=== design 1 ===
**Design 1: signal metal coverage by tile**

The bar under the picture is 20 um long. 20 x 20 tiles, from black (low) to pale yellow (high), scaled to the fullest tile. Values are wire area over tile area, all layers added.
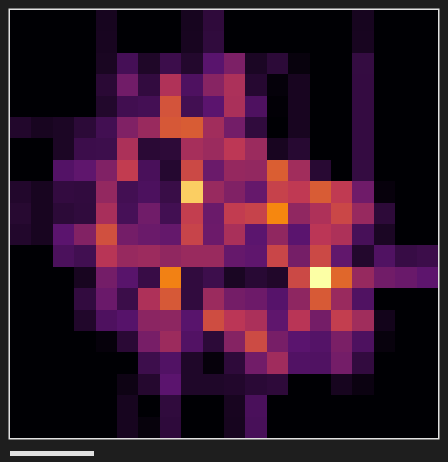
**Design 1: the metal 2 layer**

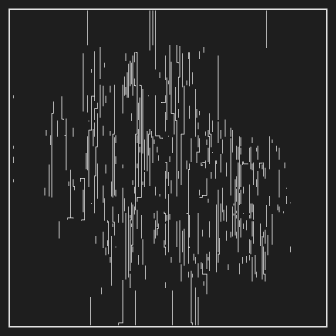
[src/rtl/uart_pkg.sv]
`timescale 1ns/1ps
`default_nettype none
// ============================================================================
// Module      : uart_pkg
// Description : Shared encodings for the UART transmit framer: parity_mode
//               values, FSM state type and small parity decode helpers.
// Revision    : 1.0 - initial release
// ============================================================================
package uart_pkg;

    // parity_mode encodings; 11 behaves exactly like 00
    localparam logic [1:0] c_parity_none     = 2'b00;
    localparam logic [1:0] c_parity_even     = 2'b01;
    localparam logic [1:0] c_parity_odd      = 2'b10;
    localparam logic [1:0] c_parity_none_alt = 2'b11;

    // Transmit FSM states; each state names the bit kind the next tick emits
    typedef enum logic [1:0] {
        IDLE   = 2'd0,
        DATA   = 2'd1,
        PARITY = 2'd2,
        STOP   = 2'd3
    } tx_state_t;

    // True when the mode inserts a parity bit after the data bits
    function automatic logic parity_enabled(input logic [1:0] mode);
        logic en;
        case (mode)
            c_parity_even,
            c_parity_odd:      en = 1'b1;
            c_parity_none,
            c_parity_none_alt: en = 1'b0;
            default:           en = 1'b0;
        endcase
        return en;
    endfunction

    // True when the parity bit is the inverse of the data XOR
    function automatic logic parity_is_odd(input logic [1:0] mode);
        return (mode == c_parity_odd);
    endfunction

endpackage : uart_pkg
`default_nettype wire

[src/rtl/uart_tx_fifo.sv]
`timescale 1ns/1ps
`default_nettype none
// ============================================================================
// Module      : uart_tx_fifo
// Description : Small synchronous FIFO feeding the UART transmit framer.
//               Pushes while full and pops while empty are ignored; full and
//               empty are decoded from a registered occupancy count.
// Revision    : 1.0 - initial release
// ============================================================================
module uart_tx_fifo #(
    parameter int DATA_W     = 8,
    parameter int FIFO_DEPTH = 4
) (
    input  logic              clk,
    input  logic              rst,
    input  logic              push,
    input  logic              pop,
    input  logic [DATA_W-1:0] din,
    output logic [DATA_W-1:0] dout,
    output logic              full,
    output logic              empty
);

    localparam int                c_aw    = $clog2(FIFO_DEPTH);
    localparam int                c_cw    = c_aw + 1;
    localparam logic [c_cw-1:0]   c_depth = c_cw'(FIFO_DEPTH);
    localparam logic [c_cw-1:0]   c_one   = c_cw'(1);

    logic [DATA_W-1:0] r_mem [FIFO_DEPTH];
    logic [c_aw-1:0]   r_wr_ptr;
    logic [c_aw-1:0]   r_rd_ptr;
    logic [c_cw-1:0]   r_count;
    logic              w_push;
    logic              w_pop;

    assign w_push = push & ~full;
    assign w_pop  = pop & ~empty;
    assign full   = (r_count == c_depth);
    assign empty  = (r_count == '0);
    assign dout   = r_mem[r_rd_ptr];

    // Storage array: written on accepted pushes only, no reset needed
    always_ff @(posedge clk) begin
        if (w_push) begin
            r_mem[r_wr_ptr] <= din;
        end
    end

    // Pointers wrap naturally because the depth is a power of two
    always_ff @(posedge clk or posedge rst) begin
        if (rst) begin
            r_wr_ptr <= '0;
            r_rd_ptr <= '0;
            r_count  <= '0;
        end else begin
            if (w_push) begin
                r_wr_ptr <= r_wr_ptr + 1'b1;
            end
            if (w_pop) begin
                r_rd_ptr <= r_rd_ptr + 1'b1;
            end
            case ({w_push, w_pop})
                2'b10:   r_count <= r_count + c_one;
                2'b01:   r_count <= r_count - c_one;
                default: r_count <= r_count;
            endcase
        end
    end

endmodule : uart_tx_fifo
`default_nettype wire

[src/rtl/uart_tx_framer.sv]
`timescale 1ns/1ps
`default_nettype none
// ============================================================================
// Module      : uart_tx_framer
// Description : FIFO-buffered UART transmitter. Frames are start bit, DATA_W
//               data bits LSB first, optional parity, one or two stop bits.
//               Framing options are captured when a frame starts so that
//               mid-frame changes only affect the next frame.
// Revision    : 1.0 - initial release
// ============================================================================
module uart_tx_framer
    import uart_pkg::*;
#(
    parameter int DATA_W     = 8,
    parameter int FIFO_DEPTH = 4
) (
    input  logic              clk,
    input  logic              rst,
    input  logic              clk_en,
    input  logic              wr_en,
    input  logic [DATA_W-1:0] data,
    input  logic [1:0]        parity_mode,
    input  logic              stop2,
    output logic              tx,
    output logic              tx_busy,
    output logic              full,
    output logic              ovf
);

    localparam int               c_bcw      = $clog2(DATA_W);
    localparam logic [c_bcw-1:0] c_last_bit = c_bcw'(DATA_W - 1);
    localparam logic [c_bcw-1:0] c_bit_one  = c_bcw'(1);

    tx_state_t         r_state,    w_state_nxt;
    logic [c_bcw-1:0]  r_bit_cnt,  w_bit_cnt_nxt;
    logic              r_stop_cnt, w_stop_cnt_nxt;
    logic [DATA_W-1:0] r_shift,    w_shift_nxt;
    logic              r_par,      w_par_nxt;
    logic              r_par_en,   w_par_en_nxt;
    logic              r_par_odd,  w_par_odd_nxt;
    logic              r_stop2,    w_stop2_nxt;
    logic              r_tx,       w_tx_nxt;
    logic              r_ovf;

    logic              w_pop;
    logic              w_empty;
    logic              w_full;
    logic [DATA_W-1:0] w_head;

    uart_tx_fifo #(
        .DATA_W     (DATA_W),
        .FIFO_DEPTH (FIFO_DEPTH)
    ) u_fifo (
        .clk   (clk),
        .rst   (rst),
        .push  (wr_en),
        .pop   (w_pop),
        .din   (data),
        .dout  (w_head),
        .full  (w_full),
        .empty (w_empty)
    );

    assign tx      = r_tx;
    assign full    = w_full;
    assign ovf     = r_ovf;
    assign tx_busy = (r_state != IDLE) | ~w_empty;

    // State register and line flop; reset parks the line high immediately
    always_ff @(posedge clk or posedge rst) begin
        if (rst) begin
            r_state    <= IDLE;
            r_bit_cnt  <= '0;
            r_stop_cnt <= 1'b0;
            r_shift    <= '0;
            r_par      <= 1'b0;
            r_par_en   <= 1'b0;
            r_par_odd  <= 1'b0;
            r_stop2    <= 1'b0;
            r_tx       <= 1'b1;
            r_ovf      <= 1'b0;
        end else begin
            r_state    <= w_state_nxt;
            r_bit_cnt  <= w_bit_cnt_nxt;
            r_stop_cnt <= w_stop_cnt_nxt;
            r_shift    <= w_shift_nxt;
            r_par      <= w_par_nxt;
            r_par_en   <= w_par_en_nxt;
            r_par_odd  <= w_par_odd_nxt;
            r_stop2    <= w_stop2_nxt;
            r_tx       <= w_tx_nxt;
            r_ovf      <= wr_en & w_full;
        end
    end

    // Next-state logic; every transition and line change is gated by clk_en.
    // The last stop-bit tick returns to IDLE, whose next tick starts the
    // following frame, so queued words go out back to back with no gap.
    always_comb begin
        w_state_nxt    = r_state;
        w_bit_cnt_nxt  = r_bit_cnt;
        w_stop_cnt_nxt = r_stop_cnt;
        w_shift_nxt    = r_shift;
        w_par_nxt      = r_par;
        w_par_en_nxt   = r_par_en;
        w_par_odd_nxt  = r_par_odd;
        w_stop2_nxt    = r_stop2;
        w_tx_nxt       = r_tx;
        w_pop          = 1'b0;

        case (r_state)
            IDLE: begin
                if (clk_en) begin
                    if (!w_empty) begin
                        w_pop         = 1'b1;
                        w_shift_nxt   = w_head;
                        w_par_nxt     = 1'b0;
                        w_bit_cnt_nxt = '0;
                        w_par_en_nxt  = parity_enabled(parity_mode);
                        w_par_odd_nxt = parity_is_odd(parity_mode);
                        w_stop2_nxt   = stop2;
                        w_tx_nxt      = 1'b0;
                        w_state_nxt   = DATA;
                    end else begin
                        w_tx_nxt      = 1'b1;
                    end
                end
            end
            DATA: begin
                if (clk_en) begin
                    w_tx_nxt    = r_shift[0];
                    w_shift_nxt = r_shift >> 1;
                    w_par_nxt   = r_par ^ r_shift[0];
                    if (r_bit_cnt == c_last_bit) begin
                        w_stop_cnt_nxt = 1'b0;
                        w_state_nxt    = r_par_en ? PARITY : STOP;
                    end else begin
                        w_bit_cnt_nxt  = r_bit_cnt + c_bit_one;
                    end
                end
            end
            PARITY: begin
                if (clk_en) begin
                    w_tx_nxt       = r_par ^ r_par_odd;
                    w_stop_cnt_nxt = 1'b0;
                    w_state_nxt    = STOP;
                end
            end
            STOP: begin
                if (clk_en) begin
                    w_tx_nxt = 1'b1;
                    if (r_stop_cnt == r_stop2) begin
                        w_state_nxt    = IDLE;
                    end else begin
                        w_stop_cnt_nxt = 1'b1;
                    end
                end
            end
            default: begin
                w_state_nxt = IDLE;
            end
        endcase
    end

endmodule : uart_tx_framer
`default_nettype wire

[config.mk]
export PLATFORM = sky130hd
export DESIGN_NAME = uart_tx_framer
export DESIGN_NICKNAME = d
export VERILOG_FILES = /design/src/rtl/uart_pkg.sv /design/src/rtl/uart_tx_fifo.sv /design/src/rtl/uart_tx_framer.sv
export SDC_FILE = /design/constraint.sdc
export NUM_CORES = 1
export LEC_CHECK = 0
export ABC_CLOCK_PERIOD_IN_PS = 2450
export CAP_MARGIN = 5
export CORE_MARGIN = 8
export CORE_UTILIZATION = 36
export DETAILED_ROUTE_END_ITERATION = 16
export GPL_TIMING_DRIVEN = 0
export REMOVE_ABC_BUFFERS = 1
export SKIP_LAST_GASP = 1
export SYNTH_ARGS = -nofsm -noshare
export SYNTH_HDL_FRONTEND = slang
export SYNTH_SLANG_ARGS = --single-unit
export TNS_END_PERCENT = 1
[constraint.sdc]
create_clock -name clk -period 2.45 [get_ports clk]
set_input_delay 0.3675 -clock clk [delete_from_list [all_inputs] [get_ports clk]]
set_output_delay 0.3675 -clock clk [all_outputs]
set_load 0.005 [all_outputs]
==> Changelog: implementation <==
## Flow update

* Outcome: complete, no violations
* Layout cells sized above 1 at 16.4%
* Clock share of power at 24.9%
* Most used cell, CP: inv_1
* Routed Antenna Nets at 0
* Buffering overhead at 5.89%
* H-tree depth at 3
* Mi-comb count at 111
* Remaining DRCs at 0
* Most numerous logic cells after layout: edfxtp_1, dfrtp_1, clkdlybuf4s50_1
* Area contributors post-synth: edfxtp_1, dfrtp_1, mux4_2, ha_1, mux2i_1
* Largest regs: u_fifo.r_mem: 32 flops, r_shift: 8 flops
* Biggest register: u_fifo.r_mem
* Dominant class by area: sequential cells
* Non-clk invs at 15
* Crit path largest cell delay at 0.46 ns
* CP endpoint: tx_busy
* CP required at 2.08 ns
## Picture notes: 'signal metal coverage by tile' of design 1
7.2% of the tiles are over half the peak. The emptiest ninth of the die: upper right. The fullest tile reaches 0.41. 41% of the tiles are nearly empty.

## Picture notes: 'the metal 2 layer' of design 1
The wires run mostly vertical. 199 nets have wire on it. The layer holds 48% of the routed length. The longest straight run is 36.2 um.

power by group through the flow:
stage	Combinational [uW]	Sequential, uW	Clock, uW
after floorplan	982	1600	0
after global placement	1240	1660	0
after detailed placement	1260	1680	0
after CTS	1260	1660	986
after global routing	1420	1700	1020
final	1260	1650	963
kinds of logic (layout without fill, tap and decap cells):
| logic type | after synthesis | count (layout) | synth area share (%) |
|---|---|---|---|
| adders and majority gates | 14 | 14 | 6.81 |
| DFF | 59 | 59 | 61.1 |
| AOI/OAI and AO/OA | 23 | 23 | 5.50 |
| and+or+nand+nor | 46 | 46 | 9.33 |
| xor gates and xnor gates | 8 | 8 | 2.61 |
| muxes | 20 | 20 | 11.4 |
| buffers and inverters | 20 | 50 | 3.31 |
layer usage:
layer / vias up / GRT usage [%] / share of wire (%)
met5: - / 0 / 0
met4: 0 / 5.76 / 1.9
met2: 25 / 14.0 / 48
met3: 7 / 2.79 / 3.2
met1: 733 / 11.6 / 47
li1: 735 / - / -
timing repair:
item,CTS,global route
resized,1,3
hold buffers,0,0
pin swaps,0,0
endpoints found under the hold margin,0,0
setup endpoints to repair,3,4
setup buffers,0,1

=== design 2 ===
--- src/rtl/regfile_pkg.sv ---
// Shared constants, types and state encoding for the 8x4 register file and its write arbiter.
package regfile_pkg;

  localparam int unsigned RF_ADDR_W = 3;
  localparam int unsigned RF_DATA_W = 4;
  localparam int unsigned NUM_REQ   = 2;

  typedef logic [RF_ADDR_W-1:0] rf_addr_t;
  typedef logic [RF_DATA_W-1:0] rf_data_t;

  typedef enum logic [0:0] {
    IDLE  = 1'b0,
    CLEAR = 1'b1
  } arb_state_e;

endpackage

--- src/rtl/rr_arbiter2.sv ---
// Two-way round-robin grant with next-pointer computation; purely combinational.
module rr_arbiter2 (
  input  logic       enable_i,
  input  logic       prio_i,
  input  logic [1:0] valid_i,
  output logic [1:0] grant_o,
  output logic       prio_o
);

  always_comb begin
    grant_o = 2'b00;
    if (enable_i) begin
      unique case (valid_i)
        2'b01:   grant_o = 2'b01;
        2'b10:   grant_o = 2'b10;
        2'b11:   grant_o = prio_i ? 2'b10 : 2'b01;
        default: grant_o = 2'b00;
      endcase
    end
    // Favour the other requester after a grant; grant to 0 sets pointer to 1 and vice versa.
    prio_o = (grant_o != 2'b00) ? grant_o[0] : prio_i;
  end

endmodule

--- src/rtl/regfile_write_arbiter.sv ---
// Round-robin arbiter in front of the register file write port.
// Define REGFILE_ARB_CLEAR_EN to build in the zero-fill clear sequencer.
module regfile_write_arbiter
  import regfile_pkg::*;
#(
  parameter int unsigned ADDR_W = RF_ADDR_W,
  parameter int unsigned DATA_W = RF_DATA_W
) (
  input  logic                            clock,
  input  logic                            reset,
  input  logic [NUM_REQ-1:0]              req_valid,
  output logic [NUM_REQ-1:0]              req_ready,
  input  logic [NUM_REQ-1:0][ADDR_W-1:0]  req_addr,
  input  logic [NUM_REQ-1:0][DATA_W-1:0]  req_data,
  input  logic                            clear_req,
  output logic                            clear_busy,
  output logic                            clear_done,
  output logic                            rf_cs_n,
  output logic                            rf_w_en_n,
  output logic [ADDR_W-1:0]               rf_w_addr,
  output logic [DATA_W-1:0]               rf_w_data
);

  logic              arb_en;
  logic [1:0]        grant;
  logic              prio_q, prio_d;
  logic              accept;
  logic              sel;
  logic              clear_load;
  logic [ADDR_W-1:0] clr_addr;

  logic              wr_q, wr_d;
  logic [ADDR_W-1:0] addr_q, addr_d;
  logic [DATA_W-1:0] data_q, data_d;

`ifdef REGFILE_ARB_CLEAR_EN
  arb_state_e        state_q, state_d;
  logic [ADDR_W-1:0] cnt_q, cnt_d;

  // The write for the counter value is loaded one cycle ahead so it shows on the pins
  // in the same cycle the counter holds that address.
  always_comb begin
    state_d    = state_q;
    cnt_d      = cnt_q;
    clear_load = 1'b0;
    clr_addr   = '0;
    unique case (state_q)
      IDLE: begin
        if (clear_req) begin
          state_d    = CLEAR;
          cnt_d      = '0;
          clear_load = 1'b1;
          clr_addr   = '0;
        end
      end
      CLEAR: begin
        if (cnt_q == '1) begin
          state_d = IDLE;
          cnt_d   = '0;
        end else begin
          cnt_d      = cnt_q + 1'b1;
          clear_load = 1'b1;
          clr_addr   = cnt_q + 1'b1;
        end
      end
      default: state_d = IDLE;
    endcase
  end

  always_ff @(posedge clock) begin
    if (reset) begin
      state_q <= IDLE;
      cnt_q   <= '0;
    end else begin
      state_q <= state_d;
      cnt_q   <= cnt_d;
    end
  end

  assign arb_en     = !reset && (state_q == IDLE) && !clear_req;
  assign clear_busy = (state_q == CLEAR);
  assign clear_done = (state_q == CLEAR) && (cnt_q == '1);
`else
  logic unused_clear_req;

  assign unused_clear_req = clear_req;
  assign clear_load       = 1'b0;
  assign clr_addr         = '0;
  assign arb_en           = !reset;
  assign clear_busy       = 1'b0;
  assign clear_done       = 1'b0;
`endif

  rr_arbiter2 u_rr_arbiter2 (
    .enable_i (arb_en),
    .prio_i   (prio_q),
    .valid_i  (req_valid),
    .grant_o  (grant),
    .prio_o   (prio_d)
  );

  assign req_ready = grant;
  assign accept    = |grant;
  assign sel       = grant[1];

  always_comb begin
    wr_d   = 1'b0;
    addr_d = addr_q;
    data_d = data_q;
    if (accept) begin
      wr_d   = 1'b1;
      addr_d = req_addr[sel];
      data_d = req_data[sel];
    end else if (clear_load) begin
      wr_d   = 1'b1;
      addr_d = clr_addr;
      data_d = '0;
    end
  end

  always_ff @(posedge clock) begin
    if (reset) begin
      prio_q <= 1'b0;
      wr_q   <= 1'b0;
      addr_q <= '0;
      data_q <= '0;
    end else begin
      prio_q <= prio_d;
      wr_q   <= wr_d;
      addr_q <= addr_d;
      data_q <= data_d;
    end
  end

  assign rf_cs_n   = ~wr_q;
  assign rf_w_en_n = ~wr_q;
  assign rf_w_addr = addr_q;
  assign rf_w_data = data_q;

endmodule

--- config.mk ---
export PLATFORM = sky130hd
export DESIGN_NAME = regfile_write_arbiter
export DESIGN_NICKNAME = d
export VERILOG_FILES = /design/src/rtl/regfile_pkg.sv /design/src/rtl/rr_arbiter2.sv /design/src/rtl/regfile_write_arbiter.sv
export SDC_FILE = /design/constraint.sdc
export NUM_CORES = 1
export LEC_CHECK = 0
export ABC_AREA = 0
export CORE_AREA = 2 2 39 41
export DETAILED_ROUTE_END_ITERATION = 12
export DIE_AREA = 0 0 41 43
export DONT_BUFFER_PORTS = 1
export HOLD_SLACK_MARGIN = 0.08
export PLACE_DENSITY = 0.53
export SYNTH_ARGS = -nofsm -noshare
export SYNTH_HDL_FRONTEND = slang
export SYNTH_SLANG_ARGS = --single-unit
--- constraint.sdc ---
create_clock -name clock -period 2.5 [get_ports clock]
set_input_delay 0.625 -clock clock [delete_from_list [all_inputs] [get_ports clock]]
set_output_delay 0.625 -clock clock [all_outputs]
set_load 0.05 [all_outputs]
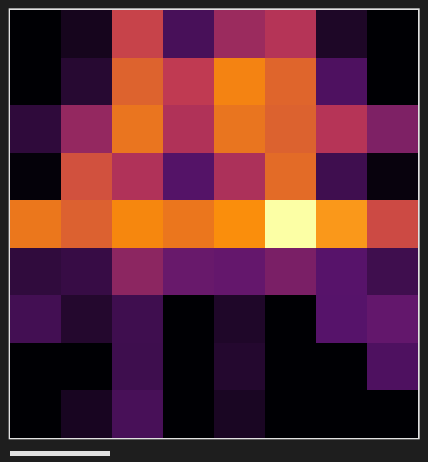
**Above:** design 2 (signal metal coverage by tile).
The bar under the picture is 10 um long. 8 x 9 tiles, from black (low) to pale yellow (high), scaled to the fullest tile. Values are wire area over tile area, all layers added.
The emptiest ninth of the die: bottom centre. The fullest tile reaches 0.32. 25% of the tiles are over half the peak. 24% of the tiles are nearly empty. The mean over all tiles is 0.090.

==> Changelog: implementation <==
## Flow update

* Syn avg cell area at 9.70 sq um
* Outcome: complete, no violations
* Post-detailed-route wirelength per cell at 15.3 um
* Yosys Chip Area at 465 sq um
* CTS buffer count at 3
* Pre-CTS WS at 0.542 ns
* Leakage at 0.000204 uW
* Largest net degree at the start of global routing at 13
* Synth-to-Final Area Change at 1.88%
* Vias at 354
* Ys cells at 48
* CTS tree: built
* Combinational fraction of design power at 13.5%
* Largest logic family: AND-OR/OR-AND gates
* Crit Path Max Fanout at 10
* CTS resizes at 0
* DIE HEIGHT at 43 um
* Post-synth seq share at 38.7%
* IO buf count at 0
* Pwr Density at 749 mW/mm^2
* Max-Cap Viols at 0
* Die W at 41 um
* Fin crit period at 2.22 ns
* First-pass GRT wire length at 1380 um
## area by class of cell
type / instances / area (sq um) / area share (%)
Multi-Input combinational cell: 24 / 199 / 42.0
Clock buffer: 4 / 26.3 / 5.54
Tap cell: 16 / 20.0 / 4.22
Inverter: 9 / 33.8 / 7.12
Timing Repair Buffer: 2 / 15.0 / 3.17
Sequential cell: 9 / 180 / 38.0
## path summary, 6_finish.rpt
path / from / to / cells past startpoint
worst max-delay path: prio_q / req_ready[1] / 2
worst min-delay path: reset / prio_q / 1
worst max register to register: prio_q / rf_w_addr[2] / 3
worst min register to register: prio_q / prio_q / 2
## kinds of logic (layout without fill, tap and decap cells)
group / count (synthesis) / after routing
AND-OR/OR-AND: 16 / 16
buffers and inverters: 16 / 15
flip-flops: 9 / 9
other: 1 / 2
AND/OR/NAND/NOR: 6 / 6
## metal layers
metal	wire length, um	up-vias	track usage [%]
li1	-	175	-
met1	474	160	18.3
met2	419	17	12.8
met3	70	2	1.57
met4	15	0	10.0
met5	0	-	0
## metrics by stage
step	power [uW]	area (sq um)
2_1_floorplan	252	474
3_3_place_gp	247	448
3_5_place_dp	247	448
4_1_cts	360	474
5_1_grt	367	474
6_report	355	474

=== design 3 ===
**Design 3: met1 routing**

The bar under the picture is 20 um long.
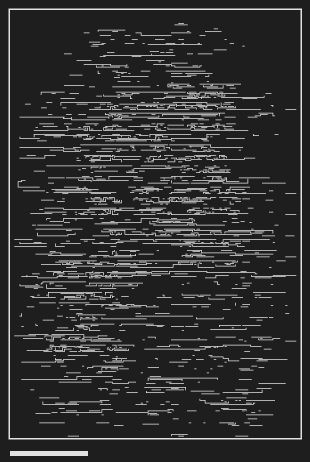
**Design 3: signal metal coverage by tile**

The bar under the picture is 20 um long. 15 x 22 tiles, from black (low) to pale yellow (high), scaled to the fullest tile. Values are wire area over tile area, all layers added.
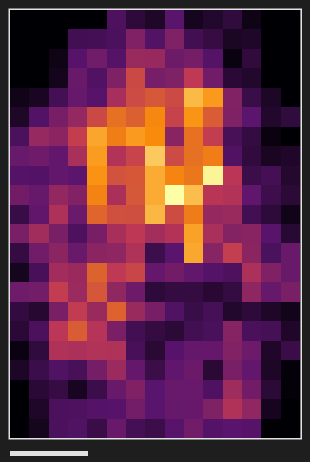
`src/rtl/wb_decompressor.sv`:
```
// wb_decompressor
//   Unpacks a compact word-serial command stream into Wishbone master cycles.
//   A transaction is a command word, an address word and, for writes, one data
//   word per beat. Single, 4-beat and 8-beat bursts are supported. Each beat
//   is answered with a one-cycle cw_ack (slave ack) or cw_err (slave error).
//
// Ports
//   i_clk, i_rst       clock, asynchronous active-high reset
//   cw_io_i  [15:0]    command / address / write-data words from the initiator
//   cw_io_o  [15:0]    last word read from the Wishbone slave
//   cw_req             initiator word strobe
//   cw_dir             bus direction from the initiator (does not affect cw_io_o)
//   cw_ack, cw_err     one-cycle beat completion / beat failure
//   wb_*               Wishbone master interface with burst-length hints
module wb_decompressor (
    input  logic        i_clk,
    input  logic        i_rst,
    input  logic [15:0] cw_io_i,
    output logic [15:0] cw_io_o,
    input  logic        cw_req,
    input  logic        cw_dir,
    output logic        cw_ack,
    output logic        cw_err,
    output logic        wb_cyc,
    output logic        wb_stb,
    output logic        wb_we,
    output logic [23:0] wb_adr,
    output logic [15:0] wb_o_dat,
    input  logic [15:0] wb_i_dat,
    input  logic        wb_ack,
    input  logic        wb_err,
    output logic [1:0]  wb_sel,
    output logic        wb_4_burst,
    output logic        wb_8_burst
);

    typedef enum logic [2:0] {
        IDLE,
        ADR,
        WDATA,
        WB,
        RESP
    } state_t;

    state_t     state;
    state_t     state_next;
    logic [3:0] beats_left;

    // cw_dir has no effect on this side of the bus; cw_io_o is always driven.
    logic       unused_dir;
    assign unused_dir = cw_dir;

    always_ff @(posedge i_clk or posedge i_rst) begin
        if (i_rst) begin
            state <= IDLE;
        end else begin
            state <= state_next;
        end
    end

    always_comb begin
        state_next = state;
        unique case (state)
            IDLE:    if (cw_req) state_next = ADR;
            ADR:     state_next = cw_req ? (wb_we ? WDATA : WB) : IDLE;
            WDATA:   if (cw_req) state_next = WB;
            WB:      if (wb_ack || wb_err) state_next = RESP;
            // beats_left is forced to zero on a slave error, so this also
            // covers the abandon-burst case.
            RESP:    if (beats_left == '0) state_next = IDLE;
                     else                  state_next = wb_we ? WDATA : WB;
            default: state_next = IDLE;
        endcase
    end

    always_ff @(posedge i_clk or posedge i_rst) begin
        if (i_rst) begin
            cw_io_o    <= '0;
            cw_ack     <= 1'b0;
            cw_err     <= 1'b0;
            wb_cyc     <= 1'b0;
            wb_stb     <= 1'b0;
            wb_we      <= 1'b0;
            wb_adr     <= '0;
            wb_o_dat   <= '0;
            wb_sel     <= '0;
            wb_4_burst <= 1'b0;
            wb_8_burst <= 1'b0;
            beats_left <= '0;
        end else begin
            cw_ack <= 1'b0;
            cw_err <= 1'b0;
            wb_stb <= (state_next == WB);

            case (state)
                IDLE: begin
                    if (cw_req) begin
                        wb_we      <= cw_io_i[15];
                        wb_8_burst <= cw_io_i[13];
                        wb_4_burst <= cw_io_i[14] & ~cw_io_i[13];
                        wb_sel     <= cw_io_i[12:11];
                        wb_adr     <= {cw_io_i[7:0], wb_adr[15:0]};
                        beats_left <= cw_io_i[13] ? 4'd8 : (cw_io_i[14] ? 4'd4 : 4'd1);
                    end
                end
                ADR: begin
                    if (cw_req) begin
                        wb_adr[15:0] <= cw_io_i;
                    end else begin
                        cw_err <= 1'b1;
                    end
                end
                WDATA: begin
                    if (cw_req) begin
                        wb_o_dat <= cw_io_i;
                    end
                end
                WB: begin
                    // Error takes priority over a simultaneous ack.
                    if (wb_err) begin
                        cw_err     <= 1'b1;
                        beats_left <= '0;
                        wb_cyc     <= 1'b0;
                    end else if (wb_ack) begin
                        cw_ack     <= 1'b1;
                        beats_left <= beats_left - 4'd1;
                        // Keep the bus owned through RESP only if more beats follow.
                        wb_cyc     <= (beats_left != 4'd1);
                        if (!wb_we) begin
                            cw_io_o <= wb_i_dat;
                        end
                    end
                end
                RESP: begin
                    if (beats_left != '0) begin
                        wb_adr <= wb_adr + 24'd1;
                    end
                end
                default: ;
            endcase

            if (state_next == WB) begin
                wb_cyc <= 1'b1;
            end
            if (state_next == IDLE) begin
                wb_4_burst <= 1'b0;
                wb_8_burst <= 1'b0;
            end
        end
    end

endmodule
```
`config.mk`:
```
export PLATFORM = sky130hd
export DESIGN_NAME = wb_decompressor
export DESIGN_NICKNAME = d
export VERILOG_FILES = /design/src/rtl/wb_decompressor.sv
export SDC_FILE = /design/constraint.sdc
export NUM_CORES = 1
export LEC_CHECK = 0
export CAP_MARGIN = 10
export CORE_ASPECT_RATIO = 1.5
export CORE_MARGIN = 2
export CORE_UTILIZATION = 48
export CTS_CLUSTER_SIZE = 25
export DETAILED_ROUTE_END_ITERATION = 6
export GPL_TIMING_DRIVEN = 0
export HOLD_SLACK_MARGIN = 0.02
export PLACE_DENSITY = 0.8
export SLEW_MARGIN = 25
export SYNTH_ARGS = -nofsm -noshare
export SYNTH_HDL_FRONTEND = slang
export SYNTH_SLANG_ARGS = --single-unit
```
`constraint.sdc`:
```
create_clock -name i_clk -period 3.25 [get_ports i_clk]
set_input_delay 0.975 -clock i_clk [delete_from_list [all_inputs] [get_ports i_clk]]
set_output_delay 0.975 -clock i_clk [all_outputs]
set_load 0.02 [all_outputs]
```
==> Changelog: implementation <==
## Flow update

* Nature of the critical path endpoint: flip-flop
* CTS Root Cell: clkbuf_8
* Met1 Wirelength at 3780 um
* First-pass GRT wire length at 15900 um
* Global-route met1 utilization at 31.7%
* Maximum clock path buffer count at 2
* Sink Count at 72
* CTS buffer count at 9
* Post-synth regs at 72
* Final setup fails at 0
* Placer Congestion at 0.918
* Outcome: complete, no violations
* WL final at 9680 um
* Total track usage at 25.1%
* Largest register FFs at 24
Notes on 'met1 routing' of design 3 above:
449 nets have wire on it. The layer holds 39% of the routed length. The wires run mostly horizontal. The longest straight run is 30.4 um. The layer carries 3780 um of wire.

Notes on 'signal metal coverage by tile' of design 3 above:
The emptiest ninth of the die: upper right. 9.1% of the tiles are nearly empty. The fullest tile reaches 0.64. 17% of the tiles are over half the peak. The mean over all tiles is 0.19.

-- metrics by stage --
stage	area, sq um	hold slack [ns]	setup TNS (ns)	instances
2_1_floorplan	3630	0.472	0	343
3_3_place_gp	4760	0.487	-52.74	544
3_5_place_dp	4790	0.494	0	545
4_1_cts	4950	0.510	0	560
5_1_grt	4950	0.524	0	560
6_report	4950	0.507	0	560
-- kinds of logic after synthesis --
kind of cell	Yosys count
simple gates	111
compound gates	95
flops	72
mux	36
buf+inv	25
fa+ha+maj	4
-- critical path: cells and delay by family --
kind / cells / cell delay (ns)
buffers and inverters: 2 / 1.09
muxes: 1 / 0.41
and+or+nand+nor: 1 / 0.28
-- worst max path at each step --
stage | slack (ns) | to | from
after detailed placement | 0.35 | wb_o_dat[2] | cw_req
after global routing | 0.63 | wb_o_dat[0] | cw_req
after CTS | 0.74 | wb_o_dat[6] | cw_req
after global placement | -0.74 | wb_adr[5] | i_rst
after floorplan | 0.45 | beats_left[0] | i_rst
final | 0.72 | wb_o_dat[2] | cw_req
-- where the power goes --
part,internal (uW),total (uW),switching (uW)
logic,1310,2660,1360
registers,1330,1690,358
clock network,269,601,332
total,2910,4950,2050

=== design 4 ===
**Design 4: the metal 2 layer**

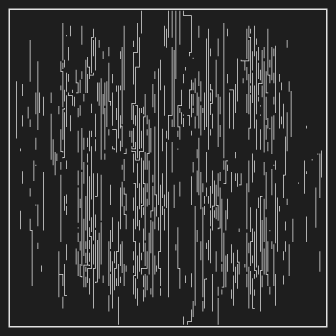
==> src/rtl/smart_light_ctrl.sv <==
// Multi-channel lighting controller: one auto/manual lamp FSM per channel with
// an occupancy hold-off timer, ambient gating, button edge detect and all-off override.
module smart_light_ctrl #(
    parameter int N_CH        = 4,
    parameter int HOLD_CYCLES = 1000
) (
    input  logic                       clk,
    input  logic                       rst,
    input  logic [N_CH-1:0]            mode_btn,
    input  logic [N_CH-1:0]            lamp_btn,
    input  logic [N_CH-1:0]            presence,
    input  logic                       dark,
    input  logic                       all_off,
    output logic [N_CH-1:0]            led_manual,
    output logic [N_CH-1:0]            lamp_on,
    output logic [$clog2(N_CH+1)-1:0]  on_count
);
    localparam int CW = $clog2(N_CH + 1);
    localparam int TW = $clog2(HOLD_CYCLES + 1);
    localparam logic [TW-1:0] HOLD_LOAD = TW'(HOLD_CYCLES);

    typedef enum logic [1:0] {
        AUTO_OFF = 2'b00,
        AUTO_ON  = 2'b01,
        MAN_OFF  = 2'b10,
        MAN_ON   = 2'b11
    } state_t;

    state_t          state_q [N_CH];
    state_t          state_d [N_CH];
    logic [TW-1:0]   timer_q [N_CH];
    logic [TW-1:0]   timer_d [N_CH];
    logic [N_CH-1:0] mode_prev;
    logic [N_CH-1:0] lamp_prev;
    logic [N_CH-1:0] mode_evt;
    logic [N_CH-1:0] lamp_evt;
    logic [N_CH-1:0] lamp_next;
    logic [CW-1:0]   count_next;

    assign mode_evt = mode_btn & ~mode_prev;
    assign lamp_evt = lamp_btn & ~lamp_prev;

    always_ff @(posedge clk or posedge rst) begin
        if (rst) begin
            for (int i = 0; i < N_CH; i++) begin
                state_q[i] <= AUTO_OFF;
                timer_q[i] <= '0;
            end
            mode_prev <= '0;
            lamp_prev <= '0;
            on_count  <= '0;
        end else begin
            for (int i = 0; i < N_CH; i++) begin
                state_q[i] <= state_d[i];
                timer_q[i] <= timer_d[i];
            end
            mode_prev <= mode_btn;
            lamp_prev <= lamp_btn;
            on_count  <= count_next;
        end
    end

    // Timer defaults to 0 so it is only non-zero while a channel sits in AUTO_ON.
    always_comb begin
        lamp_next  = '0;
        count_next = '0;
        for (int i = 0; i < N_CH; i++) begin
            state_d[i] = state_q[i];
            timer_d[i] = '0;
            if (all_off) begin
                state_d[i] = AUTO_OFF;
            end else if (mode_evt[i]) begin
                case (state_q[i])
                    AUTO_OFF: state_d[i] = MAN_OFF;
                    AUTO_ON:  state_d[i] = MAN_ON;
                    MAN_OFF:  state_d[i] = AUTO_OFF;
                    MAN_ON: begin
                        state_d[i] = AUTO_ON;
                        timer_d[i] = HOLD_LOAD;
                    end
                    default:  state_d[i] = AUTO_OFF;
                endcase
            end else begin
                case (state_q[i])
                    MAN_OFF: if (lamp_evt[i]) state_d[i] = MAN_ON;
                    MAN_ON:  if (lamp_evt[i]) state_d[i] = MAN_OFF;
                    AUTO_OFF: begin
                        if (presence[i] && dark) begin
                            state_d[i] = AUTO_ON;
                            timer_d[i] = HOLD_LOAD;
                        end
                    end
                    AUTO_ON: begin
                        if (!dark) begin
                            state_d[i] = AUTO_OFF;
                        end else if (presence[i]) begin
                            timer_d[i] = HOLD_LOAD;
                        end else if (timer_q[i] <= TW'(1)) begin
                            state_d[i] = AUTO_OFF;
                        end else begin
                            timer_d[i] = timer_q[i] - TW'(1);
                        end
                    end
                    default: state_d[i] = AUTO_OFF;
                endcase
            end
            lamp_next[i] = (state_d[i] == AUTO_ON) || (state_d[i] == MAN_ON);
            count_next   = count_next + CW'(lamp_next[i]);
        end
    end

    always_comb begin
        led_manual = '0;
        lamp_on    = '0;
        for (int i = 0; i < N_CH; i++) begin
            led_manual[i] = (state_q[i] == MAN_OFF) || (state_q[i] == MAN_ON);
            lamp_on[i]    = (state_q[i] == AUTO_ON) || (state_q[i] == MAN_ON);
        end
    end
endmodule

==> config.mk <==
export PLATFORM = sky130hd
export DESIGN_NAME = smart_light_ctrl
export DESIGN_NICKNAME = d
export VERILOG_FILES = /design/src/rtl/smart_light_ctrl.sv
export SDC_FILE = /design/constraint.sdc
export NUM_CORES = 1
export LEC_CHECK = 0
export CAP_MARGIN = 40
export CORE_MARGIN = 1
export CORE_UTILIZATION = 57
export DETAILED_ROUTE_END_ITERATION = 16
export PLACE_DENSITY = 0.82
export SYNTH_ARGS = -nofsm -noshare
export SYNTH_HDL_FRONTEND = slang
export SYNTH_SLANG_ARGS = --single-unit
==> constraint.sdc <==
create_clock -name clk -period 3.1 [get_ports clk]
set_input_delay 0.31 -clock clk [delete_from_list [all_inputs] [get_ports clk]]
set_output_delay 0.31 -clock clk [all_outputs]
set_load 0.005 [all_outputs]
==> Changelog: implementation <==
## Flow update

* Final setup fails at 0
* Clk_skew at 0.00549 ns
* Number of global-route vias before repair at 2229
* FA/HA/MAJ Cells, Area Fraction at 4.68%
* Delay-heaviest family, CP: adder cells
* Hold Buf Count CTS at 0
* Wire length on met2 at 2850 um
* Pwr Density at 510 mW/mm^2
* Setup_tns at 0 ns
* WS Path Type: flip-flop to flip-flop
* CP required at 3.33 ns
* Sink Count at 59
* Ys flop type: dfrtp_1
* Unrepaired setup endpoints after global routing: false
* Outcome: complete, no violations
* Area leader share at 47.6%
* Syn. warnings at 0
* CP Data Arrival Time at 2.86 ns
* Average vias per placed instance at 5.64
Notes on 'the metal 2 layer' of design 4 above:
The wires run mostly vertical. The layer carries 2850 um of wire. The layer holds 48% of the routed length. 317 nets have wire on it. The longest straight run is 32.6 um.
Vias: 2356
WL final: 5990 um
met2 usage: 36.5%

[area by class of cell]
cell class,instances,area share (%)
inverter,13,1.35
clock buffer,12,3.74
multi-input combinational,230,42.3
sequential,59,40.8
clock inverter,3,1.11
tap,70,2.42
timing repair buffer,31,8.24
[how the worst max path moves through the flow]
stage / to / slack (ns) / depth (start not counted)
detailed placement: on_count[1] / 0.38 / 8
finish: on_count[1] / 0.47 / 7
global route: on_count[1] / 0.28 / 7
floorplan: on_count[1] / 0.65 / 7
CTS: on_count[1] / 0.46 / 7
global placement: on_count[1] / 0.47 / 7
[state kept, by name, indices dropped and copies added (netlist names)]
name,flops
state_q,8
on_count,3
timer_q,40
lamp_prev,4
mode_prev,4
[worst reg2reg max path: stages, from the launching register on]
cell	delay (ns)
dfrtp_1	0.44
nor4_4	0.44
nand4b_1	0.22
a221oi_1	0.32
nor2_1	0.12
fa_1	0.49
ha_1	0.22
ha_1	0.27
[kinds of logic (layout without fill, tap and decap cells)]
kind of cell / after synthesis / after routing
buffers and inverters: 26 / 59
AND/OR/NAND/NOR: 122 / 122
adder cells (fa/ha/maj): 11 / 11
AND-OR/OR-AND: 64 / 64
XOR/XNOR: 33 / 33
flip-flops: 59 / 59

=== design 5 ===
**Design 5: signal metal coverage by tile**

The bar under the picture is 50 um long. 29 x 23 tiles, from black (low) to pale yellow (high), scaled to the fullest tile. Values are wire area over tile area, all layers added.
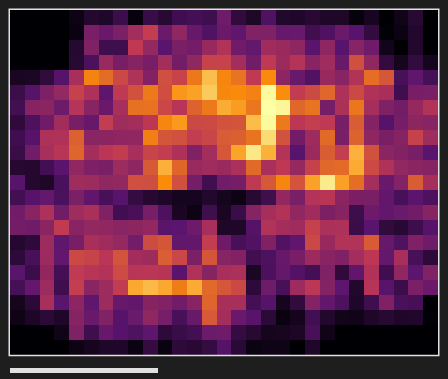
**Design 5: met1 routing**

The bar under the picture is 50 um long.
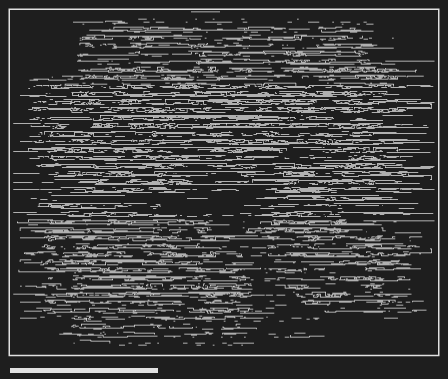
## config.mk

```make
export PLATFORM = sky130hd
export DESIGN_NAME = multicycle_control_unit_flat
export DESIGN_NICKNAME = d
export VERILOG_FILES = /design/src/rtl/multicycle_control_unit_if.sv /design/src/rtl/multicycle_control_unit.sv /design/src/flat_wrapper.sv
export SDC_FILE = /design/constraint.sdc
export NUM_CORES = 1
export LEC_CHECK = 0
export ABC_AREA = 1
export CAP_MARGIN = 20
export CORE_ASPECT_RATIO = 0.8
export CORE_MARGIN = 2
export CORE_UTILIZATION = 40
export CTS_CLUSTER_SIZE = 25
export DETAILED_ROUTE_END_ITERATION = 8
export GPL_ROUTABILITY_DRIVEN = 1
export PLACE_DENSITY = 0.66
export SLEW_MARGIN = 15
export SYNTH_ARGS = -nofsm -noshare
export SYNTH_HDL_FRONTEND = slang
export SYNTH_SLANG_ARGS = --single-unit
```

## constraint.sdc

```tcl
create_clock -name clk -period 2.8 [get_ports clk]
set_input_delay 0.56 -clock clk [delete_from_list [all_inputs] [get_ports clk]]
set_output_delay 0.56 -clock clk [all_outputs]
set_load 0.05 [all_outputs]
```

## src/rtl/multicycle_control_unit_if.sv

```systemverilog
// Control-unit <-> datapath bundle: decode inputs from the datapath, strobes and PC back to it.
interface multicycle_control_unit_if;
    logic [5:0]  opcode;
    logic [2:0]  flags;
    logic [31:0] branch_target;
    logic [31:0] alu_result;
    logic [31:0] PCout;
    logic        RegWrite;
    logic        MemRead;
    logic        MemWrite;
    logic        MemtoReg;
    logic        DataPCSel;
    logic        RegSelect;
    logic [2:0]  ALUop;
    logic [1:0]  ALUinSel;
    logic        halted;
    logic        illegal;
    logic [31:0] instr_count;

    modport master (
        input  opcode, flags, branch_target, alu_result,
        output PCout, RegWrite, MemRead, MemWrite, MemtoReg, DataPCSel, RegSelect,
               ALUop, ALUinSel, halted, illegal, instr_count
    );

    modport slave (
        output opcode, flags, branch_target, alu_result,
        input  PCout, RegWrite, MemRead, MemWrite, MemtoReg, DataPCSel, RegSelect,
               ALUop, ALUinSel, halted, illegal, instr_count
    );
endinterface

```

## src/rtl/multicycle_control_unit.sv

```systemverilog
// Multi-cycle FETCH/EXEC/MEM/WB sequencer with latched branch flags, PC, retire counter and HALT.
module multicycle_control_unit #(
    parameter logic [31:0] RESET_PC    = 32'h0000_0000,
    parameter logic [5:0]  HALT_OPCODE = 6'b111111
) (
    input  logic                        clk,
    input  logic                        reset,
    multicycle_control_unit_if.master   bus
);
    localparam logic [5:0] OP_ALUR = 6'b000000;
    localparam logic [5:0] OP_ALUI = 6'b000001;
    localparam logic [5:0] OP_LD   = 6'b000010;
    localparam logic [5:0] OP_ST   = 6'b000011;
    localparam logic [5:0] OP_BR   = 6'b000100;
    localparam logic [5:0] OP_BZ   = 6'b000101;
    localparam logic [5:0] OP_BN   = 6'b000110;
    localparam logic [5:0] OP_BC   = 6'b000111;
    localparam logic [5:0] OP_CALL = 6'b001000;
    localparam logic [5:0] OP_JR   = 6'b001001;

    typedef enum logic [2:0] {S_FETCH, S_EXEC, S_MEM, S_WB, S_HALT} state_t;
    typedef enum logic [1:0] {P_FETCH, P_MEM, P_WB, P_HALT} path_t;

    typedef struct packed {
        logic [2:0] alu_op;
        logic [1:0] alu_in_sel;
        logic       mem_to_reg;
        logic       data_pc_sel;
        logic       reg_select;
    } dec_t;

    state_t      state_q, state_d;
    dec_t        dec_c, dec_q, dec_d;
    path_t       path_c;
    logic        illegal_c, is_ld_c, is_st_c, is_jr_c, taken_c, alu_c;
    logic [31:0] pc_q, pc_d, cnt_q, cnt_d, pc_inc;
    logic [2:0]  flag_q, flag_d;
    logic        reg_write_q, reg_write_d;
    logic        mem_read_q, mem_read_d;
    logic        mem_write_q, mem_write_d;
    logic        halted_q, halted_d;

    assign pc_inc = pc_q + 32'd1;

    // Opcode decode; only meaningful while in EXEC. Branches test the latched flags.
    always_comb begin
        dec_c     = '0;
        path_c    = P_FETCH;
        illegal_c = 1'b0;
        is_ld_c   = 1'b0;
        is_st_c   = 1'b0;
        is_jr_c   = 1'b0;
        taken_c   = 1'b0;
        alu_c     = 1'b0;
        if (bus.opcode == HALT_OPCODE) begin
            path_c = P_HALT;
        end else begin
            case (bus.opcode)
                OP_ALUR: begin
                    dec_c.mem_to_reg = 1'b1;
                    path_c           = P_WB;
                    alu_c            = 1'b1;
                end
                OP_ALUI: begin
                    dec_c.alu_op     = 3'b001;
                    dec_c.alu_in_sel = 2'b10;
                    dec_c.mem_to_reg = 1'b1;
                    path_c           = P_WB;
                    alu_c            = 1'b1;
                end
                OP_LD: begin
                    dec_c.alu_op     = 3'b010;
                    dec_c.alu_in_sel = 2'b10;
                    path_c           = P_MEM;
                    is_ld_c          = 1'b1;
                end
                OP_ST: begin
                    dec_c.alu_op     = 3'b010;
                    dec_c.alu_in_sel = 2'b10;
                    path_c           = P_MEM;
                    is_st_c          = 1'b1;
                end
                OP_BR:   taken_c = 1'b1;
                OP_BZ:   taken_c = flag_q[0];
                OP_BN:   taken_c = flag_q[1];
                OP_BC:   taken_c = flag_q[2];
                OP_CALL: begin
                    dec_c.alu_op      = 3'b011;
                    dec_c.alu_in_sel  = 2'b01;
                    dec_c.data_pc_sel = 1'b1;
                    dec_c.reg_select  = 1'b1;
                    path_c            = P_WB;
                end
                OP_JR: begin
                    dec_c.alu_op     = 3'b100;
                    dec_c.alu_in_sel = 2'b01;
                    is_jr_c          = 1'b1;
                end
                default: illegal_c = 1'b1;
            endcase
        end
    end

    // Next state; strobes are computed for the state being entered so they register cleanly.
    always_comb begin
        state_d     = state_q;
        dec_d       = dec_q;
        pc_d        = pc_q;
        cnt_d       = cnt_q;
        flag_d      = flag_q;
        reg_write_d = 1'b0;
        mem_read_d  = 1'b0;
        mem_write_d = 1'b0;
        halted_d    = 1'b0;
        case (state_q)
            S_FETCH: state_d = S_EXEC;
            S_EXEC: begin
                dec_d = dec_c;
                if (alu_c) flag_d = bus.flags;
                case (path_c)
                    P_WB: begin
                        state_d     = S_WB;
                        reg_write_d = 1'b1;
                    end
                    P_MEM: begin
                        state_d     = S_MEM;
                        mem_read_d  = is_ld_c;
                        mem_write_d = is_st_c;
                    end
                    P_HALT: begin
                        state_d  = S_HALT;
                        halted_d = 1'b1;
                        dec_d    = '0;
                    end
                    default: begin
                        state_d = S_FETCH;
                        dec_d   = '0;
                        cnt_d   = cnt_q + 32'd1;
                        if (is_jr_c)      pc_d = bus.alu_result;
                        else if (taken_c) pc_d = bus.branch_target;
                        else              pc_d = pc_inc;
                    end
                endcase
            end
            S_MEM: begin
                if (mem_read_q) begin
                    state_d     = S_WB;
                    reg_write_d = 1'b1;
                end else begin
                    state_d = S_FETCH;
                    dec_d   = '0;
                    cnt_d   = cnt_q + 32'd1;
                    pc_d    = pc_inc;
                end
            end
            S_WB: begin
                state_d = S_FETCH;
                dec_d   = '0;
                cnt_d   = cnt_q + 32'd1;
                pc_d    = dec_q.data_pc_sel ? bus.branch_target : pc_inc;
            end
            S_HALT: halted_d = 1'b1;
            default: state_d = S_FETCH;
        endcase
    end

    always_ff @(posedge clk) begin
        if (reset) begin
            state_q     <= S_FETCH;
            dec_q       <= '0;
            pc_q        <= RESET_PC;
            cnt_q       <= 32'd0;
            flag_q      <= 3'd0;
            reg_write_q <= 1'b0;
            mem_read_q  <= 1'b0;
            mem_write_q <= 1'b0;
            halted_q    <= 1'b0;
        end else begin
            state_q     <= state_d;
            dec_q       <= dec_d;
            pc_q        <= pc_d;
            cnt_q       <= cnt_d;
            flag_q      <= flag_d;
            reg_write_q <= reg_write_d;
            mem_read_q  <= mem_read_d;
            mem_write_q <= mem_write_d;
            halted_q    <= halted_d;
        end
    end

    // Decode fields come straight from the opcode in EXEC, then hold from the latched copy.
    assign bus.ALUop       = (state_q == S_EXEC) ? dec_c.alu_op      : dec_q.alu_op;
    assign bus.ALUinSel    = (state_q == S_EXEC) ? dec_c.alu_in_sel  : dec_q.alu_in_sel;
    assign bus.MemtoReg    = (state_q == S_EXEC) ? dec_c.mem_to_reg  : dec_q.mem_to_reg;
    assign bus.DataPCSel   = (state_q == S_EXEC) ? dec_c.data_pc_sel : dec_q.data_pc_sel;
    assign bus.RegSelect   = (state_q == S_EXEC) ? dec_c.reg_select  : dec_q.reg_select;
    assign bus.illegal     = (state_q == S_EXEC) && illegal_c;
    assign bus.RegWrite    = reg_write_q;
    assign bus.MemRead     = mem_read_q;
    assign bus.MemWrite    = mem_write_q;
    assign bus.halted      = halted_q;
    assign bus.PCout       = pc_q;
    assign bus.instr_count = cnt_q;
endmodule

```

## src/flat_wrapper.sv

```systemverilog
// flat-port wrapper written by rule: the top's interface ports become plain ports
module multicycle_control_unit_flat 
#(
    parameter logic [31:0] RESET_PC    = 32'h0000_0000,
    parameter logic [5:0]  HALT_OPCODE = 6'b111111
)
  (clk, reset, bus_opcode, bus_flags, bus_branch_target, bus_alu_result, bus_PCout, bus_RegWrite, bus_MemRead, bus_MemWrite, bus_MemtoReg, bus_DataPCSel, bus_RegSelect, bus_ALUop, bus_ALUinSel, bus_halted, bus_illegal, bus_instr_count);
  multicycle_control_unit_if bus_i ();
  input  logic clk;
  input  logic reset;
  input wire logic [$bits(bus_i.opcode)-1:0] bus_opcode;
  input wire logic [$bits(bus_i.flags)-1:0] bus_flags;
  input wire logic [$bits(bus_i.branch_target)-1:0] bus_branch_target;
  input wire logic [$bits(bus_i.alu_result)-1:0] bus_alu_result;
  output wire logic [$bits(bus_i.PCout)-1:0] bus_PCout;
  output wire logic [$bits(bus_i.RegWrite)-1:0] bus_RegWrite;
  output wire logic [$bits(bus_i.MemRead)-1:0] bus_MemRead;
  output wire logic [$bits(bus_i.MemWrite)-1:0] bus_MemWrite;
  output wire logic [$bits(bus_i.MemtoReg)-1:0] bus_MemtoReg;
  output wire logic [$bits(bus_i.DataPCSel)-1:0] bus_DataPCSel;
  output wire logic [$bits(bus_i.RegSelect)-1:0] bus_RegSelect;
  output wire logic [$bits(bus_i.ALUop)-1:0] bus_ALUop;
  output wire logic [$bits(bus_i.ALUinSel)-1:0] bus_ALUinSel;
  output wire logic [$bits(bus_i.halted)-1:0] bus_halted;
  output wire logic [$bits(bus_i.illegal)-1:0] bus_illegal;
  output wire logic [$bits(bus_i.instr_count)-1:0] bus_instr_count;
  assign bus_i.opcode = bus_opcode;
  assign bus_i.flags = bus_flags;
  assign bus_i.branch_target = bus_branch_target;
  assign bus_i.alu_result = bus_alu_result;
  assign bus_PCout = bus_i.PCout;
  assign bus_RegWrite = bus_i.RegWrite;
  assign bus_MemRead = bus_i.MemRead;
  assign bus_MemWrite = bus_i.MemWrite;
  assign bus_MemtoReg = bus_i.MemtoReg;
  assign bus_DataPCSel = bus_i.DataPCSel;
  assign bus_RegSelect = bus_i.RegSelect;
  assign bus_ALUop = bus_i.ALUop;
  assign bus_ALUinSel = bus_i.ALUinSel;
  assign bus_halted = bus_i.halted;
  assign bus_illegal = bus_i.illegal;
  assign bus_instr_count = bus_i.instr_count;
  multicycle_control_unit #(.RESET_PC(RESET_PC), .HALT_OPCODE(HALT_OPCODE)) u_core (.clk(clk), .reset(reset), .bus(bus_i));
endmodule
```

==> Changelog: implementation <==
## Flow update

* Syn avg cell area at 5.59 sq um
* Buffering overhead at 22.5%
* Post-DP Area at 0.00837 sq mm
* Ys flop type: dfxtp_1
* Stage-log warning count at 32
* Async SR Flop Fraction at 0%
* Global-route met1 utilization at 37.4%
* Pre-CTS WS at -0.182 ns
* Overall power at 3340 uW
* Largest net degree at the start of global routing at 62
* First-pass detailed-route iteration total at 5
* Post-synth regs at 81
* Maximum clock path buffer count at 2
* Outcome: complete, no violations
* FA/HA/MAJ Cells, Area Fraction at 1.57%
* Crit path largest cell delay at 0.50 ns
* Cycle use final at 96.4%
* CTS clk-pin slew, worst paths at 0.06 ns
Notes on 'signal metal coverage by tile' of design 5 above:
The densest ninth of the die: top centre. The mean over all tiles is 0.21. 21% of the tiles are over half the peak.
post-detailed-route wirelength per cell: 14.4 um
Vias: 7646
total track usage: 25.4%
WL final: 21800 um

Notes on 'met1 routing' of design 5 above:
The longest straight run is 53.4 um. The wires run mostly horizontal. The layer holds 50% of the routed length. 1244 nets have wire on it. The layer carries 10900 um of wire.

[tightest hold or removal path, cell delays in order (launching register included)]
cell     delay, ns
dfxtp_1       0.31
nand2_1       0.06
a21oi_1       0.05
[timing repair]
action                                  CTS  global route
hold buffers                              0             0
gates resized                             0             6
endpoints found under the setup margin    0            23
[state kept, by name (all words and copies together) (netlist names)]
| signal | cells |
|---|---|
| u_core.bus.MemRead | 1 |
| u_core.bus.MemWrite | 1 |
| u_core.bus.PCout | 32 |
| u_core.bus.RegWrite | 1 |
| u_core.bus.halted | 1 |
| u_core.bus.instr_count | 32 |
| u_core.dec_q | 7 |
| u_core.flag_q | 3 |
| u_core.state_q | 3 |
[synthesized netlist by cell type (all sizes together) (6+ instances only)]
master | number | share of area [%]
xnor2 | 6 | 0.83
nor3 | 28 | 2.3
dfxtp | 81 | 25
a21oi | 105 | 8.3
nand3 | 61 | 4.8
buf | 21 | 2.0
nor2 | 175 | 11
nand2 | 373 | 22
o21ai | 93 | 7.4
inv | 106 | 6.3
ha | 8 | 1.6
clkbuf | 24 | 1.4
xor2 | 27 | 3.7

=== design 6 ===
<file path="src/rtl/riscy_pkg.sv">
// Shared decode constants and the instruction classifier for the decode stage.
package riscy_pkg;

  localparam int unsigned XLEN  = 32;
  localparam int unsigned NREGS = 32;

  localparam logic [2:0] ALU_ADD = 3'b000;
  localparam logic [2:0] ALU_SUB = 3'b001;
  localparam logic [2:0] ALU_AND = 3'b010;
  localparam logic [2:0] ALU_OR  = 3'b011;
  localparam logic [2:0] ALU_XOR = 3'b100;
  localparam logic [2:0] ALU_SLT = 3'b101;

  localparam logic [6:0] OPC_OP    = 7'b0110011;
  localparam logic [6:0] OPC_OPIMM = 7'b0010011;

  localparam logic [6:0] F7_BASE = 7'b0000000;
  localparam logic [6:0] F7_SUB  = 7'b0100000;

  localparam logic [2:0] F3_ADD = 3'b000;
  localparam logic [2:0] F3_AND = 3'b111;
  localparam logic [2:0] F3_OR  = 3'b110;
  localparam logic [2:0] F3_XOR = 3'b100;
  localparam logic [2:0] F3_SLT = 3'b010;

  typedef struct packed {
    logic       legal;
    logic [2:0] alucon;
    logic       use_rs2;
    logic       use_imm;
  } dec_t;

  // Maps funct3 to the shared OP/OP-IMM alucon; bit 3 flags a supported funct3.
  function automatic logic [3:0] f3_to_alu(input logic [2:0] f3);
    logic [3:0] r;
    r = '0;
    case (f3)
      F3_ADD:  r = {1'b1, ALU_ADD};
      F3_AND:  r = {1'b1, ALU_AND};
      F3_OR:   r = {1'b1, ALU_OR};
      F3_XOR:  r = {1'b1, ALU_XOR};
      F3_SLT:  r = {1'b1, ALU_SLT};
      default: r = '0;
    endcase
    return r;
  endfunction

  // Classifies an instruction; anything unsupported comes back all-zero (illegal, add).
  function automatic dec_t decode(input logic [31:0] instr);
    dec_t       d;
    logic [3:0] fa;
    d  = '0;
    fa = f3_to_alu(instr[14:12]);
    case (instr[6:0])
      OPC_OP: begin
        d.use_rs2 = 1'b1;
        if (instr[31:25] == F7_BASE) begin
          d.legal  = fa[3];
          d.alucon = fa[2:0];
        end else if (instr[31:25] == F7_SUB && instr[14:12] == F3_ADD) begin
          d.legal  = 1'b1;
          d.alucon = ALU_SUB;
        end
      end
      OPC_OPIMM: begin
        d.use_imm = 1'b1;
        d.legal   = fa[3];
        d.alucon  = fa[2:0];
      end
      default: d = '0;
    endcase
    if (!d.legal) d = '0;
    return d;
  endfunction

endpackage

</file>
<file path="src/rtl/id_stage_regfile.sv">
// Register file: two combinational read ports, one synchronous write port,
// x0 reads as zero and ignores writes, async active-low clear of every entry.
module regfile #(
  parameter int unsigned XLEN  = 32,
  parameter int unsigned NREGS = 32,
  parameter int unsigned AW    = $clog2(NREGS)
) (
  input  logic            clk,
  input  logic            rst_n,
  input  logic [AW-1:0]   ra1,
  output logic [XLEN-1:0] rd1,
  input  logic [AW-1:0]   ra2,
  output logic [XLEN-1:0] rd2,
  input  logic            we,
  input  logic [AW-1:0]   wa,
  input  logic [XLEN-1:0] wd
);

  logic [XLEN-1:0] mem [NREGS];

  // Write port with whole-array clear on reset; writes to x0 are dropped.
  always_ff @(posedge clk or negedge rst_n) begin
    if (!rst_n) begin
      for (int unsigned i = 0; i < NREGS; i++) mem[i] <= '0;
    end else if (we && wa != '0) begin
      mem[wa] <= wd;
    end
  end

  // Read ports, x0 forced to zero.
  always_comb begin
    rd1 = (ra1 == '0) ? '0 : mem[ra1];
    rd2 = (ra2 == '0) ? '0 : mem[ra2];
  end

endmodule

</file>
<file path="src/rtl/id_stage.sv">
// Decode / operand-fetch stage: decodes OP and OP-IMM, reads rs1/rs2 with
// write-back bypass, and holds the result in a valid/ready output register.
module id_stage
  import riscy_pkg::*;
#(
  parameter int unsigned XLEN  = riscy_pkg::XLEN,
  parameter int unsigned NREGS = riscy_pkg::NREGS
) (
  input  logic            clk,
  input  logic            rst_n,
  input  logic            in_valid,
  output logic            in_ready,
  input  logic [31:0]     in_instr,
  input  logic            flush,
  output logic            out_valid,
  input  logic            out_ready,
  output logic [XLEN-1:0] out_a,
  output logic [XLEN-1:0] out_b,
  output logic [2:0]      out_alucon,
  output logic [4:0]      out_rd,
  output logic            out_we,
  output logic            out_illegal,
  input  logic            wb_en,
  input  logic [4:0]      wb_rd,
  input  logic [XLEN-1:0] wb_data
);

  logic [4:0]      rs1, rs2, rd;
  dec_t            dec;
  logic [XLEN-1:0] rf_rd1, rf_rd2;
  logic [XLEN-1:0] opa, opb, imm_ext;
  logic            accept;
  logic            wb_live;

  // Source indices of the held instruction, kept so a late write-back can refresh it.
  logic [4:0]      held_rs1, held_rs2;
  logic            held_use_rs1, held_use_rs2;

  assign rs1     = in_instr[19:15];
  assign rs2     = in_instr[24:20];
  assign rd      = in_instr[11:7];
  assign dec     = decode(in_instr);
  assign imm_ext = {{(XLEN-12){in_instr[31]}}, in_instr[31:20]};
  assign wb_live = wb_en && (wb_rd != '0);

  regfile #(
    .XLEN  (XLEN),
    .NREGS (NREGS),
    .AW    (5)
  ) u_rf (
    .clk   (clk),
    .rst_n (rst_n),
    .ra1   (rs1),
    .rd1   (rf_rd1),
    .ra2   (rs2),
    .rd2   (rf_rd2),
    .we    (wb_en),
    .wa    (wb_rd),
    .wd    (wb_data)
  );

  // Handshake: flush blocks input; otherwise accept whenever the output slot frees up.
  always_comb begin
    in_ready = !flush && (!out_valid || out_ready);
    accept   = in_valid && in_ready;
  end

  // Operand read with same-cycle write-back bypass (x0 never bypassed).
  always_comb begin
    opa = rf_rd1;
    opb = rf_rd2;
    if (wb_live && wb_rd == rs1) opa = wb_data;
    if (wb_live && wb_rd == rs2) opb = wb_data;
  end

  // Output pipeline register: flush beats accept beats drain beats hold/refresh.
  always_ff @(posedge clk or negedge rst_n) begin
    if (!rst_n) begin
      out_valid    <= 1'b0;
      out_a        <= '0;
      out_b        <= '0;
      out_alucon   <= ALU_ADD;
      out_rd       <= '0;
      out_we       <= 1'b0;
      out_illegal  <= 1'b0;
      held_rs1     <= '0;
      held_rs2     <= '0;
      held_use_rs1 <= 1'b0;
      held_use_rs2 <= 1'b0;
    end else if (flush) begin
      out_valid <= 1'b0;
    end else if (accept) begin
      out_valid    <= 1'b1;
      // Illegal instructions present zero operands so the outputs stay deterministic.
      out_a        <= dec.legal ? opa : '0;
      out_b        <= !dec.legal ? '0 : (dec.use_imm ? imm_ext : opb);
      out_alucon   <= dec.alucon;
      out_rd       <= rd;
      out_we       <= dec.legal && (rd != '0);
      out_illegal  <= !dec.legal;
      held_rs1     <= rs1;
      held_rs2     <= rs2;
      held_use_rs1 <= dec.legal;
      held_use_rs2 <= dec.legal && dec.use_rs2;
    end else if (out_valid && out_ready) begin
      out_valid <= 1'b0;
    end else if (out_valid) begin
      if (wb_live && held_use_rs1 && wb_rd == held_rs1) out_a <= wb_data;
      if (wb_live && held_use_rs2 && wb_rd == held_rs2) out_b <= wb_data;
    end
  end

endmodule
</file>
<file path="config.mk">
export PLATFORM = sky130hd
export DESIGN_NAME = id_stage
export DESIGN_NICKNAME = d
export VERILOG_FILES = /design/src/rtl/riscy_pkg.sv /design/src/rtl/id_stage_regfile.sv /design/src/rtl/id_stage.sv
export SDC_FILE = /design/constraint.sdc
export NUM_CORES = 2
export LEC_CHECK = 0
export ABC_CLOCK_PERIOD_IN_PS = 2000
export CELL_PAD_IN_SITES_DETAIL_PLACEMENT = 1
export CELL_PAD_IN_SITES_GLOBAL_PLACEMENT = 2
export CORE_MARGIN = 2
export CORE_UTILIZATION = 42
export CTS_BUF_LIST = sky130_fd_sc_hd__clkbuf_4
export CTS_CLUSTER_SIZE = 8
export DETAILED_ROUTE_END_ITERATION = 16
export HOLD_SLACK_MARGIN = 0.12
export PLACE_DENSITY = 0.77
export REMOVE_ABC_BUFFERS = 1
export SETUP_SLACK_MARGIN = 0.5
export SYNTH_ARGS = -nofsm -noshare
export SYNTH_HDL_FRONTEND = slang
export SYNTH_SLANG_ARGS = --single-unit
</file>
<file path="constraint.sdc">
create_clock -name clk -period 2 [get_ports clk]
set_input_delay 0.3 -clock clk [delete_from_list [all_inputs] [get_ports clk]]
set_output_delay 0.3 -clock clk [all_outputs]
set_load 0.02 [all_outputs]
</file>
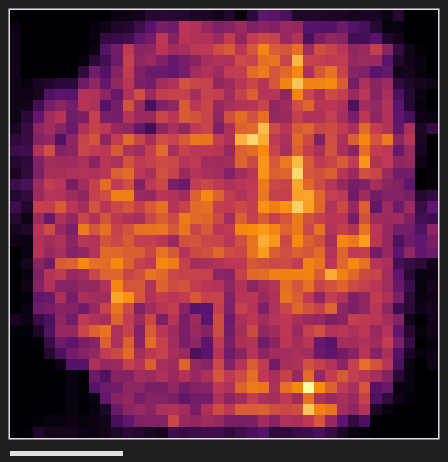
**Above:** design 6 (signal metal coverage by tile).
The bar under the picture is 100 um long. 38 x 38 tiles, from black (low) to pale yellow (high), scaled to the fullest tile. Values are wire area over tile area, all layers added.
The densest ninth of the die: centre. 9.3% of the tiles are nearly empty. The mean over all tiles is 0.27.

==> Changelog: implementation <==
## Flow update

* CP required at 1.70 ns
* Unrepaired setup endpoints after global routing: true
* Clock-cell share at 5.10%
* Sequential power at 30000 uW
* Clk. pwr at 21200 uW
* Int Power at 46100 uW
* Grt ovf at 0
* Post-route cell area at 0.0751 sq mm
* Outcome: complete, but fails checks
* FP Core Util at 42.4%
* Seq pwr share at 45.2%
* Global-route met1 utilization at 44.4%
* Final setup fails at 137
* Hold WS at 0.207 ns
* H-tree depth at 5
* Post-DP Area at 0.0686 sq mm
* Area leader share at 46.8%
* Flop share of the area at 37.1%
* Failing checks: setup timing
* M3 GR Usage at 6.85%
* Setup ws final at -0.340 ns
* Initial DRC count at 4196
==> cells by family (layout without fill, tap and decap cells) <==
family                    after synthesis  count (layout)  synth area share (%)
AOI/OAI and AO/OA                     608             608                  6.58
xor gates and xnor gates               21              21                 0.310
buffers and inverters                 499            1479                  3.66
DFF                                  1111            1111                  46.8
muxes                                1739            1739                  38.9
other                                   0               4                     0
and+or+nand+nor                       479             479                  3.70
==> worst paths after layout <==
check	slack, ns	endpoint	start
hold reg to reg	0.40	u_rf.mem[1020]	u_rf.mem[1020]
setup reg to reg	-0.28	out_a[13]	out_valid
max in group asynchronous	0.56	u_rf.mem[837]	rst_n
min in group asynchronous	0.66	u_rf.mem[977]	rst_n
setup / recovery	-0.34	in_ready	out_valid
hold / removal	0.21	out_b[12]	in_instr[20]
==> repair_timing <==
action                                 in CTS  in global routing
setup endpoints to repair                 159                384
cloned                                      4                  4
resized                                   607                 57
endpoints found under the hold margin    2052                  3
hold buffers                               95                  1
pin swaps                                  50                 14
buffers inserted                           36                 19
==> per-layer routing <==
layer  share of wire [%]  vias to the layer above
met5              0.0060                        -
met4                 3.9                        2
met3                 7.8                      478
met2                  46                     2078
met1                  42                    24498
li1                    -                    18549

=== design 7 ===
$ cat src/rtl/ucode_store_arbiter.sv
// ucode_store_arbiter: fixed-priority arbiter for the single-port micro-code store
// with speculative-fetch starvation override and a flushable tagged read-response stage.
module ucode_store_arbiter #(
    parameter int ADDR_W     = 8,
    parameter int DATA_W     = 32,
    parameter int STARVE_MAX = 3
) (
    input  logic              clk,
    input  logic              rst,
    input  logic              flush_pipeline,
    input  logic              norm_req,
    input  logic [ADDR_W-1:0] norm_addr,
    output logic              norm_gnt,
    output logic              norm_valid,
    output logic [DATA_W-1:0] norm_data,
    input  logic              spec_req,
    input  logic [ADDR_W-1:0] spec_addr,
    output logic              spec_gnt,
    output logic              spec_valid,
    output logic [DATA_W-1:0] spec_data,
    input  logic              ld_req,
    input  logic [ADDR_W-1:0] ld_addr,
    input  logic [DATA_W-1:0] ld_wdata,
    output logic              ld_gnt,
    output logic              mem_en,
    output logic              mem_we,
    output logic [ADDR_W-1:0] mem_addr,
    output logic [DATA_W-1:0] mem_wdata,
    input  logic [DATA_W-1:0] mem_rdata
);
    typedef enum logic [1:0] {TAG_NONE, TAG_NORM, TAG_SPEC} tag_t;
    localparam logic [1:0] SMAX = 2'(STARVE_MAX);
    logic       blk, s_eff, s_force;
    logic [1:0] starve_cnt;
    tag_t       tag;
    always_comb begin
        blk       = rst || flush_pipeline;
        s_eff     = spec_req && (spec_addr != '1);
        s_force   = s_eff && (starve_cnt == SMAX);
        ld_gnt    = !blk && ld_req;
        spec_gnt  = !blk && !ld_req && s_eff && (s_force || !norm_req);
        norm_gnt  = !blk && !ld_req && norm_req && !s_force;
        mem_en    = ld_gnt || spec_gnt || norm_gnt;
        mem_we    = ld_gnt;
        mem_addr  = ld_gnt ? ld_addr : spec_gnt ? spec_addr : norm_gnt ? norm_addr : '1;
        mem_wdata = ld_gnt ? ld_wdata : '0;
    end
    // The tag marks a read issued last cycle; a flush now squashes its response.
    always_ff @(posedge clk) begin
        if (rst) begin
            starve_cnt <= '0;
            tag        <= TAG_NONE;
            norm_valid <= 1'b0;
            spec_valid <= 1'b0;
            norm_data  <= '0;
            spec_data  <= '0;
        end else begin
            starve_cnt <= (flush_pipeline || !s_eff || spec_gnt) ? 2'd0 :
                          (starve_cnt == SMAX) ? starve_cnt : starve_cnt + 2'd1;
            tag        <= spec_gnt ? TAG_SPEC : norm_gnt ? TAG_NORM : TAG_NONE;
            norm_valid <= !flush_pipeline && (tag == TAG_NORM);
            spec_valid <= !flush_pipeline && (tag == TAG_SPEC);
            if (!flush_pipeline && tag == TAG_NORM) norm_data <= mem_rdata;
            if (!flush_pipeline && tag == TAG_SPEC) spec_data <= mem_rdata;
        end
    end
endmodule

$ cat config.mk
export PLATFORM = sky130hd
export DESIGN_NAME = ucode_store_arbiter
export DESIGN_NICKNAME = d
export VERILOG_FILES = /design/src/rtl/ucode_store_arbiter.sv
export SDC_FILE = /design/constraint.sdc
export NUM_CORES = 1
export LEC_CHECK = 0
export CAP_MARGIN = 20
export CORE_ASPECT_RATIO = 1.5
export CORE_MARGIN = 2
export CORE_UTILIZATION = 32
export CTS_CLUSTER_SIZE = 30
export DETAILED_ROUTE_END_ITERATION = 6
export GPL_TIMING_DRIVEN = 0
export PLACE_DENSITY = 0.77
export REMOVE_ABC_BUFFERS = 1
export SKIP_CTS_REPAIR_TIMING = 1
export SLEW_MARGIN = 20
export SYNTH_ARGS = -nofsm -noshare
export SYNTH_HDL_FRONTEND = slang
export SYNTH_SLANG_ARGS = --single-unit
$ cat constraint.sdc
create_clock -name clk -period 1.4 [get_ports clk]
set_clock_uncertainty 0.05 [all_clocks]
set_input_delay 0.28 -clock clk [delete_from_list [all_inputs] [get_ports clk]]
set_output_delay 0.28 -clock clk [all_outputs]
set_load 0.1 [all_outputs]
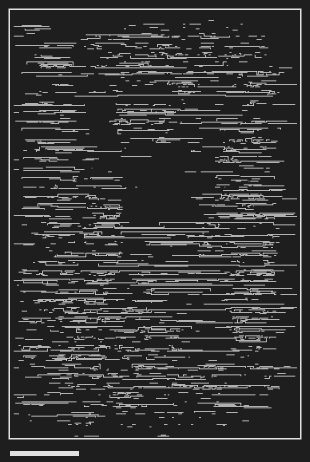
**Above:** design 7 (met1 routing).
The bar under the picture is 20 um long.
The longest straight run is 35.9 um. The wires run mostly horizontal.

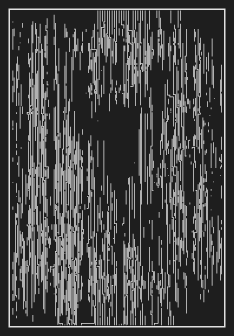
**Above:** design 7 (the metal 2 layer).
The longest straight run is 49.6 um. 646 nets have wire on it.

[area by class of cell]
type / count / area share [%]
Inverter: 2 / 0.116
Tap cell: 112 / 2.17
Clock buffer: 15 / 4.45
Sequential cell: 70 / 21.8
Timing Repair Buffer: 235 / 42.4
Multi-Input combinational cell: 293 / 29.0
[worst max-delay path, cell delays in order, from the launching register on]
cell and delay [ns]:
dfxtp_2 0.33, ha_4 0.20, nor2b_4 0.25, o41ai_2 0.09
a21oi_1 0.21, buf_6 0.26
[per-stage QoR]
step,utilization [%],hold WS (ns)
2_1_floorplan,-,0.299
3_3_place_gp,54.7,0.391
3_5_place_dp,55.2,0.397
4_1_cts,58.4,0.404
5_1_grt,69.8,0.147
6_report,69.8,0.140
[cell usage in the layout (no fill, tap or decap), drive strengths merged, types with 8 or more instances in the layout]
master / n
or4b: 8
clkbuf: 89
nand2: 128
and3: 34
dlymetal6s2s: 31
o41ai: 8
nor3b: 10
dfxtp: 70
a21oi: 74
clkdlybuf4s50: 56
buf: 74
[power breakdown]
part	internal (uW)	switching (uW)	leakage (uW)
clock network	1380	760	0.000142
logic	548	759	0.00206
registers	2010	14.8	0.000567
==> Changelog: implementation <==
## Flow update

* WL final at 14200 um
* Final hold vios at 0
* DIE HEIGHT at 123 um
* Failing checks: setup timing
* WL met3 at 1230 um
* Count of pins over their slew limit at 0
* Ys flop type: dfxtp_1
* Synth unique cells at 30
* Fill cells at 697
* Final setup fails at 44
* Placer Congestion at 0.777
* Post-DP Area at 0.00511 sq mm
* Cell with the most instances after synthesis: nand2_1
* Hold Path Sink: norm_data[13]
* M3 GR Usage at 5.21%
* Row count at 43
* Outcome: complete, but fails checks
* Min-delay src: rst
* Wire length on met2 at 7400 um
* WS Path Type: flip-flop to primary output
* First-pass GRT wire length at 16100 um
* Setup ws final at -0.608 ns
* Initial DRC count at 210
* Initial antenna violation count at 0
* Non-Filler Instances at 727
* Pre-CTS WS at -2.57 ns

=== design 8 ===
**Design 8: local utilization**

The bar under the picture is 50 um long. 13 x 13 tiles, from black (low) to pale yellow (high), 0 to 100% covered.
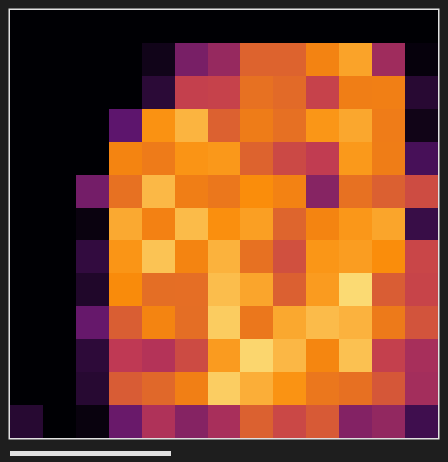
**Design 8: met1 routing**

The bar under the picture is 50 um long.
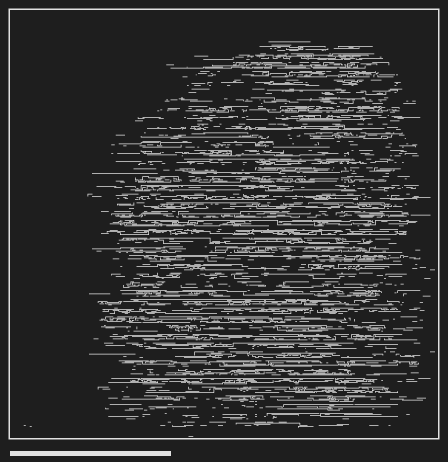
## src/rtl/ball_locate_if.sv

```systemverilog
// Pixel-stream and result bundle between the image pipeline and ball_locate.
// The master drives processed pixels; the slave (ball_locate) returns the per-frame results.
interface ball_locate_if #(
  parameter int C_NB_BUF      = 12,
  parameter int C_NB_IMG_PXLS = 13
);
  logic                     proc_we;
  logic [C_NB_BUF-1:0]      proc_pxl;
  logic [C_NB_IMG_PXLS-1:0] proc_addr;
  logic                     pos_valid;
  logic                     ball_found;
  logic [1:0]               ball_dir;
  logic                     sync_err;
  logic [7:0]               leds;

  modport master (
    output proc_we, proc_pxl, proc_addr,
    input  pos_valid, ball_found, ball_dir, sync_err, leds
  );

  modport slave (
    input  proc_we, proc_pxl, proc_addr,
    output pos_valid, ball_found, ball_dir, sync_err, leds
  );
endinterface

```

## src/rtl/ball_locate.sv

```systemverilog
// Counts strongly red pixels per image region over a full frame and reports
// whether a ball is present and in which third of the image it sits.
module ball_locate #(
  parameter int C_IMG_COLS    = 80,
  parameter int C_IMG_ROWS    = 60,
  parameter int C_NB_IMG_PXLS = 13,
  parameter int C_NB_BUF      = 12,
  parameter int C_LEFT_END    = 26,
  parameter int C_RIGHT_BEG   = 54,
  parameter int C_MIN_PXLS    = 16
) (
  input  logic          clk,
  input  logic          rst,
  ball_locate_if.slave  bus
);

  localparam int COL_W = (C_IMG_COLS > 1) ? $clog2(C_IMG_COLS) : 1;
  localparam int ROW_W = (C_IMG_ROWS > 1) ? $clog2(C_IMG_ROWS) : 1;
  localparam int NB    = C_NB_IMG_PXLS;
  localparam int TOT_W = C_NB_IMG_PXLS + 2;

  // MSB of each RGB channel: red is the top third of the pixel word.
  localparam int R_BIT = C_NB_BUF - 1;
  localparam int G_BIT = (2 * C_NB_BUF) / 3 - 1;
  localparam int B_BIT = C_NB_BUF / 3 - 1;

  localparam logic [COL_W-1:0] LEFT_END  = COL_W'(C_LEFT_END);
  localparam logic [COL_W-1:0] RIGHT_BEG = COL_W'(C_RIGHT_BEG);
  localparam logic [COL_W-1:0] COL_LAST  = COL_W'(C_IMG_COLS - 1);
  localparam logic [NB-1:0]    ADDR_LAST = NB'(C_IMG_COLS * C_IMG_ROWS - 1);
  localparam logic [TOT_W-1:0] MIN_PXLS  = TOT_W'(C_MIN_PXLS);

  typedef enum logic [1:0] {IDLE, ACCUM, REPORT} state_t;
  typedef enum logic [1:0] {
    DIR_NONE   = 2'b00,
    DIR_LEFT   = 2'b01,
    DIR_CENTRE = 2'b10,
    DIR_RIGHT  = 2'b11
  } dir_t;

  state_t           state;
  logic [COL_W-1:0] col;
  logic [ROW_W-1:0] row;
  logic [NB-1:0]    exp_addr;
  logic [NB-1:0]    cnt_l, cnt_c, cnt_r;
  logic             pos_valid_q, sync_err_q, found_q;
  dir_t             dir_q;
  logic [3:0]       frame_cnt;

  logic             hot, in_seq, mismatch, frame_start, last_pxl;
  logic [COL_W-1:0] cur_col, col_nxt;
  logic [ROW_W-1:0] cur_row, row_nxt;
  logic [NB-1:0]    exp_nxt, l_nxt, c_nxt, r_nxt;
  logic [TOT_W-1:0] total;
  logic             found_nxt;
  dir_t             dir_nxt;

  // A pixel either continues the current frame (in_seq) or, with address 0,
  // opens a new one from zeroed counts; both paths share the same update logic.
  // NOTE: every always_comb output gets a default first so no path leaves it
  // unassigned, which would otherwise infer a latch.
  always_comb begin
    hot         = bus.proc_pxl[R_BIT] & ~bus.proc_pxl[G_BIT] & ~bus.proc_pxl[B_BIT];
    in_seq      = bus.proc_we && (state == ACCUM) && (bus.proc_addr == exp_addr);
    mismatch    = bus.proc_we && (state == ACCUM) && (bus.proc_addr != exp_addr);
    frame_start = bus.proc_we && (bus.proc_addr == '0) && !in_seq;
    last_pxl    = in_seq && (bus.proc_addr == ADDR_LAST);

    cur_col = in_seq ? col      : '0;
    cur_row = in_seq ? row      : '0;
    exp_nxt = (in_seq ? exp_addr : '0) + NB'(1);
    l_nxt   = in_seq ? cnt_l    : '0;
    c_nxt   = in_seq ? cnt_c    : '0;
    r_nxt   = in_seq ? cnt_r    : '0;

    if (hot) begin
      if (cur_col < LEFT_END) begin
        if (l_nxt != '1) l_nxt = l_nxt + NB'(1);
      end else if (cur_col < RIGHT_BEG) begin
        if (c_nxt != '1) c_nxt = c_nxt + NB'(1);
      end else begin
        if (r_nxt != '1) r_nxt = r_nxt + NB'(1);
      end
    end

    if (cur_col == COL_LAST) begin
      col_nxt = '0;
      row_nxt = cur_row + ROW_W'(1);
    end else begin
      col_nxt = cur_col + COL_W'(1);
      row_nxt = cur_row;
    end

    total     = TOT_W'(l_nxt) + TOT_W'(c_nxt) + TOT_W'(r_nxt);
    found_nxt = 1'b0;
    dir_nxt   = DIR_NONE;
    if (total >= MIN_PXLS) begin
      found_nxt = 1'b1;
      if (c_nxt >= l_nxt && c_nxt >= r_nxt) dir_nxt = DIR_CENTRE;
      else if (l_nxt >= r_nxt)              dir_nxt = DIR_LEFT;
      else                                  dir_nxt = DIR_RIGHT;
    end
  end

  // Results are latched on the edge that accepts the last pixel, so they are
  // already stable during the single REPORT cycle that carries pos_valid.
  // NOTE: all state here uses non-blocking assignments so every register
  // samples the pre-edge values regardless of statement order.
  always_ff @(posedge clk or posedge rst) begin
    if (rst) begin
      state       <= IDLE;
      col         <= '0;
      row         <= '0;
      exp_addr    <= '0;
      cnt_l       <= '0;
      cnt_c       <= '0;
      cnt_r       <= '0;
      pos_valid_q <= 1'b0;
      sync_err_q  <= 1'b0;
      found_q     <= 1'b0;
      dir_q       <= DIR_NONE;
      frame_cnt   <= '0;
    end else begin
      pos_valid_q <= 1'b0;
      sync_err_q  <= mismatch;

      if (last_pxl) begin
        state       <= REPORT;
        pos_valid_q <= 1'b1;
        found_q     <= found_nxt;
        dir_q       <= dir_nxt;
        frame_cnt   <= frame_cnt + 4'd1;
        cnt_l       <= l_nxt;
        cnt_c       <= c_nxt;
        cnt_r       <= r_nxt;
      end else if (frame_start || in_seq) begin
        state    <= ACCUM;
        col      <= col_nxt;
        row      <= row_nxt;
        exp_addr <= exp_nxt;
        cnt_l    <= l_nxt;
        cnt_c    <= c_nxt;
        cnt_r    <= r_nxt;
      end else if (mismatch || state == REPORT) begin
        state    <= IDLE;
        col      <= '0;
        row      <= '0;
        exp_addr <= '0;
        cnt_l    <= '0;
        cnt_c    <= '0;
        cnt_r    <= '0;
      end
    end
  end

  assign bus.pos_valid  = pos_valid_q;
  assign bus.sync_err   = sync_err_q;
  assign bus.ball_found = found_q;
  assign bus.ball_dir   = dir_q;
  assign bus.leds       = {found_q, dir_q, 1'b0, frame_cnt};

endmodule

```

## src/flat_wrapper.sv

```systemverilog
// flat-port wrapper written by rule: the top's interface ports become plain ports
module ball_locate_flat 
#(
  parameter int C_IMG_COLS    = 80,
  parameter int C_IMG_ROWS    = 60,
  parameter int C_NB_IMG_PXLS = 13,
  parameter int C_NB_BUF      = 12,
  parameter int C_LEFT_END    = 26,
  parameter int C_RIGHT_BEG   = 54,
  parameter int C_MIN_PXLS    = 16
)
  (clk, rst, bus_proc_we, bus_proc_pxl, bus_proc_addr, bus_pos_valid, bus_ball_found, bus_ball_dir, bus_sync_err, bus_leds);
  ball_locate_if #(.C_NB_BUF(C_NB_BUF), .C_NB_IMG_PXLS(C_NB_IMG_PXLS)) bus_i ();
  input  logic clk;
  input  logic rst;
  input wire logic [$bits(bus_i.proc_we)-1:0] bus_proc_we;
  input wire logic [$bits(bus_i.proc_pxl)-1:0] bus_proc_pxl;
  input wire logic [$bits(bus_i.proc_addr)-1:0] bus_proc_addr;
  output wire logic [$bits(bus_i.pos_valid)-1:0] bus_pos_valid;
  output wire logic [$bits(bus_i.ball_found)-1:0] bus_ball_found;
  output wire logic [$bits(bus_i.ball_dir)-1:0] bus_ball_dir;
  output wire logic [$bits(bus_i.sync_err)-1:0] bus_sync_err;
  output wire logic [$bits(bus_i.leds)-1:0] bus_leds;
  assign bus_i.proc_we = bus_proc_we;
  assign bus_i.proc_pxl = bus_proc_pxl;
  assign bus_i.proc_addr = bus_proc_addr;
  assign bus_pos_valid = bus_i.pos_valid;
  assign bus_ball_found = bus_i.ball_found;
  assign bus_ball_dir = bus_i.ball_dir;
  assign bus_sync_err = bus_i.sync_err;
  assign bus_leds = bus_i.leds;
  ball_locate #(.C_IMG_COLS(C_IMG_COLS), .C_IMG_ROWS(C_IMG_ROWS), .C_NB_IMG_PXLS(C_NB_IMG_PXLS), .C_NB_BUF(C_NB_BUF), .C_LEFT_END(C_LEFT_END), .C_RIGHT_BEG(C_RIGHT_BEG), .C_MIN_PXLS(C_MIN_PXLS)) u_core (.clk(clk), .rst(rst), .bus(bus_i));
endmodule
```

## config.mk

```make
export PLATFORM = sky130hd
export DESIGN_NAME = ball_locate_flat
export DESIGN_NICKNAME = d
export VERILOG_FILES = /design/src/rtl/ball_locate_if.sv /design/src/rtl/ball_locate.sv /design/src/flat_wrapper.sv
export SDC_FILE = /design/constraint.sdc
export NUM_CORES = 1
export LEC_CHECK = 0
export CAP_MARGIN = 25
export CORE_MARGIN = 2
export CORE_UTILIZATION = 40
export DETAILED_ROUTE_END_ITERATION = 8
export GPL_TIMING_DRIVEN = 0
export PLACE_DENSITY = 0.7
export SETUP_SLACK_MARGIN = 0.1
export SYNTH_ARGS = -nofsm -noshare
export SYNTH_HDL_FRONTEND = slang
export SYNTH_SLANG_ARGS = --single-unit
export TNS_END_PERCENT = 100
```

## constraint.sdc

```tcl
create_clock -name clk -period 6.95 [get_ports clk]
set_input_delay 1.39 -clock clk [delete_from_list [all_inputs] [get_ports clk]]
set_output_delay 1.39 -clock clk [all_outputs]
set_load 0.01 [all_outputs]
```

==> Changelog: implementation <==
## Flow update

* Hold Buf Count CTS at 0
* Outcome: complete, but fails checks
* Diode count at 0
* Register-to-Register Path Depth at 29
* WL met3 at 1200 um
* First-pass GRT wire length at 31200 um
* Final net count at 957
* Combinational fraction of design power at 4.1%
* Worst Tran Pin Value at 0.911 ns
* Number of synthesized flops with an enable pin at 0
* Post-detailed-route wirelength per cell at 17.7 um
* Dominant class by area: combinational gates
* Hold WS at 0.473 ns
* Cell with the most instances after synthesis: nor2_1
* Failing checks: setup timing
* Overall power at 888 uW
* Setup ws final at -0.544 ns
* Stage-log warning count at 49
* Count of pins over their slew limit at 0
* Final setup fails at 3
Notes on 'local utilization' of design 8 above:
25% of the tiles are nearly empty. 22% of the tiles are over 75% full. The emptiest ninth of the die: upper left.
final core occ: 49.7%
core area: 0.0164 sq mm
FP Core Util: 40.4%

Notes on 'met1 routing' of design 8 above:
The wires run mostly horizontal. 888 nets have wire on it. The longest straight run is 59.8 um. The layer holds 44% of the routed length.
Vias: 6216
WL final: 19200 um
global-route met1 utilization: 29.7%

registers in the layout (all words and copies together) (netlist names):
| name | flops |
|---|---|
| u_core.cnt_c | 13 |
| u_core.cnt_l | 13 |
| u_core.cnt_r | 13 |
| u_core.exp_addr | 13 |
| u_core.col | 7 |
| u_core.frame_cnt | 4 |
| u_core.bus.ball_dir | 2 |
| u_core.state | 2 |
| u_core.bus.ball_found | 1 |
| u_core.bus.pos_valid | 1 |
| u_core.bus.sync_err | 1 |
cells by family after synthesis:
logic type,share of synthesized area (%)
xor gates and xnor gates,8.18
AOI/OAI and AO/OA,18.6
muxes,2.96
DFF,26.4
adders and majority gates,14.0
and+or+nand+nor,25.2
other,0.0565
buffers and inverters,4.62
cells in the final DEF (no fill, tap or decap), types with 17 or more instances in the layout:
| cell | n |
|---|---|
| dfrtp_1 | 70 |
| nor2_1 | 67 |
| ha_1 | 65 |
| nand2_1 | 60 |
| a21oi_1 | 45 |
| buf_4 | 44 |
| inv_1 | 38 |
| o21ai_0 | 37 |
| xnor2_1 | 27 |
| nand3_1 | 26 |
| xor2_1 | 22 |
| nand2b_1 | 20 |
| and3_1 | 18 |
| clkdlybuf4s50_1 | 17 |

=== design 9 ===
$ cat config.mk
export PLATFORM = sky130hd
export DESIGN_NAME = fb_scan_reader
export DESIGN_NICKNAME = d
export VERILOG_FILES = /design/src/rtl/vga_pkg.sv /design/src/rtl/fb_scan_counter.sv /design/src/rtl/fb_scan_reader.sv
export SDC_FILE = /design/constraint.sdc
export NUM_CORES = 1
export LEC_CHECK = 0
export ABC_AREA = 0
export CAP_MARGIN = 0
export CORE_MARGIN = 2
export CORE_UTILIZATION = 51
export DETAILED_ROUTE_END_ITERATION = 16
export HOLD_SLACK_MARGIN = 0.15
export PLACE_DENSITY_LB_ADDON = 0.2
export SYNTH_ARGS = -nofsm -noshare
export SYNTH_HDL_FRONTEND = slang
export SYNTH_SLANG_ARGS = --single-unit
export TNS_END_PERCENT = 50
$ cat constraint.sdc
create_clock -name clk -period 2.4 [get_ports clk]
set_clock_uncertainty 0.1 [all_clocks]
set_input_delay 0.36 -clock clk [delete_from_list [all_inputs] [get_ports clk]]
set_output_delay 0.36 -clock clk [all_outputs]
set_load 0.01 [all_outputs]
$ cat src/rtl/vga_pkg.sv
// Shared VGA timing and framebuffer geometry for the scan-out and drawing logic.
package vga_pkg;
  localparam int H_ACTIVE_DEF = 640;
  localparam int H_FP_DEF     = 16;
  localparam int H_SYNC_DEF   = 96;
  localparam int H_BP_DEF     = 48;
  localparam int V_ACTIVE_DEF = 480;
  localparam int V_FP_DEF     = 10;
  localparam int V_SYNC_DEF   = 2;
  localparam int V_BP_DEF     = 33;

  localparam int H_TOTAL  = H_ACTIVE_DEF + H_FP_DEF + H_SYNC_DEF + H_BP_DEF;
  localparam int V_TOTAL  = V_ACTIVE_DEF + V_FP_DEF + V_SYNC_DEF + V_BP_DEF;
  localparam int HS_START = H_ACTIVE_DEF + H_FP_DEF;
  localparam int HS_END   = HS_START + H_SYNC_DEF;
  localparam int VS_START = V_ACTIVE_DEF + V_FP_DEF;
  localparam int VS_END   = VS_START + V_SYNC_DEF;

  localparam int FB_WIDTH  = 640;
  localparam int FB_HEIGHT = 480;
  localparam int FB_X_W    = 10;
  localparam int FB_Y_W    = 9;
  localparam int CNT_W     = 10;

  typedef struct packed {
    logic active;
    logic hs;
    logic vs;
  } scan_dec_t;

  // Half-open window test lo <= c < hi on a counter value.
  function automatic logic in_window(logic [CNT_W-1:0] c, int lo, int hi);
    return (c >= CNT_W'(lo)) && (c < CNT_W'(hi));
  endfunction
endpackage

$ cat src/rtl/fb_scan_counter.sv
// Horizontal/vertical raster counters advancing on the pixel strobe.
// frame_end_o flags the last pixel of the frame (combinational on the counters).
module fb_scan_counter
  import vga_pkg::*;
#(
  parameter int HTOT = H_TOTAL,
  parameter int VTOT = V_TOTAL
) (
  input  logic             clk,
  input  logic             reset,
  input  logic             pix_en_i,
  output logic [CNT_W-1:0] hc_o,
  output logic [CNT_W-1:0] vc_o,
  output logic             frame_end_o
);
  logic [CNT_W-1:0] hc_q, hc_d;
  logic [CNT_W-1:0] vc_q, vc_d;
  logic             h_last, v_last;

  assign h_last = (hc_q == CNT_W'(HTOT - 1));
  assign v_last = (vc_q == CNT_W'(VTOT - 1));

  always_comb begin
    hc_d = hc_q;
    vc_d = vc_q;
    if (pix_en_i) begin
      if (h_last) begin
        hc_d = '0;
        vc_d = v_last ? '0 : vc_q + 1'b1;
      end else begin
        hc_d = hc_q + 1'b1;
      end
    end
  end

  always_ff @(posedge clk or posedge reset) begin
    if (reset) begin
      hc_q <= '0;
      vc_q <= '0;
    end else begin
      hc_q <= hc_d;
      vc_q <= vc_d;
    end
  end

  assign hc_o        = hc_q;
  assign vc_o        = vc_q;
  assign frame_end_o = h_last & v_last;
endmodule

$ cat src/rtl/fb_scan_reader.sv
// Raster-order framebuffer reader: presents read addresses from the scan counters and
// re-aligns sync/blank with the one-clock RAM data so all outputs move on the same edge.
module fb_scan_reader
  import vga_pkg::*;
#(
  parameter int H_ACTIVE = H_ACTIVE_DEF,
  parameter int H_FP     = H_FP_DEF,
  parameter int H_SYNC   = H_SYNC_DEF,
  parameter int H_BP     = H_BP_DEF,
  parameter int V_ACTIVE = V_ACTIVE_DEF,
  parameter int V_FP     = V_FP_DEF,
  parameter int V_SYNC   = V_SYNC_DEF,
  parameter int V_BP     = V_BP_DEF
) (
  input  logic              clk,
  input  logic              reset,
  input  logic              pix_en,
  output logic [FB_X_W-1:0] rd_x,
  output logic [FB_Y_W-1:0] rd_y,
  output logic              rd_en,
  input  logic              rd_data,
  output logic              pixel_out,
  output logic              hsync_n,
  output logic              vsync_n,
  output logic              blank_n,
  output logic              frame_start
);
  localparam int H_TOT = H_ACTIVE + H_FP + H_SYNC + H_BP;
  localparam int V_TOT = V_ACTIVE + V_FP + V_SYNC + V_BP;
  localparam int HS_S  = H_ACTIVE + H_FP;
  localparam int HS_E  = HS_S + H_SYNC;
  localparam int VS_S  = V_ACTIVE + V_FP;
  localparam int VS_E  = VS_S + V_SYNC;

  logic [CNT_W-1:0] hc, vc;
  logic             frame_end;
  scan_dec_t        dec;

  fb_scan_counter #(
    .HTOT(H_TOT),
    .VTOT(V_TOT)
  ) u_cnt (
    .clk        (clk),
    .reset      (reset),
    .pix_en_i   (pix_en),
    .hc_o       (hc),
    .vc_o       (vc),
    .frame_end_o(frame_end)
  );

  always_comb begin
    dec.active = (hc < CNT_W'(H_ACTIVE)) && (vc < CNT_W'(V_ACTIVE));
    dec.hs     = in_window(hc, HS_S, HS_E);
    dec.vs     = in_window(vc, VS_S, VS_E);
  end

  assign rd_en = dec.active & pix_en;
  assign rd_x  = dec.active ? hc : '0;
  assign rd_y  = dec.active ? vc[FB_Y_W-1:0] : '0;

  logic      pe_q;
  scan_dec_t dec_q;
  logic      pix_q, hsn_q, vsn_q, bn_q, fs_q;

  // Stage 1 tracks the address cycle; stage 2 loads only when that cycle was a pixel
  // strobe, which is exactly when rd_data carries that pixel.
  always_ff @(posedge clk or posedge reset) begin
    if (reset) begin
      pe_q  <= 1'b0;
      dec_q <= '0;
      pix_q <= 1'b0;
      hsn_q <= 1'b1;
      vsn_q <= 1'b1;
      bn_q  <= 1'b0;
      fs_q  <= 1'b0;
    end else begin
      pe_q  <= pix_en;
      dec_q <= dec;
      fs_q  <= pix_en & frame_end;
      if (pe_q) begin
        pix_q <= dec_q.active & rd_data;
        hsn_q <= ~dec_q.hs;
        vsn_q <= ~dec_q.vs;
        bn_q  <= dec_q.active;
      end
    end
  end

  assign pixel_out   = pix_q;
  assign hsync_n     = hsn_q;
  assign vsync_n     = vsn_q;
  assign blank_n     = bn_q;
  assign frame_start = fs_q;
endmodule

==> Changelog: implementation <==
## Flow update

* Mapped Area at 0.00157 sq mm
* CTS resizes at 21
* Area contributors post-synth: dfrtp_1, and2_1, dfstp_2, xnor2_1, ha_1
* Grt ovf at 0
* Outcome: complete, no violations
* Syn. warnings at 0
* WS Path Type: flip-flop to primary output
* Min-delay src: dec_q[0]
* Remaining DRCs at 0
* Hold Buf Count CTS at 0
* Hold Path Sink: vsync_n
* Fin crit period at 2.17 ns
* Post-DP Area at 0.00192 sq mm
* DIE HEIGHT at 59.5 um
* Slowest CP cell: dfrtp_1
==> power breakdown <==
group	switching (uW)	internal (uW)	total (uW)
clock network	153	116	270
registers	91.8	547	639
logic	95.3	84.5	180
total	340	748	1090
==> registers in the layout, indices dropped and copies added, names as in the netlist <==
signal / flops
hsync_n: 1
pe_q: 1
vsync_n: 1
frame_start: 1
u_cnt.vc_o: 10
pixel_out: 1
u_cnt.hc_o: 10
blank_n: 1
dec_q: 3
==> stage by stage <==
step | worst slack, ns | utilization [%]
5_1_grt | 0.141 | 66.0
2_1_floorplan | 0.540 | -
3_3_place_gp | 0.271 | 64.5
6_report | 0.229 | 66.0
3_5_place_dp | 0.228 | 64.5
4_1_cts | 0.203 | 66.0
==> cell type report <==
| cell class | count | area (sq um) | area share [%] |
|---|---|---|---|
| well taps | 33 | 41.3 | 2.10 |
| flip-flops and latches | 29 | 728 | 37.1 |
| repair buffers | 41 | 357 | 18.2 |
| clock buffers | 8 | 48.8 | 2.48 |
| multi-input cells | 109 | 752 | 38.3 |
| inverters | 10 | 37.5 | 1.91 |
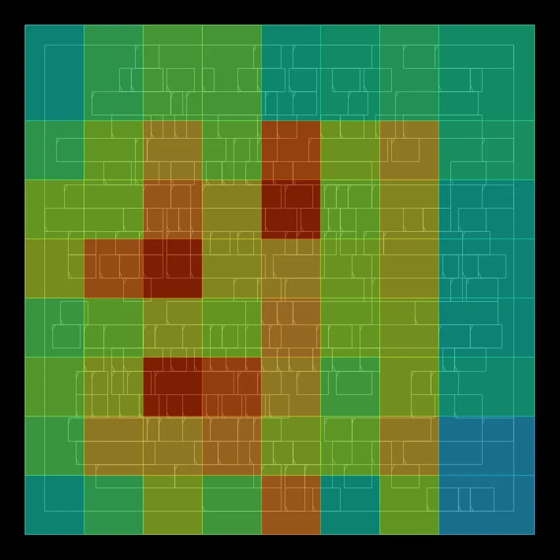
**Above:** design 9 (routing congestion).
M3 GR Usage: 7.42%
Top Usage Layer GRT: met2
met2 usage: 29.8%
final core occ: 66.0%
global-route met1 utilization: 27.9%

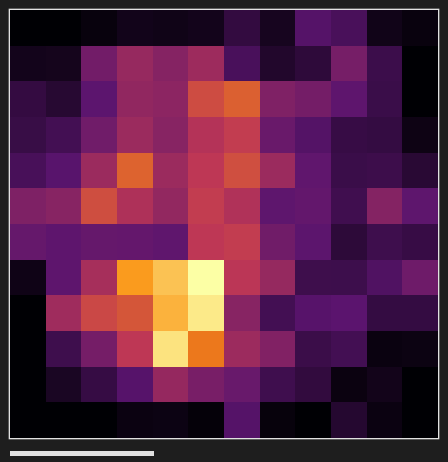
**Above:** design 9 (signal metal coverage by tile).
The bar under the picture is 20 um long. 12 x 12 tiles, from black (low) to pale yellow (high), scaled to the fullest tile. Values are wire area over tile area, all layers added.
The emptiest ninth of the die: lower right. The fullest tile reaches 0.57. 13% of the tiles are over half the peak. 10% of the tiles are nearly empty. The mean over all tiles is 0.15.
Vias: 1307
total track usage: 21.4%

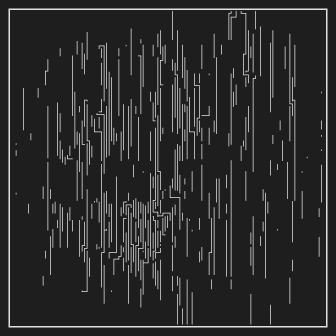
**Above:** design 9 (the metal 2 layer).
172 nets have wire on it. The wires run mostly vertical. The layer holds 45% of the routed length. The layer carries 1480 um of wire.
WL final: 3250 um


=== design 10 ===
`src/rtl/tff_count_ctrl_if.sv`:
```
// tff_count_ctrl_if: board-key, counter-feedback and counter-control signals of the sequencing controller
interface tff_count_ctrl_if #(
    parameter int WIDTH = 8
);
    logic             key_start;
    logic             key_stop;
    logic             key_clear;
    logic             reload;
    logic [WIDTH-1:0] limit;
    logic [WIDTH-1:0] cnt_q;
    logic             cnt_en;
    logic             cnt_clr;
    logic             tick;
    logic             done;
    logic [1:0]       state;

    modport master (
        output key_start, key_stop, key_clear, reload, limit, cnt_q,
        input  cnt_en, cnt_clr, tick, done, state
    );

    modport slave (
        input  key_start, key_stop, key_clear, reload, limit, cnt_q,
        output cnt_en, cnt_clr, tick, done, state
    );
endinterface

```
`src/rtl/tff_count_ctrl.sv`:
```
// tff_count_ctrl: run/pause/done sequencer, count-tick prescaler and terminal-count detect for a T-flip-flop counter chain
module tff_count_ctrl #(
    parameter int WIDTH = 8,
    parameter int DIV   = 50000000,
    parameter int PW    = 26
) (
    input logic            clk,
    input logic            clr,
    tff_count_ctrl_if.slave bus
);
    typedef enum logic [1:0] {IDLE = 2'b00, RUN = 2'b01, PAUSE = 2'b10, DONE = 2'b11} state_t;

    state_t           r_state;
    state_t           w_next;
    logic [PW-1:0]    r_pre;
    logic [PW-1:0]    w_pre_next;
    logic             r_prev_start;
    logic             r_prev_stop;
    logic             r_prev_clear;
    logic             w_start;
    logic             w_stop;
    logic             w_clear;
    logic             w_tick;
    logic             w_at_limit;
    logic             w_en;
    logic             w_clr;
    logic [WIDTH-1:0] w_q;
    logic [WIDTH-1:0] w_lim;

    assign w_q        = bus.cnt_q;
    assign w_lim      = bus.limit;
    assign w_at_limit = (w_q == w_lim);
    assign w_start    = bus.key_start & ~r_prev_start;
    assign w_stop     = bus.key_stop  & ~r_prev_stop;
    assign w_clear    = bus.key_clear & ~r_prev_clear;
    assign w_tick     = ~clr & (r_state == RUN) & (r_pre == PW'(DIV - 1));

    // Next state and counter control; clear outranks stop, stop outranks start
    always_comb begin
        w_next = r_state;
        w_en   = 1'b0;
        w_clr  = 1'b0;
        case (r_state)
            IDLE: begin
                if (w_clear) w_clr = 1'b1;
                else if (w_start) w_next = RUN;
            end
            RUN: begin
                if (w_clear) begin
                    w_clr  = 1'b1;
                    w_next = IDLE;
                end else if (w_stop) begin
                    w_next = PAUSE;
                end else if (w_tick) begin
                    if (!w_at_limit) w_en = 1'b1;
                    else if (bus.reload) w_clr = 1'b1;
                    else w_next = DONE;
                end
            end
            PAUSE: begin
                if (w_clear) begin
                    w_clr  = 1'b1;
                    w_next = IDLE;
                end else if (w_start) begin
                    w_next = RUN;
                end
            end
            default: begin
                if (w_clear) begin
                    w_clr  = 1'b1;
                    w_next = IDLE;
                end else if (w_start) begin
                    w_clr  = 1'b1;
                    w_next = RUN;
                end
            end
        endcase
    end

    // Prescaler advances in RUN, freezes in PAUSE, and sits at zero otherwise so every fresh run starts a full period
    always_comb begin
        w_pre_next = (r_state == RUN)   ? ((r_pre == PW'(DIV - 1)) ? '0 : r_pre + PW'(1)) :
                     (r_state == PAUSE) ? r_pre : '0;
    end

    // State, prescaler and key history; history loads 1 in reset so held keys do not fire on release
    always_ff @(posedge clk) begin
        if (clr) begin
            r_state      <= IDLE;
            r_pre        <= '0;
            r_prev_start <= 1'b1;
            r_prev_stop  <= 1'b1;
            r_prev_clear <= 1'b1;
        end else begin
            r_state      <= w_next;
            r_pre        <= w_pre_next;
            r_prev_start <= bus.key_start;
            r_prev_stop  <= bus.key_stop;
            r_prev_clear <= bus.key_clear;
        end
    end

    assign bus.cnt_clr = clr | w_clr;
    assign bus.cnt_en  = ~clr & ~w_clr & w_en;
    assign bus.tick    = w_tick;
    assign bus.done    = ~clr & (r_state == DONE);
    assign bus.state   = r_state;
endmodule

```
`src/flat_wrapper.sv`:
```
// flat-port wrapper written by rule: the top's interface ports become plain ports
module tff_count_ctrl_flat 
#(
    parameter int WIDTH = 8,
    parameter int DIV   = 50000000,
    parameter int PW    = 26
)
  (clk, clr, bus_key_start, bus_key_stop, bus_key_clear, bus_reload, bus_limit, bus_cnt_q, bus_cnt_en, bus_cnt_clr, bus_tick, bus_done, bus_state);
  tff_count_ctrl_if #(.WIDTH(WIDTH)) bus_i ();
  input logic clk;
  input logic clr;
  input wire logic [$bits(bus_i.key_start)-1:0] bus_key_start;
  input wire logic [$bits(bus_i.key_stop)-1:0] bus_key_stop;
  input wire logic [$bits(bus_i.key_clear)-1:0] bus_key_clear;
  input wire logic [$bits(bus_i.reload)-1:0] bus_reload;
  input wire logic [$bits(bus_i.limit)-1:0] bus_limit;
  input wire logic [$bits(bus_i.cnt_q)-1:0] bus_cnt_q;
  output wire logic [$bits(bus_i.cnt_en)-1:0] bus_cnt_en;
  output wire logic [$bits(bus_i.cnt_clr)-1:0] bus_cnt_clr;
  output wire logic [$bits(bus_i.tick)-1:0] bus_tick;
  output wire logic [$bits(bus_i.done)-1:0] bus_done;
  output wire logic [$bits(bus_i.state)-1:0] bus_state;
  assign bus_i.key_start = bus_key_start;
  assign bus_i.key_stop = bus_key_stop;
  assign bus_i.key_clear = bus_key_clear;
  assign bus_i.reload = bus_reload;
  assign bus_i.limit = bus_limit;
  assign bus_i.cnt_q = bus_cnt_q;
  assign bus_cnt_en = bus_i.cnt_en;
  assign bus_cnt_clr = bus_i.cnt_clr;
  assign bus_tick = bus_i.tick;
  assign bus_done = bus_i.done;
  assign bus_state = bus_i.state;
  tff_count_ctrl #(.WIDTH(WIDTH), .DIV(DIV), .PW(PW)) u_core (.clk(clk), .clr(clr), .bus(bus_i));
endmodule
```
`config.mk`:
```
export PLATFORM = sky130hd
export DESIGN_NAME = tff_count_ctrl_flat
export DESIGN_NICKNAME = d
export VERILOG_FILES = /design/src/rtl/tff_count_ctrl_if.sv /design/src/rtl/tff_count_ctrl.sv /design/src/flat_wrapper.sv
export SDC_FILE = /design/constraint.sdc
export NUM_CORES = 1
export LEC_CHECK = 0
export ABC_AREA = 1
export ABC_CLOCK_PERIOD_IN_PS = 4050
export CORE_MARGIN = 2
export CORE_UTILIZATION = 42
export DETAILED_ROUTE_END_ITERATION = 6
export GPL_TIMING_DRIVEN = 0
export PLACE_DENSITY_LB_ADDON = 0.25
export SLEW_MARGIN = 20
export SYNTH_ARGS = -nofsm -noshare
export SYNTH_HDL_FRONTEND = slang
export SYNTH_SLANG_ARGS = --single-unit
```
`constraint.sdc`:
```
create_clock -name clk -period 4.05 [get_ports clk]
set_input_delay 0.405 -clock clk [delete_from_list [all_inputs] [get_ports clk]]
set_output_delay 0.405 -clock clk [all_outputs]
set_load 0.02 [all_outputs]
```
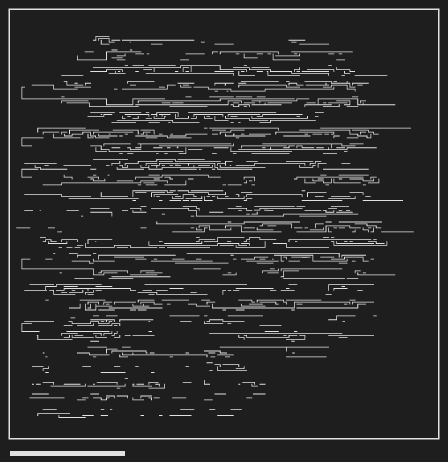
**Above:** design 10 (met1 routing).
The bar under the picture is 20 um long.
The layer carries 2620 um of wire. The longest straight run is 26.5 um.

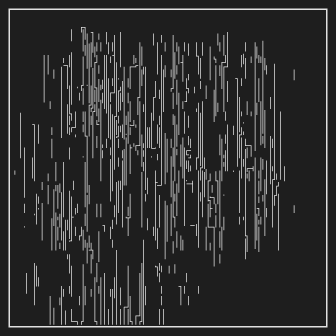
**Above:** design 10 (the metal 2 layer).
The layer carries 2330 um of wire. 296 nets have wire on it.

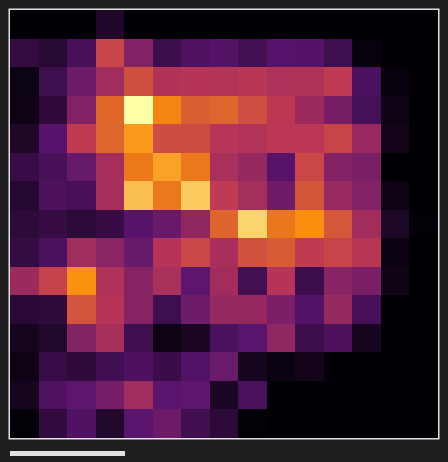
**Above:** design 10 (signal metal coverage by tile).
The bar under the picture is 20 um long. 15 x 15 tiles, from black (low) to pale yellow (high), scaled to the fullest tile. Values are wire area over tile area, all layers added.
The mean over all tiles is 0.15. 16% of the tiles are over half the peak. The emptiest ninth of the die: lower right. The fullest tile reaches 0.55. 21% of the tiles are nearly empty.

==> Changelog: implementation <==
## Flow update

* Outcome: complete, no violations
* Post-route cell area at 0.00253 sq mm
* Clk_skew at 0.00718 ns
* Initial DRC count at 100
* Dominant class by area: combinational gates
* Placer Congestion at 0.834
* Hold Buf Count CTS at 0
* Combinational power at 192 uW
* Number of global-route vias before repair at 1968
* Synth-to-Final Area Change at 21.2%
* Hold Path Sink: u_core.r_pre[16]
* First-pass GRT wire length at 8790 um
* Final net count at 404
* Yosys Chip Area at 0.00208 sq mm
* CP Data Arrival Time at 2.38 ns
* CTS tree: built
* Non-Filler Instances at 448
* Final setup fails at 0
* Buf+Inv Stages, Crit Path at 1
* Area leader share at 29.8%
* Ys cells at 347
* Post-detailed-route wirelength per cell at 11.6 um
cell families after synthesis:
group	share of synthesized area [%]
and+or+nand+nor	43.6
buffers and inverters	10.1
AOI/OAI and AO/OA	13.0
DFF	29.8
xor gates and xnor gates	2.94
adders and majority gates	0.600
layout by cell type, fill, tap and decap left out, drive strengths merged:
cell type and instances:
nor3 5, xnor2 5, clkdlybuf4s50 27, a21oi 30, o22ai 1, nor2 50, ha 1, nand3b 1
buf 2, nand3 23, dfxtp 31, or2 3, clkinv 1, clkbuf 11, nand2 116, xor2 2
o21bai 1, inv 45, nand4 9, o21ai 17
per-stage QoR:
step | util, % | hold WS (ns) | setup slack (ns) | total power [uW]
after CTS | 53.1 | 0.506 | 1.25 | 777
after floorplan | - | 0.467 | 2.26 | 455
final | 53.1 | 0.503 | 1.27 | 773
after detailed placement | 51.3 | 0.495 | 1.50 | 524
after global placement | 51.3 | 0.484 | 1.51 | 522
after global routing | 53.1 | 0.530 | 1.07 | 811
registers in the layout (all words and copies together) (netlist names):
register,flops
u_core.bus.state,2
u_core.r_pre,26
u_core.r_prev_clear,1
u_core.r_prev_start,1
u_core.r_prev_stop,1

=== design 11 ===
$ cat config.mk
export PLATFORM = sky130hd
export DESIGN_NAME = imem_loader
export DESIGN_NICKNAME = d
export VERILOG_FILES = /design/src/rtl/imem_loader.sv
export SDC_FILE = /design/constraint.sdc
export NUM_CORES = 1
export LEC_CHECK = 0
export CAP_MARGIN = 20
export CORE_ASPECT_RATIO = 0.6
export CORE_MARGIN = 5
export CORE_UTILIZATION = 48
export DETAILED_ROUTE_END_ITERATION = 16
export PLACE_DENSITY = 0.75
export SLEW_MARGIN = 30
export SYNTH_ARGS = -nofsm -noshare
export SYNTH_HDL_FRONTEND = slang
export SYNTH_SLANG_ARGS = --single-unit
$ cat constraint.sdc
create_clock -name clock -period 4.32 [get_ports clock]
set_clock_uncertainty 0.15 [all_clocks]
set_input_delay 0.864 -clock clock [delete_from_list [all_inputs] [get_ports clock]]
set_output_delay 0.864 -clock clock [all_outputs]
set_load 0.005 [all_outputs]
$ cat src/rtl/imem_loader.sv
// Streams a length-prefixed big-endian program into instruction memory and holds the CPU while loading.
// Optional `IMEM_LOADER_CHECKSUM_EN adds a trailing XOR checksum byte; all outputs are registered.
module imem_loader #(
  parameter int          DEPTH     = 64,
  parameter logic [31:0] BASE_ADDR = 32'h0000_0000
) (
  input  logic        clock,
  input  logic        reset,
  input  logic        start,
  input  logic        byte_valid,
  input  logic [7:0]  byte_data,
  output logic        byte_ready,
  output logic        wr_en,
  output logic [31:0] wr_addr,
  output logic [31:0] wr_data,
  output logic        cpu_hold,
  output logic        busy,
  output logic        done,
  output logic        err
);

  typedef enum logic [2:0] {
    IDLE,
    LEN_HI,
    LEN_LO,
    DATA,
    WRITE,
    DONE,
`ifdef IMEM_LOADER_CHECKSUM_EN
    ERR,
    CSUM
`else
    ERR
`endif
  } state_t;

  state_t      state;
  logic [15:0] len_n;
  logic        len_got;
  logic [23:0] part;
  logic [1:0]  byte_cnt;
  logic [15:0] idx;
  logic [15:0] idx_nxt;
  logic        take;
`ifdef IMEM_LOADER_CHECKSUM_EN
  logic [7:0]  csum;
`endif

  assign take    = byte_valid && byte_ready;
  assign idx_nxt = idx + 16'd1;

  always_ff @(posedge clock) begin
    if (!reset) begin
      state      <= IDLE;
      byte_ready <= 1'b0;
      wr_en      <= 1'b0;
      wr_addr    <= BASE_ADDR;
      wr_data    <= 32'd0;
      busy       <= 1'b0;
      done       <= 1'b0;
      err        <= 1'b0;
      cpu_hold   <= 1'b1;
      len_n      <= 16'd0;
      len_got    <= 1'b0;
      part       <= 24'd0;
      byte_cnt   <= 2'd0;
      idx        <= 16'd0;
`ifdef IMEM_LOADER_CHECKSUM_EN
      csum       <= 8'd0;
`endif
    end else begin
      wr_en <= 1'b0;
      case (state)
        IDLE, DONE, ERR: begin
          if (start) begin
            state      <= LEN_HI;
            byte_ready <= 1'b1;
            busy       <= 1'b1;
            cpu_hold   <= 1'b1;
            done       <= 1'b0;
            err        <= 1'b0;
            len_got    <= 1'b0;
            byte_cnt   <= 2'd0;
`ifdef IMEM_LOADER_CHECKSUM_EN
            csum       <= 8'd0;
`endif
          end
        end
        LEN_HI: begin
          if (take) begin
            len_n[15:8] <= byte_data;
            state       <= LEN_LO;
          end
        end
        LEN_LO: begin
          // Low byte is latched first; the count is judged on the following cycle.
          if (!len_got) begin
            if (take) begin
              len_n[7:0] <= byte_data;
              len_got    <= 1'b1;
              byte_ready <= 1'b0;
            end
          end else begin
            len_got <= 1'b0;
            if (len_n == 16'd0) begin
              state    <= DONE;
              done     <= 1'b1;
              busy     <= 1'b0;
              cpu_hold <= 1'b0;
            end else if ({16'd0, len_n} > 32'(DEPTH)) begin
              state    <= ERR;
              err      <= 1'b1;
              busy     <= 1'b0;
              cpu_hold <= 1'b1;
            end else begin
              state      <= DATA;
              byte_ready <= 1'b1;
              idx        <= 16'd0;
              byte_cnt   <= 2'd0;
            end
          end
        end
        DATA: begin
          if (take) begin
`ifdef IMEM_LOADER_CHECKSUM_EN
            csum <= csum ^ byte_data;
`endif
            if (byte_cnt == 2'd3) begin
              wr_data    <= {part, byte_data};
              wr_addr    <= BASE_ADDR + {14'd0, idx, 2'b00};
              wr_en      <= 1'b1;
              byte_ready <= 1'b0;
              byte_cnt   <= 2'd0;
              state      <= WRITE;
            end else begin
              part     <= {part[15:0], byte_data};
              byte_cnt <= byte_cnt + 2'd1;
            end
          end
        end
        WRITE: begin
          idx <= idx_nxt;
          if (idx_nxt == len_n) begin
`ifdef IMEM_LOADER_CHECKSUM_EN
            state      <= CSUM;
            byte_ready <= 1'b1;
`else
            state    <= DONE;
            done     <= 1'b1;
            busy     <= 1'b0;
            cpu_hold <= 1'b0;
`endif
          end else begin
            state      <= DATA;
            byte_ready <= 1'b1;
          end
        end
`ifdef IMEM_LOADER_CHECKSUM_EN
        CSUM: begin
          if (take) begin
            byte_ready <= 1'b0;
            busy       <= 1'b0;
            if (byte_data == csum) begin
              state    <= DONE;
              done     <= 1'b1;
              cpu_hold <= 1'b0;
            end else begin
              state    <= ERR;
              err      <= 1'b1;
              cpu_hold <= 1'b1;
            end
          end
        end
`endif
        default: begin
          state      <= IDLE;
          byte_ready <= 1'b0;
          busy       <= 1'b0;
        end
      endcase
    end
  end

endmodule

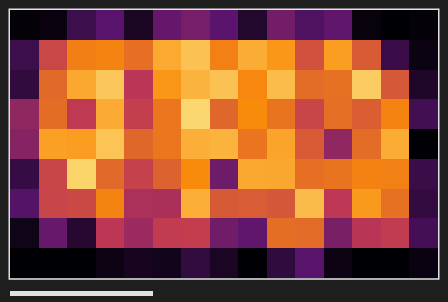
**Above:** design 11 (local utilization).
The bar under the picture is 50 um long. 15 x 9 tiles, from black (low) to pale yellow (high), 0 to 100% covered.
The emptiest ninth of the die: lower left. The densest ninth of the die: centre. 20% of the tiles are over 75% full. 7.4% of the tiles are nearly empty.
core area: 0.0114 sq mm
final core occ: 60.6%
FP Core Util: 49.4%

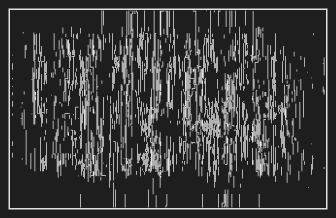
**Above:** design 11 (the metal 2 layer).
The layer carries 6010 um of wire. 622 nets have wire on it. The wires run mostly vertical.
met2 usage: 29.7%
WL final: 14600 um
Vias: 5024

==> Changelog: implementation <==
## Flow update

* Min-delay src: wr_data[31]
* Buffering overhead at 10.3%
* Levels on crit path at 8
* CTS resizes at 0
* Initial DRC count at 572
* Most used cell, CP: nand4_1
* Buf+Inv Stages, Crit Path at 0
* Cycle use final at 71.5%
* Remaining DRCs at 0
* Final hold vios at 0
* Unrepaired setup endpoints after global routing: false
* Ao+oa area frac at 20.8%
* Yosys simple share at 24.7%
* Nature of the critical path endpoint: flip-flop
* WS Path Type: flip-flop to flip-flop
* Post-CTS setup buffers at 0
* Outcome: complete, no violations
* Row count at 30
* Die W at 150 um
* Logic area at 0.00301 sq mm
* Area contributors post-synth: dfxtp_1, nand2_1, a21boi_0, mux2i_1, o21ai_0
* Register-to-Register Path Depth at 8
* Mapped Area at 0.00562 sq mm
* CP cell instances: ha_1 > nand4_1 > nor3_1 > o211ai_1 > a2111oi_0 > nand4_1 > a311o_1 > and4_1
* I/O pin cnt at 82
* Area leader share at 41.3%
* Non-CTS buffers at 74
* Hold Path Depth at 2
* FA/HA/MAJ Cells, Area Fraction at 0.801%
* Clk latency late pin at 0.41 ns
[stage by stage]
step                      hold WS (ns)  setup WS, ns  total power [uW]  std cells  cell area [sq um]
after CTS                        0.315          1.29              3230        906               6900
after floorplan                  0.291          1.67              1590        709               5680
after detailed placement         0.305          1.29              1730        874               6260
after global routing             0.327         0.940              3370        906               6900
after global placement           0.300          1.38              1730        874               6260
final                            0.310          1.23              3230        906               6900
[flip-flops by register name, indices dropped and copies added (netlist names)]
| signal | flops |
|---|---|
| cpu_hold | 1 |
| err | 1 |
| busy | 1 |
| part | 24 |
| done | 1 |
| len_got | 1 |
| byte_ready | 1 |
| len_n | 16 |
| state | 3 |
| wr_addr | 16 |
| idx | 16 |
| wr_en | 1 |
| wr_data | 32 |
| byte_cnt | 2 |
[layer usage]
layer | vias to the layer above | global-route usage, % | wire length, um | share of wire, %
li1 | 2435 | - | - | -
met1 | 2351 | 31.6 | 7120 | 49
met5 | - | 0 | 0 | 0
met4 | 0 | 6.93 | 180 | 1.2
met2 | 216 | 29.7 | 6010 | 41
met3 | 22 | 5.98 | 1280 | 8.8

=== design 12 ===
**Design 12: met1 routing**

The bar under the picture is 50 um long.
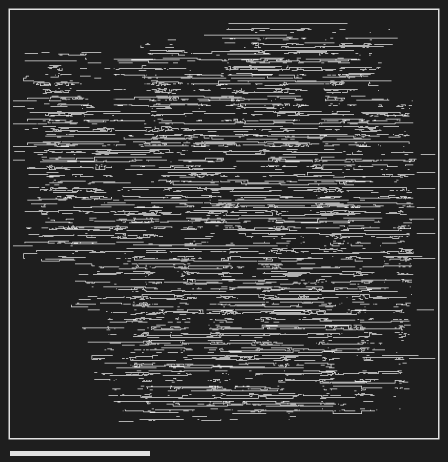
**Design 12: the metal 2 layer**

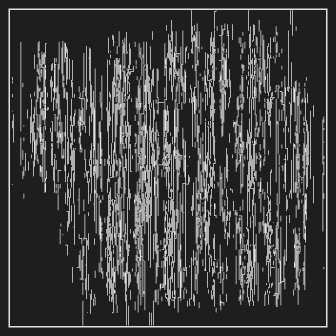
**src/rtl/axis_switch_pkg.sv**
```systemverilog
// Shared constants and width-free helpers for the AXI-Stream switch and its
// per-port input FIFOs.
package axis_switch_pkg;

  localparam int unsigned MIN_FIFO_DEPTH = 4;

  // Pointer width: one extra MSB so full and empty are distinguishable.
  function automatic int unsigned ptr_w(input int unsigned depth);
    return $clog2(depth) + 1;
  endfunction

  function automatic bit depth_legal(input int unsigned depth);
    return (depth >= MIN_FIFO_DEPTH) && ((depth & (depth - 1)) == 0);
  endfunction

endpackage

```
**src/rtl/axis_fifo_ram.sv**
```systemverilog
// DEPTH x WIDTH storage: synchronous write port, asynchronous read port.
module axis_fifo_ram #(
  parameter int unsigned DEPTH = 16,
  parameter int unsigned WIDTH = 8
) (
  input  logic                     clk,
  input  logic                     we,
  input  logic [$clog2(DEPTH)-1:0] waddr,
  input  logic [WIDTH-1:0]         wdata,
  input  logic [$clog2(DEPTH)-1:0] raddr,
  output logic [WIDTH-1:0]         rdata
);

  logic [WIDTH-1:0] mem [DEPTH];

  // NOTE: storage is deliberately left out of reset; the pointers alone decide
  // which entries are valid, and a reset here would prevent RAM inference.
  always_ff @(posedge clk) begin
    if (we) mem[waddr] <= wdata;
  end

  assign rdata = mem[raddr];

endmodule

```
**src/rtl/axis_pkt_fifo.sv**
```systemverilog
// AXI-Stream FIFO with optional store-and-forward gating, sitting in front of
// each switch input port.
module axis_pkt_fifo
  import axis_switch_pkg::*;
#(
  parameter int unsigned DATA_WIDTH  = 8,
  parameter int unsigned ID_WIDTH    = 1,
  parameter int unsigned DEST_WIDTH  = 1,
  parameter int unsigned USER_WIDTH  = 1,
  parameter int unsigned DEPTH       = 16,
  parameter bit          PACKET_MODE = 1'b1
) (
  input  logic                      clk,
  input  logic                      reset_n,
  input  logic [DATA_WIDTH-1:0]     s_data,
  input  logic [ID_WIDTH-1:0]       s_id,
  input  logic [DEST_WIDTH-1:0]     s_dest,
  input  logic [USER_WIDTH-1:0]     s_user,
  input  logic [DATA_WIDTH/8-1:0]   s_keep,
  input  logic                      s_last,
  input  logic                      s_valid,
  output logic                      s_ready,
  output logic [DATA_WIDTH-1:0]     m_data,
  output logic [ID_WIDTH-1:0]       m_id,
  output logic [DEST_WIDTH-1:0]     m_dest,
  output logic [USER_WIDTH-1:0]     m_user,
  output logic [DATA_WIDTH/8-1:0]   m_keep,
  output logic                      m_last,
  output logic                      m_valid,
  input  logic                      m_ready,
  output logic [$clog2(DEPTH):0]    level,
  output logic [$clog2(DEPTH):0]    pkt_count
);

  localparam int unsigned PTR_W  = ptr_w(DEPTH);
  localparam int unsigned AW     = PTR_W - 1;
  localparam int unsigned KEEP_W = DATA_WIDTH / 8;
  localparam int unsigned WORD_W = DATA_WIDTH + ID_WIDTH + DEST_WIDTH + USER_WIDTH + KEEP_W + 1;

  if (!depth_legal(DEPTH)) begin : g_bad_depth
    $fatal(1, "axis_pkt_fifo: DEPTH must be a power of 2 and at least 4");
  end
  if ((DATA_WIDTH % 8) != 0 || DATA_WIDTH == 0) begin : g_bad_width
    $fatal(1, "axis_pkt_fifo: DATA_WIDTH must be a non-zero multiple of 8");
  end

  logic [PTR_W-1:0]  wr_ptr;
  logic [PTR_W-1:0]  rd_ptr;
  logic [PTR_W-1:0]  pkt_cnt;
  logic              out_open;
  logic              empty;
  logic              full;
  logic              push;
  logic              pop;
  logic              release_ok;
  logic [WORD_W-1:0] wr_word;
  logic [WORD_W-1:0] rd_word;

  assign empty = (wr_ptr == rd_ptr);
  assign full  = (wr_ptr[PTR_W-1] != rd_ptr[PTR_W-1]) && (wr_ptr[AW-1:0] == rd_ptr[AW-1:0]);

  assign s_ready = !full;
  assign push    = s_valid && s_ready;
  assign pop     = m_valid && m_ready;

  // Each release term only falls on a pop, so a presented beat never retracts.
  if (PACKET_MODE) begin : g_gate
    assign release_ok = (pkt_cnt != '0) || full || out_open;
  end else begin : g_plain
    assign release_ok = 1'b1;
  end

  assign m_valid = !empty && release_ok;

  assign wr_word = {s_id, s_dest, s_user, s_keep, s_last, s_data};
  assign {m_id, m_dest, m_user, m_keep, m_last, m_data} = rd_word;

  axis_fifo_ram #(
    .DEPTH (DEPTH),
    .WIDTH (WORD_W)
  ) u_ram (
    .clk   (clk),
    .we    (push),
    .waddr (wr_ptr[AW-1:0]),
    .wdata (wr_word),
    .raddr (rd_ptr[AW-1:0]),
    .rdata (rd_word)
  );

  // NOTE: sequential state uses non-blocking assignments so every register
  // samples the pre-edge values regardless of process evaluation order.
  always_ff @(posedge clk or negedge reset_n) begin
    if (!reset_n) begin
      wr_ptr <= '0;
      rd_ptr <= '0;
    end else begin
      if (push) wr_ptr <= wr_ptr + PTR_W'(1);
      if (pop)  rd_ptr <= rd_ptr + PTR_W'(1);
    end
  end

  always_ff @(posedge clk or negedge reset_n) begin
    if (!reset_n) begin
      pkt_cnt <= '0;
    end else if ((push && s_last) && !(pop && m_last)) begin
      pkt_cnt <= pkt_cnt + PTR_W'(1);
    end else if (!(push && s_last) && (pop && m_last)) begin
      pkt_cnt <= pkt_cnt - PTR_W'(1);
    end
  end

  // Set once a packet's head has left, so an oversize packet released by
  // `full` keeps flowing until its last beat.
  always_ff @(posedge clk or negedge reset_n) begin
    if (!reset_n) begin
      out_open <= 1'b0;
    end else if (pop) begin
      out_open <= !m_last;
    end
  end

  assign level     = wr_ptr - rd_ptr;
  assign pkt_count = pkt_cnt;

endmodule
```
**config.mk**
```make
export PLATFORM = sky130hd
export DESIGN_NAME = axis_pkt_fifo
export DESIGN_NICKNAME = d
export VERILOG_FILES = /design/src/rtl/axis_switch_pkg.sv /design/src/rtl/axis_fifo_ram.sv /design/src/rtl/axis_pkt_fifo.sv
export SDC_FILE = /design/constraint.sdc
export NUM_CORES = 1
export LEC_CHECK = 0
export ABC_AREA = 1
export CORE_MARGIN = 5
export CORE_UTILIZATION = 50
export DETAILED_ROUTE_END_ITERATION = 7
export PLACE_DENSITY = 0.65
export SLEW_MARGIN = 40
export SYNTH_ARGS = -nofsm -noshare
export SYNTH_HDL_FRONTEND = slang
export SYNTH_HIERARCHICAL = 1
export SYNTH_SLANG_ARGS = --single-unit
```
**constraint.sdc**
```tcl
create_clock -name clk -period 2.9 [get_ports clk]
set_clock_uncertainty 0.2 [all_clocks]
set_input_delay 0.29 -clock clk [delete_from_list [all_inputs] [get_ports clk]]
set_output_delay 0.29 -clock clk [all_outputs]
set_load 0.01 [all_outputs]
```
==> Changelog: implementation <==
## Flow update

* First-pass GRT wire length at 38100 um
* Max frequency at 0.359 GHz
* Post-route cell area at 0.0119 sq mm
* CTS resizes at 31
* Core area at 0.0201 sq mm
* Max-Cap Viols at 0
* Most numerous logic cells after layout: nand2_1, edfxtp_1, inv_1
* WS Path Type: flip-flop to primary output
* Hold WS at 0.0513 ns
* Routed Antenna Nets at 0
* Clk latency late pin at 0.50 ns
* Worst rel slew slack at 55.5%
* Largest register FFs at 208
* Worst Tran Pin Value at 0.665 ns
* Post-DP Area at 0.0110 sq mm
* Net Count, Synth at 1033
* Top Usage Layer GRT: met2
* Outcome: complete, no violations
* Worst setup path start: rd_ptr[0]
* Diode count at 0
About 'met1 routing' of design 12:
1049 nets have wire on it. The layer carries 10700 um of wire. The wires run mostly horizontal. The layer holds 43% of the routed length.

About 'the metal 2 layer' of design 12:
The wires run mostly vertical. The layer carries 11400 um of wire. The layer holds 46% of the routed length.

[final cells by class]
class                      instances  area share, %
sequential                       224           55.7
multi-input combinational        555           21.7
timing repair buffer              95           7.74
inverter                         183           5.85
clock buffer                      26           4.92
tap                              270           2.83
clock inverter                    15           1.21
[report_power, final]
group          internal (uW)  switching, uW  leakage [uW]
Sequential              3940            190       0.00207
Combinational           1940           3130       0.00282
Clock                   1710           1160      0.000358
Total                   7590           4480       0.00525
[synth_stat cells (all sizes together)]
master / number / share of area, %
nand2: 317 / 12
edfxtp: 208 / 61
inv: 182 / 6.8
nand3: 171 / 8.4
buf: 36 / 2.3
nor2: 28 / 1.1
dfrtp: 16 / 3.9
ha: 10 / 1.2
o21ai: 9 / 0.52
xor2: 8 / 0.69
clkbuf: 6 / 0.22
a21oi: 4 / 0.20
xnor2: 4 / 0.34
fa: 2 / 0.39
nand3b: 2 / 0.15
clkinv: 1 / 0.037
[cell families after synthesis]
group	after synthesis	share of synthesized area (%)
fa+ha+maj	12	1.62
simple gates	518	21.9
buf+inv	225	9.35
xor+xnor	12	1.03
flops	224	65.3
compound gates	13	0.713

=== design 13 ===
**Design 13: signal metal coverage by tile**

The bar under the picture is 20 um long. 17 x 29 tiles, from black (low) to pale yellow (high), scaled to the fullest tile. Values are wire area over tile area, all layers added.
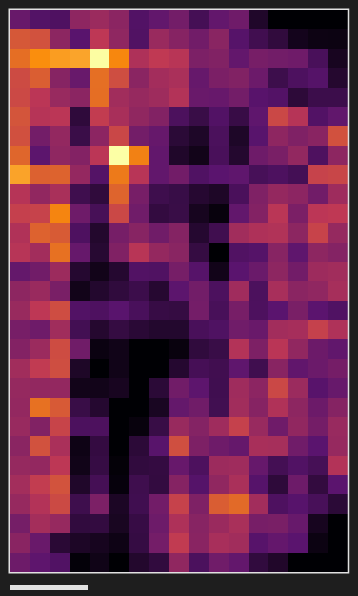
**Design 13: local utilization**

The bar under the picture is 20 um long. 9 x 14 tiles, from black (low) to pale yellow (high), 0 to 100% covered.
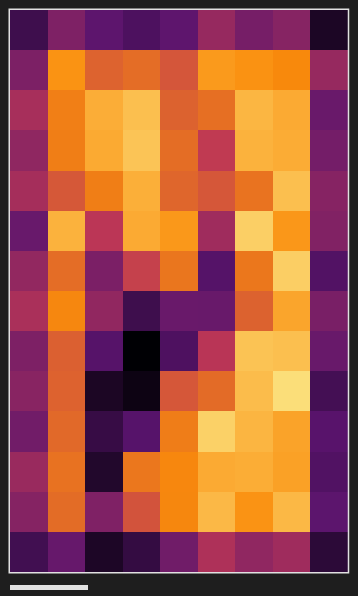
File: config.mk
export PLATFORM = sky130hd
export DESIGN_NAME = mem_port_arbiter
export DESIGN_NICKNAME = d
export VERILOG_FILES = /design/src/rtl/mem_port_arbiter_pkg.sv /design/src/rtl/mem_port_arbiter_arb_select.sv /design/src/rtl/mem_port_arbiter.sv
export SDC_FILE = /design/constraint.sdc
export NUM_CORES = 1
export LEC_CHECK = 0
export CORE_ASPECT_RATIO = 1.75
export CORE_MARGIN = 5
export CORE_UTILIZATION = 35
export DETAILED_ROUTE_END_ITERATION = 16
export PLACE_DENSITY = 0.89
export REMOVE_ABC_BUFFERS = 1
export SLEW_MARGIN = 20
export SYNTH_ARGS = -nofsm -noshare
export SYNTH_HDL_FRONTEND = slang
export SYNTH_SLANG_ARGS = --single-unit
File: constraint.sdc
create_clock -name clk -period 2.5 [get_ports clk]
set_clock_uncertainty 0.15 [all_clocks]
set_input_delay 0.5 -clock clk [delete_from_list [all_inputs] [get_ports clk]]
set_output_delay 0.5 -clock clk [all_outputs]
set_load 0.01 [all_outputs]
File: src/rtl/mem_port_arbiter_pkg.sv
// Shared types and constants for the I/D memory port arbiter.
package mem_port_arbiter_pkg;

  localparam int unsigned DEF_AW = 32;
  localparam int unsigned DEF_DW = 32;
  // Wide enough for RD_LAT - 1 with RD_LAT up to 7.
  localparam int unsigned LAT_W  = 3;

  typedef enum logic {
    IDLE    = 1'b0,
    RD_WAIT = 1'b1
  } state_t;

  typedef enum logic {
    OWN_I = 1'b0,
    OWN_D = 1'b1
  } owner_t;

endpackage

File: src/rtl/mem_port_arbiter_arb_select.sv
// Winner selection for the memory arbiter: D has priority, but after MAX_DGRANT
// consecutive D grants with a fetch waiting, the fetch is forced through.
module mem_port_arbiter_arb_select
  import mem_port_arbiter_pkg::*;
#(
  parameter int unsigned MAX_DGRANT = 4
) (
  input  logic   clk,
  input  logic   rst,
  input  logic   en,
  input  logic   i_req,
  input  logic   d_req,
  output logic   i_win,
  output logic   d_win,
  output owner_t win_own
);

  localparam int unsigned CW = $clog2(MAX_DGRANT + 1);
  localparam logic [CW-1:0] DMAX = CW'(MAX_DGRANT);

  logic [CW-1:0] dcount_q, dcount_d;
  logic          starve;

  // Combinational winner; nothing wins unless the arbiter is able to issue.
  always_comb begin
    starve  = i_req && (dcount_q == DMAX);
    d_win   = en && d_req && !starve;
    i_win   = en && i_req && !d_win;
    win_own = d_win ? OWN_D : OWN_I;
  end

  // Consecutive D grants seen by a waiting fetch; any gap in i_req forgets them.
  always_comb begin
    dcount_d = dcount_q;
    if (!i_req || i_win) begin
      dcount_d = '0;
    end else if (d_win && (dcount_q != DMAX)) begin
      dcount_d = dcount_q + CW'(1);
    end
  end

  // dcount register.
  always_ff @(posedge clk or negedge rst) begin
    if (!rst) begin
      dcount_q <= '0;
    end else begin
      dcount_q <= dcount_d;
    end
  end

endmodule

File: src/rtl/mem_port_arbiter.sv
// Single-port memory arbiter between instruction fetch (I) and load/store (D).
// Reads return with fixed latency RD_LAT + 1 from grant; stores complete at grant.
// Optional build macro ARB_PERF_EN adds per-port stall cycle counters.
module mem_port_arbiter
  import mem_port_arbiter_pkg::*;
#(
  parameter int unsigned AW         = DEF_AW,
  parameter int unsigned DW         = DEF_DW,
  parameter int unsigned RD_LAT     = 1,
  parameter int unsigned MAX_DGRANT = 4
) (
  input  logic          clk,
  input  logic          rst,
  input  logic          i_req,
  input  logic [AW-1:0] i_addr,
  output logic          i_gnt,
  output logic          i_rvalid,
  output logic [DW-1:0] i_rdata,
  input  logic          d_req,
  input  logic          d_we,
  input  logic [AW-1:0] d_addr,
  input  logic [DW-1:0] d_wdata,
  output logic          d_gnt,
  output logic          d_rvalid,
  output logic [DW-1:0] d_rdata,
  output logic          mem_en,
  output logic          mem_we,
  output logic [AW-1:0] mem_addr,
  output logic [DW-1:0] mem_wdata,
  input  logic [DW-1:0] mem_rdata
`ifdef ARB_PERF_EN
  ,
  output logic [31:0]   perf_i_stall,
  output logic [31:0]   perf_d_stall
`endif
);

  state_t           state_q, state_d;
  owner_t           owner_q, owner_d, win_own;
  logic [LAT_W-1:0] lat_q, lat_d;
  logic             idle, i_win, d_win, rd_done;
  logic             i_rvalid_q, d_rvalid_q;
  logic [DW-1:0]    i_rdata_q, d_rdata_q;

  // Grants are suppressed while reset is asserted so every output reads 0.
  always_comb begin
    idle = (state_q == IDLE) && rst;
  end

  mem_port_arbiter_arb_select #(
    .MAX_DGRANT(MAX_DGRANT)
  ) u_arb_select (
    .clk    (clk),
    .rst    (rst),
    .en     (idle),
    .i_req  (i_req),
    .d_req  (d_req),
    .i_win  (i_win),
    .d_win  (d_win),
    .win_own(win_own)
  );

  // Next state, latency countdown and memory-side muxing.
  always_comb begin
    state_d   = state_q;
    lat_d     = lat_q;
    owner_d   = owner_q;
    mem_en    = 1'b0;
    mem_we    = 1'b0;
    mem_addr  = '0;
    mem_wdata = '0;
    rd_done   = 1'b0;
    unique case (state_q)
      IDLE: begin
        if (i_win || d_win) begin
          mem_en   = 1'b1;
          mem_addr = (win_own == OWN_D) ? d_addr : i_addr;
          if (d_win && d_we) begin
            mem_we    = 1'b1;
            mem_wdata = d_wdata;
          end else begin
            state_d = RD_WAIT;
            lat_d   = LAT_W'(RD_LAT - 1);
            owner_d = win_own;
          end
        end
      end
      RD_WAIT: begin
        if (lat_q == '0) begin
          rd_done = 1'b1;
          state_d = IDLE;
        end else begin
          lat_d = lat_q - LAT_W'(1);
        end
      end
      default: state_d = IDLE;
    endcase
  end

  // FSM, owner and latency registers.
  always_ff @(posedge clk or negedge rst) begin
    if (!rst) begin
      state_q <= IDLE;
      owner_q <= OWN_I;
      lat_q   <= '0;
    end else begin
      state_q <= state_d;
      owner_q <= owner_d;
      lat_q   <= lat_d;
    end
  end

  // Read data capture; each rdata register holds until its port's next read.
  always_ff @(posedge clk or negedge rst) begin
    if (!rst) begin
      i_rvalid_q <= 1'b0;
      d_rvalid_q <= 1'b0;
      i_rdata_q  <= '0;
      d_rdata_q  <= '0;
    end else begin
      i_rvalid_q <= rd_done && (owner_q == OWN_I);
      d_rvalid_q <= rd_done && (owner_q == OWN_D);
      if (rd_done && (owner_q == OWN_I)) i_rdata_q <= mem_rdata;
      if (rd_done && (owner_q == OWN_D)) d_rdata_q <= mem_rdata;
    end
  end

`ifdef ARB_PERF_EN
  // Stall counters: cycles with a request pending and no grant.
  always_ff @(posedge clk or negedge rst) begin
    if (!rst) begin
      perf_i_stall <= '0;
      perf_d_stall <= '0;
    end else begin
      if (i_req && !i_win) perf_i_stall <= perf_i_stall + 32'd1;
      if (d_req && !d_win) perf_d_stall <= perf_d_stall + 32'd1;
    end
  end
`endif

  assign i_gnt    = i_win;
  assign d_gnt    = d_win;
  assign i_rvalid = i_rvalid_q;
  assign d_rvalid = d_rvalid_q;
  assign i_rdata  = i_rdata_q;
  assign d_rdata  = d_rdata_q;

endmodule
==> Changelog: implementation <==
## Flow update

* Setup_tns at -0.0165 ns
* Failing checks: setup timing
* Setup ws final at -0.0165 ns
* Register-to-Register Path Depth at 7
* Combinational power at 3340 uW
* Clk. pwr at 1320 uW
* Worst Tran Pin Value at 0.884 ns
* MUX area fraction at 20.8%
* Dominant class by area: buffers
* Top layer in use: met4
* FA/HA/MAJ Cells, Area Fraction at 1.39%
* Outcome: complete, but fails checks
* Total track usage at 20.3%
* Clock-cell share at 4.56%
* Final setup fails at 1
## Picture notes: 'signal metal coverage by tile' of design 13
4.9% of the tiles are nearly empty. The fullest tile reaches 0.57. 12% of the tiles are over half the peak. The emptiest ninth of the die: centre. The mean over all tiles is 0.17.

## Picture notes: 'local utilization' of design 13
The fullest tile reaches 93%. 0.80% of the tiles are nearly empty. The emptiest ninth of the die: lower left. The mean over all tiles is 53%. 26% of the tiles are over 75% full.
core area: 0.0102 sq mm
final core occ: 66.1%
FP Core Util: 35.4%

[state kept, by name, summed over array words and instances, names as in the netlist]
name and count:
d_rdata 32, i_rdata 32, lat_q 3, u_arb_select.dcount_q 3
d_rvalid 1, i_rvalid 1, owner_q 1, state_q 1
[metrics by stage]
| stage | std cells | total power [uW] | setup WS [ns] | utilization [%] | instance area [sq um] |
|---|---|---|---|---|---|
| 2_1_floorplan | 311 | 3450 | -0.269 | - | 3470 |
| 3_3_place_gp | 725 | 5340 | -0.448 | 64.0 | 6520 |
| 3_5_place_dp | 725 | 5490 | -0.447 | 64.0 | 6520 |
| 4_1_cts | 748 | 6840 | -0.0909 | 66.7 | 6790 |
| 5_1_grt | 750 | 7140 | -0.0929 | 66.1 | 6730 |
| 6_report | 750 | 6760 | -0.0165 | 66.1 | 6730 |
[worst min path at each step]
stage                          start          to  cells after the start
after floorplan                  rst  d_rdata[0]                      0
after global placement      lat_q[0]    lat_q[0]                      1
after detailed placement    lat_q[0]    lat_q[0]                      1
after CTS                   lat_q[0]    lat_q[0]                      1
after global routing      i_rdata[5]  i_rdata[5]                      1
final                            rst  d_rdata[8]                      2

=== design 14 ===
<file path="src/rtl/cv_text_loader.sv">
// Character text loader: bytes fill a shadow buffer; a commit copies it atomically to text_out.
// Optional macro CV_TEXT_SYNC_COMMIT_EN defers each commit to the next frame_start pulse.
module cv_text_loader #(
    parameter int unsigned NOF_CHARS = 12,
    parameter logic [7:0]  PAD_CHAR  = 8'h20
) (
    input  logic                               clk,
    input  logic                               reset,
    input  logic                               wr_valid,
    input  logic [7:0]                         wr_data,
    output logic                               wr_ready,
    input  logic                               frame_start,
    output logic [8*NOF_CHARS-1:0]             text_out,
    output logic [$clog2(NOF_CHARS+1)-1:0]     cursor,
    output logic                               overflow,
    output logic                               commit_done
);

    localparam int unsigned CW = $clog2(NOF_CHARS + 1);
    localparam logic [7:0] CODE_BS = 8'h08;
    localparam logic [7:0] CODE_LF = 8'h0A;
    localparam logic [7:0] CODE_FF = 8'h0C;

    typedef enum logic {
        FILL    = 1'b0,
        PENDING = 1'b1
    } state_t;

    state_t     state;
    logic [7:0] shadow [NOF_CHARS];
    logic       accept_c;
    logic       commit_c;

    assign wr_ready = (state == FILL);
    assign accept_c = wr_valid && wr_ready;

`ifdef CV_TEXT_SYNC_COMMIT_EN
    // Commit only on a frame boundary so the display never changes mid-frame.
    assign commit_c = (state == PENDING) && frame_start;
`else
    assign commit_c = (state == PENDING);
    logic unused_frame_start;
    assign unused_frame_start = frame_start;
`endif

    always_ff @(posedge clk or posedge reset) begin
        if (reset) begin
            state       <= FILL;
            text_out    <= {NOF_CHARS{PAD_CHAR}};
            cursor      <= '0;
            overflow    <= 1'b0;
            commit_done <= 1'b0;
            for (int unsigned i = 0; i < NOF_CHARS; i++) begin
                shadow[i] <= PAD_CHAR;
            end
        end else begin
            commit_done <= 1'b0;
            if (commit_c) begin
                // Whole string moves in one edge; shadow restarts empty.
                for (int unsigned i = 0; i < NOF_CHARS; i++) begin
                    text_out[8*(NOF_CHARS-i)-1 -: 8] <= shadow[i];
                    shadow[i] <= PAD_CHAR;
                end
                cursor      <= '0;
                overflow    <= 1'b0;
                commit_done <= 1'b1;
                state       <= FILL;
            end else if (accept_c) begin
                case (wr_data)
                    CODE_FF: begin
                        for (int unsigned i = 0; i < NOF_CHARS; i++) begin
                            shadow[i] <= PAD_CHAR;
                        end
                        cursor   <= '0;
                        overflow <= 1'b0;
                    end
                    CODE_LF: begin
                        state <= PENDING;
                    end
                    CODE_BS: begin
                        if (cursor != '0) begin
                            cursor <= cursor - CW'(1);
                            for (int unsigned i = 0; i < NOF_CHARS; i++) begin
                                if (CW'(i) == cursor - CW'(1)) begin
                                    shadow[i] <= PAD_CHAR;
                                end
                            end
                        end
                    end
                    default: begin
                        if (cursor < CW'(NOF_CHARS)) begin
                            for (int unsigned i = 0; i < NOF_CHARS; i++) begin
                                if (CW'(i) == cursor) begin
                                    shadow[i] <= wr_data;
                                end
                            end
                            cursor <= cursor + CW'(1);
                        end else begin
                            overflow <= 1'b1;
                        end
                    end
                endcase
            end
        end
    end

endmodule

</file>
<file path="config.mk">
export PLATFORM = sky130hd
export DESIGN_NAME = cv_text_loader
export DESIGN_NICKNAME = d
export VERILOG_FILES = /design/src/rtl/cv_text_loader.sv
export SDC_FILE = /design/constraint.sdc
export NUM_CORES = 1
export LEC_CHECK = 0
export CORE_MARGIN = 1
export CORE_UTILIZATION = 37
export CTS_CLUSTER_DIAMETER = 200
export DETAILED_ROUTE_END_ITERATION = 10
export SETUP_SLACK_MARGIN = 0.3
export SLEW_MARGIN = 20
export SYNTH_ARGS = -nofsm -noshare
export SYNTH_HDL_FRONTEND = slang
export SYNTH_SLANG_ARGS = --single-unit
</file>
<file path="constraint.sdc">
create_clock -name clk -period 19.9 [get_ports clk]
set_clock_uncertainty 0.05 [all_clocks]
set_input_delay 3.98 -clock clk [delete_from_list [all_inputs] [get_ports clk]]
set_output_delay 3.98 -clock clk [all_outputs]
set_load 0.005 [all_outputs]
</file>
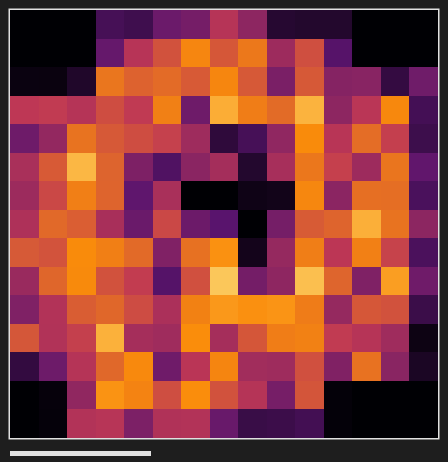
**Above:** design 14 (local utilization).
The bar under the picture is 50 um long. 15 x 15 tiles, from black (low) to pale yellow (high), 0 to 100% covered.
The mean over all tiles is 43%. 6.7% of the tiles are over 75% full. 12% of the tiles are nearly empty. The fullest tile reaches 88%.

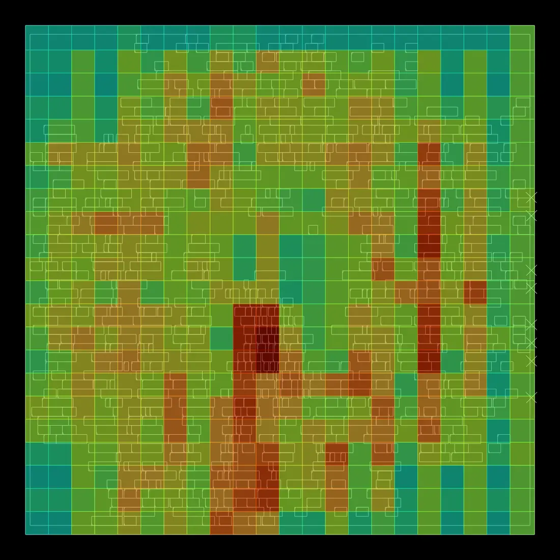
**Above:** design 14 (routing congestion).
M3 GR Usage: 3.78%
met2 usage: 27.5%
global-route met1 utilization: 22.5%

==> Changelog: implementation <==
## Flow update

* Outcome: complete, but fails checks
* Failing checks: DRC
* Worst rel slew slack at 26.0%
* Clock buffer count at 21
* Net Count, Synth at 661
* Post-route cell area at 0.0102 sq mm
* Yosys simple share at 8.00%
* Post-synth seq share at 60.0%
* Largest net degree at the start of global routing at 126
* Max frequency at 0.148 GHz
* Setup ws final at 13.15 ns
* Syn. warnings at 0
* CP required at 20.18 ns
* Dominant class by area: sequential cells
* Cells after Synth at 645
* Remaining DRCs at 8
* Fin crit period at 6.75 ns
* Final core occ at 46.4%
* Max-Cap Viols at 0
* Area contributors post-synth: dfrtp_1, mux2_2, mux2i_1, dfstp_2, nand2_1
* Setup_tns at 0 ns
* CP Data Arrival Time at 7.03 ns
* CTS resizes at 0
* CP endpoint: shadow[4]
* Ao+oa area frac at 3.39%
[critical path: stages]
cell             delay (ns)
clkdlybuf4s50_1        0.43
or4b_4                 0.59
or3_1                  0.34
and3_4                 0.19
a311oi_4               0.68
or4_1                  0.56
mux2i_1                0.25
[how the worst min path moves through the flow]
stage                         endpoint          from  cells past startpoint
final                     text_out[12]  text_out[12]                      1
after global routing      text_out[12]  text_out[12]                      1
after CTS                 text_out[38]  text_out[38]                      1
after detailed placement  text_out[42]    shadow[42]                      1
after global placement    text_out[64]    shadow[64]                      1
after floorplan            commit_done      commit_c                      0
[kinds of logic (layout without fill, tap and decap cells)]
family,Yosys count,after routing
AND-OR/OR-AND,36,36
XOR/XNOR,3,3
adder cells (fa/ha/maj),4,4
buffers and inverters,54,154
flip-flops,199,199
multiplexers,193,193
AND/OR/NAND/NOR,156,156
[flip-flops by register name (all words and copies together), names as in the netlist]
name / flops
shadow: 96
text_out: 96
commit_done: 1
overflow: 1
cursor: 4
commit_c: 1
[routing by layer]
layer / track usage, % / part of all wire, % / vias up
li1: - / - / 2393
met1: 22.5 / 46 / 2623
met2: 27.5 / 48 / 123
met3: 3.78 / 4.2 / 22
met4: 5.30 / 1.5 / 0
met5: 0 / 0 / -

=== design 15 ===
**Design 15: routing congestion**

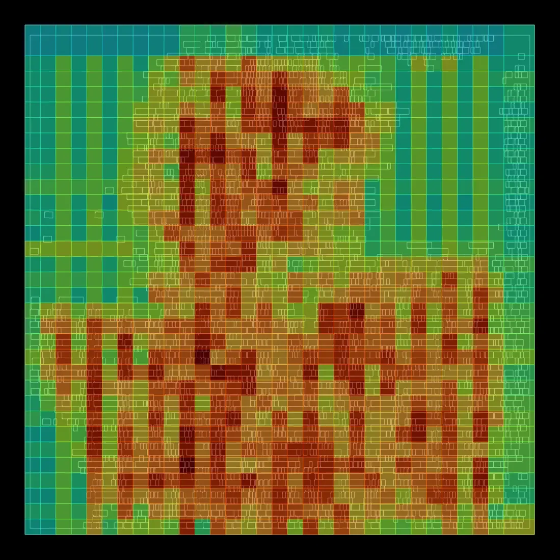
**Design 15: local utilization**

The bar under the picture is 50 um long. 23 x 23 tiles, from black (low) to pale yellow (high), 0 to 100% covered.
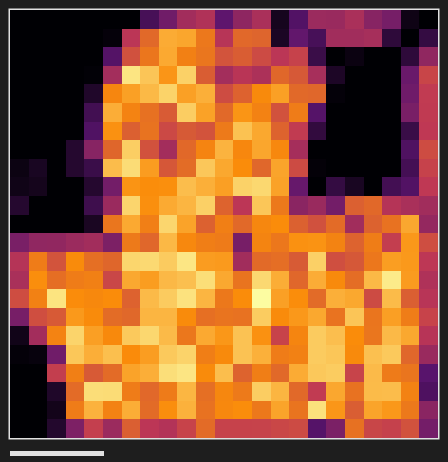
==> src/rtl/ysyx_22040237_pkg.sv <==
// rtl/ysyx_22040237_pkg.sv - shared GPR constants and write-back queue entry type
package ysyx_22040237_pkg;
  localparam int REG_NUM   = 32;
  localparam int REG_IDX_W = 5;
  localparam int REG_WIDTH = 64;

  typedef struct packed {
    logic [4:0]           rd;
    logic [REG_WIDTH-1:0] data;
  } wb_entry_t;
endpackage

==> src/rtl/ysyx_22040237_wb_sb.sv <==
// rtl/ysyx_22040237_wb_sb.sv - per-GPR pending-write counters with two busy query ports
module ysyx_22040237_wb_sb
  import ysyx_22040237_pkg::*;
#(
  parameter int CNT_W = 3
) (
  input  logic                 clk,
  input  logic                 rst,
  input  logic                 inc0_en,
  input  logic [REG_IDX_W-1:0] inc0_idx,
  input  logic                 inc1_en,
  input  logic [REG_IDX_W-1:0] inc1_idx,
  input  logic                 dec_en,
  input  logic [REG_IDX_W-1:0] dec_idx,
  input  logic [REG_IDX_W-1:0] q0_idx,
  input  logic [REG_IDX_W-1:0] q1_idx,
  output logic                 q0_busy,
  output logic                 q1_busy
);
  logic [CNT_W-1:0] cnt [REG_NUM];

  // Same-cycle increments and decrement on one GPR resolve to their net change.
  always_ff @(posedge clk or negedge rst) begin
    if (!rst) begin
      for (int i = 0; i < REG_NUM; i++) cnt[i] <= '0;
    end else begin
      for (int i = 0; i < REG_NUM; i++) begin
        cnt[i] <= cnt[i]
                + CNT_W'(inc0_en && (inc0_idx == REG_IDX_W'(i)))
                + CNT_W'(inc1_en && (inc1_idx == REG_IDX_W'(i)))
                - CNT_W'(dec_en  && (dec_idx  == REG_IDX_W'(i)));
      end
    end
  end

  assign q0_busy = (q0_idx != '0) && (cnt[q0_idx] != '0);
  assign q1_busy = (q1_idx != '0) && (cnt[q1_idx] != '0);
endmodule

==> src/rtl/ysyx_22040237_wb_queue.sv <==
// rtl/ysyx_22040237_wb_queue.sv - in-order GPR write-back queue with RAW scoreboard
// Optional youngest-entry bypass search: YSYX_22040237_WB_BYPASS_EN.
module ysyx_22040237_wb_queue
  import ysyx_22040237_pkg::*;
#(
  parameter int DEPTH     = 4,
  parameter int REG_WIDTH = ysyx_22040237_pkg::REG_WIDTH
) (
  input  logic                 clk,
  input  logic                 rst,
  input  logic                 lsu_valid_i,
  output logic                 lsu_ready_o,
  input  logic [4:0]           lsu_rd_i,
  input  logic [REG_WIDTH-1:0] lsu_data_i,
  input  logic                 exu_valid_i,
  output logic                 exu_ready_o,
  input  logic [4:0]           exu_rd_i,
  input  logic [REG_WIDTH-1:0] exu_data_i,
  output logic                 rd_wr_en_o,
  output logic [4:0]           rd_wr_idx_o,
  output logic [REG_WIDTH-1:0] rd_wr_data_o,
  input  logic [4:0]           rs1_idx_i,
  input  logic [4:0]           rs2_idx_i,
  output logic                 rs1_busy_o,
  output logic                 rs2_busy_o,
  output logic                 rs1_hit_o,
  output logic                 rs2_hit_o,
  output logic [REG_WIDTH-1:0] rs1_fwd_o,
  output logic [REG_WIDTH-1:0] rs2_fwd_o
);
  localparam int PTR_W = $clog2(DEPTH);
  localparam int CNT_W = $clog2(DEPTH + 1);

  logic [PTR_W-1:0] head, tail, exu_ptr;
  logic [CNT_W-1:0] count, free;
  wb_entry_t        mem [DEPTH];
  logic             lsu_take, lsu_enq, exu_enq, pop;

  // Free space uses the registered count only; this cycle's pop is not credited.
  assign free        = CNT_W'(DEPTH) - count;
  assign lsu_take    = lsu_valid_i && (lsu_rd_i != '0);
  assign lsu_ready_o = (free != '0);
  assign exu_ready_o = (free > CNT_W'(lsu_take));
  assign lsu_enq     = lsu_take && lsu_ready_o;
  assign exu_enq     = exu_valid_i && exu_ready_o && (exu_rd_i != '0);
  assign pop         = (count != '0);
  assign exu_ptr     = tail + PTR_W'(lsu_enq);

  always_ff @(posedge clk or negedge rst) begin
    if (!rst) begin
      head  <= '0;
      tail  <= '0;
      count <= '0;
    end else begin
      head  <= head + PTR_W'(pop);
      tail  <= tail + PTR_W'(lsu_enq) + PTR_W'(exu_enq);
      count <= count + CNT_W'(lsu_enq) + CNT_W'(exu_enq) - CNT_W'(pop);
    end
  end

  // LSU result is treated as older and lands at tail when both arrive together.
  always_ff @(posedge clk) begin
    if (lsu_enq) mem[tail]    <= {lsu_rd_i, lsu_data_i};
    if (exu_enq) mem[exu_ptr] <= {exu_rd_i, exu_data_i};
  end

  assign rd_wr_en_o   = pop;
  assign rd_wr_idx_o  = pop ? mem[head].rd   : '0;
  assign rd_wr_data_o = pop ? mem[head].data : '0;

  ysyx_22040237_wb_sb #(.CNT_W(CNT_W)) u_sb (
    .clk      (clk),
    .rst      (rst),
    .inc0_en  (lsu_enq),
    .inc0_idx (lsu_rd_i),
    .inc1_en  (exu_enq),
    .inc1_idx (exu_rd_i),
    .dec_en   (pop),
    .dec_idx  (mem[head].rd),
    .q0_idx   (rs1_idx_i),
    .q1_idx   (rs2_idx_i),
    .q0_busy  (rs1_busy_o),
    .q1_busy  (rs2_busy_o)
  );

`ifdef YSYX_22040237_WB_BYPASS_EN
  // Walk oldest to youngest so the last match left standing is the youngest.
  always_comb begin
    wb_entry_t        e;
    logic [PTR_W-1:0] p;
    e         = '0;
    p         = '0;
    rs1_hit_o = 1'b0;
    rs2_hit_o = 1'b0;
    rs1_fwd_o = '0;
    rs2_fwd_o = '0;
    for (int i = 0; i < DEPTH; i++) begin
      if (CNT_W'(i) < count) begin
        p = head + PTR_W'(i);
        e = mem[p];
        if ((rs1_idx_i != '0) && (e.rd == rs1_idx_i)) begin
          rs1_hit_o = 1'b1;
          rs1_fwd_o = e.data;
        end
        if ((rs2_idx_i != '0) && (e.rd == rs2_idx_i)) begin
          rs2_hit_o = 1'b1;
          rs2_fwd_o = e.data;
        end
      end
    end
  end
`else
  assign rs1_hit_o = 1'b0;
  assign rs2_hit_o = 1'b0;
  assign rs1_fwd_o = '0;
  assign rs2_fwd_o = '0;
`endif
endmodule

==> config.mk <==
export PLATFORM = sky130hd
export DESIGN_NAME = ysyx_22040237_wb_queue
export DESIGN_NICKNAME = d
export VERILOG_FILES = /design/src/rtl/ysyx_22040237_pkg.sv /design/src/rtl/ysyx_22040237_wb_sb.sv /design/src/rtl/ysyx_22040237_wb_queue.sv
export SDC_FILE = /design/constraint.sdc
export NUM_CORES = 1
export LEC_CHECK = 0
export ABC_AREA = 1
export CAP_MARGIN = 15
export CORE_MARGIN = 2
export CORE_UTILIZATION = 45
export CTS_CLUSTER_SIZE = 24
export DETAILED_ROUTE_END_ITERATION = 7
export GPL_TIMING_DRIVEN = 0
export HOLD_SLACK_MARGIN = 0.03
export PLACE_DENSITY = 0.78
export SLEW_MARGIN = 0
export SYNTH_ARGS = -nofsm -noshare
export SYNTH_HDL_FRONTEND = slang
export SYNTH_SLANG_ARGS = --single-unit
==> constraint.sdc <==
create_clock -name clk -period 6.3 [get_ports clk]
set_clock_uncertainty 0.15 [all_clocks]
set_input_delay 0.63 -clock clk [delete_from_list [all_inputs] [get_ports clk]]
set_output_delay 0.63 -clock clk [all_outputs]
set_load 0.02 [all_outputs]
==> Changelog: implementation <==
## Flow update

* Hold WS at 0.308 ns
* Number of synthesized flops with an enable pin at 276
* Min-Delay Path Class: flip-flop to flip-flop
* Placed insts at 3579
* Buffering overhead at 15.1%
* Delay-heaviest family, CP: buffers and inverters
* Initial DRC count at 2478
* Register-to-Register Path Depth at 14
* Most frequent cells after synthesis: nand2_1, nor2_1, edfxtp_1
* Outcome: complete, no violations
* Sink Count at 379
* Post-DP Area at 0.0264 sq mm
* Die footprint at 0.0518 sq mm
* Flop share of the area at 39.2%
* CP cell instances: inv_1 > ha_1 > ha_1 > clkbuf_1 > clkbuf_1 > clkbuf_1 > a21oi_1 > clkdlybuf4s50_1
* Leading area contributor after synthesis: edfxtp_1
* Number of global-route vias before repair at 18197
* First-pass GRT wire length at 103000 um
* Clock buffer count at 54
## Picture notes: 'routing congestion' of design 15
met2 usage: 41.4%
total track usage: 26.4%
final core occ: 56.4%
post-detailed-route wirelength per cell: 18.7 um

## Picture notes: 'local utilization' of design 15
28% of the tiles are over 75% full. The mean over all tiles is 52%. 17% of the tiles are nearly empty. The fullest tile reaches 99%.
FP Core Util: 45.8%
core area: 0.0492 sq mm

==> sequential cells by signal (all words and copies together), names as in the netlist <==
name and flops:
count 3, u_sb.cnt 96, tail 2, head 2
mem 276
==> per-layer routing <==
metal / global-route usage (%) / share of wire (%)
met5: 0 / 0.054
met4: 12.8 / 4.7
met3: 5.26 / 13
met2: 41.4 / 45
met1: 35.2 / 37
==> power groups by stage <==
stage | sequential, uW | combinational (uW) | clock [uW]
2_1_floorplan | 4760 | 4730 | 0
3_3_place_gp | 4930 | 7390 | 0
3_5_place_dp | 4750 | 7820 | 0
4_1_cts | 4710 | 7870 | 2410
5_1_grt | 4830 | 8620 | 2500
6_report | 4720 | 7960 | 2400
==> worst max-delay path by stage <==
stage                                   to  slack (ns)  depth (start not counted)
final                     rd_wr_data_o[37]        1.62                          8
after global routing      rd_wr_data_o[38]        1.49                          8
after CTS                 rd_wr_data_o[38]        1.63                          8
after detailed placement      u_sb.cnt[26]        1.59                         18
after global placement          mem[2][41]       -2.11                         10
after floorplan                  mem[2][0]        1.21                          9

=== design 16 ===
**Design 16: signal metal coverage by tile**

The bar under the picture is 50 um long. 31 x 31 tiles, from black (low) to pale yellow (high), scaled to the fullest tile. Values are wire area over tile area, all layers added.
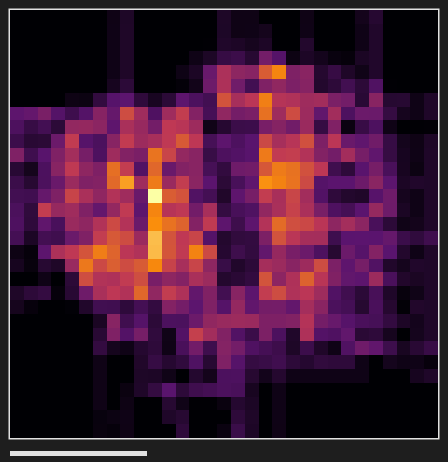
**Design 16: met1 routing**

The bar under the picture is 50 um long.
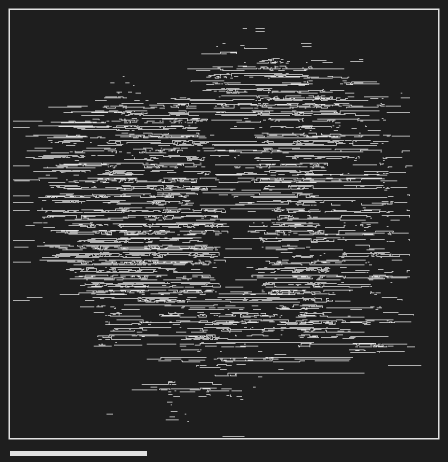
**Design 16: the metal 2 layer**

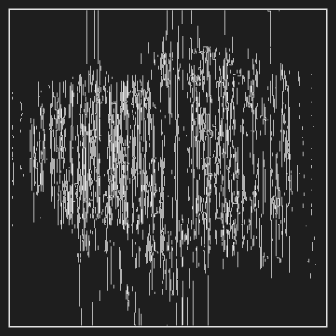
==> src/rtl/mul_pkg.sv <==
// Shared constants and product type for the bit-serial multiplier slice.
// The border cell and the partial-product accumulator both use these definitions.
package mul_pkg;

  localparam int MUL_WIDTH = 16;
  localparam int MUL_DEPTH = 4;

  typedef logic signed [2*MUL_WIDTH-1:0] mul_prod_t;

endpackage

==> src/rtl/mul_pp_acc_if.sv <==
// Bus between the partial-product accumulator and its neighbours: the border cell feed
// and clear going in, the product valid/ready register and status flags coming out.
interface mul_pp_acc_if
  import mul_pkg::*;
#(
  parameter int WIDTH = MUL_WIDTH
) ();

  logic                      clr;
  logic signed [2*WIDTH-1:0] i_pp;
  logic                      i_ready;
  logic signed [2*WIDTH-1:0] o_data;
  logic                      o_valid;
  logic                      o_busy;
  logic                      o_drop;

  modport master (
    input  clr,
    input  i_pp,
    input  i_ready,
    output o_data,
    output o_valid,
    output o_busy,
    output o_drop
  );

  modport slave (
    output clr,
    output i_pp,
    output i_ready,
    input  o_data,
    input  o_valid,
    input  o_busy,
    input  o_drop
  );

endinterface

==> src/rtl/mul_pp_acc_term.sv <==
// Weights one partial product by its bit position; the multiplier MSB carries a
// negative weight in two's complement, so its term is negated.
module mul_pp_term
  import mul_pkg::*;
#(
  parameter int WIDTH = MUL_WIDTH,
  parameter int DEPTH = MUL_DEPTH
) (
  input  logic signed [2*WIDTH-1:0] pp,
  input  logic        [DEPTH-1:0]   cnt,
  input  logic                      is_msb,
  output logic signed [2*WIDTH-1:0] term
);

  logic signed [2*WIDTH-1:0] shifted;

  assign shifted = pp <<< cnt;
  assign term    = is_msb ? -shifted : shifted;

endmodule

==> src/rtl/mul_pp_acc.sv <==
// Shift-add accumulator behind the serial border cell: WIDTH partial products in, one
// signed product out through a 1-deep valid/ready register (overwrite sets sticky o_drop).
module mul_pp_acc
  import mul_pkg::*;
#(
  parameter int WIDTH = MUL_WIDTH,
  parameter int DEPTH = MUL_DEPTH
) (
  input logic          clk,
  input logic          rst_n,
  mul_pp_acc_if.master bus
);

  localparam logic [DEPTH-1:0] CNT_LAST = DEPTH'(WIDTH - 1);

  logic        [DEPTH-1:0]   cnt;
  logic signed [2*WIDTH-1:0] acc;
  logic signed [2*WIDTH-1:0] acc_next;
  logic signed [2*WIDTH-1:0] term;
  logic signed [2*WIDTH-1:0] data_q;
  logic                      valid_q;
  logic                      drop_q;
  logic                      is_last;

  assign is_last = (cnt == CNT_LAST);

  mul_pp_term #(
    .WIDTH (WIDTH),
    .DEPTH (DEPTH)
  ) u_term (
    .pp     (bus.i_pp),
    .cnt    (cnt),
    .is_msb (is_last),
    .term   (term)
  );

  assign acc_next = acc + term;

  // The counter free-runs with no enable so it stays in lockstep with the border cell.
  always_ff @(posedge clk or negedge rst_n) begin
    if (!rst_n) begin
      cnt     <= '0;
      acc     <= '0;
      data_q  <= '0;
      valid_q <= 1'b0;
      drop_q  <= 1'b0;
    end else if (bus.clr) begin
      cnt     <= '0;
      acc     <= '0;
      valid_q <= 1'b0;
      drop_q  <= 1'b0;
    end else begin
      cnt <= cnt + 1'b1;
      if (is_last) begin
        acc     <= '0;
        data_q  <= acc_next;
        valid_q <= 1'b1;
        if (valid_q && !bus.i_ready) begin
          drop_q <= 1'b1;
        end
      end else begin
        acc <= acc_next;
        if (valid_q && bus.i_ready) begin
          valid_q <= 1'b0;
        end
      end
    end
  end

  assign bus.o_data  = data_q;
  assign bus.o_valid = valid_q;
  assign bus.o_drop  = drop_q;
  assign bus.o_busy  = (cnt != '0);

endmodule

==> src/flat_wrapper.sv <==
// flat-port wrapper written by rule: the top's interface ports become plain ports
module mul_pp_acc_flat import mul_pkg::*;
#(
  parameter int WIDTH = MUL_WIDTH,
  parameter int DEPTH = MUL_DEPTH
)
  (clk, rst_n, bus_clr, bus_i_pp, bus_i_ready, bus_o_data, bus_o_valid, bus_o_busy, bus_o_drop);
  mul_pp_acc_if #(.WIDTH(WIDTH)) bus_i ();
  input logic clk;
  input logic rst_n;
  input wire logic [$bits(bus_i.clr)-1:0] bus_clr;
  input wire logic [$bits(bus_i.i_pp)-1:0] bus_i_pp;
  input wire logic [$bits(bus_i.i_ready)-1:0] bus_i_ready;
  output wire logic [$bits(bus_i.o_data)-1:0] bus_o_data;
  output wire logic [$bits(bus_i.o_valid)-1:0] bus_o_valid;
  output wire logic [$bits(bus_i.o_busy)-1:0] bus_o_busy;
  output wire logic [$bits(bus_i.o_drop)-1:0] bus_o_drop;
  assign bus_i.clr = bus_clr;
  assign bus_i.i_pp = bus_i_pp;
  assign bus_i.i_ready = bus_i_ready;
  assign bus_o_data = bus_i.o_data;
  assign bus_o_valid = bus_i.o_valid;
  assign bus_o_busy = bus_i.o_busy;
  assign bus_o_drop = bus_i.o_drop;
  mul_pp_acc #(.WIDTH(WIDTH), .DEPTH(DEPTH)) u_core (.clk(clk), .rst_n(rst_n), .bus(bus_i));
endmodule
==> config.mk <==
export PLATFORM = sky130hd
export DESIGN_NAME = mul_pp_acc_flat
export DESIGN_NICKNAME = d
export VERILOG_FILES = /design/src/rtl/mul_pkg.sv /design/src/rtl/mul_pp_acc_if.sv /design/src/rtl/mul_pp_acc_term.sv /design/src/rtl/mul_pp_acc.sv /design/src/flat_wrapper.sv
export SDC_FILE = /design/constraint.sdc
export NUM_CORES = 1
export LEC_CHECK = 0
export CAP_MARGIN = 20
export CORE_MARGIN = 5
export CORE_UTILIZATION = 32
export CTS_CLUSTER_SIZE = 16
export DETAILED_ROUTE_END_ITERATION = 8
export GPL_TIMING_DRIVEN = 0
export PLACE_DENSITY = 0.59
export SLEW_MARGIN = 20
export SYNTH_ARGS = -nofsm -noshare
export SYNTH_HDL_FRONTEND = slang
export SYNTH_HIERARCHICAL = 1
export SYNTH_SLANG_ARGS = --single-unit
==> constraint.sdc <==
create_clock -name clk -period 6.9 [get_ports clk]
set_input_delay 0.69 -clock clk [delete_from_list [all_inputs] [get_ports clk]]
set_output_delay 0.69 -clock clk [all_outputs]
set_load 0.01 [all_outputs]
==> Changelog: implementation <==
## Flow update

* Syn avg cell area at 8.47 sq um
* Yosys Chip Area at 0.00681 sq mm
* Nature of the critical path endpoint: flip-flop
* Remaining DRCs at 0
* Unrepaired setup endpoints after global routing: false
* Pre-CTS WS at 0.537 ns
* Leading area contributor after synthesis: dfrtp_1
* Non-CTS buffers at 122
* Initial antenna violation count at 0
* Synth-to-Final Area Change at 20.1%
* First-pass detailed-route iteration total at 7
* Ao+oa area frac at 20.0%
* Crit path largest cell delay at 0.55 ns
* Async SR Flop Fraction at 100%
* Maximum clock path buffer count at 2
* Area leader share at 25.7%
* Non-clk invs at 20
* Top layer in use: met4
* Number of synthesized flops with an enable pin at 0
* Final hold vios at 0
* Count of pins over their slew limit at 0
* Clock-cell share at 3.93%
* First-pass GRT wire length at 32400 um
* CP required at 7.17 ns
* Average vias per placed instance at 5.40
* Die W at 156 um
* Setup_tns at 0 ns
* Worst setup path start: u_core/cnt[1]
* Outcome: complete, no violations
About 'signal metal coverage by tile' of design 16:
27% of the tiles are nearly empty. The fullest tile reaches 0.65. The mean over all tiles is 0.13.
post-detailed-route wirelength per cell: 17.0 um
total track usage: 16.3%
WL final: 19800 um

About 'met1 routing' of design 16:
888 nets have wire on it. The layer carries 9780 um of wire. The layer holds 49% of the routed length. The longest straight run is 49.7 um. The wires run mostly horizontal.
Vias: 6287
global-route met1 utilization: 24.0%

About 'the metal 2 layer' of design 16:
The longest straight run is 98.6 um. The wires run mostly vertical.
met2 usage: 25.2%

[final timing paths]
check	endpoint
setup / recovery	u_core/bus.o_data[29]
max in group asynchronous	u_core/bus.o_data[4]
setup reg to reg	u_core/bus.o_data[29]
hold reg to reg	u_core/bus.o_data[0]
min in group clk	u_core/bus.o_data[0]
hold / removal	u_core/bus.o_data[6]
[power breakdown]
| group | switching, uW | total (uW) | internal [uW] |
|---|---|---|---|
| sequential | 32.5 | 519 | 487 |
| combinational | 787 | 1300 | 509 |
| clock | 171 | 490 | 319 |
[registers in the layout (all words and copies together) (netlist names)]
| signal | cells |
|---|---|
| u_core/bus.o_drop | 1 |
| u_core/cnt | 4 |
| u_core/acc | 32 |
| u_core/bus.o_data | 32 |
| u_core/bus.o_valid | 1 |
[metrics by stage]
| stage | power, uW | util, % | instances | hold WS, ns |
|---|---|---|---|---|
| after CTS | 2310 | 38.9 | 1164 | 0.308 |
| after floorplan | 1490 | - | 804 | 0.394 |
| final | 2300 | 38.9 | 1164 | 0.299 |
| after global placement | 1800 | 37.3 | 1147 | 0.462 |
| after global routing | 2490 | 38.9 | 1164 | 0.340 |
| after detailed placement | 1810 | 37.4 | 1148 | 0.463 |

=== design 17 ===
**Design 17: met1 routing**

The bar under the picture is 50 um long.
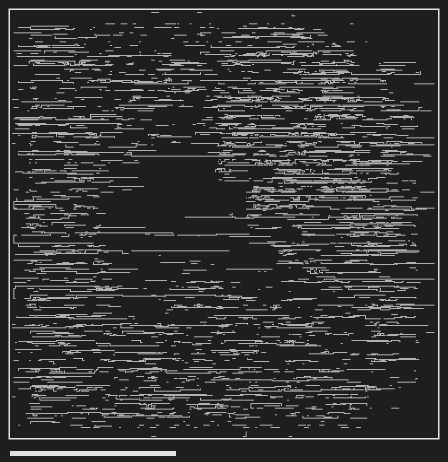
**Design 17: routing congestion**

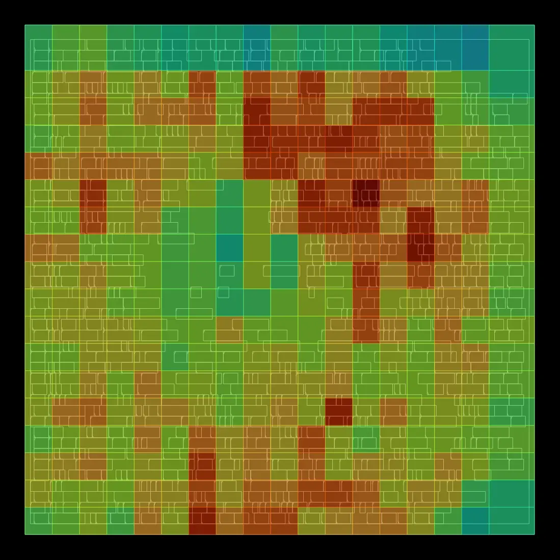
**Design 17: local utilization**

The bar under the picture is 50 um long. 13 x 13 tiles, from black (low) to pale yellow (high), 0 to 100% covered.
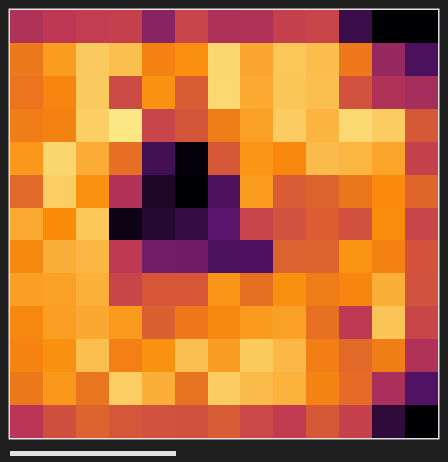
### src/rtl/alu_pipeline_n_if.sv
// Issue/commit/forward bundle for alu_pipeline_n.
// master = issuer/commit side, slave = the pipeline.
interface alu_pipeline_n_if #(
   parameter int DataW       = 32,
   parameter int NumStages   = 2,
   parameter int NumWawPorts = 2
);
   logic                          flush_i;
   logic                          us_valid_i;
   logic                          us_rdy_o;
   logic                          us_rf_we_i;
   logic [4:0]                    us_rd_i;
   logic [31:0]                   us_pc_i;
   logic [DataW-1:0]              us_data_i;
   logic [NumWawPorts-1:0]        waw_valid_i;
   logic [5*NumWawPorts-1:0]      waw_rd_i;
   logic [31:0]                   fwd_act_o;
   logic [NumStages-1:0]          fwd_valid_o;
   logic [5*NumStages-1:0]        fwd_addr_o;
   logic [DataW*NumStages-1:0]    fwd_data_o;
   logic                          ds_rdy_i;
   logic                          ds_valid_o;
   logic                          ds_we_o;
   logic [4:0]                    ds_waddr_o;
   logic [DataW-1:0]              ds_wdata_o;
   logic [31:0]                   ds_pc_o;
   logic                          ds_wrsv_o;
   logic [2:0]                    occupancy_o;

   modport master (
      output flush_i, us_valid_i, us_rf_we_i, us_rd_i, us_pc_i, us_data_i,
             waw_valid_i, waw_rd_i, ds_rdy_i,
      input  us_rdy_o, fwd_act_o, fwd_valid_o, fwd_addr_o, fwd_data_o,
             ds_valid_o, ds_we_o, ds_waddr_o, ds_wdata_o, ds_pc_o, ds_wrsv_o,
             occupancy_o
   );

   modport slave (
      input  flush_i, us_valid_i, us_rf_we_i, us_rd_i, us_pc_i, us_data_i,
             waw_valid_i, waw_rd_i, ds_rdy_i,
      output us_rdy_o, fwd_act_o, fwd_valid_o, fwd_addr_o, fwd_data_o,
             ds_valid_o, ds_we_o, ds_waddr_o, ds_wdata_o, ds_pc_o, ds_wrsv_o,
             occupancy_o
   );
endinterface

### src/rtl/alu_pipeline_n.sv
// N-stage result pipeline from issue to commit with per-stage forwarding,
// collapsing bubbles, and forward cancellation on external/internal WAW.
module alu_pipeline_n #(
   parameter int DataW       = 32,
   parameter int NumStages   = 2,
   parameter int NumWawPorts = 2
) (
   input logic             clk_i,
   input logic             rst_i,
   alu_pipeline_n_if.slave bus
);
   localparam int N = NumStages;

   logic [N-1:0]                  r_v, r_fok, r_we;
   logic [N-1:0][4:0]             r_rd;
   logic [N-1:0][31:0]            r_pc;
   logic [N-1:0][DataW-1:0]       r_data;
   logic [31:0]                   r_act;

   logic [N-1:0]                  w_rdy, w_fok_c;
   logic [N-1:0]                  w_v_n, w_fok_n, w_we_n;
   logic [N-1:0][4:0]             w_rd_n;
   logic [N-1:0][31:0]            w_pc_n;
   logic [N-1:0][DataW-1:0]       w_data_n;
   logic [31:0]                   w_act_n;
   logic                          w_acc, w_iwaw, w_ext;
   logic [2:0]                    w_occ;

   always_comb begin
      w_rdy[N-1] = ~r_v[N-1] | bus.ds_rdy_i;
      for (int k = N-2; k >= 0; k--) w_rdy[k] = ~r_v[k] | w_rdy[k+1];
   end

   assign w_acc  = bus.us_valid_i & w_rdy[0] & ~bus.flush_i;
   assign w_iwaw = w_acc & bus.us_rf_we_i & (bus.us_rd_i != 5'd0);

   // Cancelled fok per current stage; it moves with the entry if the stage advances.
   always_comb begin
      w_fok_c = '0;
      w_ext   = 1'b0;
      for (int k = 0; k < N; k++) begin
         w_ext = 1'b0;
         for (int p = 0; p < NumWawPorts; p++)
            w_ext = w_ext | (bus.waw_valid_i[p] & (bus.waw_rd_i[5*p +: 5] == r_rd[k]));
         w_fok_c[k] = r_fok[k] & ~w_ext & ~(w_iwaw & r_v[k] & (r_rd[k] == bus.us_rd_i));
      end
   end

   always_comb begin
      w_v_n    = r_v;
      w_fok_n  = w_fok_c;
      w_we_n   = r_we;
      w_rd_n   = r_rd;
      w_pc_n   = r_pc;
      w_data_n = r_data;
      if (w_rdy[0]) begin
         w_v_n[0]   = w_acc;
         w_fok_n[0] = bus.us_rf_we_i & (bus.us_rd_i != 5'd0);
         if (w_acc) begin
            w_we_n[0]   = bus.us_rf_we_i;
            w_rd_n[0]   = bus.us_rd_i;
            w_pc_n[0]   = bus.us_pc_i;
            w_data_n[0] = bus.us_data_i;
         end
      end
      for (int k = 1; k < N; k++) begin
         if (w_rdy[k]) begin
            w_v_n[k]   = r_v[k-1];
            w_fok_n[k] = w_fok_c[k-1];
            if (r_v[k-1]) begin
               w_we_n[k]   = r_we[k-1];
               w_rd_n[k]   = r_rd[k-1];
               w_pc_n[k]   = r_pc[k-1];
               w_data_n[k] = r_data[k-1];
            end
         end
      end
      if (bus.flush_i) begin
         w_v_n   = '0;
         w_fok_n = '0;
      end
   end

   // Registered from next state so the issuer's compare sees a flop, not this cone.
   always_comb begin
      w_act_n = '0;
      for (int i = 1; i < 32; i++)
         for (int k = 0; k < N; k++)
            if (w_v_n[k] & w_fok_n[k] & (w_rd_n[k] == 5'(i))) w_act_n[i] = 1'b1;
   end

   always_ff @(posedge clk_i or posedge rst_i) begin
      if (rst_i) begin
         r_v    <= '0;
         r_fok  <= '0;
         r_we   <= '0;
         r_rd   <= '0;
         r_pc   <= '0;
         r_data <= '0;
         r_act  <= '0;
      end else begin
         r_v    <= w_v_n;
         r_fok  <= w_fok_n;
         r_we   <= w_we_n;
         r_rd   <= w_rd_n;
         r_pc   <= w_pc_n;
         r_data <= w_data_n;
         r_act  <= w_act_n;
      end
   end

   always_comb begin
      w_occ = '0;
      for (int k = 0; k < N; k++) w_occ = w_occ + 3'(r_v[k]);
   end

   assign bus.us_rdy_o    = w_rdy[0];
   assign bus.fwd_act_o   = r_act;
   assign bus.fwd_valid_o = r_v & r_fok;
   assign bus.fwd_addr_o  = r_rd;
   assign bus.fwd_data_o  = r_data;
   assign bus.ds_valid_o  = r_v[N-1];
   assign bus.ds_we_o     = r_we[N-1];
   assign bus.ds_waddr_o  = r_rd[N-1];
   assign bus.ds_wdata_o  = r_data[N-1];
   assign bus.ds_pc_o     = r_pc[N-1];
   assign bus.ds_wrsv_o   = r_we[N-1] & r_v[N-1] & r_fok[N-1];
   assign bus.occupancy_o = w_occ;
endmodule

### src/flat_wrapper.sv
// flat-port wrapper written by rule: the top's interface ports become plain ports
module alu_pipeline_n_flat 
#(
   parameter int DataW       = 32,
   parameter int NumStages   = 2,
   parameter int NumWawPorts = 2
)
  (clk_i, rst_i, bus_flush_i, bus_us_valid_i, bus_us_rf_we_i, bus_us_rd_i, bus_us_pc_i, bus_us_data_i, bus_waw_valid_i, bus_waw_rd_i, bus_ds_rdy_i, bus_us_rdy_o, bus_fwd_act_o, bus_fwd_valid_o, bus_fwd_addr_o, bus_fwd_data_o, bus_ds_valid_o, bus_ds_we_o, bus_ds_waddr_o, bus_ds_wdata_o, bus_ds_pc_o, bus_ds_wrsv_o, bus_occupancy_o);
  alu_pipeline_n_if #(.DataW(DataW), .NumStages(NumStages), .NumWawPorts(NumWawPorts)) bus_i ();
  input logic clk_i;
  input logic rst_i;
  input wire logic [$bits(bus_i.flush_i)-1:0] bus_flush_i;
  input wire logic [$bits(bus_i.us_valid_i)-1:0] bus_us_valid_i;
  input wire logic [$bits(bus_i.us_rf_we_i)-1:0] bus_us_rf_we_i;
  input wire logic [$bits(bus_i.us_rd_i)-1:0] bus_us_rd_i;
  input wire logic [$bits(bus_i.us_pc_i)-1:0] bus_us_pc_i;
  input wire logic [$bits(bus_i.us_data_i)-1:0] bus_us_data_i;
  input wire logic [$bits(bus_i.waw_valid_i)-1:0] bus_waw_valid_i;
  input wire logic [$bits(bus_i.waw_rd_i)-1:0] bus_waw_rd_i;
  input wire logic [$bits(bus_i.ds_rdy_i)-1:0] bus_ds_rdy_i;
  output wire logic [$bits(bus_i.us_rdy_o)-1:0] bus_us_rdy_o;
  output wire logic [$bits(bus_i.fwd_act_o)-1:0] bus_fwd_act_o;
  output wire logic [$bits(bus_i.fwd_valid_o)-1:0] bus_fwd_valid_o;
  output wire logic [$bits(bus_i.fwd_addr_o)-1:0] bus_fwd_addr_o;
  output wire logic [$bits(bus_i.fwd_data_o)-1:0] bus_fwd_data_o;
  output wire logic [$bits(bus_i.ds_valid_o)-1:0] bus_ds_valid_o;
  output wire logic [$bits(bus_i.ds_we_o)-1:0] bus_ds_we_o;
  output wire logic [$bits(bus_i.ds_waddr_o)-1:0] bus_ds_waddr_o;
  output wire logic [$bits(bus_i.ds_wdata_o)-1:0] bus_ds_wdata_o;
  output wire logic [$bits(bus_i.ds_pc_o)-1:0] bus_ds_pc_o;
  output wire logic [$bits(bus_i.ds_wrsv_o)-1:0] bus_ds_wrsv_o;
  output wire logic [$bits(bus_i.occupancy_o)-1:0] bus_occupancy_o;
  assign bus_i.flush_i = bus_flush_i;
  assign bus_i.us_valid_i = bus_us_valid_i;
  assign bus_i.us_rf_we_i = bus_us_rf_we_i;
  assign bus_i.us_rd_i = bus_us_rd_i;
  assign bus_i.us_pc_i = bus_us_pc_i;
  assign bus_i.us_data_i = bus_us_data_i;
  assign bus_i.waw_valid_i = bus_waw_valid_i;
  assign bus_i.waw_rd_i = bus_waw_rd_i;
  assign bus_i.ds_rdy_i = bus_ds_rdy_i;
  assign bus_us_rdy_o = bus_i.us_rdy_o;
  assign bus_fwd_act_o = bus_i.fwd_act_o;
  assign bus_fwd_valid_o = bus_i.fwd_valid_o;
  assign bus_fwd_addr_o = bus_i.fwd_addr_o;
  assign bus_fwd_data_o = bus_i.fwd_data_o;
  assign bus_ds_valid_o = bus_i.ds_valid_o;
  assign bus_ds_we_o = bus_i.ds_we_o;
  assign bus_ds_waddr_o = bus_i.ds_waddr_o;
  assign bus_ds_wdata_o = bus_i.ds_wdata_o;
  assign bus_ds_pc_o = bus_i.ds_pc_o;
  assign bus_ds_wrsv_o = bus_i.ds_wrsv_o;
  assign bus_occupancy_o = bus_i.occupancy_o;
  alu_pipeline_n #(.DataW(DataW), .NumStages(NumStages), .NumWawPorts(NumWawPorts)) u_core (.clk_i(clk_i), .rst_i(rst_i), .bus(bus_i));
endmodule
### config.mk
export PLATFORM = sky130hd
export DESIGN_NAME = alu_pipeline_n_flat
export DESIGN_NICKNAME = d
export VERILOG_FILES = /design/src/rtl/alu_pipeline_n_if.sv /design/src/rtl/alu_pipeline_n.sv /design/src/flat_wrapper.sv
export SDC_FILE = /design/constraint.sdc
export NUM_CORES = 1
export LEC_CHECK = 0
export CAP_MARGIN = 25
export CORE_UTILIZATION = 49
export CTS_CLUSTER_DIAMETER = 80
export DETAILED_ROUTE_END_ITERATION = 8
export PLACE_DENSITY = 0.86
export SYNTH_ARGS = -nofsm -noshare
export SYNTH_HDL_FRONTEND = slang
export SYNTH_SLANG_ARGS = --single-unit
### constraint.sdc
create_clock -name clk_i -period 10.7 [get_ports clk_i]
set_clock_uncertainty 0.2 [all_clocks]
set_input_delay 1.605 -clock clk_i [delete_from_list [all_inputs] [get_ports clk_i]]
set_output_delay 1.605 -clock clk_i [all_outputs]
set_load 0.01 [all_outputs]
==> Changelog: implementation <==
## Flow update

* Post-route cell area at 0.0108 sq mm
* Clk latency late pin at 0.42 ns
* Ao+oa area frac at 4.97%
* Seq_cells at 175
* Post-CTS setup buffers at 0
* Overall power at 2000 uW
* Fin crit period at 4.85 ns
* FP Core Util at 51.1%
* Post-detailed-route wirelength per cell at 17.5 um
* Outcome: complete, no violations
* Pwr Density at 186 mW/mm^2
* Post-DP HPWL at 13700 um
* Wire length on met2 at 10100 um
* CTS resizes at 0
* Mi-comb count at 451
* Top cell excl fill/tap: clkdlybuf4s50_1
* Min-Delay Path Class: flip-flop to flip-flop
* Logic area at 0.00273 sq mm
* IO buf count at 268
* Seq pwr share at 42.4%
* Async SR Flop Fraction at 100%
* Final setup fails at 0
* Syn. warnings at 0
About 'met1 routing' of design 17:
The longest straight run is 33.1 um. 850 nets have wire on it. The layer carries 8100 um of wire. The layer holds 40% of the routed length. The wires run mostly horizontal.
WL final: 20300 um
Vias: 5986

About 'routing congestion' of design 17:
global-route met1 utilization: 31.0%
final core occ: 69.8%
M3 GR Usage: 7.69%
total track usage: 25.7%
met2 usage: 43.3%

About 'local utilization' of design 17:
The emptiest ninth of the die: centre. The fullest tile reaches 95%. The mean over all tiles is 63%. 3.0% of the tiles are nearly empty. 37% of the tiles are over 75% full.

==> registers in the layout, summed over array words and instances, names as in the netlist <==
| name | flops |
|---|---|
| u_core.r_pc | 32 |
| u_core.bus.fwd_data_o | 32 |
| u_core.bus.ds_pc_o | 32 |
| u_core.bus.ds_wdata_o | 32 |
| u_core.bus.ds_waddr_o | 5 |
| u_core.r_v | 2 |
| u_core.r_fok | 2 |
| u_core.bus.fwd_addr_o | 5 |
| u_core.bus.fwd_act_o | 31 |
| u_core.r_we | 2 |
==> kinds of logic (layout without fill, tap and decap cells) <==
logic type	after synthesis	after routing
compound gates	59	59
xor+xnor	30	30
fa+ha+maj	1	1
buf+inv	123	318
flops	175	175
mux	72	72
other cells	1	2
simple gates	287	287
==> worst paths after layout <==
check / cells after the start / to / start
max: 3 / bus_us_rdy_o / bus_ds_rdy_i
min: 2 / u_core.r_pc[30] / u_core.r_pc[30]
max reg2reg: 7 / u_core.bus.fwd_act_o[16] / u_core.r_v[0]
min reg2reg: 2 / u_core.r_pc[30] / u_core.r_pc[30]
max in group asynchronous: 4 / u_core.bus.fwd_act_o[24] / rst_i
min in group asynchronous: 2 / u_core.bus.fwd_data_o[26] / rst_i

=== design 18 ===
**Design 18: signal metal coverage by tile**

The bar under the picture is 20 um long. 24 x 18 tiles, from black (low) to pale yellow (high), scaled to the fullest tile. Values are wire area over tile area, all layers added.
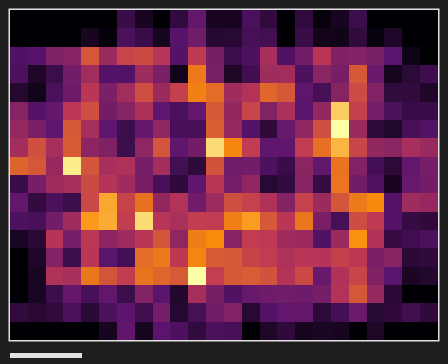
**Design 18: met1 routing**

The bar under the picture is 20 um long.
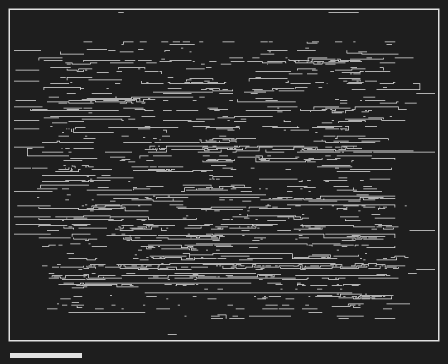
`src/rtl/butterfly_pkg.sv`:
```
// Shared types for the butterfly host-side sequencer.
package butterfly_pkg;

  localparam int DATA_W = 8;

  typedef enum logic [2:0] {
    IDLE,
    SEND_W,
    SEND_B,
    SEND_A,
    WAIT,
    COLLECT,
    OUT
  } bfly_drv_state_t;

  typedef struct packed {
    logic [DATA_W-1:0] y_re;
    logic [DATA_W-1:0] y_im;
    logic [DATA_W-1:0] z_re;
    logic [DATA_W-1:0] z_im;
    logic              err;
  } bfly_result_t;

endpackage

```
`src/rtl/bfly_collect.sv`:
```
// Four-slot result byte deserialiser: slot counter, synchronous clear, done on the last byte.
module bfly_collect
  import butterfly_pkg::*;
(
  input  logic                   Clock,
  input  logic                   nReset,
  input  logic                   clear_i,
  input  logic                   store_i,
  input  logic [DATA_W-1:0]      byte_i,
  output logic [3:0][DATA_W-1:0] slots_o,
  output logic                   done_o
);

  logic [1:0]             k_q, k_d;
  logic [3:0][DATA_W-1:0] slot_q, slot_d;

  // NOTE: every variable gets a default first so no path leaves it unassigned and no latch is inferred.
  always_comb begin
    k_d    = k_q;
    slot_d = slot_q;
    if (clear_i) begin
      k_d    = '0;
      slot_d = '0;
    end else if (store_i) begin
      slot_d[k_q] = byte_i;
      k_d         = k_q + 2'd1;
    end
  end

  // NOTE: the slots drive outputs directly, so they are reset like control state rather than left as uninitialised storage.
  always_ff @(posedge Clock or negedge nReset) begin
    if (!nReset) begin
      k_q    <= '0;
      slot_q <= '0;
    end else begin
      // NOTE: non-blocking assignments so all flops sample the same pre-edge values.
      k_q    <= k_d;
      slot_q <= slot_d;
    end
  end

  assign slots_o = slot_q;
  assign done_o  = store_i && !clear_i && (k_q == 2'd3);

endmodule

```
`src/rtl/butterfly_driver.sv`:
```
// Job serialiser / result deserialiser for one radix-2 butterfly core.
// Optional result timeout compiled in with BUTTERFLY_DRIVER_TIMEOUT_EN.
module butterfly_driver
  import butterfly_pkg::*;
#(
  parameter int TIMEOUT_CYCLES = 64,
  parameter int IDX_W          = 3
) (
  input  logic              Clock,
  input  logic              nReset,
  input  logic              job_valid,
  output logic              job_ready,
  input  logic [IDX_W-1:0]  job_index,
  input  logic [DATA_W-1:0] job_a,
  input  logic [DATA_W-1:0] job_b,
  output logic [DATA_W-1:0] bfly_data,
  output logic              bfly_go,
  input  logic [DATA_W-1:0] bfly_result,
  input  logic              bfly_rvalid,
  output logic              bfly_abort,
  output logic              res_valid,
  input  logic              res_ready,
  output logic [DATA_W-1:0] res_y_re,
  output logic [DATA_W-1:0] res_y_im,
  output logic [DATA_W-1:0] res_z_re,
  output logic [DATA_W-1:0] res_z_im,
  output logic              res_err,
  output logic [15:0]       job_count
);

  bfly_drv_state_t        state_q, state_d;
  logic [DATA_W-1:0]      a_q, a_d, b_q, b_d;
  logic [DATA_W-1:0]      data_q, data_d;
  logic                   go_q, go_d;
  logic                   abort_q, abort_d;
  logic                   res_valid_q, res_valid_d;
  logic                   err_q, err_d;
  logic [15:0]            count_q, count_d;

  logic                   job_hs, res_hs, collecting, store, done, timeout;
  logic [3:0][DATA_W-1:0] slots;
  bfly_result_t           res;

  assign job_ready  = (state_q == IDLE);
  assign job_hs     = job_valid && job_ready;
  assign res_hs     = res_valid_q && res_ready;
  assign collecting = (state_q == WAIT) || (state_q == COLLECT);
  assign store      = collecting && bfly_rvalid;

  bfly_collect u_collect (
    .Clock   (Clock),
    .nReset  (nReset),
    .clear_i (job_hs),
    .store_i (store),
    .byte_i  (bfly_result),
    .slots_o (slots),
    .done_o  (done)
  );

`ifdef BUTTERFLY_DRIVER_TIMEOUT_EN
  localparam int CNT_W = $clog2(TIMEOUT_CYCLES + 1);
  logic [CNT_W-1:0] cnt_q, cnt_d;

  // Counts idle cycles since entering WAIT or since the last stored byte.
  always_comb begin
    cnt_d = '0;
    if (collecting && !store) cnt_d = cnt_q + CNT_W'(1);
  end

  assign timeout = collecting && !store && (cnt_d == CNT_W'(TIMEOUT_CYCLES));

  always_ff @(posedge Clock or negedge nReset) begin
    if (!nReset) cnt_q <= '0;
    else         cnt_q <= cnt_d;
  end
`else
  logic unused_timeout;
  assign timeout        = 1'b0;
  assign unused_timeout = (TIMEOUT_CYCLES == 0);
`endif

  // Outputs are computed for the state being entered so they appear registered in that state.
  always_comb begin
    state_d     = state_q;
    a_d         = a_q;
    b_d         = b_q;
    data_d      = '0;
    go_d        = 1'b0;
    abort_d     = 1'b0;
    res_valid_d = res_valid_q;
    err_d       = err_q;
    count_d     = count_q;
    unique case (state_q)
      IDLE: begin
        if (job_hs) begin
          a_d     = job_a;
          b_d     = job_b;
          data_d  = DATA_W'(job_index);
          go_d    = 1'b1;
          state_d = SEND_W;
        end
      end
      SEND_W: begin
        data_d  = b_q;
        state_d = SEND_B;
      end
      SEND_B: begin
        data_d  = a_q;
        state_d = SEND_A;
      end
      SEND_A: state_d = WAIT;
      WAIT, COLLECT: begin
        if (done) begin
          res_valid_d = 1'b1;
          state_d     = OUT;
        end else if (timeout) begin
          res_valid_d = 1'b1;
          err_d       = 1'b1;
          abort_d     = 1'b1;
          state_d     = OUT;
        end else if (store) begin
          state_d = COLLECT;
        end
      end
      OUT: begin
        if (res_hs) begin
          res_valid_d = 1'b0;
          err_d       = 1'b0;
          count_d     = count_q + 16'd1;
          state_d     = IDLE;
        end
      end
      default: state_d = IDLE;
    endcase
  end

  always_ff @(posedge Clock or negedge nReset) begin
    if (!nReset) begin
      state_q     <= IDLE;
      a_q         <= '0;
      b_q         <= '0;
      data_q      <= '0;
      go_q        <= 1'b0;
      abort_q     <= 1'b0;
      res_valid_q <= 1'b0;
      err_q       <= 1'b0;
      count_q     <= '0;
    end else begin
      state_q     <= state_d;
      a_q         <= a_d;
      b_q         <= b_d;
      data_q      <= data_d;
      go_q        <= go_d;
      abort_q     <= abort_d;
      res_valid_q <= res_valid_d;
      err_q       <= err_d;
      count_q     <= count_d;
    end
  end

  assign res = '{y_re: slots[0], y_im: slots[1], z_re: slots[2], z_im: slots[3], err: err_q};

  assign bfly_data  = data_q;
  assign bfly_go    = go_q;
  assign bfly_abort = abort_q;
  assign res_valid  = res_valid_q;
  assign res_y_re   = res.y_re;
  assign res_y_im   = res.y_im;
  assign res_z_re   = res.z_re;
  assign res_z_im   = res.z_im;
  assign res_err    = res.err;
  assign job_count  = count_q;

endmodule

```
`config.mk`:
```
export PLATFORM = sky130hd
export DESIGN_NAME = butterfly_driver
export DESIGN_NICKNAME = d
export VERILOG_FILES = /design/src/rtl/butterfly_pkg.sv /design/src/rtl/bfly_collect.sv /design/src/rtl/butterfly_driver.sv
export SDC_FILE = /design/constraint.sdc
export NUM_CORES = 1
export LEC_CHECK = 0
export CELL_PAD_IN_SITES_DETAIL_PLACEMENT = 1
export CELL_PAD_IN_SITES_GLOBAL_PLACEMENT = 1
export CORE_ASPECT_RATIO = 0.75
export CORE_MARGIN = 5
export CORE_UTILIZATION = 41
export DETAILED_ROUTE_END_ITERATION = 10
export PLACE_DENSITY_LB_ADDON = 0.1
export SLEW_MARGIN = 40
export SYNTH_ARGS = -nofsm -noshare
export SYNTH_HDL_FRONTEND = slang
export SYNTH_HIERARCHICAL = 1
export SYNTH_SLANG_ARGS = --single-unit
```
`constraint.sdc`:
```
create_clock -name Clock -period 3.07 [get_ports Clock]
set_input_delay 0.307 -clock Clock [delete_from_list [all_inputs] [get_ports Clock]]
set_output_delay 0.307 -clock Clock [all_outputs]
set_load 0.01 [all_outputs]
```
==> Changelog: implementation <==
## Flow update

* Outcome: complete, no violations
* Grt ovf at 0
* Largest net degree at the start of global routing at 80
* P_sw at 1290 uW
* Worst rel slew slack at 51.7%
* Stage-log warning count at 30
* Placer Congestion at 0.761
* Met1 Wirelength at 4180 um
* Average vias per placed instance at 5.32
* Seq pwr share at 37.8%
* Overall power at 4220 uW
* Non-Filler Instances at 495
* Clock share of power at 27.6%
* Routed Antenna Nets at 0
* CTS resizes at 0
* Die footprint at 0.0109 sq mm
* Fin crit period at 2.21 ns
* Most numerous logic cells after layout: clkdlybuf4s50_1, dfrtp_1, a21oi_1
* Post-DP HPWL at 6150 um
* Worst Tran Pin Value at 0.724 ns
## Picture notes: 'signal metal coverage by tile' of design 18
The emptiest ninth of the die: upper right. 21% of the tiles are over half the peak. The densest ninth of the die: middle left. The fullest tile reaches 0.40.
Vias: 2633
post-detailed-route wirelength per cell: 18.1 um
WL final: 8960 um
total track usage: 17.4%

## Picture notes: 'met1 routing' of design 18
The layer holds 47% of the routed length. 370 nets have wire on it. The wires run mostly horizontal. The longest straight run is 57.5 um.

-- cell type report --
type / count / area, sq um
fillers: 893 / 3700
flip-flops and latches: 79 / 1980
clock inverters: 3 / 65.1
repair buffers: 92 / 917
well taps: 108 / 135
clock buffers: 12 / 267
multi-input cells: 196 / 1480
inverters: 5 / 18.8
-- state kept, by name (all words and copies together) (netlist names), 2 cells and up --
name and flops:
state_q 3, u_collect/slots_o 32, u_collect/k_q 2, b_q 8, bfly_data 8, a_q 8, job_count 16
-- metrics by stage --
step                      area [sq um]  setup slack (ns)
final                             4860             0.863
after global routing              4860             0.647
after CTS                         4860             0.834
after detailed placement          4530             0.930
after global placement            4530              1.04
after floorplan                   3650             0.835
-- final timing paths --
kind,slack (ns),depth (start not counted),endpoint
min reg2reg,0.48,1,job_count[15]
min in group Clock,0.48,1,job_count[15]
max in group asynchronous,2.57,1,bfly_data[7]
min,0.02,1,u_collect/slots_o[17]
max,0.86,2,job_ready
max reg2reg,0.93,4,u_collect/slots_o[9]
-- per-layer routing --
layer	vias up	track usage (%)
met5	-	0
met4	0	4.34
met3	7	6.58
met2	58	26.8
met1	1326	23.3
li1	1242	-

=== design 19 ===
**Design 19: local utilization**

The bar under the picture is 20 um long. 6 x 7 tiles, from black (low) to pale yellow (high), 0 to 100% covered.
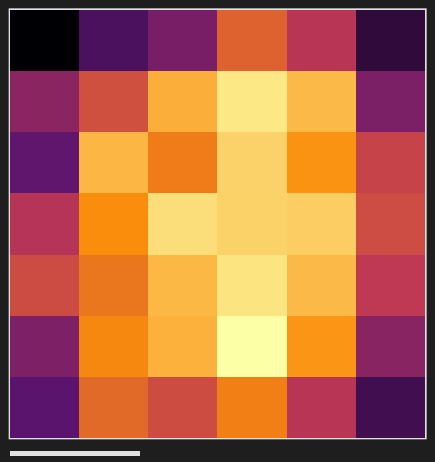
--- src/rtl/seq_chain_detect.sv ---
// Ordered event-chain detector: ev[0]..ev[N_STEPS-1] must fire in order with at most MAX_GAP idle cycles between steps.
// Optional SEQ_CHAIN_RESTART_EN: an abort caused by ev[0] re-arms at step 1 instead of dropping to idle.
module seq_chain_detect #(
  parameter int unsigned N_STEPS = 3,
  parameter int unsigned MAX_GAP = 0,
  parameter int unsigned CNT_W   = 8
) (
  input  logic                         clk,
  input  logic                         rst_n,
  input  logic [N_STEPS-1:0]           ev,
  input  logic                         clr,
  output logic                         match,
  output logic                         fail,
  output logic [$clog2(N_STEPS+1)-1:0] step,
  output logic [CNT_W-1:0]             match_cnt,
  output logic [CNT_W-1:0]             err_cnt
);

  localparam int unsigned SW = $clog2(N_STEPS+1);
  localparam logic [N_STEPS-1:0] FIRST   = N_STEPS'(1);
  localparam logic [SW-1:0]      LAST    = SW'(N_STEPS-1);
  localparam logic [7:0]         GAP_MAX = 8'(MAX_GAP);

  typedef enum logic {IDLE, ARMED} state_t;

  state_t          state, state_n;
  logic [SW-1:0]   step_n;
  logic [7:0]      gap, gap_n;
  logic            match_n, fail_n;
  logic [N_STEPS-1:0] expect_ev;

  assign expect_ev = FIRST << step;

  always_ff @(posedge clk or negedge rst_n) begin
    if (!rst_n) begin
      state <= IDLE;
      step  <= '0;
      gap   <= '0;
      match <= 1'b0;
      fail  <= 1'b0;
    end else begin
      state <= state_n;
      step  <= step_n;
      gap   <= gap_n;
      match <= match_n;
      fail  <= fail_n;
    end
  end

  always_comb begin
    state_n = state;
    step_n  = step;
    gap_n   = gap;
    match_n = 1'b0;
    fail_n  = 1'b0;
    case (state)
      IDLE: begin
        if (ev == FIRST) begin
          state_n = ARMED;
          step_n  = SW'(1);
          gap_n   = '0;
        end
      end
      ARMED: begin
        if (ev == expect_ev) begin
          gap_n = '0;
          if (step == LAST) begin
            match_n = 1'b1;
            state_n = IDLE;
            step_n  = '0;
          end else begin
            step_n = step + SW'(1);
          end
        end else if (ev == '0 && gap != GAP_MAX) begin
          gap_n = gap + 8'd1;
        end else begin
          // Gap overrun, wrong step or multiple steps: abort the chain.
          fail_n  = 1'b1;
          state_n = IDLE;
          step_n  = '0;
          gap_n   = '0;
`ifdef SEQ_CHAIN_RESTART_EN
          if (ev == FIRST) begin
            state_n = ARMED;
            step_n  = SW'(1);
          end
`endif
        end
      end
      default: begin
        state_n = IDLE;
        step_n  = '0;
        gap_n   = '0;
      end
    endcase
  end

  // Counters follow the next-state decision so they update together with the pulses; clr wins.
  always_ff @(posedge clk or negedge rst_n) begin
    if (!rst_n) begin
      match_cnt <= '0;
      err_cnt   <= '0;
    end else if (clr) begin
      match_cnt <= '0;
      err_cnt   <= '0;
    end else begin
      if (match_n && match_cnt != '1)
        match_cnt <= match_cnt + CNT_W'(1);
      if (fail_n && err_cnt != '1)
        err_cnt <= err_cnt + CNT_W'(1);
    end
  end

endmodule

--- config.mk ---
export PLATFORM = sky130hd
export DESIGN_NAME = seq_chain_detect
export DESIGN_NICKNAME = d
export VERILOG_FILES = /design/src/rtl/seq_chain_detect.sv
export SDC_FILE = /design/constraint.sdc
export NUM_CORES = 1
export LEC_CHECK = 0
export CORE_AREA = 2 2 62 64
export CTS_CLUSTER_DIAMETER = 150
export CTS_CLUSTER_SIZE = 30
export DETAILED_ROUTE_END_ITERATION = 8
export DIE_AREA = 0 0 64 66
export GPL_TIMING_DRIVEN = 1
export PLACE_DENSITY = 0.72
export SETUP_SLACK_MARGIN = 0.4
export SLEW_MARGIN = 20
export SYNTH_ARGS = -nofsm -noshare
export SYNTH_HDL_FRONTEND = slang
export SYNTH_SLANG_ARGS = --single-unit
--- constraint.sdc ---
create_clock -name clk -period 2.07 [get_ports clk]
set_input_delay 0.414 -clock clk [delete_from_list [all_inputs] [get_ports clk]]
set_output_delay 0.414 -clock clk [all_outputs]
set_load 0.05 [all_outputs]
==> Changelog: implementation <==
## Flow update

* Outcome: complete, no violations
* Routed Antenna Nets at 0
* Post-DP Area at 0.00217 sq mm
* Max frequency at 0.484 GHz
* Cell with the most instances after synthesis: dfrtp_1
* Stage-log warning count at 30
* Async SR Flop Fraction at 100%
* Fill cells at 234
* WL final at 4240 um
* Top layer in use: met4
* Worst setup path start: gap[0]
* Yosys xor share at 4.96%
* First-pass detailed-route iteration total at 4
* Mapped Area at 0.00159 sq mm
* Synth unique cells at 39
* First-pass GRT wire length at 6930 um
* Global-route met1 utilization at 26.4%
* CTS clk-pin slew, worst paths at 0.09 ns
* Setup crit start kind: flip-flop
* Layout cells sized above 1 at 53.4%
* Syn. warnings at 0
* Area contributors post-synth: dfrtp_1, xnor2_1, nor2_1, nand2_1, ha_1
* Row count at 22
Notes on 'local utilization' of design 19 above:
2.4% of the tiles are nearly empty. The mean over all tiles is 61%. The densest ninth of the die: centre. The emptiest ninth of the die: upper left.
FP Core Util: 44.7%
core area: 0.00355 sq mm
final core occ: 73.9%

report_power, final:
| group | total [uW] | internal [uW] | switching [uW] |
|---|---|---|---|
| registers | 721 | 624 | 97.5 |
| logic | 918 | 432 | 486 |
| clock network | 346 | 167 | 179 |
| total | 1990 | 1220 | 762 |
cell type report:
class                   count  share of cell area [%]
clock buffers               8                    2.24
inverters                   6                   0.859
multi-input cells         127                    45.8
flip-flops and latches     29                    28.1
well taps                  48                    2.29
repair buffers             64                    20.8
sequential cells by signal, indices dropped and copies added, names as in the netlist:
register / count
match: 1
match_cnt: 8
gap: 8
err_cnt: 8
fail: 1
step: 2
state: 1
how the worst max path moves through the flow:
stage	slack [ns]	cells past startpoint	to
2_1_floorplan	0.06	7	err_cnt[4]
3_3_place_gp	-0.26	6	err_cnt[2]
3_5_place_dp	-0.38	6	err_cnt[2]
4_1_cts	0.01	7	err_cnt[6]
5_1_grt	-0.09	7	err_cnt[7]
6_report	0.005	7	err_cnt[7]
metrics by stage:
stage	power [uW]	hold slack, ns
global route	2110	0.499
CTS	1860	0.468
global placement	1350	0.552
floorplan	1130	0.118
finish	1990	0.468
detailed placement	1370	0.567

=== design 20 ===
**Design 20: the metal 2 layer**

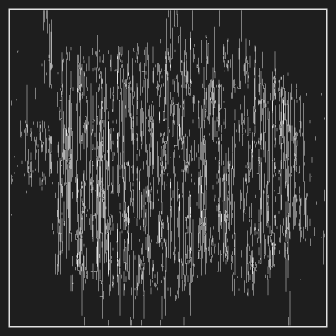
**Design 20: signal metal coverage by tile**

The bar under the picture is 50 um long. 21 x 21 tiles, from black (low) to pale yellow (high), scaled to the fullest tile. Values are wire area over tile area, all layers added.
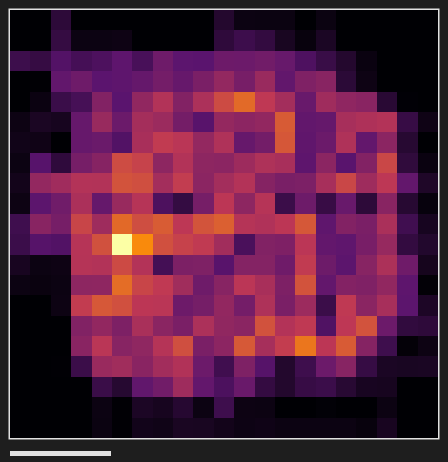
--- src/rtl/myca_ustore.sv ---
// myca_ustore: writable 16-word microprogram store with condition selector.
// The store is loaded through a valid/ready port. It drives a hold opcode
// until a complete 16-word program is present.
module myca_ustore #(
    parameter int unsigned CTLW = 7,
    localparam int unsigned WW = 9 + CTLW
) (
    input  logic            ck,
    input  logic            rst,
    input  logic [3:0]      pc,
    input  logic            wr_start,
    input  logic            wr_valid,
    input  logic [WW-1:0]   wr_data,
    output logic            wr_ready,
    output logic            loaded,
    input  logic [2:0]      flags,
    input  logic            flag_en,
    output logic [2:0]      opc,
    output logic [3:0]      dir,
    output logic            x,
    output logic [CTLW-1:0] ctl
);

    localparam logic [2:0] OPC_HOLD = 3'b111;
    localparam logic [3:0] LAST_ADDR = 4'd15;

    typedef enum logic [1:0] {
        ST_EMPTY = 2'd0,
        ST_LOAD  = 2'd1,
        ST_RUN   = 2'd2
    } state_e;

    state_e          state_q, state_d;
    logic [3:0]      waddr_q, waddr_d;
    logic [2:0]      freg_q, freg_d;
    logic            mem_we;
    logic [WW-1:0]   mem_q [16];
    logic [WW-1:0]   rd_word;
    logic [1:0]      csel;

    // State, write address and flag registers
    always_ff @(posedge ck or posedge rst) begin
        if (rst) begin
            state_q <= ST_EMPTY;
            waddr_q <= 4'd0;
            freg_q  <= 3'd0;
        end else begin
            state_q <= state_d;
            waddr_q <= waddr_d;
            freg_q  <= freg_d;
        end
    end

    // Microword storage; contents survive reset and reloads until overwritten
    always_ff @(posedge ck) begin
        if (mem_we) begin
            mem_q[waddr_q] <= wr_data;
        end
    end

    // Next-state, write control and status decode; wr_start wins over a concurrent write
    always_comb begin
        state_d  = state_q;
        waddr_d  = waddr_q;
        mem_we   = 1'b0;
        wr_ready = 1'b0;
        loaded   = 1'b0;
        freg_d   = flag_en ? flags : freg_q;
        case (state_q)
            ST_EMPTY: begin
                if (wr_start) begin
                    state_d = ST_LOAD;
                    waddr_d = 4'd0;
                end
            end
            ST_LOAD: begin
                wr_ready = 1'b1;
                if (wr_start) begin
                    waddr_d = 4'd0;
                end else if (wr_valid) begin
                    mem_we  = 1'b1;
                    waddr_d = 4'(waddr_q + 4'd1);
                    if (waddr_q == LAST_ADDR) begin
                        state_d = ST_RUN;
                    end
                end
            end
            ST_RUN: begin
                loaded = 1'b1;
                if (wr_start) begin
                    state_d = ST_LOAD;
                    waddr_d = 4'd0;
                end
            end
            default: begin
                state_d = ST_EMPTY;
                waddr_d = 4'd0;
            end
        endcase
    end

    // Zero-latency microword fields and condition select; hold opcode unless running
    always_comb begin
        rd_word = mem_q[pc];
        csel    = rd_word[WW-8:WW-9];
        opc     = OPC_HOLD;
        dir     = 4'd0;
        ctl     = '0;
        x       = 1'b0;
        if (state_q == ST_RUN) begin
            opc = rd_word[WW-1:WW-3];
            dir = rd_word[WW-4:WW-7];
            ctl = rd_word[CTLW-1:0];
            case (csel)
                2'd0:    x = freg_q[0];
                2'd1:    x = freg_q[1];
                2'd2:    x = freg_q[2];
                default: x = 1'b1;
            endcase
        end
    end

endmodule

--- config.mk ---
export PLATFORM = sky130hd
export DESIGN_NAME = myca_ustore
export DESIGN_NICKNAME = d
export VERILOG_FILES = /design/src/rtl/myca_ustore.sv
export SDC_FILE = /design/constraint.sdc
export NUM_CORES = 1
export LEC_CHECK = 0
export ABC_AREA = 1
export CAP_MARGIN = 25
export CELL_PAD_IN_SITES_DETAIL_PLACEMENT = 1
export CELL_PAD_IN_SITES_GLOBAL_PLACEMENT = 2
export CORE_MARGIN = 2
export CORE_UTILIZATION = 25
export CTS_BUF_LIST = sky130_fd_sc_hd__clkbuf_2
export DETAILED_ROUTE_END_ITERATION = 16
export PLACE_DENSITY = 0.54
export SETUP_SLACK_MARGIN = 0.02
export SLEW_MARGIN = 10
export SYNTH_ARGS = -nofsm -noshare
export SYNTH_HDL_FRONTEND = slang
export SYNTH_SLANG_ARGS = --single-unit
--- constraint.sdc ---
create_clock -name ck -period 5.6 [get_ports ck]
set_input_delay 0.84 -clock ck [delete_from_list [all_inputs] [get_ports ck]]
set_output_delay 0.84 -clock ck [all_outputs]
set_load 0.005 [all_outputs]
==> Changelog: implementation <==
## Flow update

* CTS tree: built
* Post-DP HPWL at 17200 um
* Remaining DRCs at 0
* Outcome: complete, no violations
* Clk_skew at 0.0579 ns
* Worst rel slew slack at 39.8%
* Area contributors post-synth: edfxtp_1, nor2_1, o21ai_0, o221ai_1, dfrtp_1
* Final setup fails at 0
* Dominant class by area: sequential cells
* Synth unique cells at 29
* Worst Tran Pin Value at 0.897 ns
* First-pass detailed-route iteration total at 4
* Reg area at 0.00791 sq mm
* Most numerous logic cells after layout: edfxtp_1, nor2_1, clkbuf_2
* Post-synth regs at 265
* Int Power at 2970 uW
* Row count at 75
* Grt ovf at 0
* Non-Filler Instances at 1487
* Average vias per placed instance at 4.65
* CP required at 4.76 ns
* Core area at 0.0421 sq mm
* Top Usage Layer GRT: met2
* Count of pins over their slew limit at 0
* I/O pin cnt at 45
* Die W at 211 um
* Nature of the critical path endpoint: primary output
## Picture notes: 'the metal 2 layer' of design 20
The wires run mostly vertical. The layer holds 47% of the routed length.
met2 usage: 23.2%
WL final: 31300 um

## Picture notes: 'signal metal coverage by tile' of design 20
The fullest tile reaches 0.43. 18% of the tiles are nearly empty. 10% of the tiles are over half the peak.
total track usage: 14.4%
post-detailed-route wirelength per cell: 21.0 um
Vias: 6915

==> through the flow <==
stage / setup slack (ns) / utilization [%]
after global placement: 1.45 / 27.8
after global routing: 1.14 / 29.4
after CTS: 1.24 / 29.4
final: 1.51 / 29.4
after detailed placement: 1.46 / 27.8
after floorplan: 2.81 / -
==> sequential cells by signal (all words and copies together) (netlist names) <==
name and count:
waddr_q 4, mem_q 256, freg_q 3, state_q 2
==> power by group through the flow <==
stage	clock [uW]	combinational [uW]	sequential, uW
after floorplan	0	186	2290
after global placement	0	319	2290
after detailed placement	0	321	2290
after CTS	1550	321	2250
after global routing	1650	348	2260
final	1470	309	2250
==> synth_stat cells <==
cell type and instances:
nand2_2 4, o21ai_2 1, ha_1 4, clkbuf_1 15, nand2_1 51, nand4_1 1, inv_1 24, buf_6 16
nor3_1 4, o22ai_1 22, nand3_2 5, a21oi_1 14, o21ai_0 86, edfxtp_1 256, clkbuf_2 5, clkinv_1 1
inv_2 2, o211ai_1 20, o21ai_1 34, o221ai_1 36, buf_4 4, mux2_2 2, nand3_1 27, nor2_2 2
buf_8 1, dfrtp_1 9, nor2_1 140, buf_2 10, buf_12 1

=== design 21 ===
**Design 21: routing congestion**

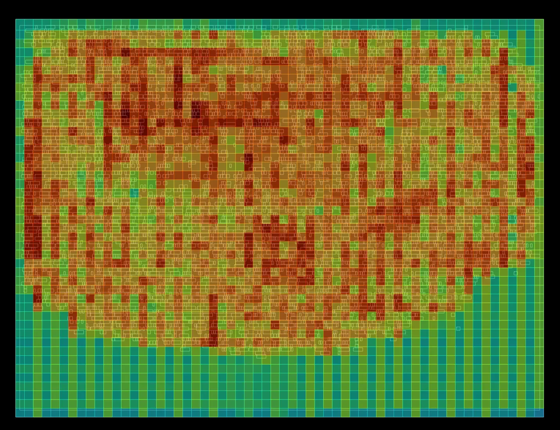
**Design 21: local utilization**

The bar under the picture is 100 um long. 21 x 16 tiles, from black (low) to pale yellow (high), 0 to 100% covered.
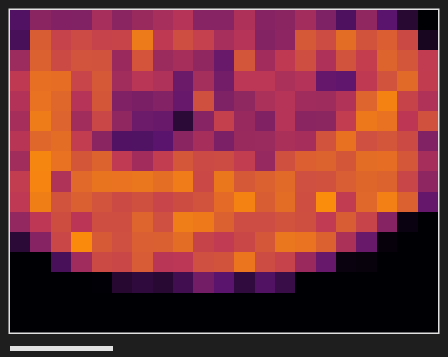
`config.mk`:
```
export PLATFORM = sky130hd
export DESIGN_NAME = exec_muldiv
export DESIGN_NICKNAME = d
export VERILOG_FILES = /design/src/rtl/exec_muldiv.sv
export SDC_FILE = /design/constraint.sdc
export NUM_CORES = 2
export LEC_CHECK = 0
export CORE_ASPECT_RATIO = 0.75
export CORE_MARGIN = 3
export CORE_UTILIZATION = 40
export DETAILED_ROUTE_END_ITERATION = 10
export SLEW_MARGIN = 20
export SYNTH_ARGS = -nofsm -noshare
export SYNTH_HDL_FRONTEND = slang
export SYNTH_SLANG_ARGS = --single-unit
```
`constraint.sdc`:
```
create_clock -name clk -period 11 [get_ports clk]
set_input_delay 2.2 -clock clk [delete_from_list [all_inputs] [get_ports clk]]
set_output_delay 2.2 -clock clk [all_outputs]
set_load 0.005 [all_outputs]
```
`src/rtl/exec_muldiv.sv`:
```
// exec_muldiv: RV32M multiply/divide execute unit with valid/ready handshakes, one op in flight
module exec_muldiv #(
    parameter int XLEN        = 32,
    parameter int MUL_LATENCY = 2,
    parameter int TAG_W       = 5
) (
    input  logic             clk,
    input  logic             rst,
    input  logic             in_valid,
    output logic             in_ready,
    input  logic [2:0]       in_op,
    input  logic [XLEN-1:0]  in_rs1,
    input  logic [XLEN-1:0]  in_rs2,
    input  logic [TAG_W-1:0] in_tag,
    input  logic             flush,
    output logic             out_valid,
    input  logic             out_ready,
    output logic [XLEN-1:0]  out_result,
    output logic [TAG_W-1:0] out_tag,
    output logic             busy
);
    localparam int CW = $clog2(XLEN);

    typedef enum logic [2:0] {IDLE, MUL, DIV, FIX, DONE} state_t;

    state_t            state_q, state_d;
    logic [CW-1:0]     cnt_q, cnt_d;
    logic [1:0]        op_q, op_d;
    logic [TAG_W-1:0]  tag_q, tag_d;
    logic [XLEN-1:0]   a_q, a_d, b_q, b_d, rem_q, rem_d, res_q, res_d;
    logic              neg_q_q, neg_q_d, neg_r_q, neg_r_d;
    logic [XLEN:0]     trial;
    logic              accept, sgn, neg_a, neg_b, dz, ovf;
    logic [XLEN-1:0]   spec_res, abs_a, abs_b;

    // Full-width product of extended operands; low half for MUL, high half otherwise
    function automatic logic [XLEN-1:0] mul_res(input logic [1:0] op, input logic [XLEN-1:0] a, input logic [XLEN-1:0] b);
        logic [2*XLEN-1:0] sa, sb, p;
        sa = {{XLEN{(op[1] ^ op[0]) & a[XLEN-1]}}, a};
        sb = {{XLEN{(op == 2'd1) & b[XLEN-1]}}, b};
        p  = sa * sb;
        return (op == 2'd0) ? p[XLEN-1:0] : p[2*XLEN-1:XLEN];
    endfunction

    assign in_ready   = !flush && (state_q == IDLE || (state_q == DONE && out_ready));
    assign accept     = in_valid && in_ready;
    assign out_valid  = state_q == DONE;
    assign out_result = res_q;
    assign out_tag    = tag_q;
    assign busy       = state_q != IDLE;

    // DIV/REM (even funct3) are signed; divide-by-zero and overflow resolve without iterating
    assign sgn      = !in_op[0];
    assign neg_a    = sgn & in_rs1[XLEN-1];
    assign neg_b    = sgn & in_rs2[XLEN-1];
    assign abs_a    = neg_a ? -in_rs1 : in_rs1;
    assign abs_b    = neg_b ? -in_rs2 : in_rs2;
    assign dz       = in_rs2 == '0;
    assign ovf      = sgn && in_rs1 == {1'b1, {(XLEN-1){1'b0}}} && &in_rs2;
    assign spec_res = dz ? (in_op[1] ? in_rs1 : '1) : (in_op[1] ? '0 : in_rs1);

    // Next state: advance the current op, then a new accept, then flush overrides everything
    always_comb begin
        state_d = state_q;
        cnt_d   = cnt_q;
        op_d    = op_q;
        tag_d   = tag_q;
        a_d     = a_q;
        b_d     = b_q;
        rem_d   = rem_q;
        res_d   = res_q;
        neg_q_d = neg_q_q;
        neg_r_d = neg_r_q;
        trial   = {rem_q, a_q[XLEN-1]} - {1'b0, b_q};
        if (state_q == MUL) begin
            cnt_d = cnt_q + 1'b1;
            if (cnt_q == CW'(MUL_LATENCY - 1)) begin
                state_d = DONE;
                res_d   = mul_res(op_q, a_q, b_q);
            end
        end else if (state_q == DIV) begin
            cnt_d = cnt_q + 1'b1;
            rem_d = trial[XLEN] ? {rem_q[XLEN-2:0], a_q[XLEN-1]} : trial[XLEN-1:0];
            a_d   = {a_q[XLEN-2:0], ~trial[XLEN]};
            if (cnt_q == CW'(XLEN - 1)) state_d = FIX;
        end else if (state_q == FIX) begin
            state_d = DONE;
            res_d   = op_q[1] ? (neg_r_q ? -rem_q : rem_q) : (neg_q_q ? -a_q : a_q);
        end else if (state_q == DONE && out_ready) begin
            state_d = IDLE;
        end
        if (accept) begin
            op_d  = in_op[1:0];
            tag_d = in_tag;
            cnt_d = '0;
            if (!in_op[2]) begin
                a_d     = in_rs1;
                b_d     = in_rs2;
                cnt_d   = CW'(1);
                state_d = (MUL_LATENCY == 1) ? DONE : MUL;
                res_d   = (MUL_LATENCY == 1) ? mul_res(in_op[1:0], in_rs1, in_rs2) : res_q;
            end else if (dz || ovf) begin
                state_d = DONE;
                res_d   = spec_res;
            end else begin
                state_d = DIV;
                a_d     = abs_a;
                b_d     = abs_b;
                rem_d   = '0;
                neg_q_d = neg_a ^ neg_b;
                neg_r_d = neg_a;
            end
        end
        if (flush) state_d = IDLE;
    end

    // State registers with synchronous reset
    always_ff @(posedge clk) begin
        if (rst) begin
            state_q <= IDLE;
            cnt_q   <= '0;
            op_q    <= '0;
            tag_q   <= '0;
            a_q     <= '0;
            b_q     <= '0;
            rem_q   <= '0;
            res_q   <= '0;
            neg_q_q <= 1'b0;
            neg_r_q <= 1'b0;
        end else begin
            state_q <= state_d;
            cnt_q   <= cnt_d;
            op_q    <= op_d;
            tag_q   <= tag_d;
            a_q     <= a_d;
            b_q     <= b_d;
            rem_q   <= rem_d;
            res_q   <= res_d;
            neg_q_q <= neg_q_d;
            neg_r_q <= neg_r_d;
        end
    end
endmodule
```
==> Changelog: implementation <==
## Flow update

* Outcome: complete, no violations
* CTS Root Cell: clkbuf_16
* Maximum clock path buffer count at 2
* WS Path Type: flip-flop to flip-flop
* Max frequency at 0.0978 GHz
* Max-Cap Viols at 0
* Cell with the most instances after synthesis: inv_1
* Worst Tran Pin Value at 1.39 ns
* Register-to-Register Path Depth at 28
* CTS tree: built
* Post-detailed-route wirelength per cell at 24.6 um
* Synth-to-Final Area Change at 7.25%
* Layout cells sized above 1 at 3.98%
* WL final at 185000 um
* Row count at 111
* Ys cells at 5953
* Clk latency late pin at 0.46 ns
* Number of synthesized flops with an enable pin at 0
* CTS buffer count at 17
* Most used cell, CP: fa_1
* Grt ovf at 0
* RR Endpoint: out_result[22]
* Setup_tns at 0 ns
* Ys flop type: dfxtp_1
* Worst rel slew slack at 6.64%
* Int Power at 2230 uW
About 'routing congestion' of design 21:
global-route met1 utilization: 42.5%
total track usage: 29.0%
final core occ: 43.5%

About 'local utilization' of design 21:
The fullest tile reaches 75%. 19% of the tiles are nearly empty. 0.30% of the tiles are over 75% full. The mean over all tiles is 40%.
FP Core Util: 40.6%
core area: 0.123 sq mm

## logic make-up (layout without fill, tap and decap cells)
logic type / after synthesis / count (layout)
other: 0 / 7
adders and majority gates: 1409 / 1409
xor gates and xnor gates: 212 / 212
buffers and inverters: 1630 / 1561
muxes: 17 / 17
and+or+nand+nor: 1780 / 1780
AOI/OAI and AO/OA: 760 / 760
DFF: 145 / 145
## worst min-delay path, cell delays in order, from the launching register on
cell and delay (ns):
dfxtp_1 0.31, nand2_1 0.05, a21oi_1 0.06
## per-layer routing
metal / global-route usage [%] / vias to the layer above / part of all wire, % / wire length, um
li1: - / 17967 / - / -
met1: 42.5 / 21407 / 44 / 80900
met2: 43.0 / 2063 / 42 / 78300
met3: 6.31 / 253 / 11 / 19600
met4: 8.02 / 2 / 3.3 / 6100
met5: 0 / - / 0.0070 / 13
## cell type report
class	count	area, sq um	area share [%]
antenna	7	17.5	0.0327
inverter	1272	4770	8.90
multi-input combinational	4178	41000	76.4
tap	1638	2050	3.82
clock inverter	12	160	0.299
clock buffer	19	443	0.826
sequential	145	2930	5.46
timing repair buffer	258	2290	4.26

=== design 22 ===
<file path="src/rtl/space_invaders_pkg.sv">
// space_invaders_pkg: colour codes, screen/ship geometry, bomb timing constants and
// the bomb state enum shared by the Space Invaders game blocks.
package space_invaders_pkg;

  localparam logic [2:0]  BACKGROUND     = 3'd0;
  localparam logic [2:0]  EXPLOSION      = 3'd4;
  localparam logic [2:0]  BOMB           = 3'd5;

  localparam logic [10:0] RADIUS         = 11'd4;
  localparam logic [10:0] SCREEN_HEIGHT  = 11'd480;
  localparam logic [10:0] SHIP_WIDTH     = 11'd60;
  localparam logic [10:0] SHIP_HEIGHT    = 11'd30;
  localparam logic [10:0] V_OFFSET       = 11'd10;
  localparam logic [10:0] STEP_MOTION    = 11'd2;

  localparam logic [6:0]  COOLDOWN_MIN   = 7'd30;
  localparam logic [3:0]  EXPLODE_FRAMES = 4'd8;
  localparam logic [15:0] LFSR_SEED      = 16'hACE1;

  // Derived geometry, kept 11 bits wide so coordinate sums never wrap.
  localparam logic [10:0] HIT_RANGE      = RADIUS << 1;
  localparam logic [10:0] SHIP_TOP       = SCREEN_HEIGHT - V_OFFSET - SHIP_HEIGHT;
  localparam logic [10:0] SHIP_HALF      = SHIP_WIDTH >> 1;

  typedef enum logic [1:0] {
    COOLDOWN,
    REQUEST,
    FALLING,
    EXPLODE
  } bomb_state_t;

  function automatic logic [10:0] absDiff(input logic [10:0] a, input logic [10:0] b);
    return (a >= b) ? (a - b) : (b - a);
  endfunction

endpackage

</file>
<file path="src/rtl/alien_bomb_if.sv">
// alien_bomb_if: shooter request handshake between the bomb (master) and the alien grid (slave).
interface alien_bomb_if;

  logic       fireReq;
  logic       fireAck;
  logic [9:0] shooterX;
  logic [9:0] shooterY;

  modport master (
    output fireReq,
    input  fireAck,
    input  shooterX,
    input  shooterY
  );

  modport slave (
    input  fireReq,
    output fireAck,
    output shooterX,
    output shooterY
  );

endinterface

</file>
<file path="src/rtl/alien_bomb_lfsr.sv">
// bomb_lfsr: 16-bit Fibonacci LFSR (taps 16,14,13,11) that advances on every enabled clock;
// only the low OUT_W bits are exported.
module bomb_lfsr #(
  parameter int OUT_W = 6
) (
  input  logic             clk,
  input  logic             reset,
  input  logic             i_enable,
  input  logic [15:0]      i_seed,
  output logic [OUT_W-1:0] o_bits
);

  logic [15:0] r_lfsr;
  logic        w_feedback;

  assign w_feedback = r_lfsr[0] ^ r_lfsr[2] ^ r_lfsr[3] ^ r_lfsr[5];

  always_ff @(posedge clk) begin
    if (!reset) begin
      r_lfsr <= i_seed;
    end else if (i_enable) begin
      r_lfsr <= {w_feedback, r_lfsr[15:1]};
    end
  end

  assign o_bits = r_lfsr[OUT_W-1:0];

endmodule

</file>
<file path="src/rtl/alien_bomb.sv">
// alien_bomb: the single falling alien bomb -- random cooldown, shooter request, fall,
// laser/ship collisions and pixel colour. Define ALIEN_BOMB_EXPLODE_EN for the explosion phase.
module alien_bomb
  import space_invaders_pkg::*;
(
  input  logic         clk,
  input  logic         reset,
  input  logic         enable,
  input  logic         frameTick,
  alien_bomb_if.master grid,
  input  logic [9:0]   gunPosition,
  input  logic         laserActive,
  input  logic [9:0]   xLaser,
  input  logic [9:0]   yLaser,
  input  logic [9:0]   hPos,
  input  logic [9:0]   vPos,
  output logic [9:0]   xBomb,
  output logic [9:0]   yBomb,
  output logic         hitShip,
  output logic         bombShot,
  output logic [2:0]   colorBomb
);

  bomb_state_t r_state;
  logic [6:0]  r_cooldown;
  logic [9:0]  r_xBomb;
  logic [9:0]  r_yBomb;
  logic        r_fireReq;
  logic        r_hitShip;
  logic        r_bombShot;
`ifdef ALIEN_BOMB_EXPLODE_EN
  logic [3:0]  r_explode;
`endif

  logic [5:0]  w_random;
  logic [10:0] w_xb;
  logic [10:0] w_yb;
  logic [10:0] w_dxPix;
  logic [10:0] w_dyPix;
  logic        w_laserHit;
  logic        w_shipHit;
  logic        w_offScreen;
  logic [6:0]  w_cooldownLoad;

  bomb_lfsr #(.OUT_W(6)) u_lfsr (
    .clk      (clk),
    .reset    (reset),
    .i_enable (enable),
    .i_seed   (LFSR_SEED),
    .o_bits   (w_random)
  );

  assign w_xb    = {1'b0, r_xBomb};
  assign w_yb    = {1'b0, r_yBomb};
  assign w_dxPix = absDiff({1'b0, hPos}, w_xb);
  assign w_dyPix = absDiff({1'b0, vPos}, w_yb);

  assign w_laserHit  = laserActive
                    && (absDiff({1'b0, xLaser}, w_xb) <= HIT_RANGE)
                    && (absDiff({1'b0, yLaser}, w_yb) <= HIT_RANGE);
  assign w_shipHit   = ((w_yb + RADIUS) >= SHIP_TOP)
                    && (absDiff(w_xb, {1'b0, gunPosition}) <= SHIP_HALF);
  assign w_offScreen = (w_yb + RADIUS + STEP_MOTION) >= SCREEN_HEIGHT;

  assign w_cooldownLoad = COOLDOWN_MIN + {1'b0, w_random};

  // Bomb lifecycle; pulses are cleared every cycle so they last exactly one clock.
  always_ff @(posedge clk) begin
    if (!reset) begin
      r_state    <= COOLDOWN;
      r_cooldown <= COOLDOWN_MIN;
      r_xBomb    <= '0;
      r_yBomb    <= '0;
      r_fireReq  <= 1'b0;
      r_hitShip  <= 1'b0;
      r_bombShot <= 1'b0;
`ifdef ALIEN_BOMB_EXPLODE_EN
      r_explode  <= '0;
`endif
    end else begin
      r_hitShip  <= 1'b0;
      r_bombShot <= 1'b0;
      if (enable) begin
        case (r_state)
          COOLDOWN: begin
            if (frameTick) begin
              if (r_cooldown <= 7'd1) begin
                r_state   <= REQUEST;
                r_fireReq <= 1'b1;
              end else begin
                r_cooldown <= r_cooldown - 7'd1;
              end
            end
          end
          REQUEST: begin
            if (grid.fireAck) begin
              r_xBomb   <= grid.shooterX;
              r_yBomb   <= grid.shooterY + RADIUS[9:0];
              r_fireReq <= 1'b0;
              r_state   <= FALLING;
            end
          end
          FALLING: begin
            if (frameTick) begin
              // Laser has priority: a simultaneous ship hit only yields bombShot.
              if (w_laserHit || w_shipHit) begin
                r_bombShot <= w_laserHit;
                r_hitShip  <= !w_laserHit;
`ifdef ALIEN_BOMB_EXPLODE_EN
                r_state    <= EXPLODE;
                r_explode  <= EXPLODE_FRAMES;
`else
                r_state    <= COOLDOWN;
                r_cooldown <= w_cooldownLoad;
`endif
              end else if (w_offScreen) begin
                r_state    <= COOLDOWN;
                r_cooldown <= w_cooldownLoad;
              end else begin
                r_yBomb <= r_yBomb + STEP_MOTION[9:0];
              end
            end
          end
          EXPLODE: begin
`ifdef ALIEN_BOMB_EXPLODE_EN
            if (frameTick) begin
              if (r_explode <= 4'd1) begin
                r_state    <= COOLDOWN;
                r_cooldown <= w_cooldownLoad;
              end else begin
                r_explode <= r_explode - 4'd1;
              end
            end
`else
            r_state    <= COOLDOWN;
            r_cooldown <= w_cooldownLoad;
`endif
          end
          default: begin
            r_state <= COOLDOWN;
          end
        endcase
      end
    end
  end

  always_comb begin
    colorBomb = BACKGROUND;
    if ((r_state == FALLING) && (w_dxPix <= RADIUS) && (w_dyPix <= RADIUS)) begin
      colorBomb = BOMB;
    end
`ifdef ALIEN_BOMB_EXPLODE_EN
    else if ((r_state == EXPLODE) && (w_dxPix <= HIT_RANGE) && (w_dyPix <= HIT_RANGE)) begin
      colorBomb = EXPLOSION;
    end
`endif
  end

  assign grid.fireReq = r_fireReq & enable;
  assign xBomb        = r_xBomb;
  assign yBomb        = r_yBomb;
  assign hitShip      = r_hitShip;
  assign bombShot     = r_bombShot;

endmodule

</file>
<file path="src/flat_wrapper.sv">
// flat-port wrapper written by rule: the top's interface ports become plain ports
module alien_bomb_flat import space_invaders_pkg::*;
  (clk, reset, enable, frameTick, gunPosition, laserActive, xLaser, yLaser, hPos, vPos, xBomb, yBomb, hitShip, bombShot, colorBomb, grid_fireReq, grid_fireAck, grid_shooterX, grid_shooterY);
  alien_bomb_if grid_i ();
  input  logic clk;
  input  logic reset;
  input  logic enable;
  input  logic frameTick;
  input  logic [9:0] gunPosition;
  input  logic laserActive;
  input  logic [9:0] xLaser;
  input  logic [9:0] yLaser;
  input  logic [9:0] hPos;
  input  logic [9:0] vPos;
  output logic [9:0] xBomb;
  output logic [9:0] yBomb;
  output logic hitShip;
  output logic bombShot;
  output logic [2:0] colorBomb;
  output wire logic [$bits(grid_i.fireReq)-1:0] grid_fireReq;
  input wire logic [$bits(grid_i.fireAck)-1:0] grid_fireAck;
  input wire logic [$bits(grid_i.shooterX)-1:0] grid_shooterX;
  input wire logic [$bits(grid_i.shooterY)-1:0] grid_shooterY;
  assign grid_fireReq = grid_i.fireReq;
  assign grid_i.fireAck = grid_fireAck;
  assign grid_i.shooterX = grid_shooterX;
  assign grid_i.shooterY = grid_shooterY;
  alien_bomb u_core (.clk(clk), .reset(reset), .enable(enable), .frameTick(frameTick), .grid(grid_i), .gunPosition(gunPosition), .laserActive(laserActive), .xLaser(xLaser), .yLaser(yLaser), .hPos(hPos), .vPos(vPos), .xBomb(xBomb), .yBomb(yBomb), .hitShip(hitShip), .bombShot(bombShot), .colorBomb(colorBomb));
endmodule
</file>
<file path="config.mk">
export PLATFORM = sky130hd
export DESIGN_NAME = alien_bomb_flat
export DESIGN_NICKNAME = d
export VERILOG_FILES = /design/src/rtl/space_invaders_pkg.sv /design/src/rtl/alien_bomb_if.sv /design/src/rtl/alien_bomb_lfsr.sv /design/src/rtl/alien_bomb.sv /design/src/flat_wrapper.sv
export SDC_FILE = /design/constraint.sdc
export NUM_CORES = 1
export LEC_CHECK = 0
export CAP_MARGIN = 15
export CORE_ASPECT_RATIO = 1.1
export CORE_UTILIZATION = 44
export CTS_BUF_LIST = sky130_fd_sc_hd__clkbuf_2 sky130_fd_sc_hd__clkbuf_4 sky130_fd_sc_hd__clkbuf_8
export DETAILED_ROUTE_END_ITERATION = 8
export PLACE_DENSITY = 0.66
export SYNTH_ARGS = -nofsm -noshare
export SYNTH_HDL_FRONTEND = slang
export SYNTH_SLANG_ARGS = --single-unit
</file>
<file path="constraint.sdc">
create_clock -name clk -period 13.9 [get_ports clk]
set_clock_uncertainty 0.05 [all_clocks]
set_input_delay 2.78 -clock clk [delete_from_list [all_inputs] [get_ports clk]]
set_output_delay 2.78 -clock clk [all_outputs]
set_load 0.01 [all_outputs]
</file>
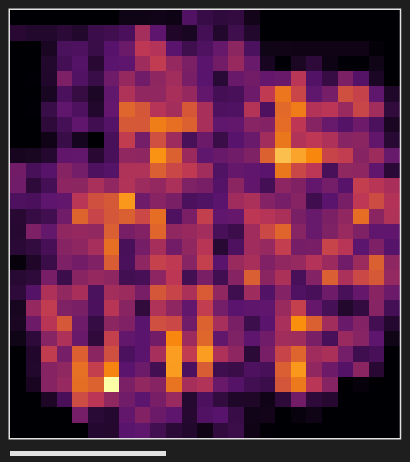
**Above:** design 22 (signal metal coverage by tile).
The bar under the picture is 50 um long. 25 x 28 tiles, from black (low) to pale yellow (high), scaled to the fullest tile. Values are wire area over tile area, all layers added.
The emptiest ninth of the die: upper left. The mean over all tiles is 0.19. The fullest tile reaches 0.64. 15% of the tiles are over half the peak. 12% of the tiles are nearly empty.

==> Changelog: implementation <==
## Flow update

* Outcome: complete, but fails checks
* Remaining DRCs at 9
* Yosys simple share at 21.8%
* Area contributors post-synth: ha_1, dfxtp_1, a21oi_1, inv_1, mux2i_1
* Flop share of the area at 11.2%
* Failing checks: DRC
* Met2 usage at 41.9%
* Synth unique cells at 85
* DIE HEIGHT at 138 um
* Min-Delay Path Class: flip-flop to flip-flop
* MUX area fraction at 6.14%
* Layout cells sized above 1 at 3.96%
* Logic area at 0.00584 sq mm
* Non-clk invs at 97
* Stage-log warning count at 81
* Post-CTS setup buffers at 0
* Clk latency late pin at 0.31 ns
* Ys flop type: dfxtp_1
* Syn avg cell area at 7.39 sq um
* Post-synth regs at 48
* Tapcells at 204
[through the flow]
step                total power (uW)  util (%)  area (sq um)  hold WS (ns)  instances
floorplan                        239         -          7350         0.391        995
global placement                 283      51.7          8460         0.407       1257
detailed placement               284      51.7          8460         0.410       1257
CTS                              393      52.4          8580         0.435       1265
global route                     414      52.4          8580         0.451       1265
finish                           392      52.4          8580         0.427       1265
[power breakdown]
| group | switching (uW) | internal (uW) | leakage [uW] |
|---|---|---|---|
| clock network | 50.3 | 58.9 | 0.0000614 |
| registers | 2.75 | 141 | 0.000391 |
| logic | 72.3 | 66.4 | 0.00326 |
[critical path, delay by kind of cell]
family          cells  cell delay [ns]
fa+ha+maj           1             0.31
mux                 2             0.55
compound gates      5             1.73
buf+inv             3             1.18
simple gates        4             0.88
[final timing paths]
kind,startpoint,endpoint,slack [ns],cells after the start
max reg2reg,u_core.xBomb[5],u_core.r_cooldown[2],9.84,12
max,hPos[1],colorBomb[0],3.62,15
min,u_core.u_lfsr.r_lfsr[6],u_core.u_lfsr.r_lfsr[6],0.43,2
min reg2reg,u_core.u_lfsr.r_lfsr[6],u_core.u_lfsr.r_lfsr[6],0.43,2

=== design 23 ===
**Design 23: the metal 2 layer**

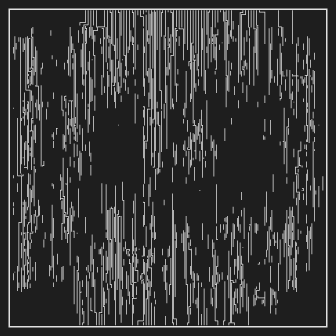
**Design 23: routing congestion**

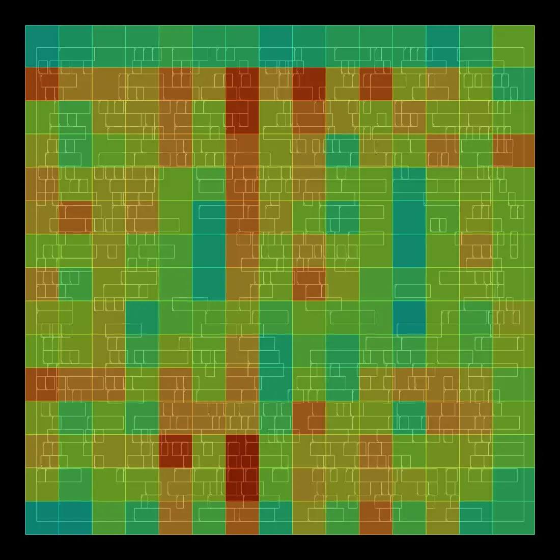
**Design 23: local utilization**

The bar under the picture is 20 um long. 11 x 11 tiles, from black (low) to pale yellow (high), 0 to 100% covered.
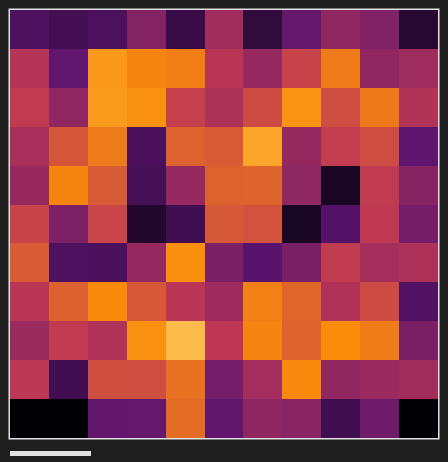
File: config.mk
export PLATFORM = sky130hd
export DESIGN_NAME = commit_controller
export DESIGN_NICKNAME = d
export VERILOG_FILES = /design/src/rtl/commit_controller.sv
export SDC_FILE = /design/constraint.sdc
export NUM_CORES = 1
export LEC_CHECK = 0
export CAP_MARGIN = 20
export CORE_MARGIN = 2
export CORE_UTILIZATION = 45
export DETAILED_ROUTE_END_ITERATION = 8
export DONT_BUFFER_PORTS = 1
export SLEW_MARGIN = 20
export SYNTH_ARGS = -nofsm -noshare
export SYNTH_HDL_FRONTEND = slang
export SYNTH_SLANG_ARGS = --single-unit
File: constraint.sdc
create_clock -name clockIn -period 7.2 [get_ports clockIn]
set_clock_uncertainty 0.2 [all_clocks]
set_input_delay 1.08 -clock clockIn [delete_from_list [all_inputs] [get_ports clockIn]]
set_output_delay 1.08 -clock clockIn [all_outputs]
set_load 0.1 [all_outputs]
File: src/rtl/commit_controller.sv
// commit_controller: in-order retirement of the ROB head, one entry per cycle at most.
// Drives the RF write port, the LSB store-commit handshake and the global flush/redirect.
`default_nettype none

module commit_controller #(
    parameter int ROB_WIDTH    = 4,
    parameter int FLUSH_CYCLES = 2
) (
    input  logic                 clockIn,
    input  logic                 resetIn,
    input  logic                 readyIn,
    input  logic                 headValid,
    input  logic                 headReady,
    input  logic [1:0]           headType,
    input  logic [4:0]           headDest,
    input  logic [31:0]          headValue,
    input  logic [ROB_WIDTH-1:0] headRobId,
    input  logic                 headMispredict,
    input  logic [31:0]          headTarget,
    input  logic                 storeDoneIn,
    output logic                 robPopOut,
    output logic                 regUpdateValid,
    output logic [4:0]           regUpdateDest,
    output logic [31:0]          regUpdateValue,
    output logic [ROB_WIDTH-1:0] regUpdateRobId,
    output logic                 storeCommitOut,
    output logic                 clearOut,
    output logic                 redirectValid,
    output logic [31:0]          redirectPc,
    output logic                 haltOut,
    output logic [31:0]          commitCount
);

    localparam logic [1:0] c_TYPE_REG    = 2'b00;
    localparam logic [1:0] c_TYPE_STORE  = 2'b01;
    localparam logic [1:0] c_TYPE_BRANCH = 2'b10;
    localparam logic [1:0] c_TYPE_HALT   = 2'b11;

    typedef enum logic [1:0] {
        ST_ACTIVE     = 2'd0,
        ST_STORE_WAIT = 2'd1,
        ST_FLUSH      = 2'd2
    } state_t;

    state_t                 r_state, w_state;
    logic [3:0]             r_flush_cnt, w_flush_cnt;
    logic                   r_pop, w_pop;
    logic                   r_reg_valid, w_reg_valid;
    logic [4:0]             r_dest, w_dest;
    logic [31:0]            r_value, w_value;
    logic [ROB_WIDTH-1:0]   r_robid, w_robid;
    logic                   r_store, w_store;
    logic                   r_clear, w_clear;
    logic                   r_redir, w_redir;
    logic [31:0]            r_pc, w_pc;
    logic                   r_halt, w_halt;
    logic [31:0]            r_count, w_count;
    logic                   w_accept;

    assign w_accept = (r_state == ST_ACTIVE) && readyIn && headValid && headReady && !r_halt;

    always_comb begin
        w_state     = r_state;
        w_flush_cnt = r_flush_cnt;
        w_pop       = 1'b0;
        w_reg_valid = 1'b0;
        w_dest      = r_dest;
        w_value     = r_value;
        w_robid     = r_robid;
        w_store     = 1'b0;
        w_clear     = 1'b0;
        w_redir     = 1'b0;
        w_pc        = r_pc;
        w_halt      = r_halt;

        case (r_state)
            ST_ACTIVE: begin
                if (w_accept) begin
                    case (headType)
                        c_TYPE_STORE: begin
                            w_store = 1'b1;
                            w_state = ST_STORE_WAIT;
                        end
                        c_TYPE_HALT: begin
                            w_pop  = 1'b1;
                            w_halt = 1'b1;
                        end
                        default: begin
                            // REG and BRANCH both retire with an optional RF write; x0 is never written
                            w_pop = 1'b1;
                            if (headDest != 5'd0) begin
                                w_reg_valid = 1'b1;
                                w_dest      = headDest;
                                w_value     = headValue;
                                w_robid     = headRobId;
                            end
                            if (headType == c_TYPE_BRANCH && headMispredict) begin
                                w_clear     = 1'b1;
                                w_redir     = 1'b1;
                                w_pc        = headTarget;
                                w_state     = ST_FLUSH;
                                w_flush_cnt = 4'(FLUSH_CYCLES);
                            end
                        end
                    endcase
                end
            end
            ST_STORE_WAIT: begin
                if (storeDoneIn) begin
                    w_pop   = 1'b1;
                    w_state = ST_ACTIVE;
                end
            end
            ST_FLUSH: begin
                w_flush_cnt = r_flush_cnt - 4'd1;
                if (r_flush_cnt <= 4'd1) begin
                    w_flush_cnt = 4'd0;
                    w_state     = ST_ACTIVE;
                end
            end
            default: begin
                w_state     = ST_ACTIVE;
                w_flush_cnt = 4'd0;
            end
        endcase
    end

    assign w_count = r_count + {31'd0, w_pop};

    always_ff @(posedge clockIn) begin
        if (resetIn) begin
            r_state     <= ST_ACTIVE;
            r_flush_cnt <= 4'd0;
            r_pop       <= 1'b0;
            r_reg_valid <= 1'b0;
            r_dest      <= 5'd0;
            r_value     <= 32'd0;
            r_robid     <= '0;
            r_store     <= 1'b0;
            r_clear     <= 1'b0;
            r_redir     <= 1'b0;
            r_pc        <= 32'd0;
            r_halt      <= 1'b0;
            r_count     <= 32'd0;
        end else begin
            r_state     <= w_state;
            r_flush_cnt <= w_flush_cnt;
            r_pop       <= w_pop;
            r_reg_valid <= w_reg_valid;
            r_dest      <= w_dest;
            r_value     <= w_value;
            r_robid     <= w_robid;
            r_store     <= w_store;
            r_clear     <= w_clear;
            r_redir     <= w_redir;
            r_pc        <= w_pc;
            r_halt      <= w_halt;
            r_count     <= w_count;
        end
    end

    assign robPopOut      = r_pop;
    assign regUpdateValid = r_reg_valid;
    assign regUpdateDest  = r_dest;
    assign regUpdateValue = r_value;
    assign regUpdateRobId = r_robid;
    assign storeCommitOut = r_store;
    assign clearOut       = r_clear;
    assign redirectValid  = r_redir;
    assign redirectPc     = r_pc;
    assign haltOut        = r_halt;
    assign commitCount    = r_count;

endmodule

`default_nettype wire

==> Changelog: implementation <==
## Flow update

* WL met3 at 1130 um
* Max frequency at 0.246 GHz
* Buffering overhead at 0.869%
* Combinational power at 29.6 uW
* Clk. pwr at 740 uW
* Yosys Chip Area at 0.00461 sq mm
* Placer Congestion at 0.868
* Seq pwr share at 47.8%
* Yosys xor share at 2.09%
* Clock-cell share at 10.1%
* CTS resizes at 0
* Most frequent cells after synthesis: dfxtp_1, a21oi_1, nand2_1
* Synth-to-Final Area Change at 12.4%
* Flop share of the area at 44.8%
* Net Count, Synth at 642
* Fill cells at 960
* MUX area fraction at 0.488%
* Outcome: complete, no violations
* Tapcells at 133
* CP Data Arrival Time at 4.26 ns
* Seq_cells at 116
About 'the metal 2 layer' of design 23:
The layer holds 48% of the routed length. The wires run mostly vertical. The longest straight run is 46.2 um.

About 'routing congestion' of design 23:
M3 GR Usage: 9.21%
global-route met1 utilization: 24.1%
met2 usage: 32.8%
Top Usage Layer GRT: met2

About 'local utilization' of design 23:
The fullest tile reaches 85%. The densest ninth of the die: bottom centre. 2.5% of the tiles are nearly empty.
FP Core Util: 46.7%
final core occ: 52.5%
core area: 0.00986 sq mm

## worst register-to-register path, cell delays in order, from the launching register on
cell and delay [ns]:
dfxtp_1 0.66, nor4b_1 0.67, and2_1 0.24, nand2_1 0.07, a21oi_1 0.13, ha_1 0.24, ha_1 0.24, nand4_1 0.18
or3_1 0.59, nor4_1 0.37, mux2_2 0.37
## stage by stage
step | setup slack (ns) | hold slack [ns] | cells | utilization, %
floorplan | 3.05 | 0.286 | 556 | -
global placement | 3.04 | 0.293 | 652 | 47.2
detailed placement | 2.93 | 0.310 | 652 | 47.2
CTS | 3.13 | 0.316 | 681 | 52.5
global route | 2.93 | 0.362 | 682 | 52.5
finish | 3.13 | 0.325 | 682 | 52.5
## final timing paths
kind	start	endpoint	slack, ns	cells past startpoint
max	haltOut	commitCount[30]	3.13	10
min reg2reg	r_flush_cnt[3]	r_flush_cnt[3]	0.32	2
max reg2reg	haltOut	commitCount[30]	3.13	10
min	r_flush_cnt[3]	r_flush_cnt[3]	0.32	2
## kinds of logic after synthesis
group | count (synthesis)
XOR/XNOR | 11
AND/OR/NAND/NOR | 205
multiplexers | 2
AND-OR/OR-AND | 167
adder cells (fa/ha/maj) | 4
buffers and inverters | 51
flip-flops | 116

=== design 24 ===
**Design 24: the metal 2 layer**

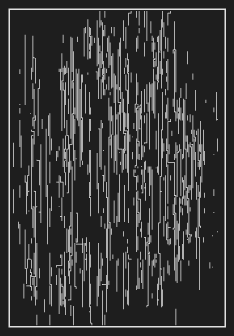
===== src/rtl/calc_pkg.sv =====
// Shared types and arithmetic helpers for the calculation responder.
// Optional build macro: CALC_RSP_SAT_EN selects the saturating result.
package calc_pkg;

    typedef logic [7:0] operand_t;
    typedef logic [8:0] result_t;

    typedef struct packed {
        operand_t x;
        operand_t y;
    } req_t;

    typedef enum logic [1:0] {
        IDLE = 2'd0,
        CALC = 2'd1,
        DONE = 2'd2
    } state_t;

    // Full 9-bit sum, carry lands in bit 8.
    function automatic result_t full_sum(input operand_t x, input operand_t y);
        return {1'b0, x} + {1'b0, y};
    endfunction

    // Sum clamped to 8'hFF; bit 8 is always zero.
    function automatic result_t sat_sum(input operand_t x, input operand_t y);
        result_t s;
        s = {1'b0, x} + {1'b0, y};
        return s[8] ? 9'h0FF : s;
    endfunction

endpackage


===== src/rtl/calc_fifo.sv =====
// Synchronous request FIFO. Pointers carry one extra wrap bit so full and
// empty can be told apart without a separate counter.
module calc_fifo
    import calc_pkg::*;
#(
    parameter int DEPTH = 4
) (
    input  logic                     clk,
    input  logic                     rst,
    input  logic                     push,
    input  logic                     pop,
    input  req_t                     wdata,
    output req_t                     rdata,
    output logic                     full,
    output logic                     empty,
    output logic [$clog2(DEPTH):0]   level
);

    localparam int AW = $clog2(DEPTH);

    req_t          mem [DEPTH];
    logic [AW:0]   wr_ptr;
    logic [AW:0]   rd_ptr;
    logic          do_push;
    logic          do_pop;

    assign do_push = push && !full;
    assign do_pop  = pop && !empty;

    // Store pushed entries.
    // NOTE: the array has no reset; an entry is only read after it has been written, and a resettable array cannot map onto RAM.
    always_ff @(posedge clk) begin
        if (do_push) begin
            mem[wr_ptr[AW-1:0]] <= wdata;
        end
    end

    // Advance the read and write pointers.
    // NOTE: non-blocking assignments so every register samples pre-edge values regardless of statement order.
    always_ff @(posedge clk or posedge rst) begin
        if (rst) begin
            wr_ptr <= '0;
            rd_ptr <= '0;
        end else begin
            if (do_push) begin
                wr_ptr <= wr_ptr + {{AW{1'b0}}, 1'b1};
            end
            if (do_pop) begin
                rd_ptr <= rd_ptr + {{AW{1'b0}}, 1'b1};
            end
        end
    end

    assign empty = (wr_ptr == rd_ptr);
    assign full  = (wr_ptr[AW] != rd_ptr[AW]) && (wr_ptr[AW-1:0] == rd_ptr[AW-1:0]);
    assign level = wr_ptr - rd_ptr;
    assign rdata = mem[rd_ptr[AW-1:0]];

endmodule


===== src/rtl/calc_responder.sv =====
// Responder end of the calculation request/response protocol: queues operand
// pairs, adds them with a fixed latency and returns results in order.
// Optional build macro: CALC_RSP_SAT_EN (saturate the result to 8'hFF).
module calc_responder
    import calc_pkg::*;
#(
    parameter int DEPTH   = 4,
    parameter int LATENCY = 2
) (
    input  logic                     clk,
    input  logic                     rst,
    input  logic                     req_valid,
    output logic                     req_ready,
    input  logic [7:0]               req_x,
    input  logic [7:0]               req_y,
    output logic                     rsp_valid,
    input  logic                     rsp_ready,
    output logic [8:0]               rsp_z,
    output logic                     busy,
    output logic [$clog2(DEPTH):0]   level
);

    localparam logic [1:0] CNT_INIT = 2'(LATENCY - 1);

    state_t      state;
    logic [1:0]  cnt;
    req_t        op_q;
    req_t        fifo_rdata;
    logic        fifo_full;
    logic        fifo_empty;
    logic        push;
    logic        pop;

    function automatic result_t compute(input req_t r);
`ifdef CALC_RSP_SAT_EN
        return sat_sum(r.x, r.y);
`else
        return full_sum(r.x, r.y);
`endif
    endfunction

    // No pass-through: a full FIFO refuses even when a pop happens this cycle.
    assign req_ready = !fifo_full && !rst;
    assign push      = req_valid && req_ready;

    // The engine takes a new pair when idle, or straight after a handshake.
    assign pop = !fifo_empty && ((state == IDLE) || ((state == DONE) && rsp_ready));

    assign busy = (state != IDLE) || (level != '0);

    calc_fifo #(
        .DEPTH (DEPTH)
    ) u_fifo (
        .clk   (clk),
        .rst   (rst),
        .push  (push),
        .pop   (pop),
        .wdata ('{x: req_x, y: req_y}),
        .rdata (fifo_rdata),
        .full  (fifo_full),
        .empty (fifo_empty),
        .level (level)
    );

    // Engine: one operation in flight, result and valid held until consumed.
    always_ff @(posedge clk or posedge rst) begin
        if (rst) begin
            state     <= IDLE;
            cnt       <= '0;
            op_q      <= '0;
            rsp_valid <= 1'b0;
            rsp_z     <= '0;
        end else begin
            case (state)
                IDLE: begin
                    if (!fifo_empty) begin
                        op_q  <= fifo_rdata;
                        cnt   <= CNT_INIT;
                        state <= CALC;
                    end
                end
                CALC: begin
                    if (cnt == 2'd0) begin
                        rsp_z     <= compute(op_q);
                        rsp_valid <= 1'b1;
                        state     <= DONE;
                    end else begin
                        cnt <= cnt - 2'd1;
                    end
                end
                DONE: begin
                    if (rsp_ready) begin
                        rsp_valid <= 1'b0;
                        if (!fifo_empty) begin
                            op_q  <= fifo_rdata;
                            cnt   <= CNT_INIT;
                            state <= CALC;
                        end else begin
                            state <= IDLE;
                        end
                    end
                end
                default: begin
                    state <= IDLE;
                end
            endcase
        end
    end

endmodule


===== config.mk =====
export PLATFORM = sky130hd
export DESIGN_NAME = calc_responder
export DESIGN_NICKNAME = d
export VERILOG_FILES = /design/src/rtl/calc_pkg.sv /design/src/rtl/calc_fifo.sv /design/src/rtl/calc_responder.sv
export SDC_FILE = /design/constraint.sdc
export NUM_CORES = 1
export LEC_CHECK = 0
export CAP_MARGIN = 40
export CORE_ASPECT_RATIO = 1.5
export CORE_MARGIN = 2
export CORE_UTILIZATION = 57
export CTS_CLUSTER_SIZE = 12
export DETAILED_ROUTE_END_ITERATION = 10
export PLACE_DENSITY = 0.78
export SETUP_SLACK_MARGIN = 0.4
export SLEW_MARGIN = 20
export SYNTH_ARGS = -nofsm -noshare
export SYNTH_HDL_FRONTEND = slang
export SYNTH_HIERARCHICAL = 1
export SYNTH_SLANG_ARGS = --single-unit

===== constraint.sdc =====
create_clock -name clk -period 3.59 [get_ports clk]
set_input_delay 0.8975 -clock clk [delete_from_list [all_inputs] [get_ports clk]]
set_output_delay 0.8975 -clock clk [all_outputs]
set_load 0.01 [all_outputs]

==> Changelog: implementation <==
## Flow update

* Synth unique cells at 43
* Top cell excl fill/tap: edfxtp_1
* Max-Cap Viols at 0
* Clk latency late pin at 0.34 ns
* Stage-log warning count at 30
* Hold Buf Count CTS at 0
* Layout cells sized above 1 at 15.1%
* Worst Tran Pin Value at 0.621 ns
* RR Endpoint: u_fifo/rd_ptr[1]
* Grt ovf at 0
* Net Count, Synth at 340
* Tapcells at 102
* Combinational share of cell area at 27.5%
* WS Path Type: flip-flop to primary output
* Post-synth seq share at 65.0%
* Switching Share at 35.6%
* Largest register FFs at 64
* Setup crit start kind: flip-flop
* WL met3 at 223 um
* Post-DP Area at 0.00480 sq mm
* Seq pwr share at 37.1%
* CP cell instances: inv_1 > ha_1 > inv_1 > fa_1 > xnor2_2 > clkdlybuf4s50_1
* Syn avg cell area at 14.4 sq um
* Outcome: complete, no violations
* Flop share of the area at 55.2%
Notes on 'the metal 2 layer' of design 24 above:
331 nets have wire on it. The layer holds 55% of the routed length.

## stage by stage
stage | instances | hold WS, ns
6_report | 452 | 0.475
5_1_grt | 452 | 0.498
3_5_place_dp | 435 | 0.465
2_1_floorplan | 302 | 0.449
4_1_cts | 452 | 0.480
3_3_place_gp | 435 | 0.459
## kinds of logic (layout without fill, tap and decap cells)
| logic type | after synthesis | count (layout) | share of synthesized area, % |
|---|---|---|---|
| mux | 21 | 21 | 9.76 |
| simple gates | 95 | 95 | 10.0 |
| compound gates | 38 | 38 | 5.70 |
| xor+xnor | 5 | 5 | 1.18 |
| fa+ha+maj | 18 | 18 | 5.53 |
| flops | 100 | 100 | 65.0 |
| buf+inv | 25 | 73 | 2.85 |
## power by group through the flow
stage                     Clock, uW  Combinational [uW]  Sequential (uW)
after detailed placement          0                1940             1730
after global routing            976                2210             1740
after global placement            0                1890             1710
after floorplan                   0                1430             1720
final                           913                1980             1700
after CTS                       929                1980             1710
## routing by layer
metal  GRT usage (%)  up-vias
met2            32.7       45
met1            23.6     1221
met3            4.27       14
met4            7.13        0
li1                -     1184
met5               0        -
## repair_timing
item,CTS,global route
gates resized,0,2
pin swaps,1,1
setup endpoints to repair,1,1
buffers inserted,1,0

=== design 25 ===
**Design 25: signal metal coverage by tile**

The bar under the picture is 20 um long. 16 x 16 tiles, from black (low) to pale yellow (high), scaled to the fullest tile. Values are wire area over tile area, all layers added.
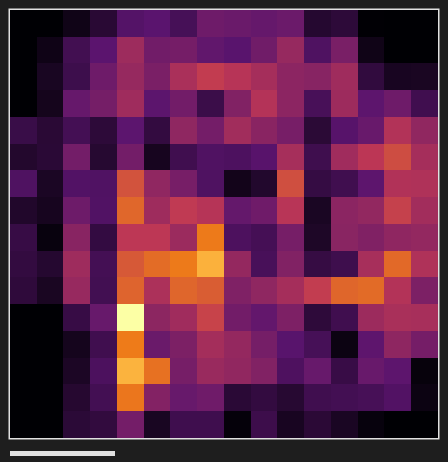
**Design 25: routing congestion**

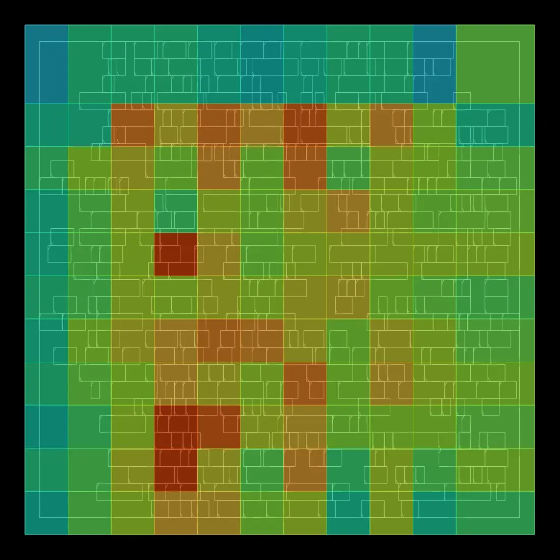
**Design 25: local utilization**

The bar under the picture is 20 um long. 8 x 8 tiles, from black (low) to pale yellow (high), 0 to 100% covered.
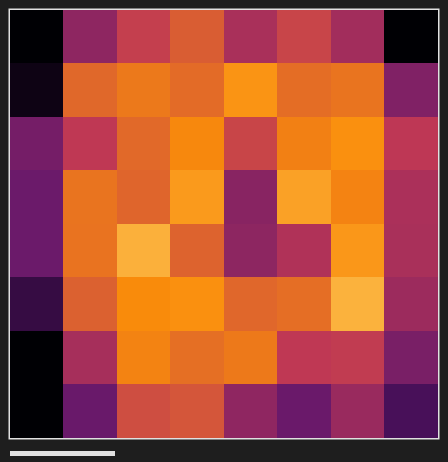
### src/rtl/regfile_dump_reader_if.sv
// regfile_dump_reader_if: control, register-file read port and word-stream handshake of the dump reader
interface regfile_dump_reader_if #(
  parameter int ADDR_W = 5,
  parameter int DATA_W = 32
);
  logic              start;
  logic [ADDR_W-1:0] first_reg;
  logic [ADDR_W-1:0] last_reg;
  logic [ADDR_W-1:0] rd_addr;
  logic [DATA_W-1:0] rd_data;
  logic              out_valid;
  logic              out_ready;
  logic [ADDR_W-1:0] out_idx;
  logic [DATA_W-1:0] out_data;
  logic              busy;
  logic              done;
  logic [ADDR_W:0]   out_count;
  modport master (
    input  start, first_reg, last_reg, rd_data, out_ready,
    output rd_addr, out_valid, out_idx, out_data, busy, done, out_count
  );
  modport slave (
    output start, first_reg, last_reg, rd_data, out_ready,
    input  rd_addr, out_valid, out_idx, out_data, busy, done, out_count
  );
endinterface

### src/rtl/regfile_dump_reader.sv
// regfile_dump_reader: walks a register-file range on start and streams (index, data) words over valid/ready
module regfile_dump_reader #(
  parameter int ADDR_W    = 5,
  parameter int DATA_W    = 32,
  parameter int SKIP_ZERO = 0
) (
  input logic                   clk,
  input logic                   reset,
  regfile_dump_reader_if.master bus
);
  typedef enum logic [1:0] {IDLE, READ, SEND, FIN} state_t;
  state_t            state_q;
  logic [ADDR_W-1:0] cur_q;
  logic [ADDR_W-1:0] last_q;
  logic [ADDR_W-1:0] idx_q;
  logic [DATA_W-1:0] data_q;
  logic              valid_q;
  logic              done_q;
  logic [ADDR_W:0]   count_q;
  logic              skip;
  logic              at_last;
  assign skip          = (SKIP_ZERO != 0) && (bus.rd_data == '0);
  assign at_last       = cur_q == last_q;
  assign bus.rd_addr   = state_q == READ ? cur_q : '0;
  assign bus.out_valid = valid_q;
  assign bus.out_idx   = idx_q;
  assign bus.out_data  = data_q;
  assign bus.busy      = state_q != IDLE;
  assign bus.done      = done_q;
  assign bus.out_count = count_q;
  // cur wraps naturally at 2**ADDR_W, so first_reg > last_reg walks through 0
  always_ff @(posedge clk) begin
    if (reset) begin
      state_q <= IDLE;
      cur_q   <= '0;
      last_q  <= '0;
      idx_q   <= '0;
      data_q  <= '0;
      valid_q <= 1'b0;
      done_q  <= 1'b0;
      count_q <= '0;
    end else begin
      done_q <= 1'b0;
      case (state_q)
        IDLE: if (bus.start) begin
          cur_q   <= bus.first_reg;
          last_q  <= bus.last_reg;
          count_q <= '0;
          state_q <= READ;
        end
        READ: begin
          idx_q  <= cur_q;
          data_q <= bus.rd_data;
          if (!skip) begin
            valid_q <= 1'b1;
            state_q <= SEND;
          end else if (at_last) begin
            done_q  <= 1'b1;
            state_q <= FIN;
          end else begin
            cur_q <= cur_q + 1'b1;
          end
        end
        SEND: if (bus.out_ready) begin
          valid_q <= 1'b0;
          count_q <= count_q + 1'b1;
          if (at_last) begin
            done_q  <= 1'b1;
            state_q <= FIN;
          end else begin
            cur_q   <= cur_q + 1'b1;
            state_q <= READ;
          end
        end
        default: state_q <= IDLE;
      endcase
    end
  end
endmodule
### src/flat_wrapper.sv
// flat-port wrapper written by rule: the top's interface ports become plain ports
module regfile_dump_reader_flat 
#(
  parameter int ADDR_W    = 5,
  parameter int DATA_W    = 32,
  parameter int SKIP_ZERO = 0
)
  (clk, reset, bus_start, bus_first_reg, bus_last_reg, bus_rd_data, bus_out_ready, bus_rd_addr, bus_out_valid, bus_out_idx, bus_out_data, bus_busy, bus_done, bus_out_count);
  regfile_dump_reader_if #(.ADDR_W(ADDR_W), .DATA_W(DATA_W)) bus_i ();
  input logic clk;
  input logic reset;
  input wire logic [$bits(bus_i.start)-1:0] bus_start;
  input wire logic [$bits(bus_i.first_reg)-1:0] bus_first_reg;
  input wire logic [$bits(bus_i.last_reg)-1:0] bus_last_reg;
  input wire logic [$bits(bus_i.rd_data)-1:0] bus_rd_data;
  input wire logic [$bits(bus_i.out_ready)-1:0] bus_out_ready;
  output wire logic [$bits(bus_i.rd_addr)-1:0] bus_rd_addr;
  output wire logic [$bits(bus_i.out_valid)-1:0] bus_out_valid;
  output wire logic [$bits(bus_i.out_idx)-1:0] bus_out_idx;
  output wire logic [$bits(bus_i.out_data)-1:0] bus_out_data;
  output wire logic [$bits(bus_i.busy)-1:0] bus_busy;
  output wire logic [$bits(bus_i.done)-1:0] bus_done;
  output wire logic [$bits(bus_i.out_count)-1:0] bus_out_count;
  assign bus_i.start = bus_start;
  assign bus_i.first_reg = bus_first_reg;
  assign bus_i.last_reg = bus_last_reg;
  assign bus_i.rd_data = bus_rd_data;
  assign bus_i.out_ready = bus_out_ready;
  assign bus_rd_addr = bus_i.rd_addr;
  assign bus_out_valid = bus_i.out_valid;
  assign bus_out_idx = bus_i.out_idx;
  assign bus_out_data = bus_i.out_data;
  assign bus_busy = bus_i.busy;
  assign bus_done = bus_i.done;
  assign bus_out_count = bus_i.out_count;
  regfile_dump_reader #(.ADDR_W(ADDR_W), .DATA_W(DATA_W), .SKIP_ZERO(SKIP_ZERO)) u_core (.clk(clk), .reset(reset), .bus(bus_i));
endmodule
### config.mk
export PLATFORM = sky130hd
export DESIGN_NAME = regfile_dump_reader_flat
export DESIGN_NICKNAME = d
export VERILOG_FILES = /design/src/rtl/regfile_dump_reader_if.sv /design/src/rtl/regfile_dump_reader.sv /design/src/flat_wrapper.sv
export SDC_FILE = /design/constraint.sdc
export NUM_CORES = 1
export LEC_CHECK = 0
export CORE_MARGIN = 2
export CORE_UTILIZATION = 40
export DETAILED_ROUTE_END_ITERATION = 10
export HOLD_SLACK_MARGIN = 0.15
export PLACE_DENSITY = 0.74
export SKIP_LAST_GASP = 1
export SLEW_MARGIN = 20
export SYNTH_ARGS = -nofsm -noshare
export SYNTH_HDL_FRONTEND = slang
export SYNTH_SLANG_ARGS = --single-unit
### constraint.sdc
create_clock -name clk -period 3.33 [get_ports clk]
set_clock_uncertainty 0.2 [all_clocks]
set_input_delay 0.666 -clock clk [delete_from_list [all_inputs] [get_ports clk]]
set_output_delay 0.666 -clock clk [all_outputs]
set_load 0.1 [all_outputs]
==> Changelog: implementation <==
## Flow update

* Outcome: complete, no violations
* Routed Antenna Nets at 0
* WS Path Type: flip-flop to primary output
* Ao+oa area frac at 17.4%
* Crit Path Max Fanout at 19
* Number of synthesized flops with an enable pin at 0
* Synth unique cells at 45
* Levels on crit path at 5
* MUX area fraction at 2.55%
* Row count at 28
* Setup crit start kind: flip-flop
* Maximum clock path buffer count at 2
* DIE HEIGHT at 81.5 um
* Fin crit period at 2.65 ns
* Slowest CP cell: dfxtp_1
* Top Usage Layer GRT: met2
* Syn. warnings at 0
* Leakage at 0.00144 uW
* Most frequent cells after synthesis: nand2_1, dfxtp_1, a21oi_1
* Max-Cap Viols at 0
* Hold Path Sink: u_core.bus.out_data[26]
* CP cell instances: nor2b_2 > buf_4 > nand2_1 > inv_1 > buf_12
* First-pass detailed-route iteration total at 4
* Cells after Synth at 292
* Initial antenna violation count at 0
* Mapped Area at 0.00240 sq mm
* Crit path largest cell delay at 0.52 ns
* Hold Buf Count CTS at 0
* CTS Root Cell: clkbuf_8
Notes on 'signal metal coverage by tile' of design 25 above:
9.8% of the tiles are over half the peak. The emptiest ninth of the die: upper left. The fullest tile reaches 0.53. 9.4% of the tiles are nearly empty. The mean over all tiles is 0.15.
total track usage: 18.4%
WL final: 5900 um

Notes on 'routing congestion' of design 25 above:
met2 usage: 32.0%
post-detailed-route wirelength per cell: 12.8 um
global-route met1 utilization: 20.5%

Notes on 'local utilization' of design 25 above:
The mean over all tiles is 51%. 13% of the tiles are over 75% full. 6.2% of the tiles are nearly empty. The fullest tile reaches 83%.
final core occ: 59.8%
FP Core Util: 41.1%
core area: 0.00585 sq mm

## worst reg2reg max path: cells and delay by family, from the launching register on
| kind | cells | cell delay (ns) |
|---|---|---|
| simple gates | 2 | 0.60 |
| flops | 1 | 0.54 |
| compound gates | 2 | 0.46 |
## report_power, final
part / switching (uW) / internal (uW) / leakage (uW) / total (uW)
combinational: 349 / 161 / 0.000880 / 510
clock: 254 / 364 / 0.0000974 / 618
sequential: 37.7 / 723 / 0.000465 / 761
total: 641 / 1250 / 0.00144 / 1890
## flip-flops by register name (all words and copies together) (netlist names)
signal,flops
u_core.bus.done,1
u_core.bus.out_count,6
u_core.bus.out_data,32
u_core.bus.out_idx,5
u_core.bus.out_valid,1
u_core.cur_q,5
u_core.last_q,5
u_core.state_q,2
## layout make-up
cell class / instances / share of cell area, %
well taps: 75 / 2.68
repair buffers: 101 / 26.5
inverters: 11 / 1.18
flip-flops and latches: 57 / 32.6
clock buffers: 13 / 4.26
multi-input cells: 202 / 31.6
clock inverters: 3 / 1.14


==> notes/layouts.md <==
Pictures saved along the way, in no particular order.

Signal metal coverage by tile.
Plate I
The bar under the picture is 20 um long. 15 x 22 tiles, from black (low) to pale yellow (high), scaled to the fullest tile. Values are wire area over tile area, all layers added.
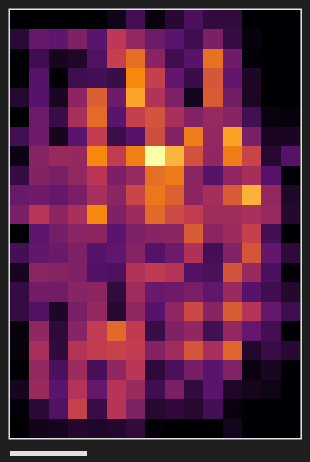
Plate II
The bar under the picture is 20 um long. 13 x 13 tiles, from black (low) to pale yellow (high), scaled to the fullest tile. Values are wire area over tile area, all layers added.
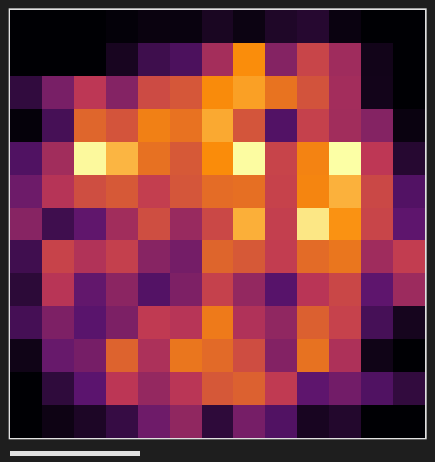
Plate III
The bar under the picture is 20 um long. 21 x 21 tiles, from black (low) to pale yellow (high), scaled to the fullest tile. Values are wire area over tile area, all layers added.
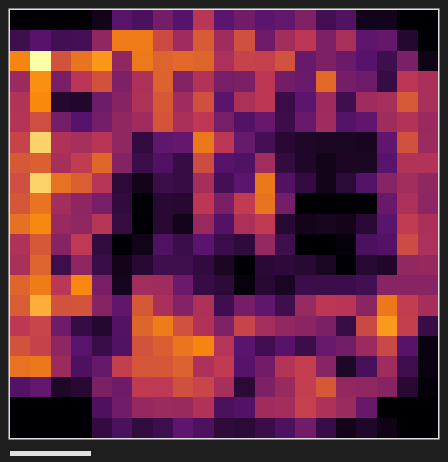
Plate IV
The bar under the picture is 50 um long. 23 x 23 tiles, from black (low) to pale yellow (high), scaled to the fullest tile. Values are wire area over tile area, all layers added.
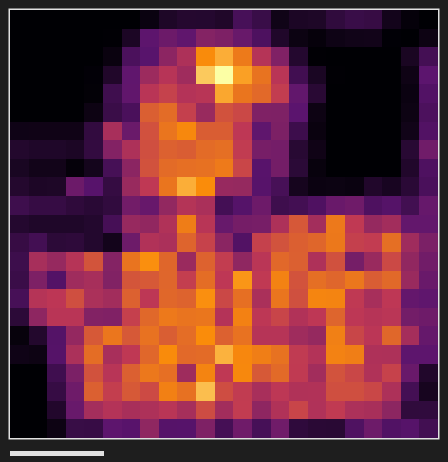
Plate V
The bar under the picture is 50 um long. 27 x 27 tiles, from black (low) to pale yellow (high), scaled to the fullest tile. Values are wire area over tile area, all layers added.
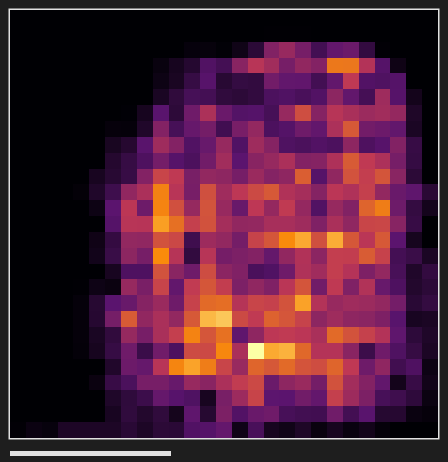
Plate VI
The bar under the picture is 50 um long. 31 x 31 tiles, from black (low) to pale yellow (high), scaled to the fullest tile. Values are wire area over tile area, all layers added.
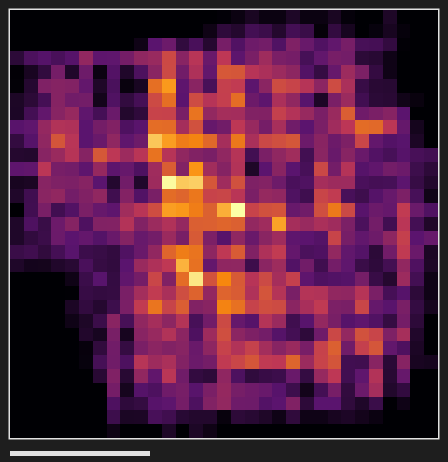
- design 15 = Plate IV
- design 8 = Plate V
- design 24 = Plate I
- design 12 = Plate VI
- design 19 = Plate II
- design 23 = Plate III

Key to Plate VI:
The densest ninth of the die: centre. The emptiest ninth of the die: lower left. The fullest tile reaches 0.66. The mean over all tiles is 0.18.


==> layout pictures side by side <==
The metal 2 layer.
(a)
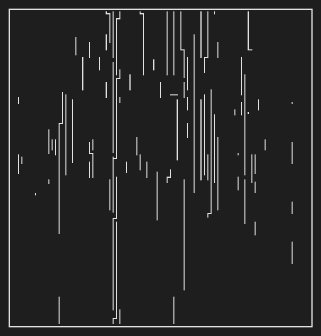
(b)
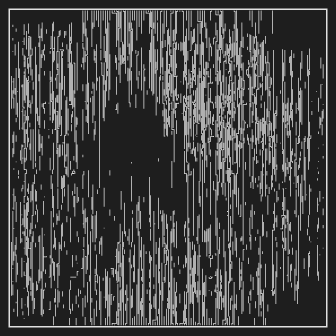
(c)
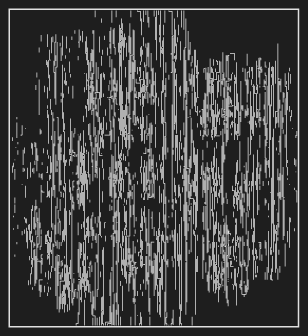
(d)
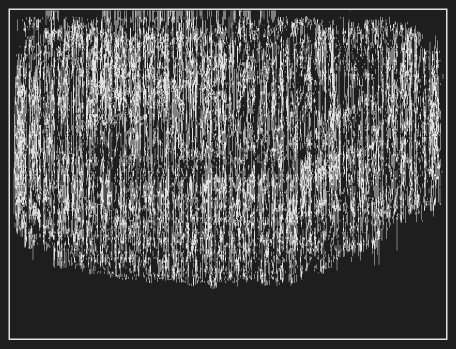
(e)
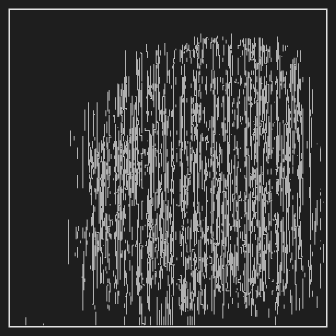
(f)
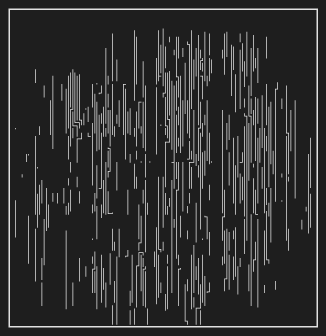
(a) is design 2.
(e) is design 8.
(d) is design 21.
(b) is design 17.
(c) is design 22.
(f) is design 19.

Key to (c):
The wires run mostly vertical. The layer carries 9630 um of wire.

Power and IR drop assume default switching activity.
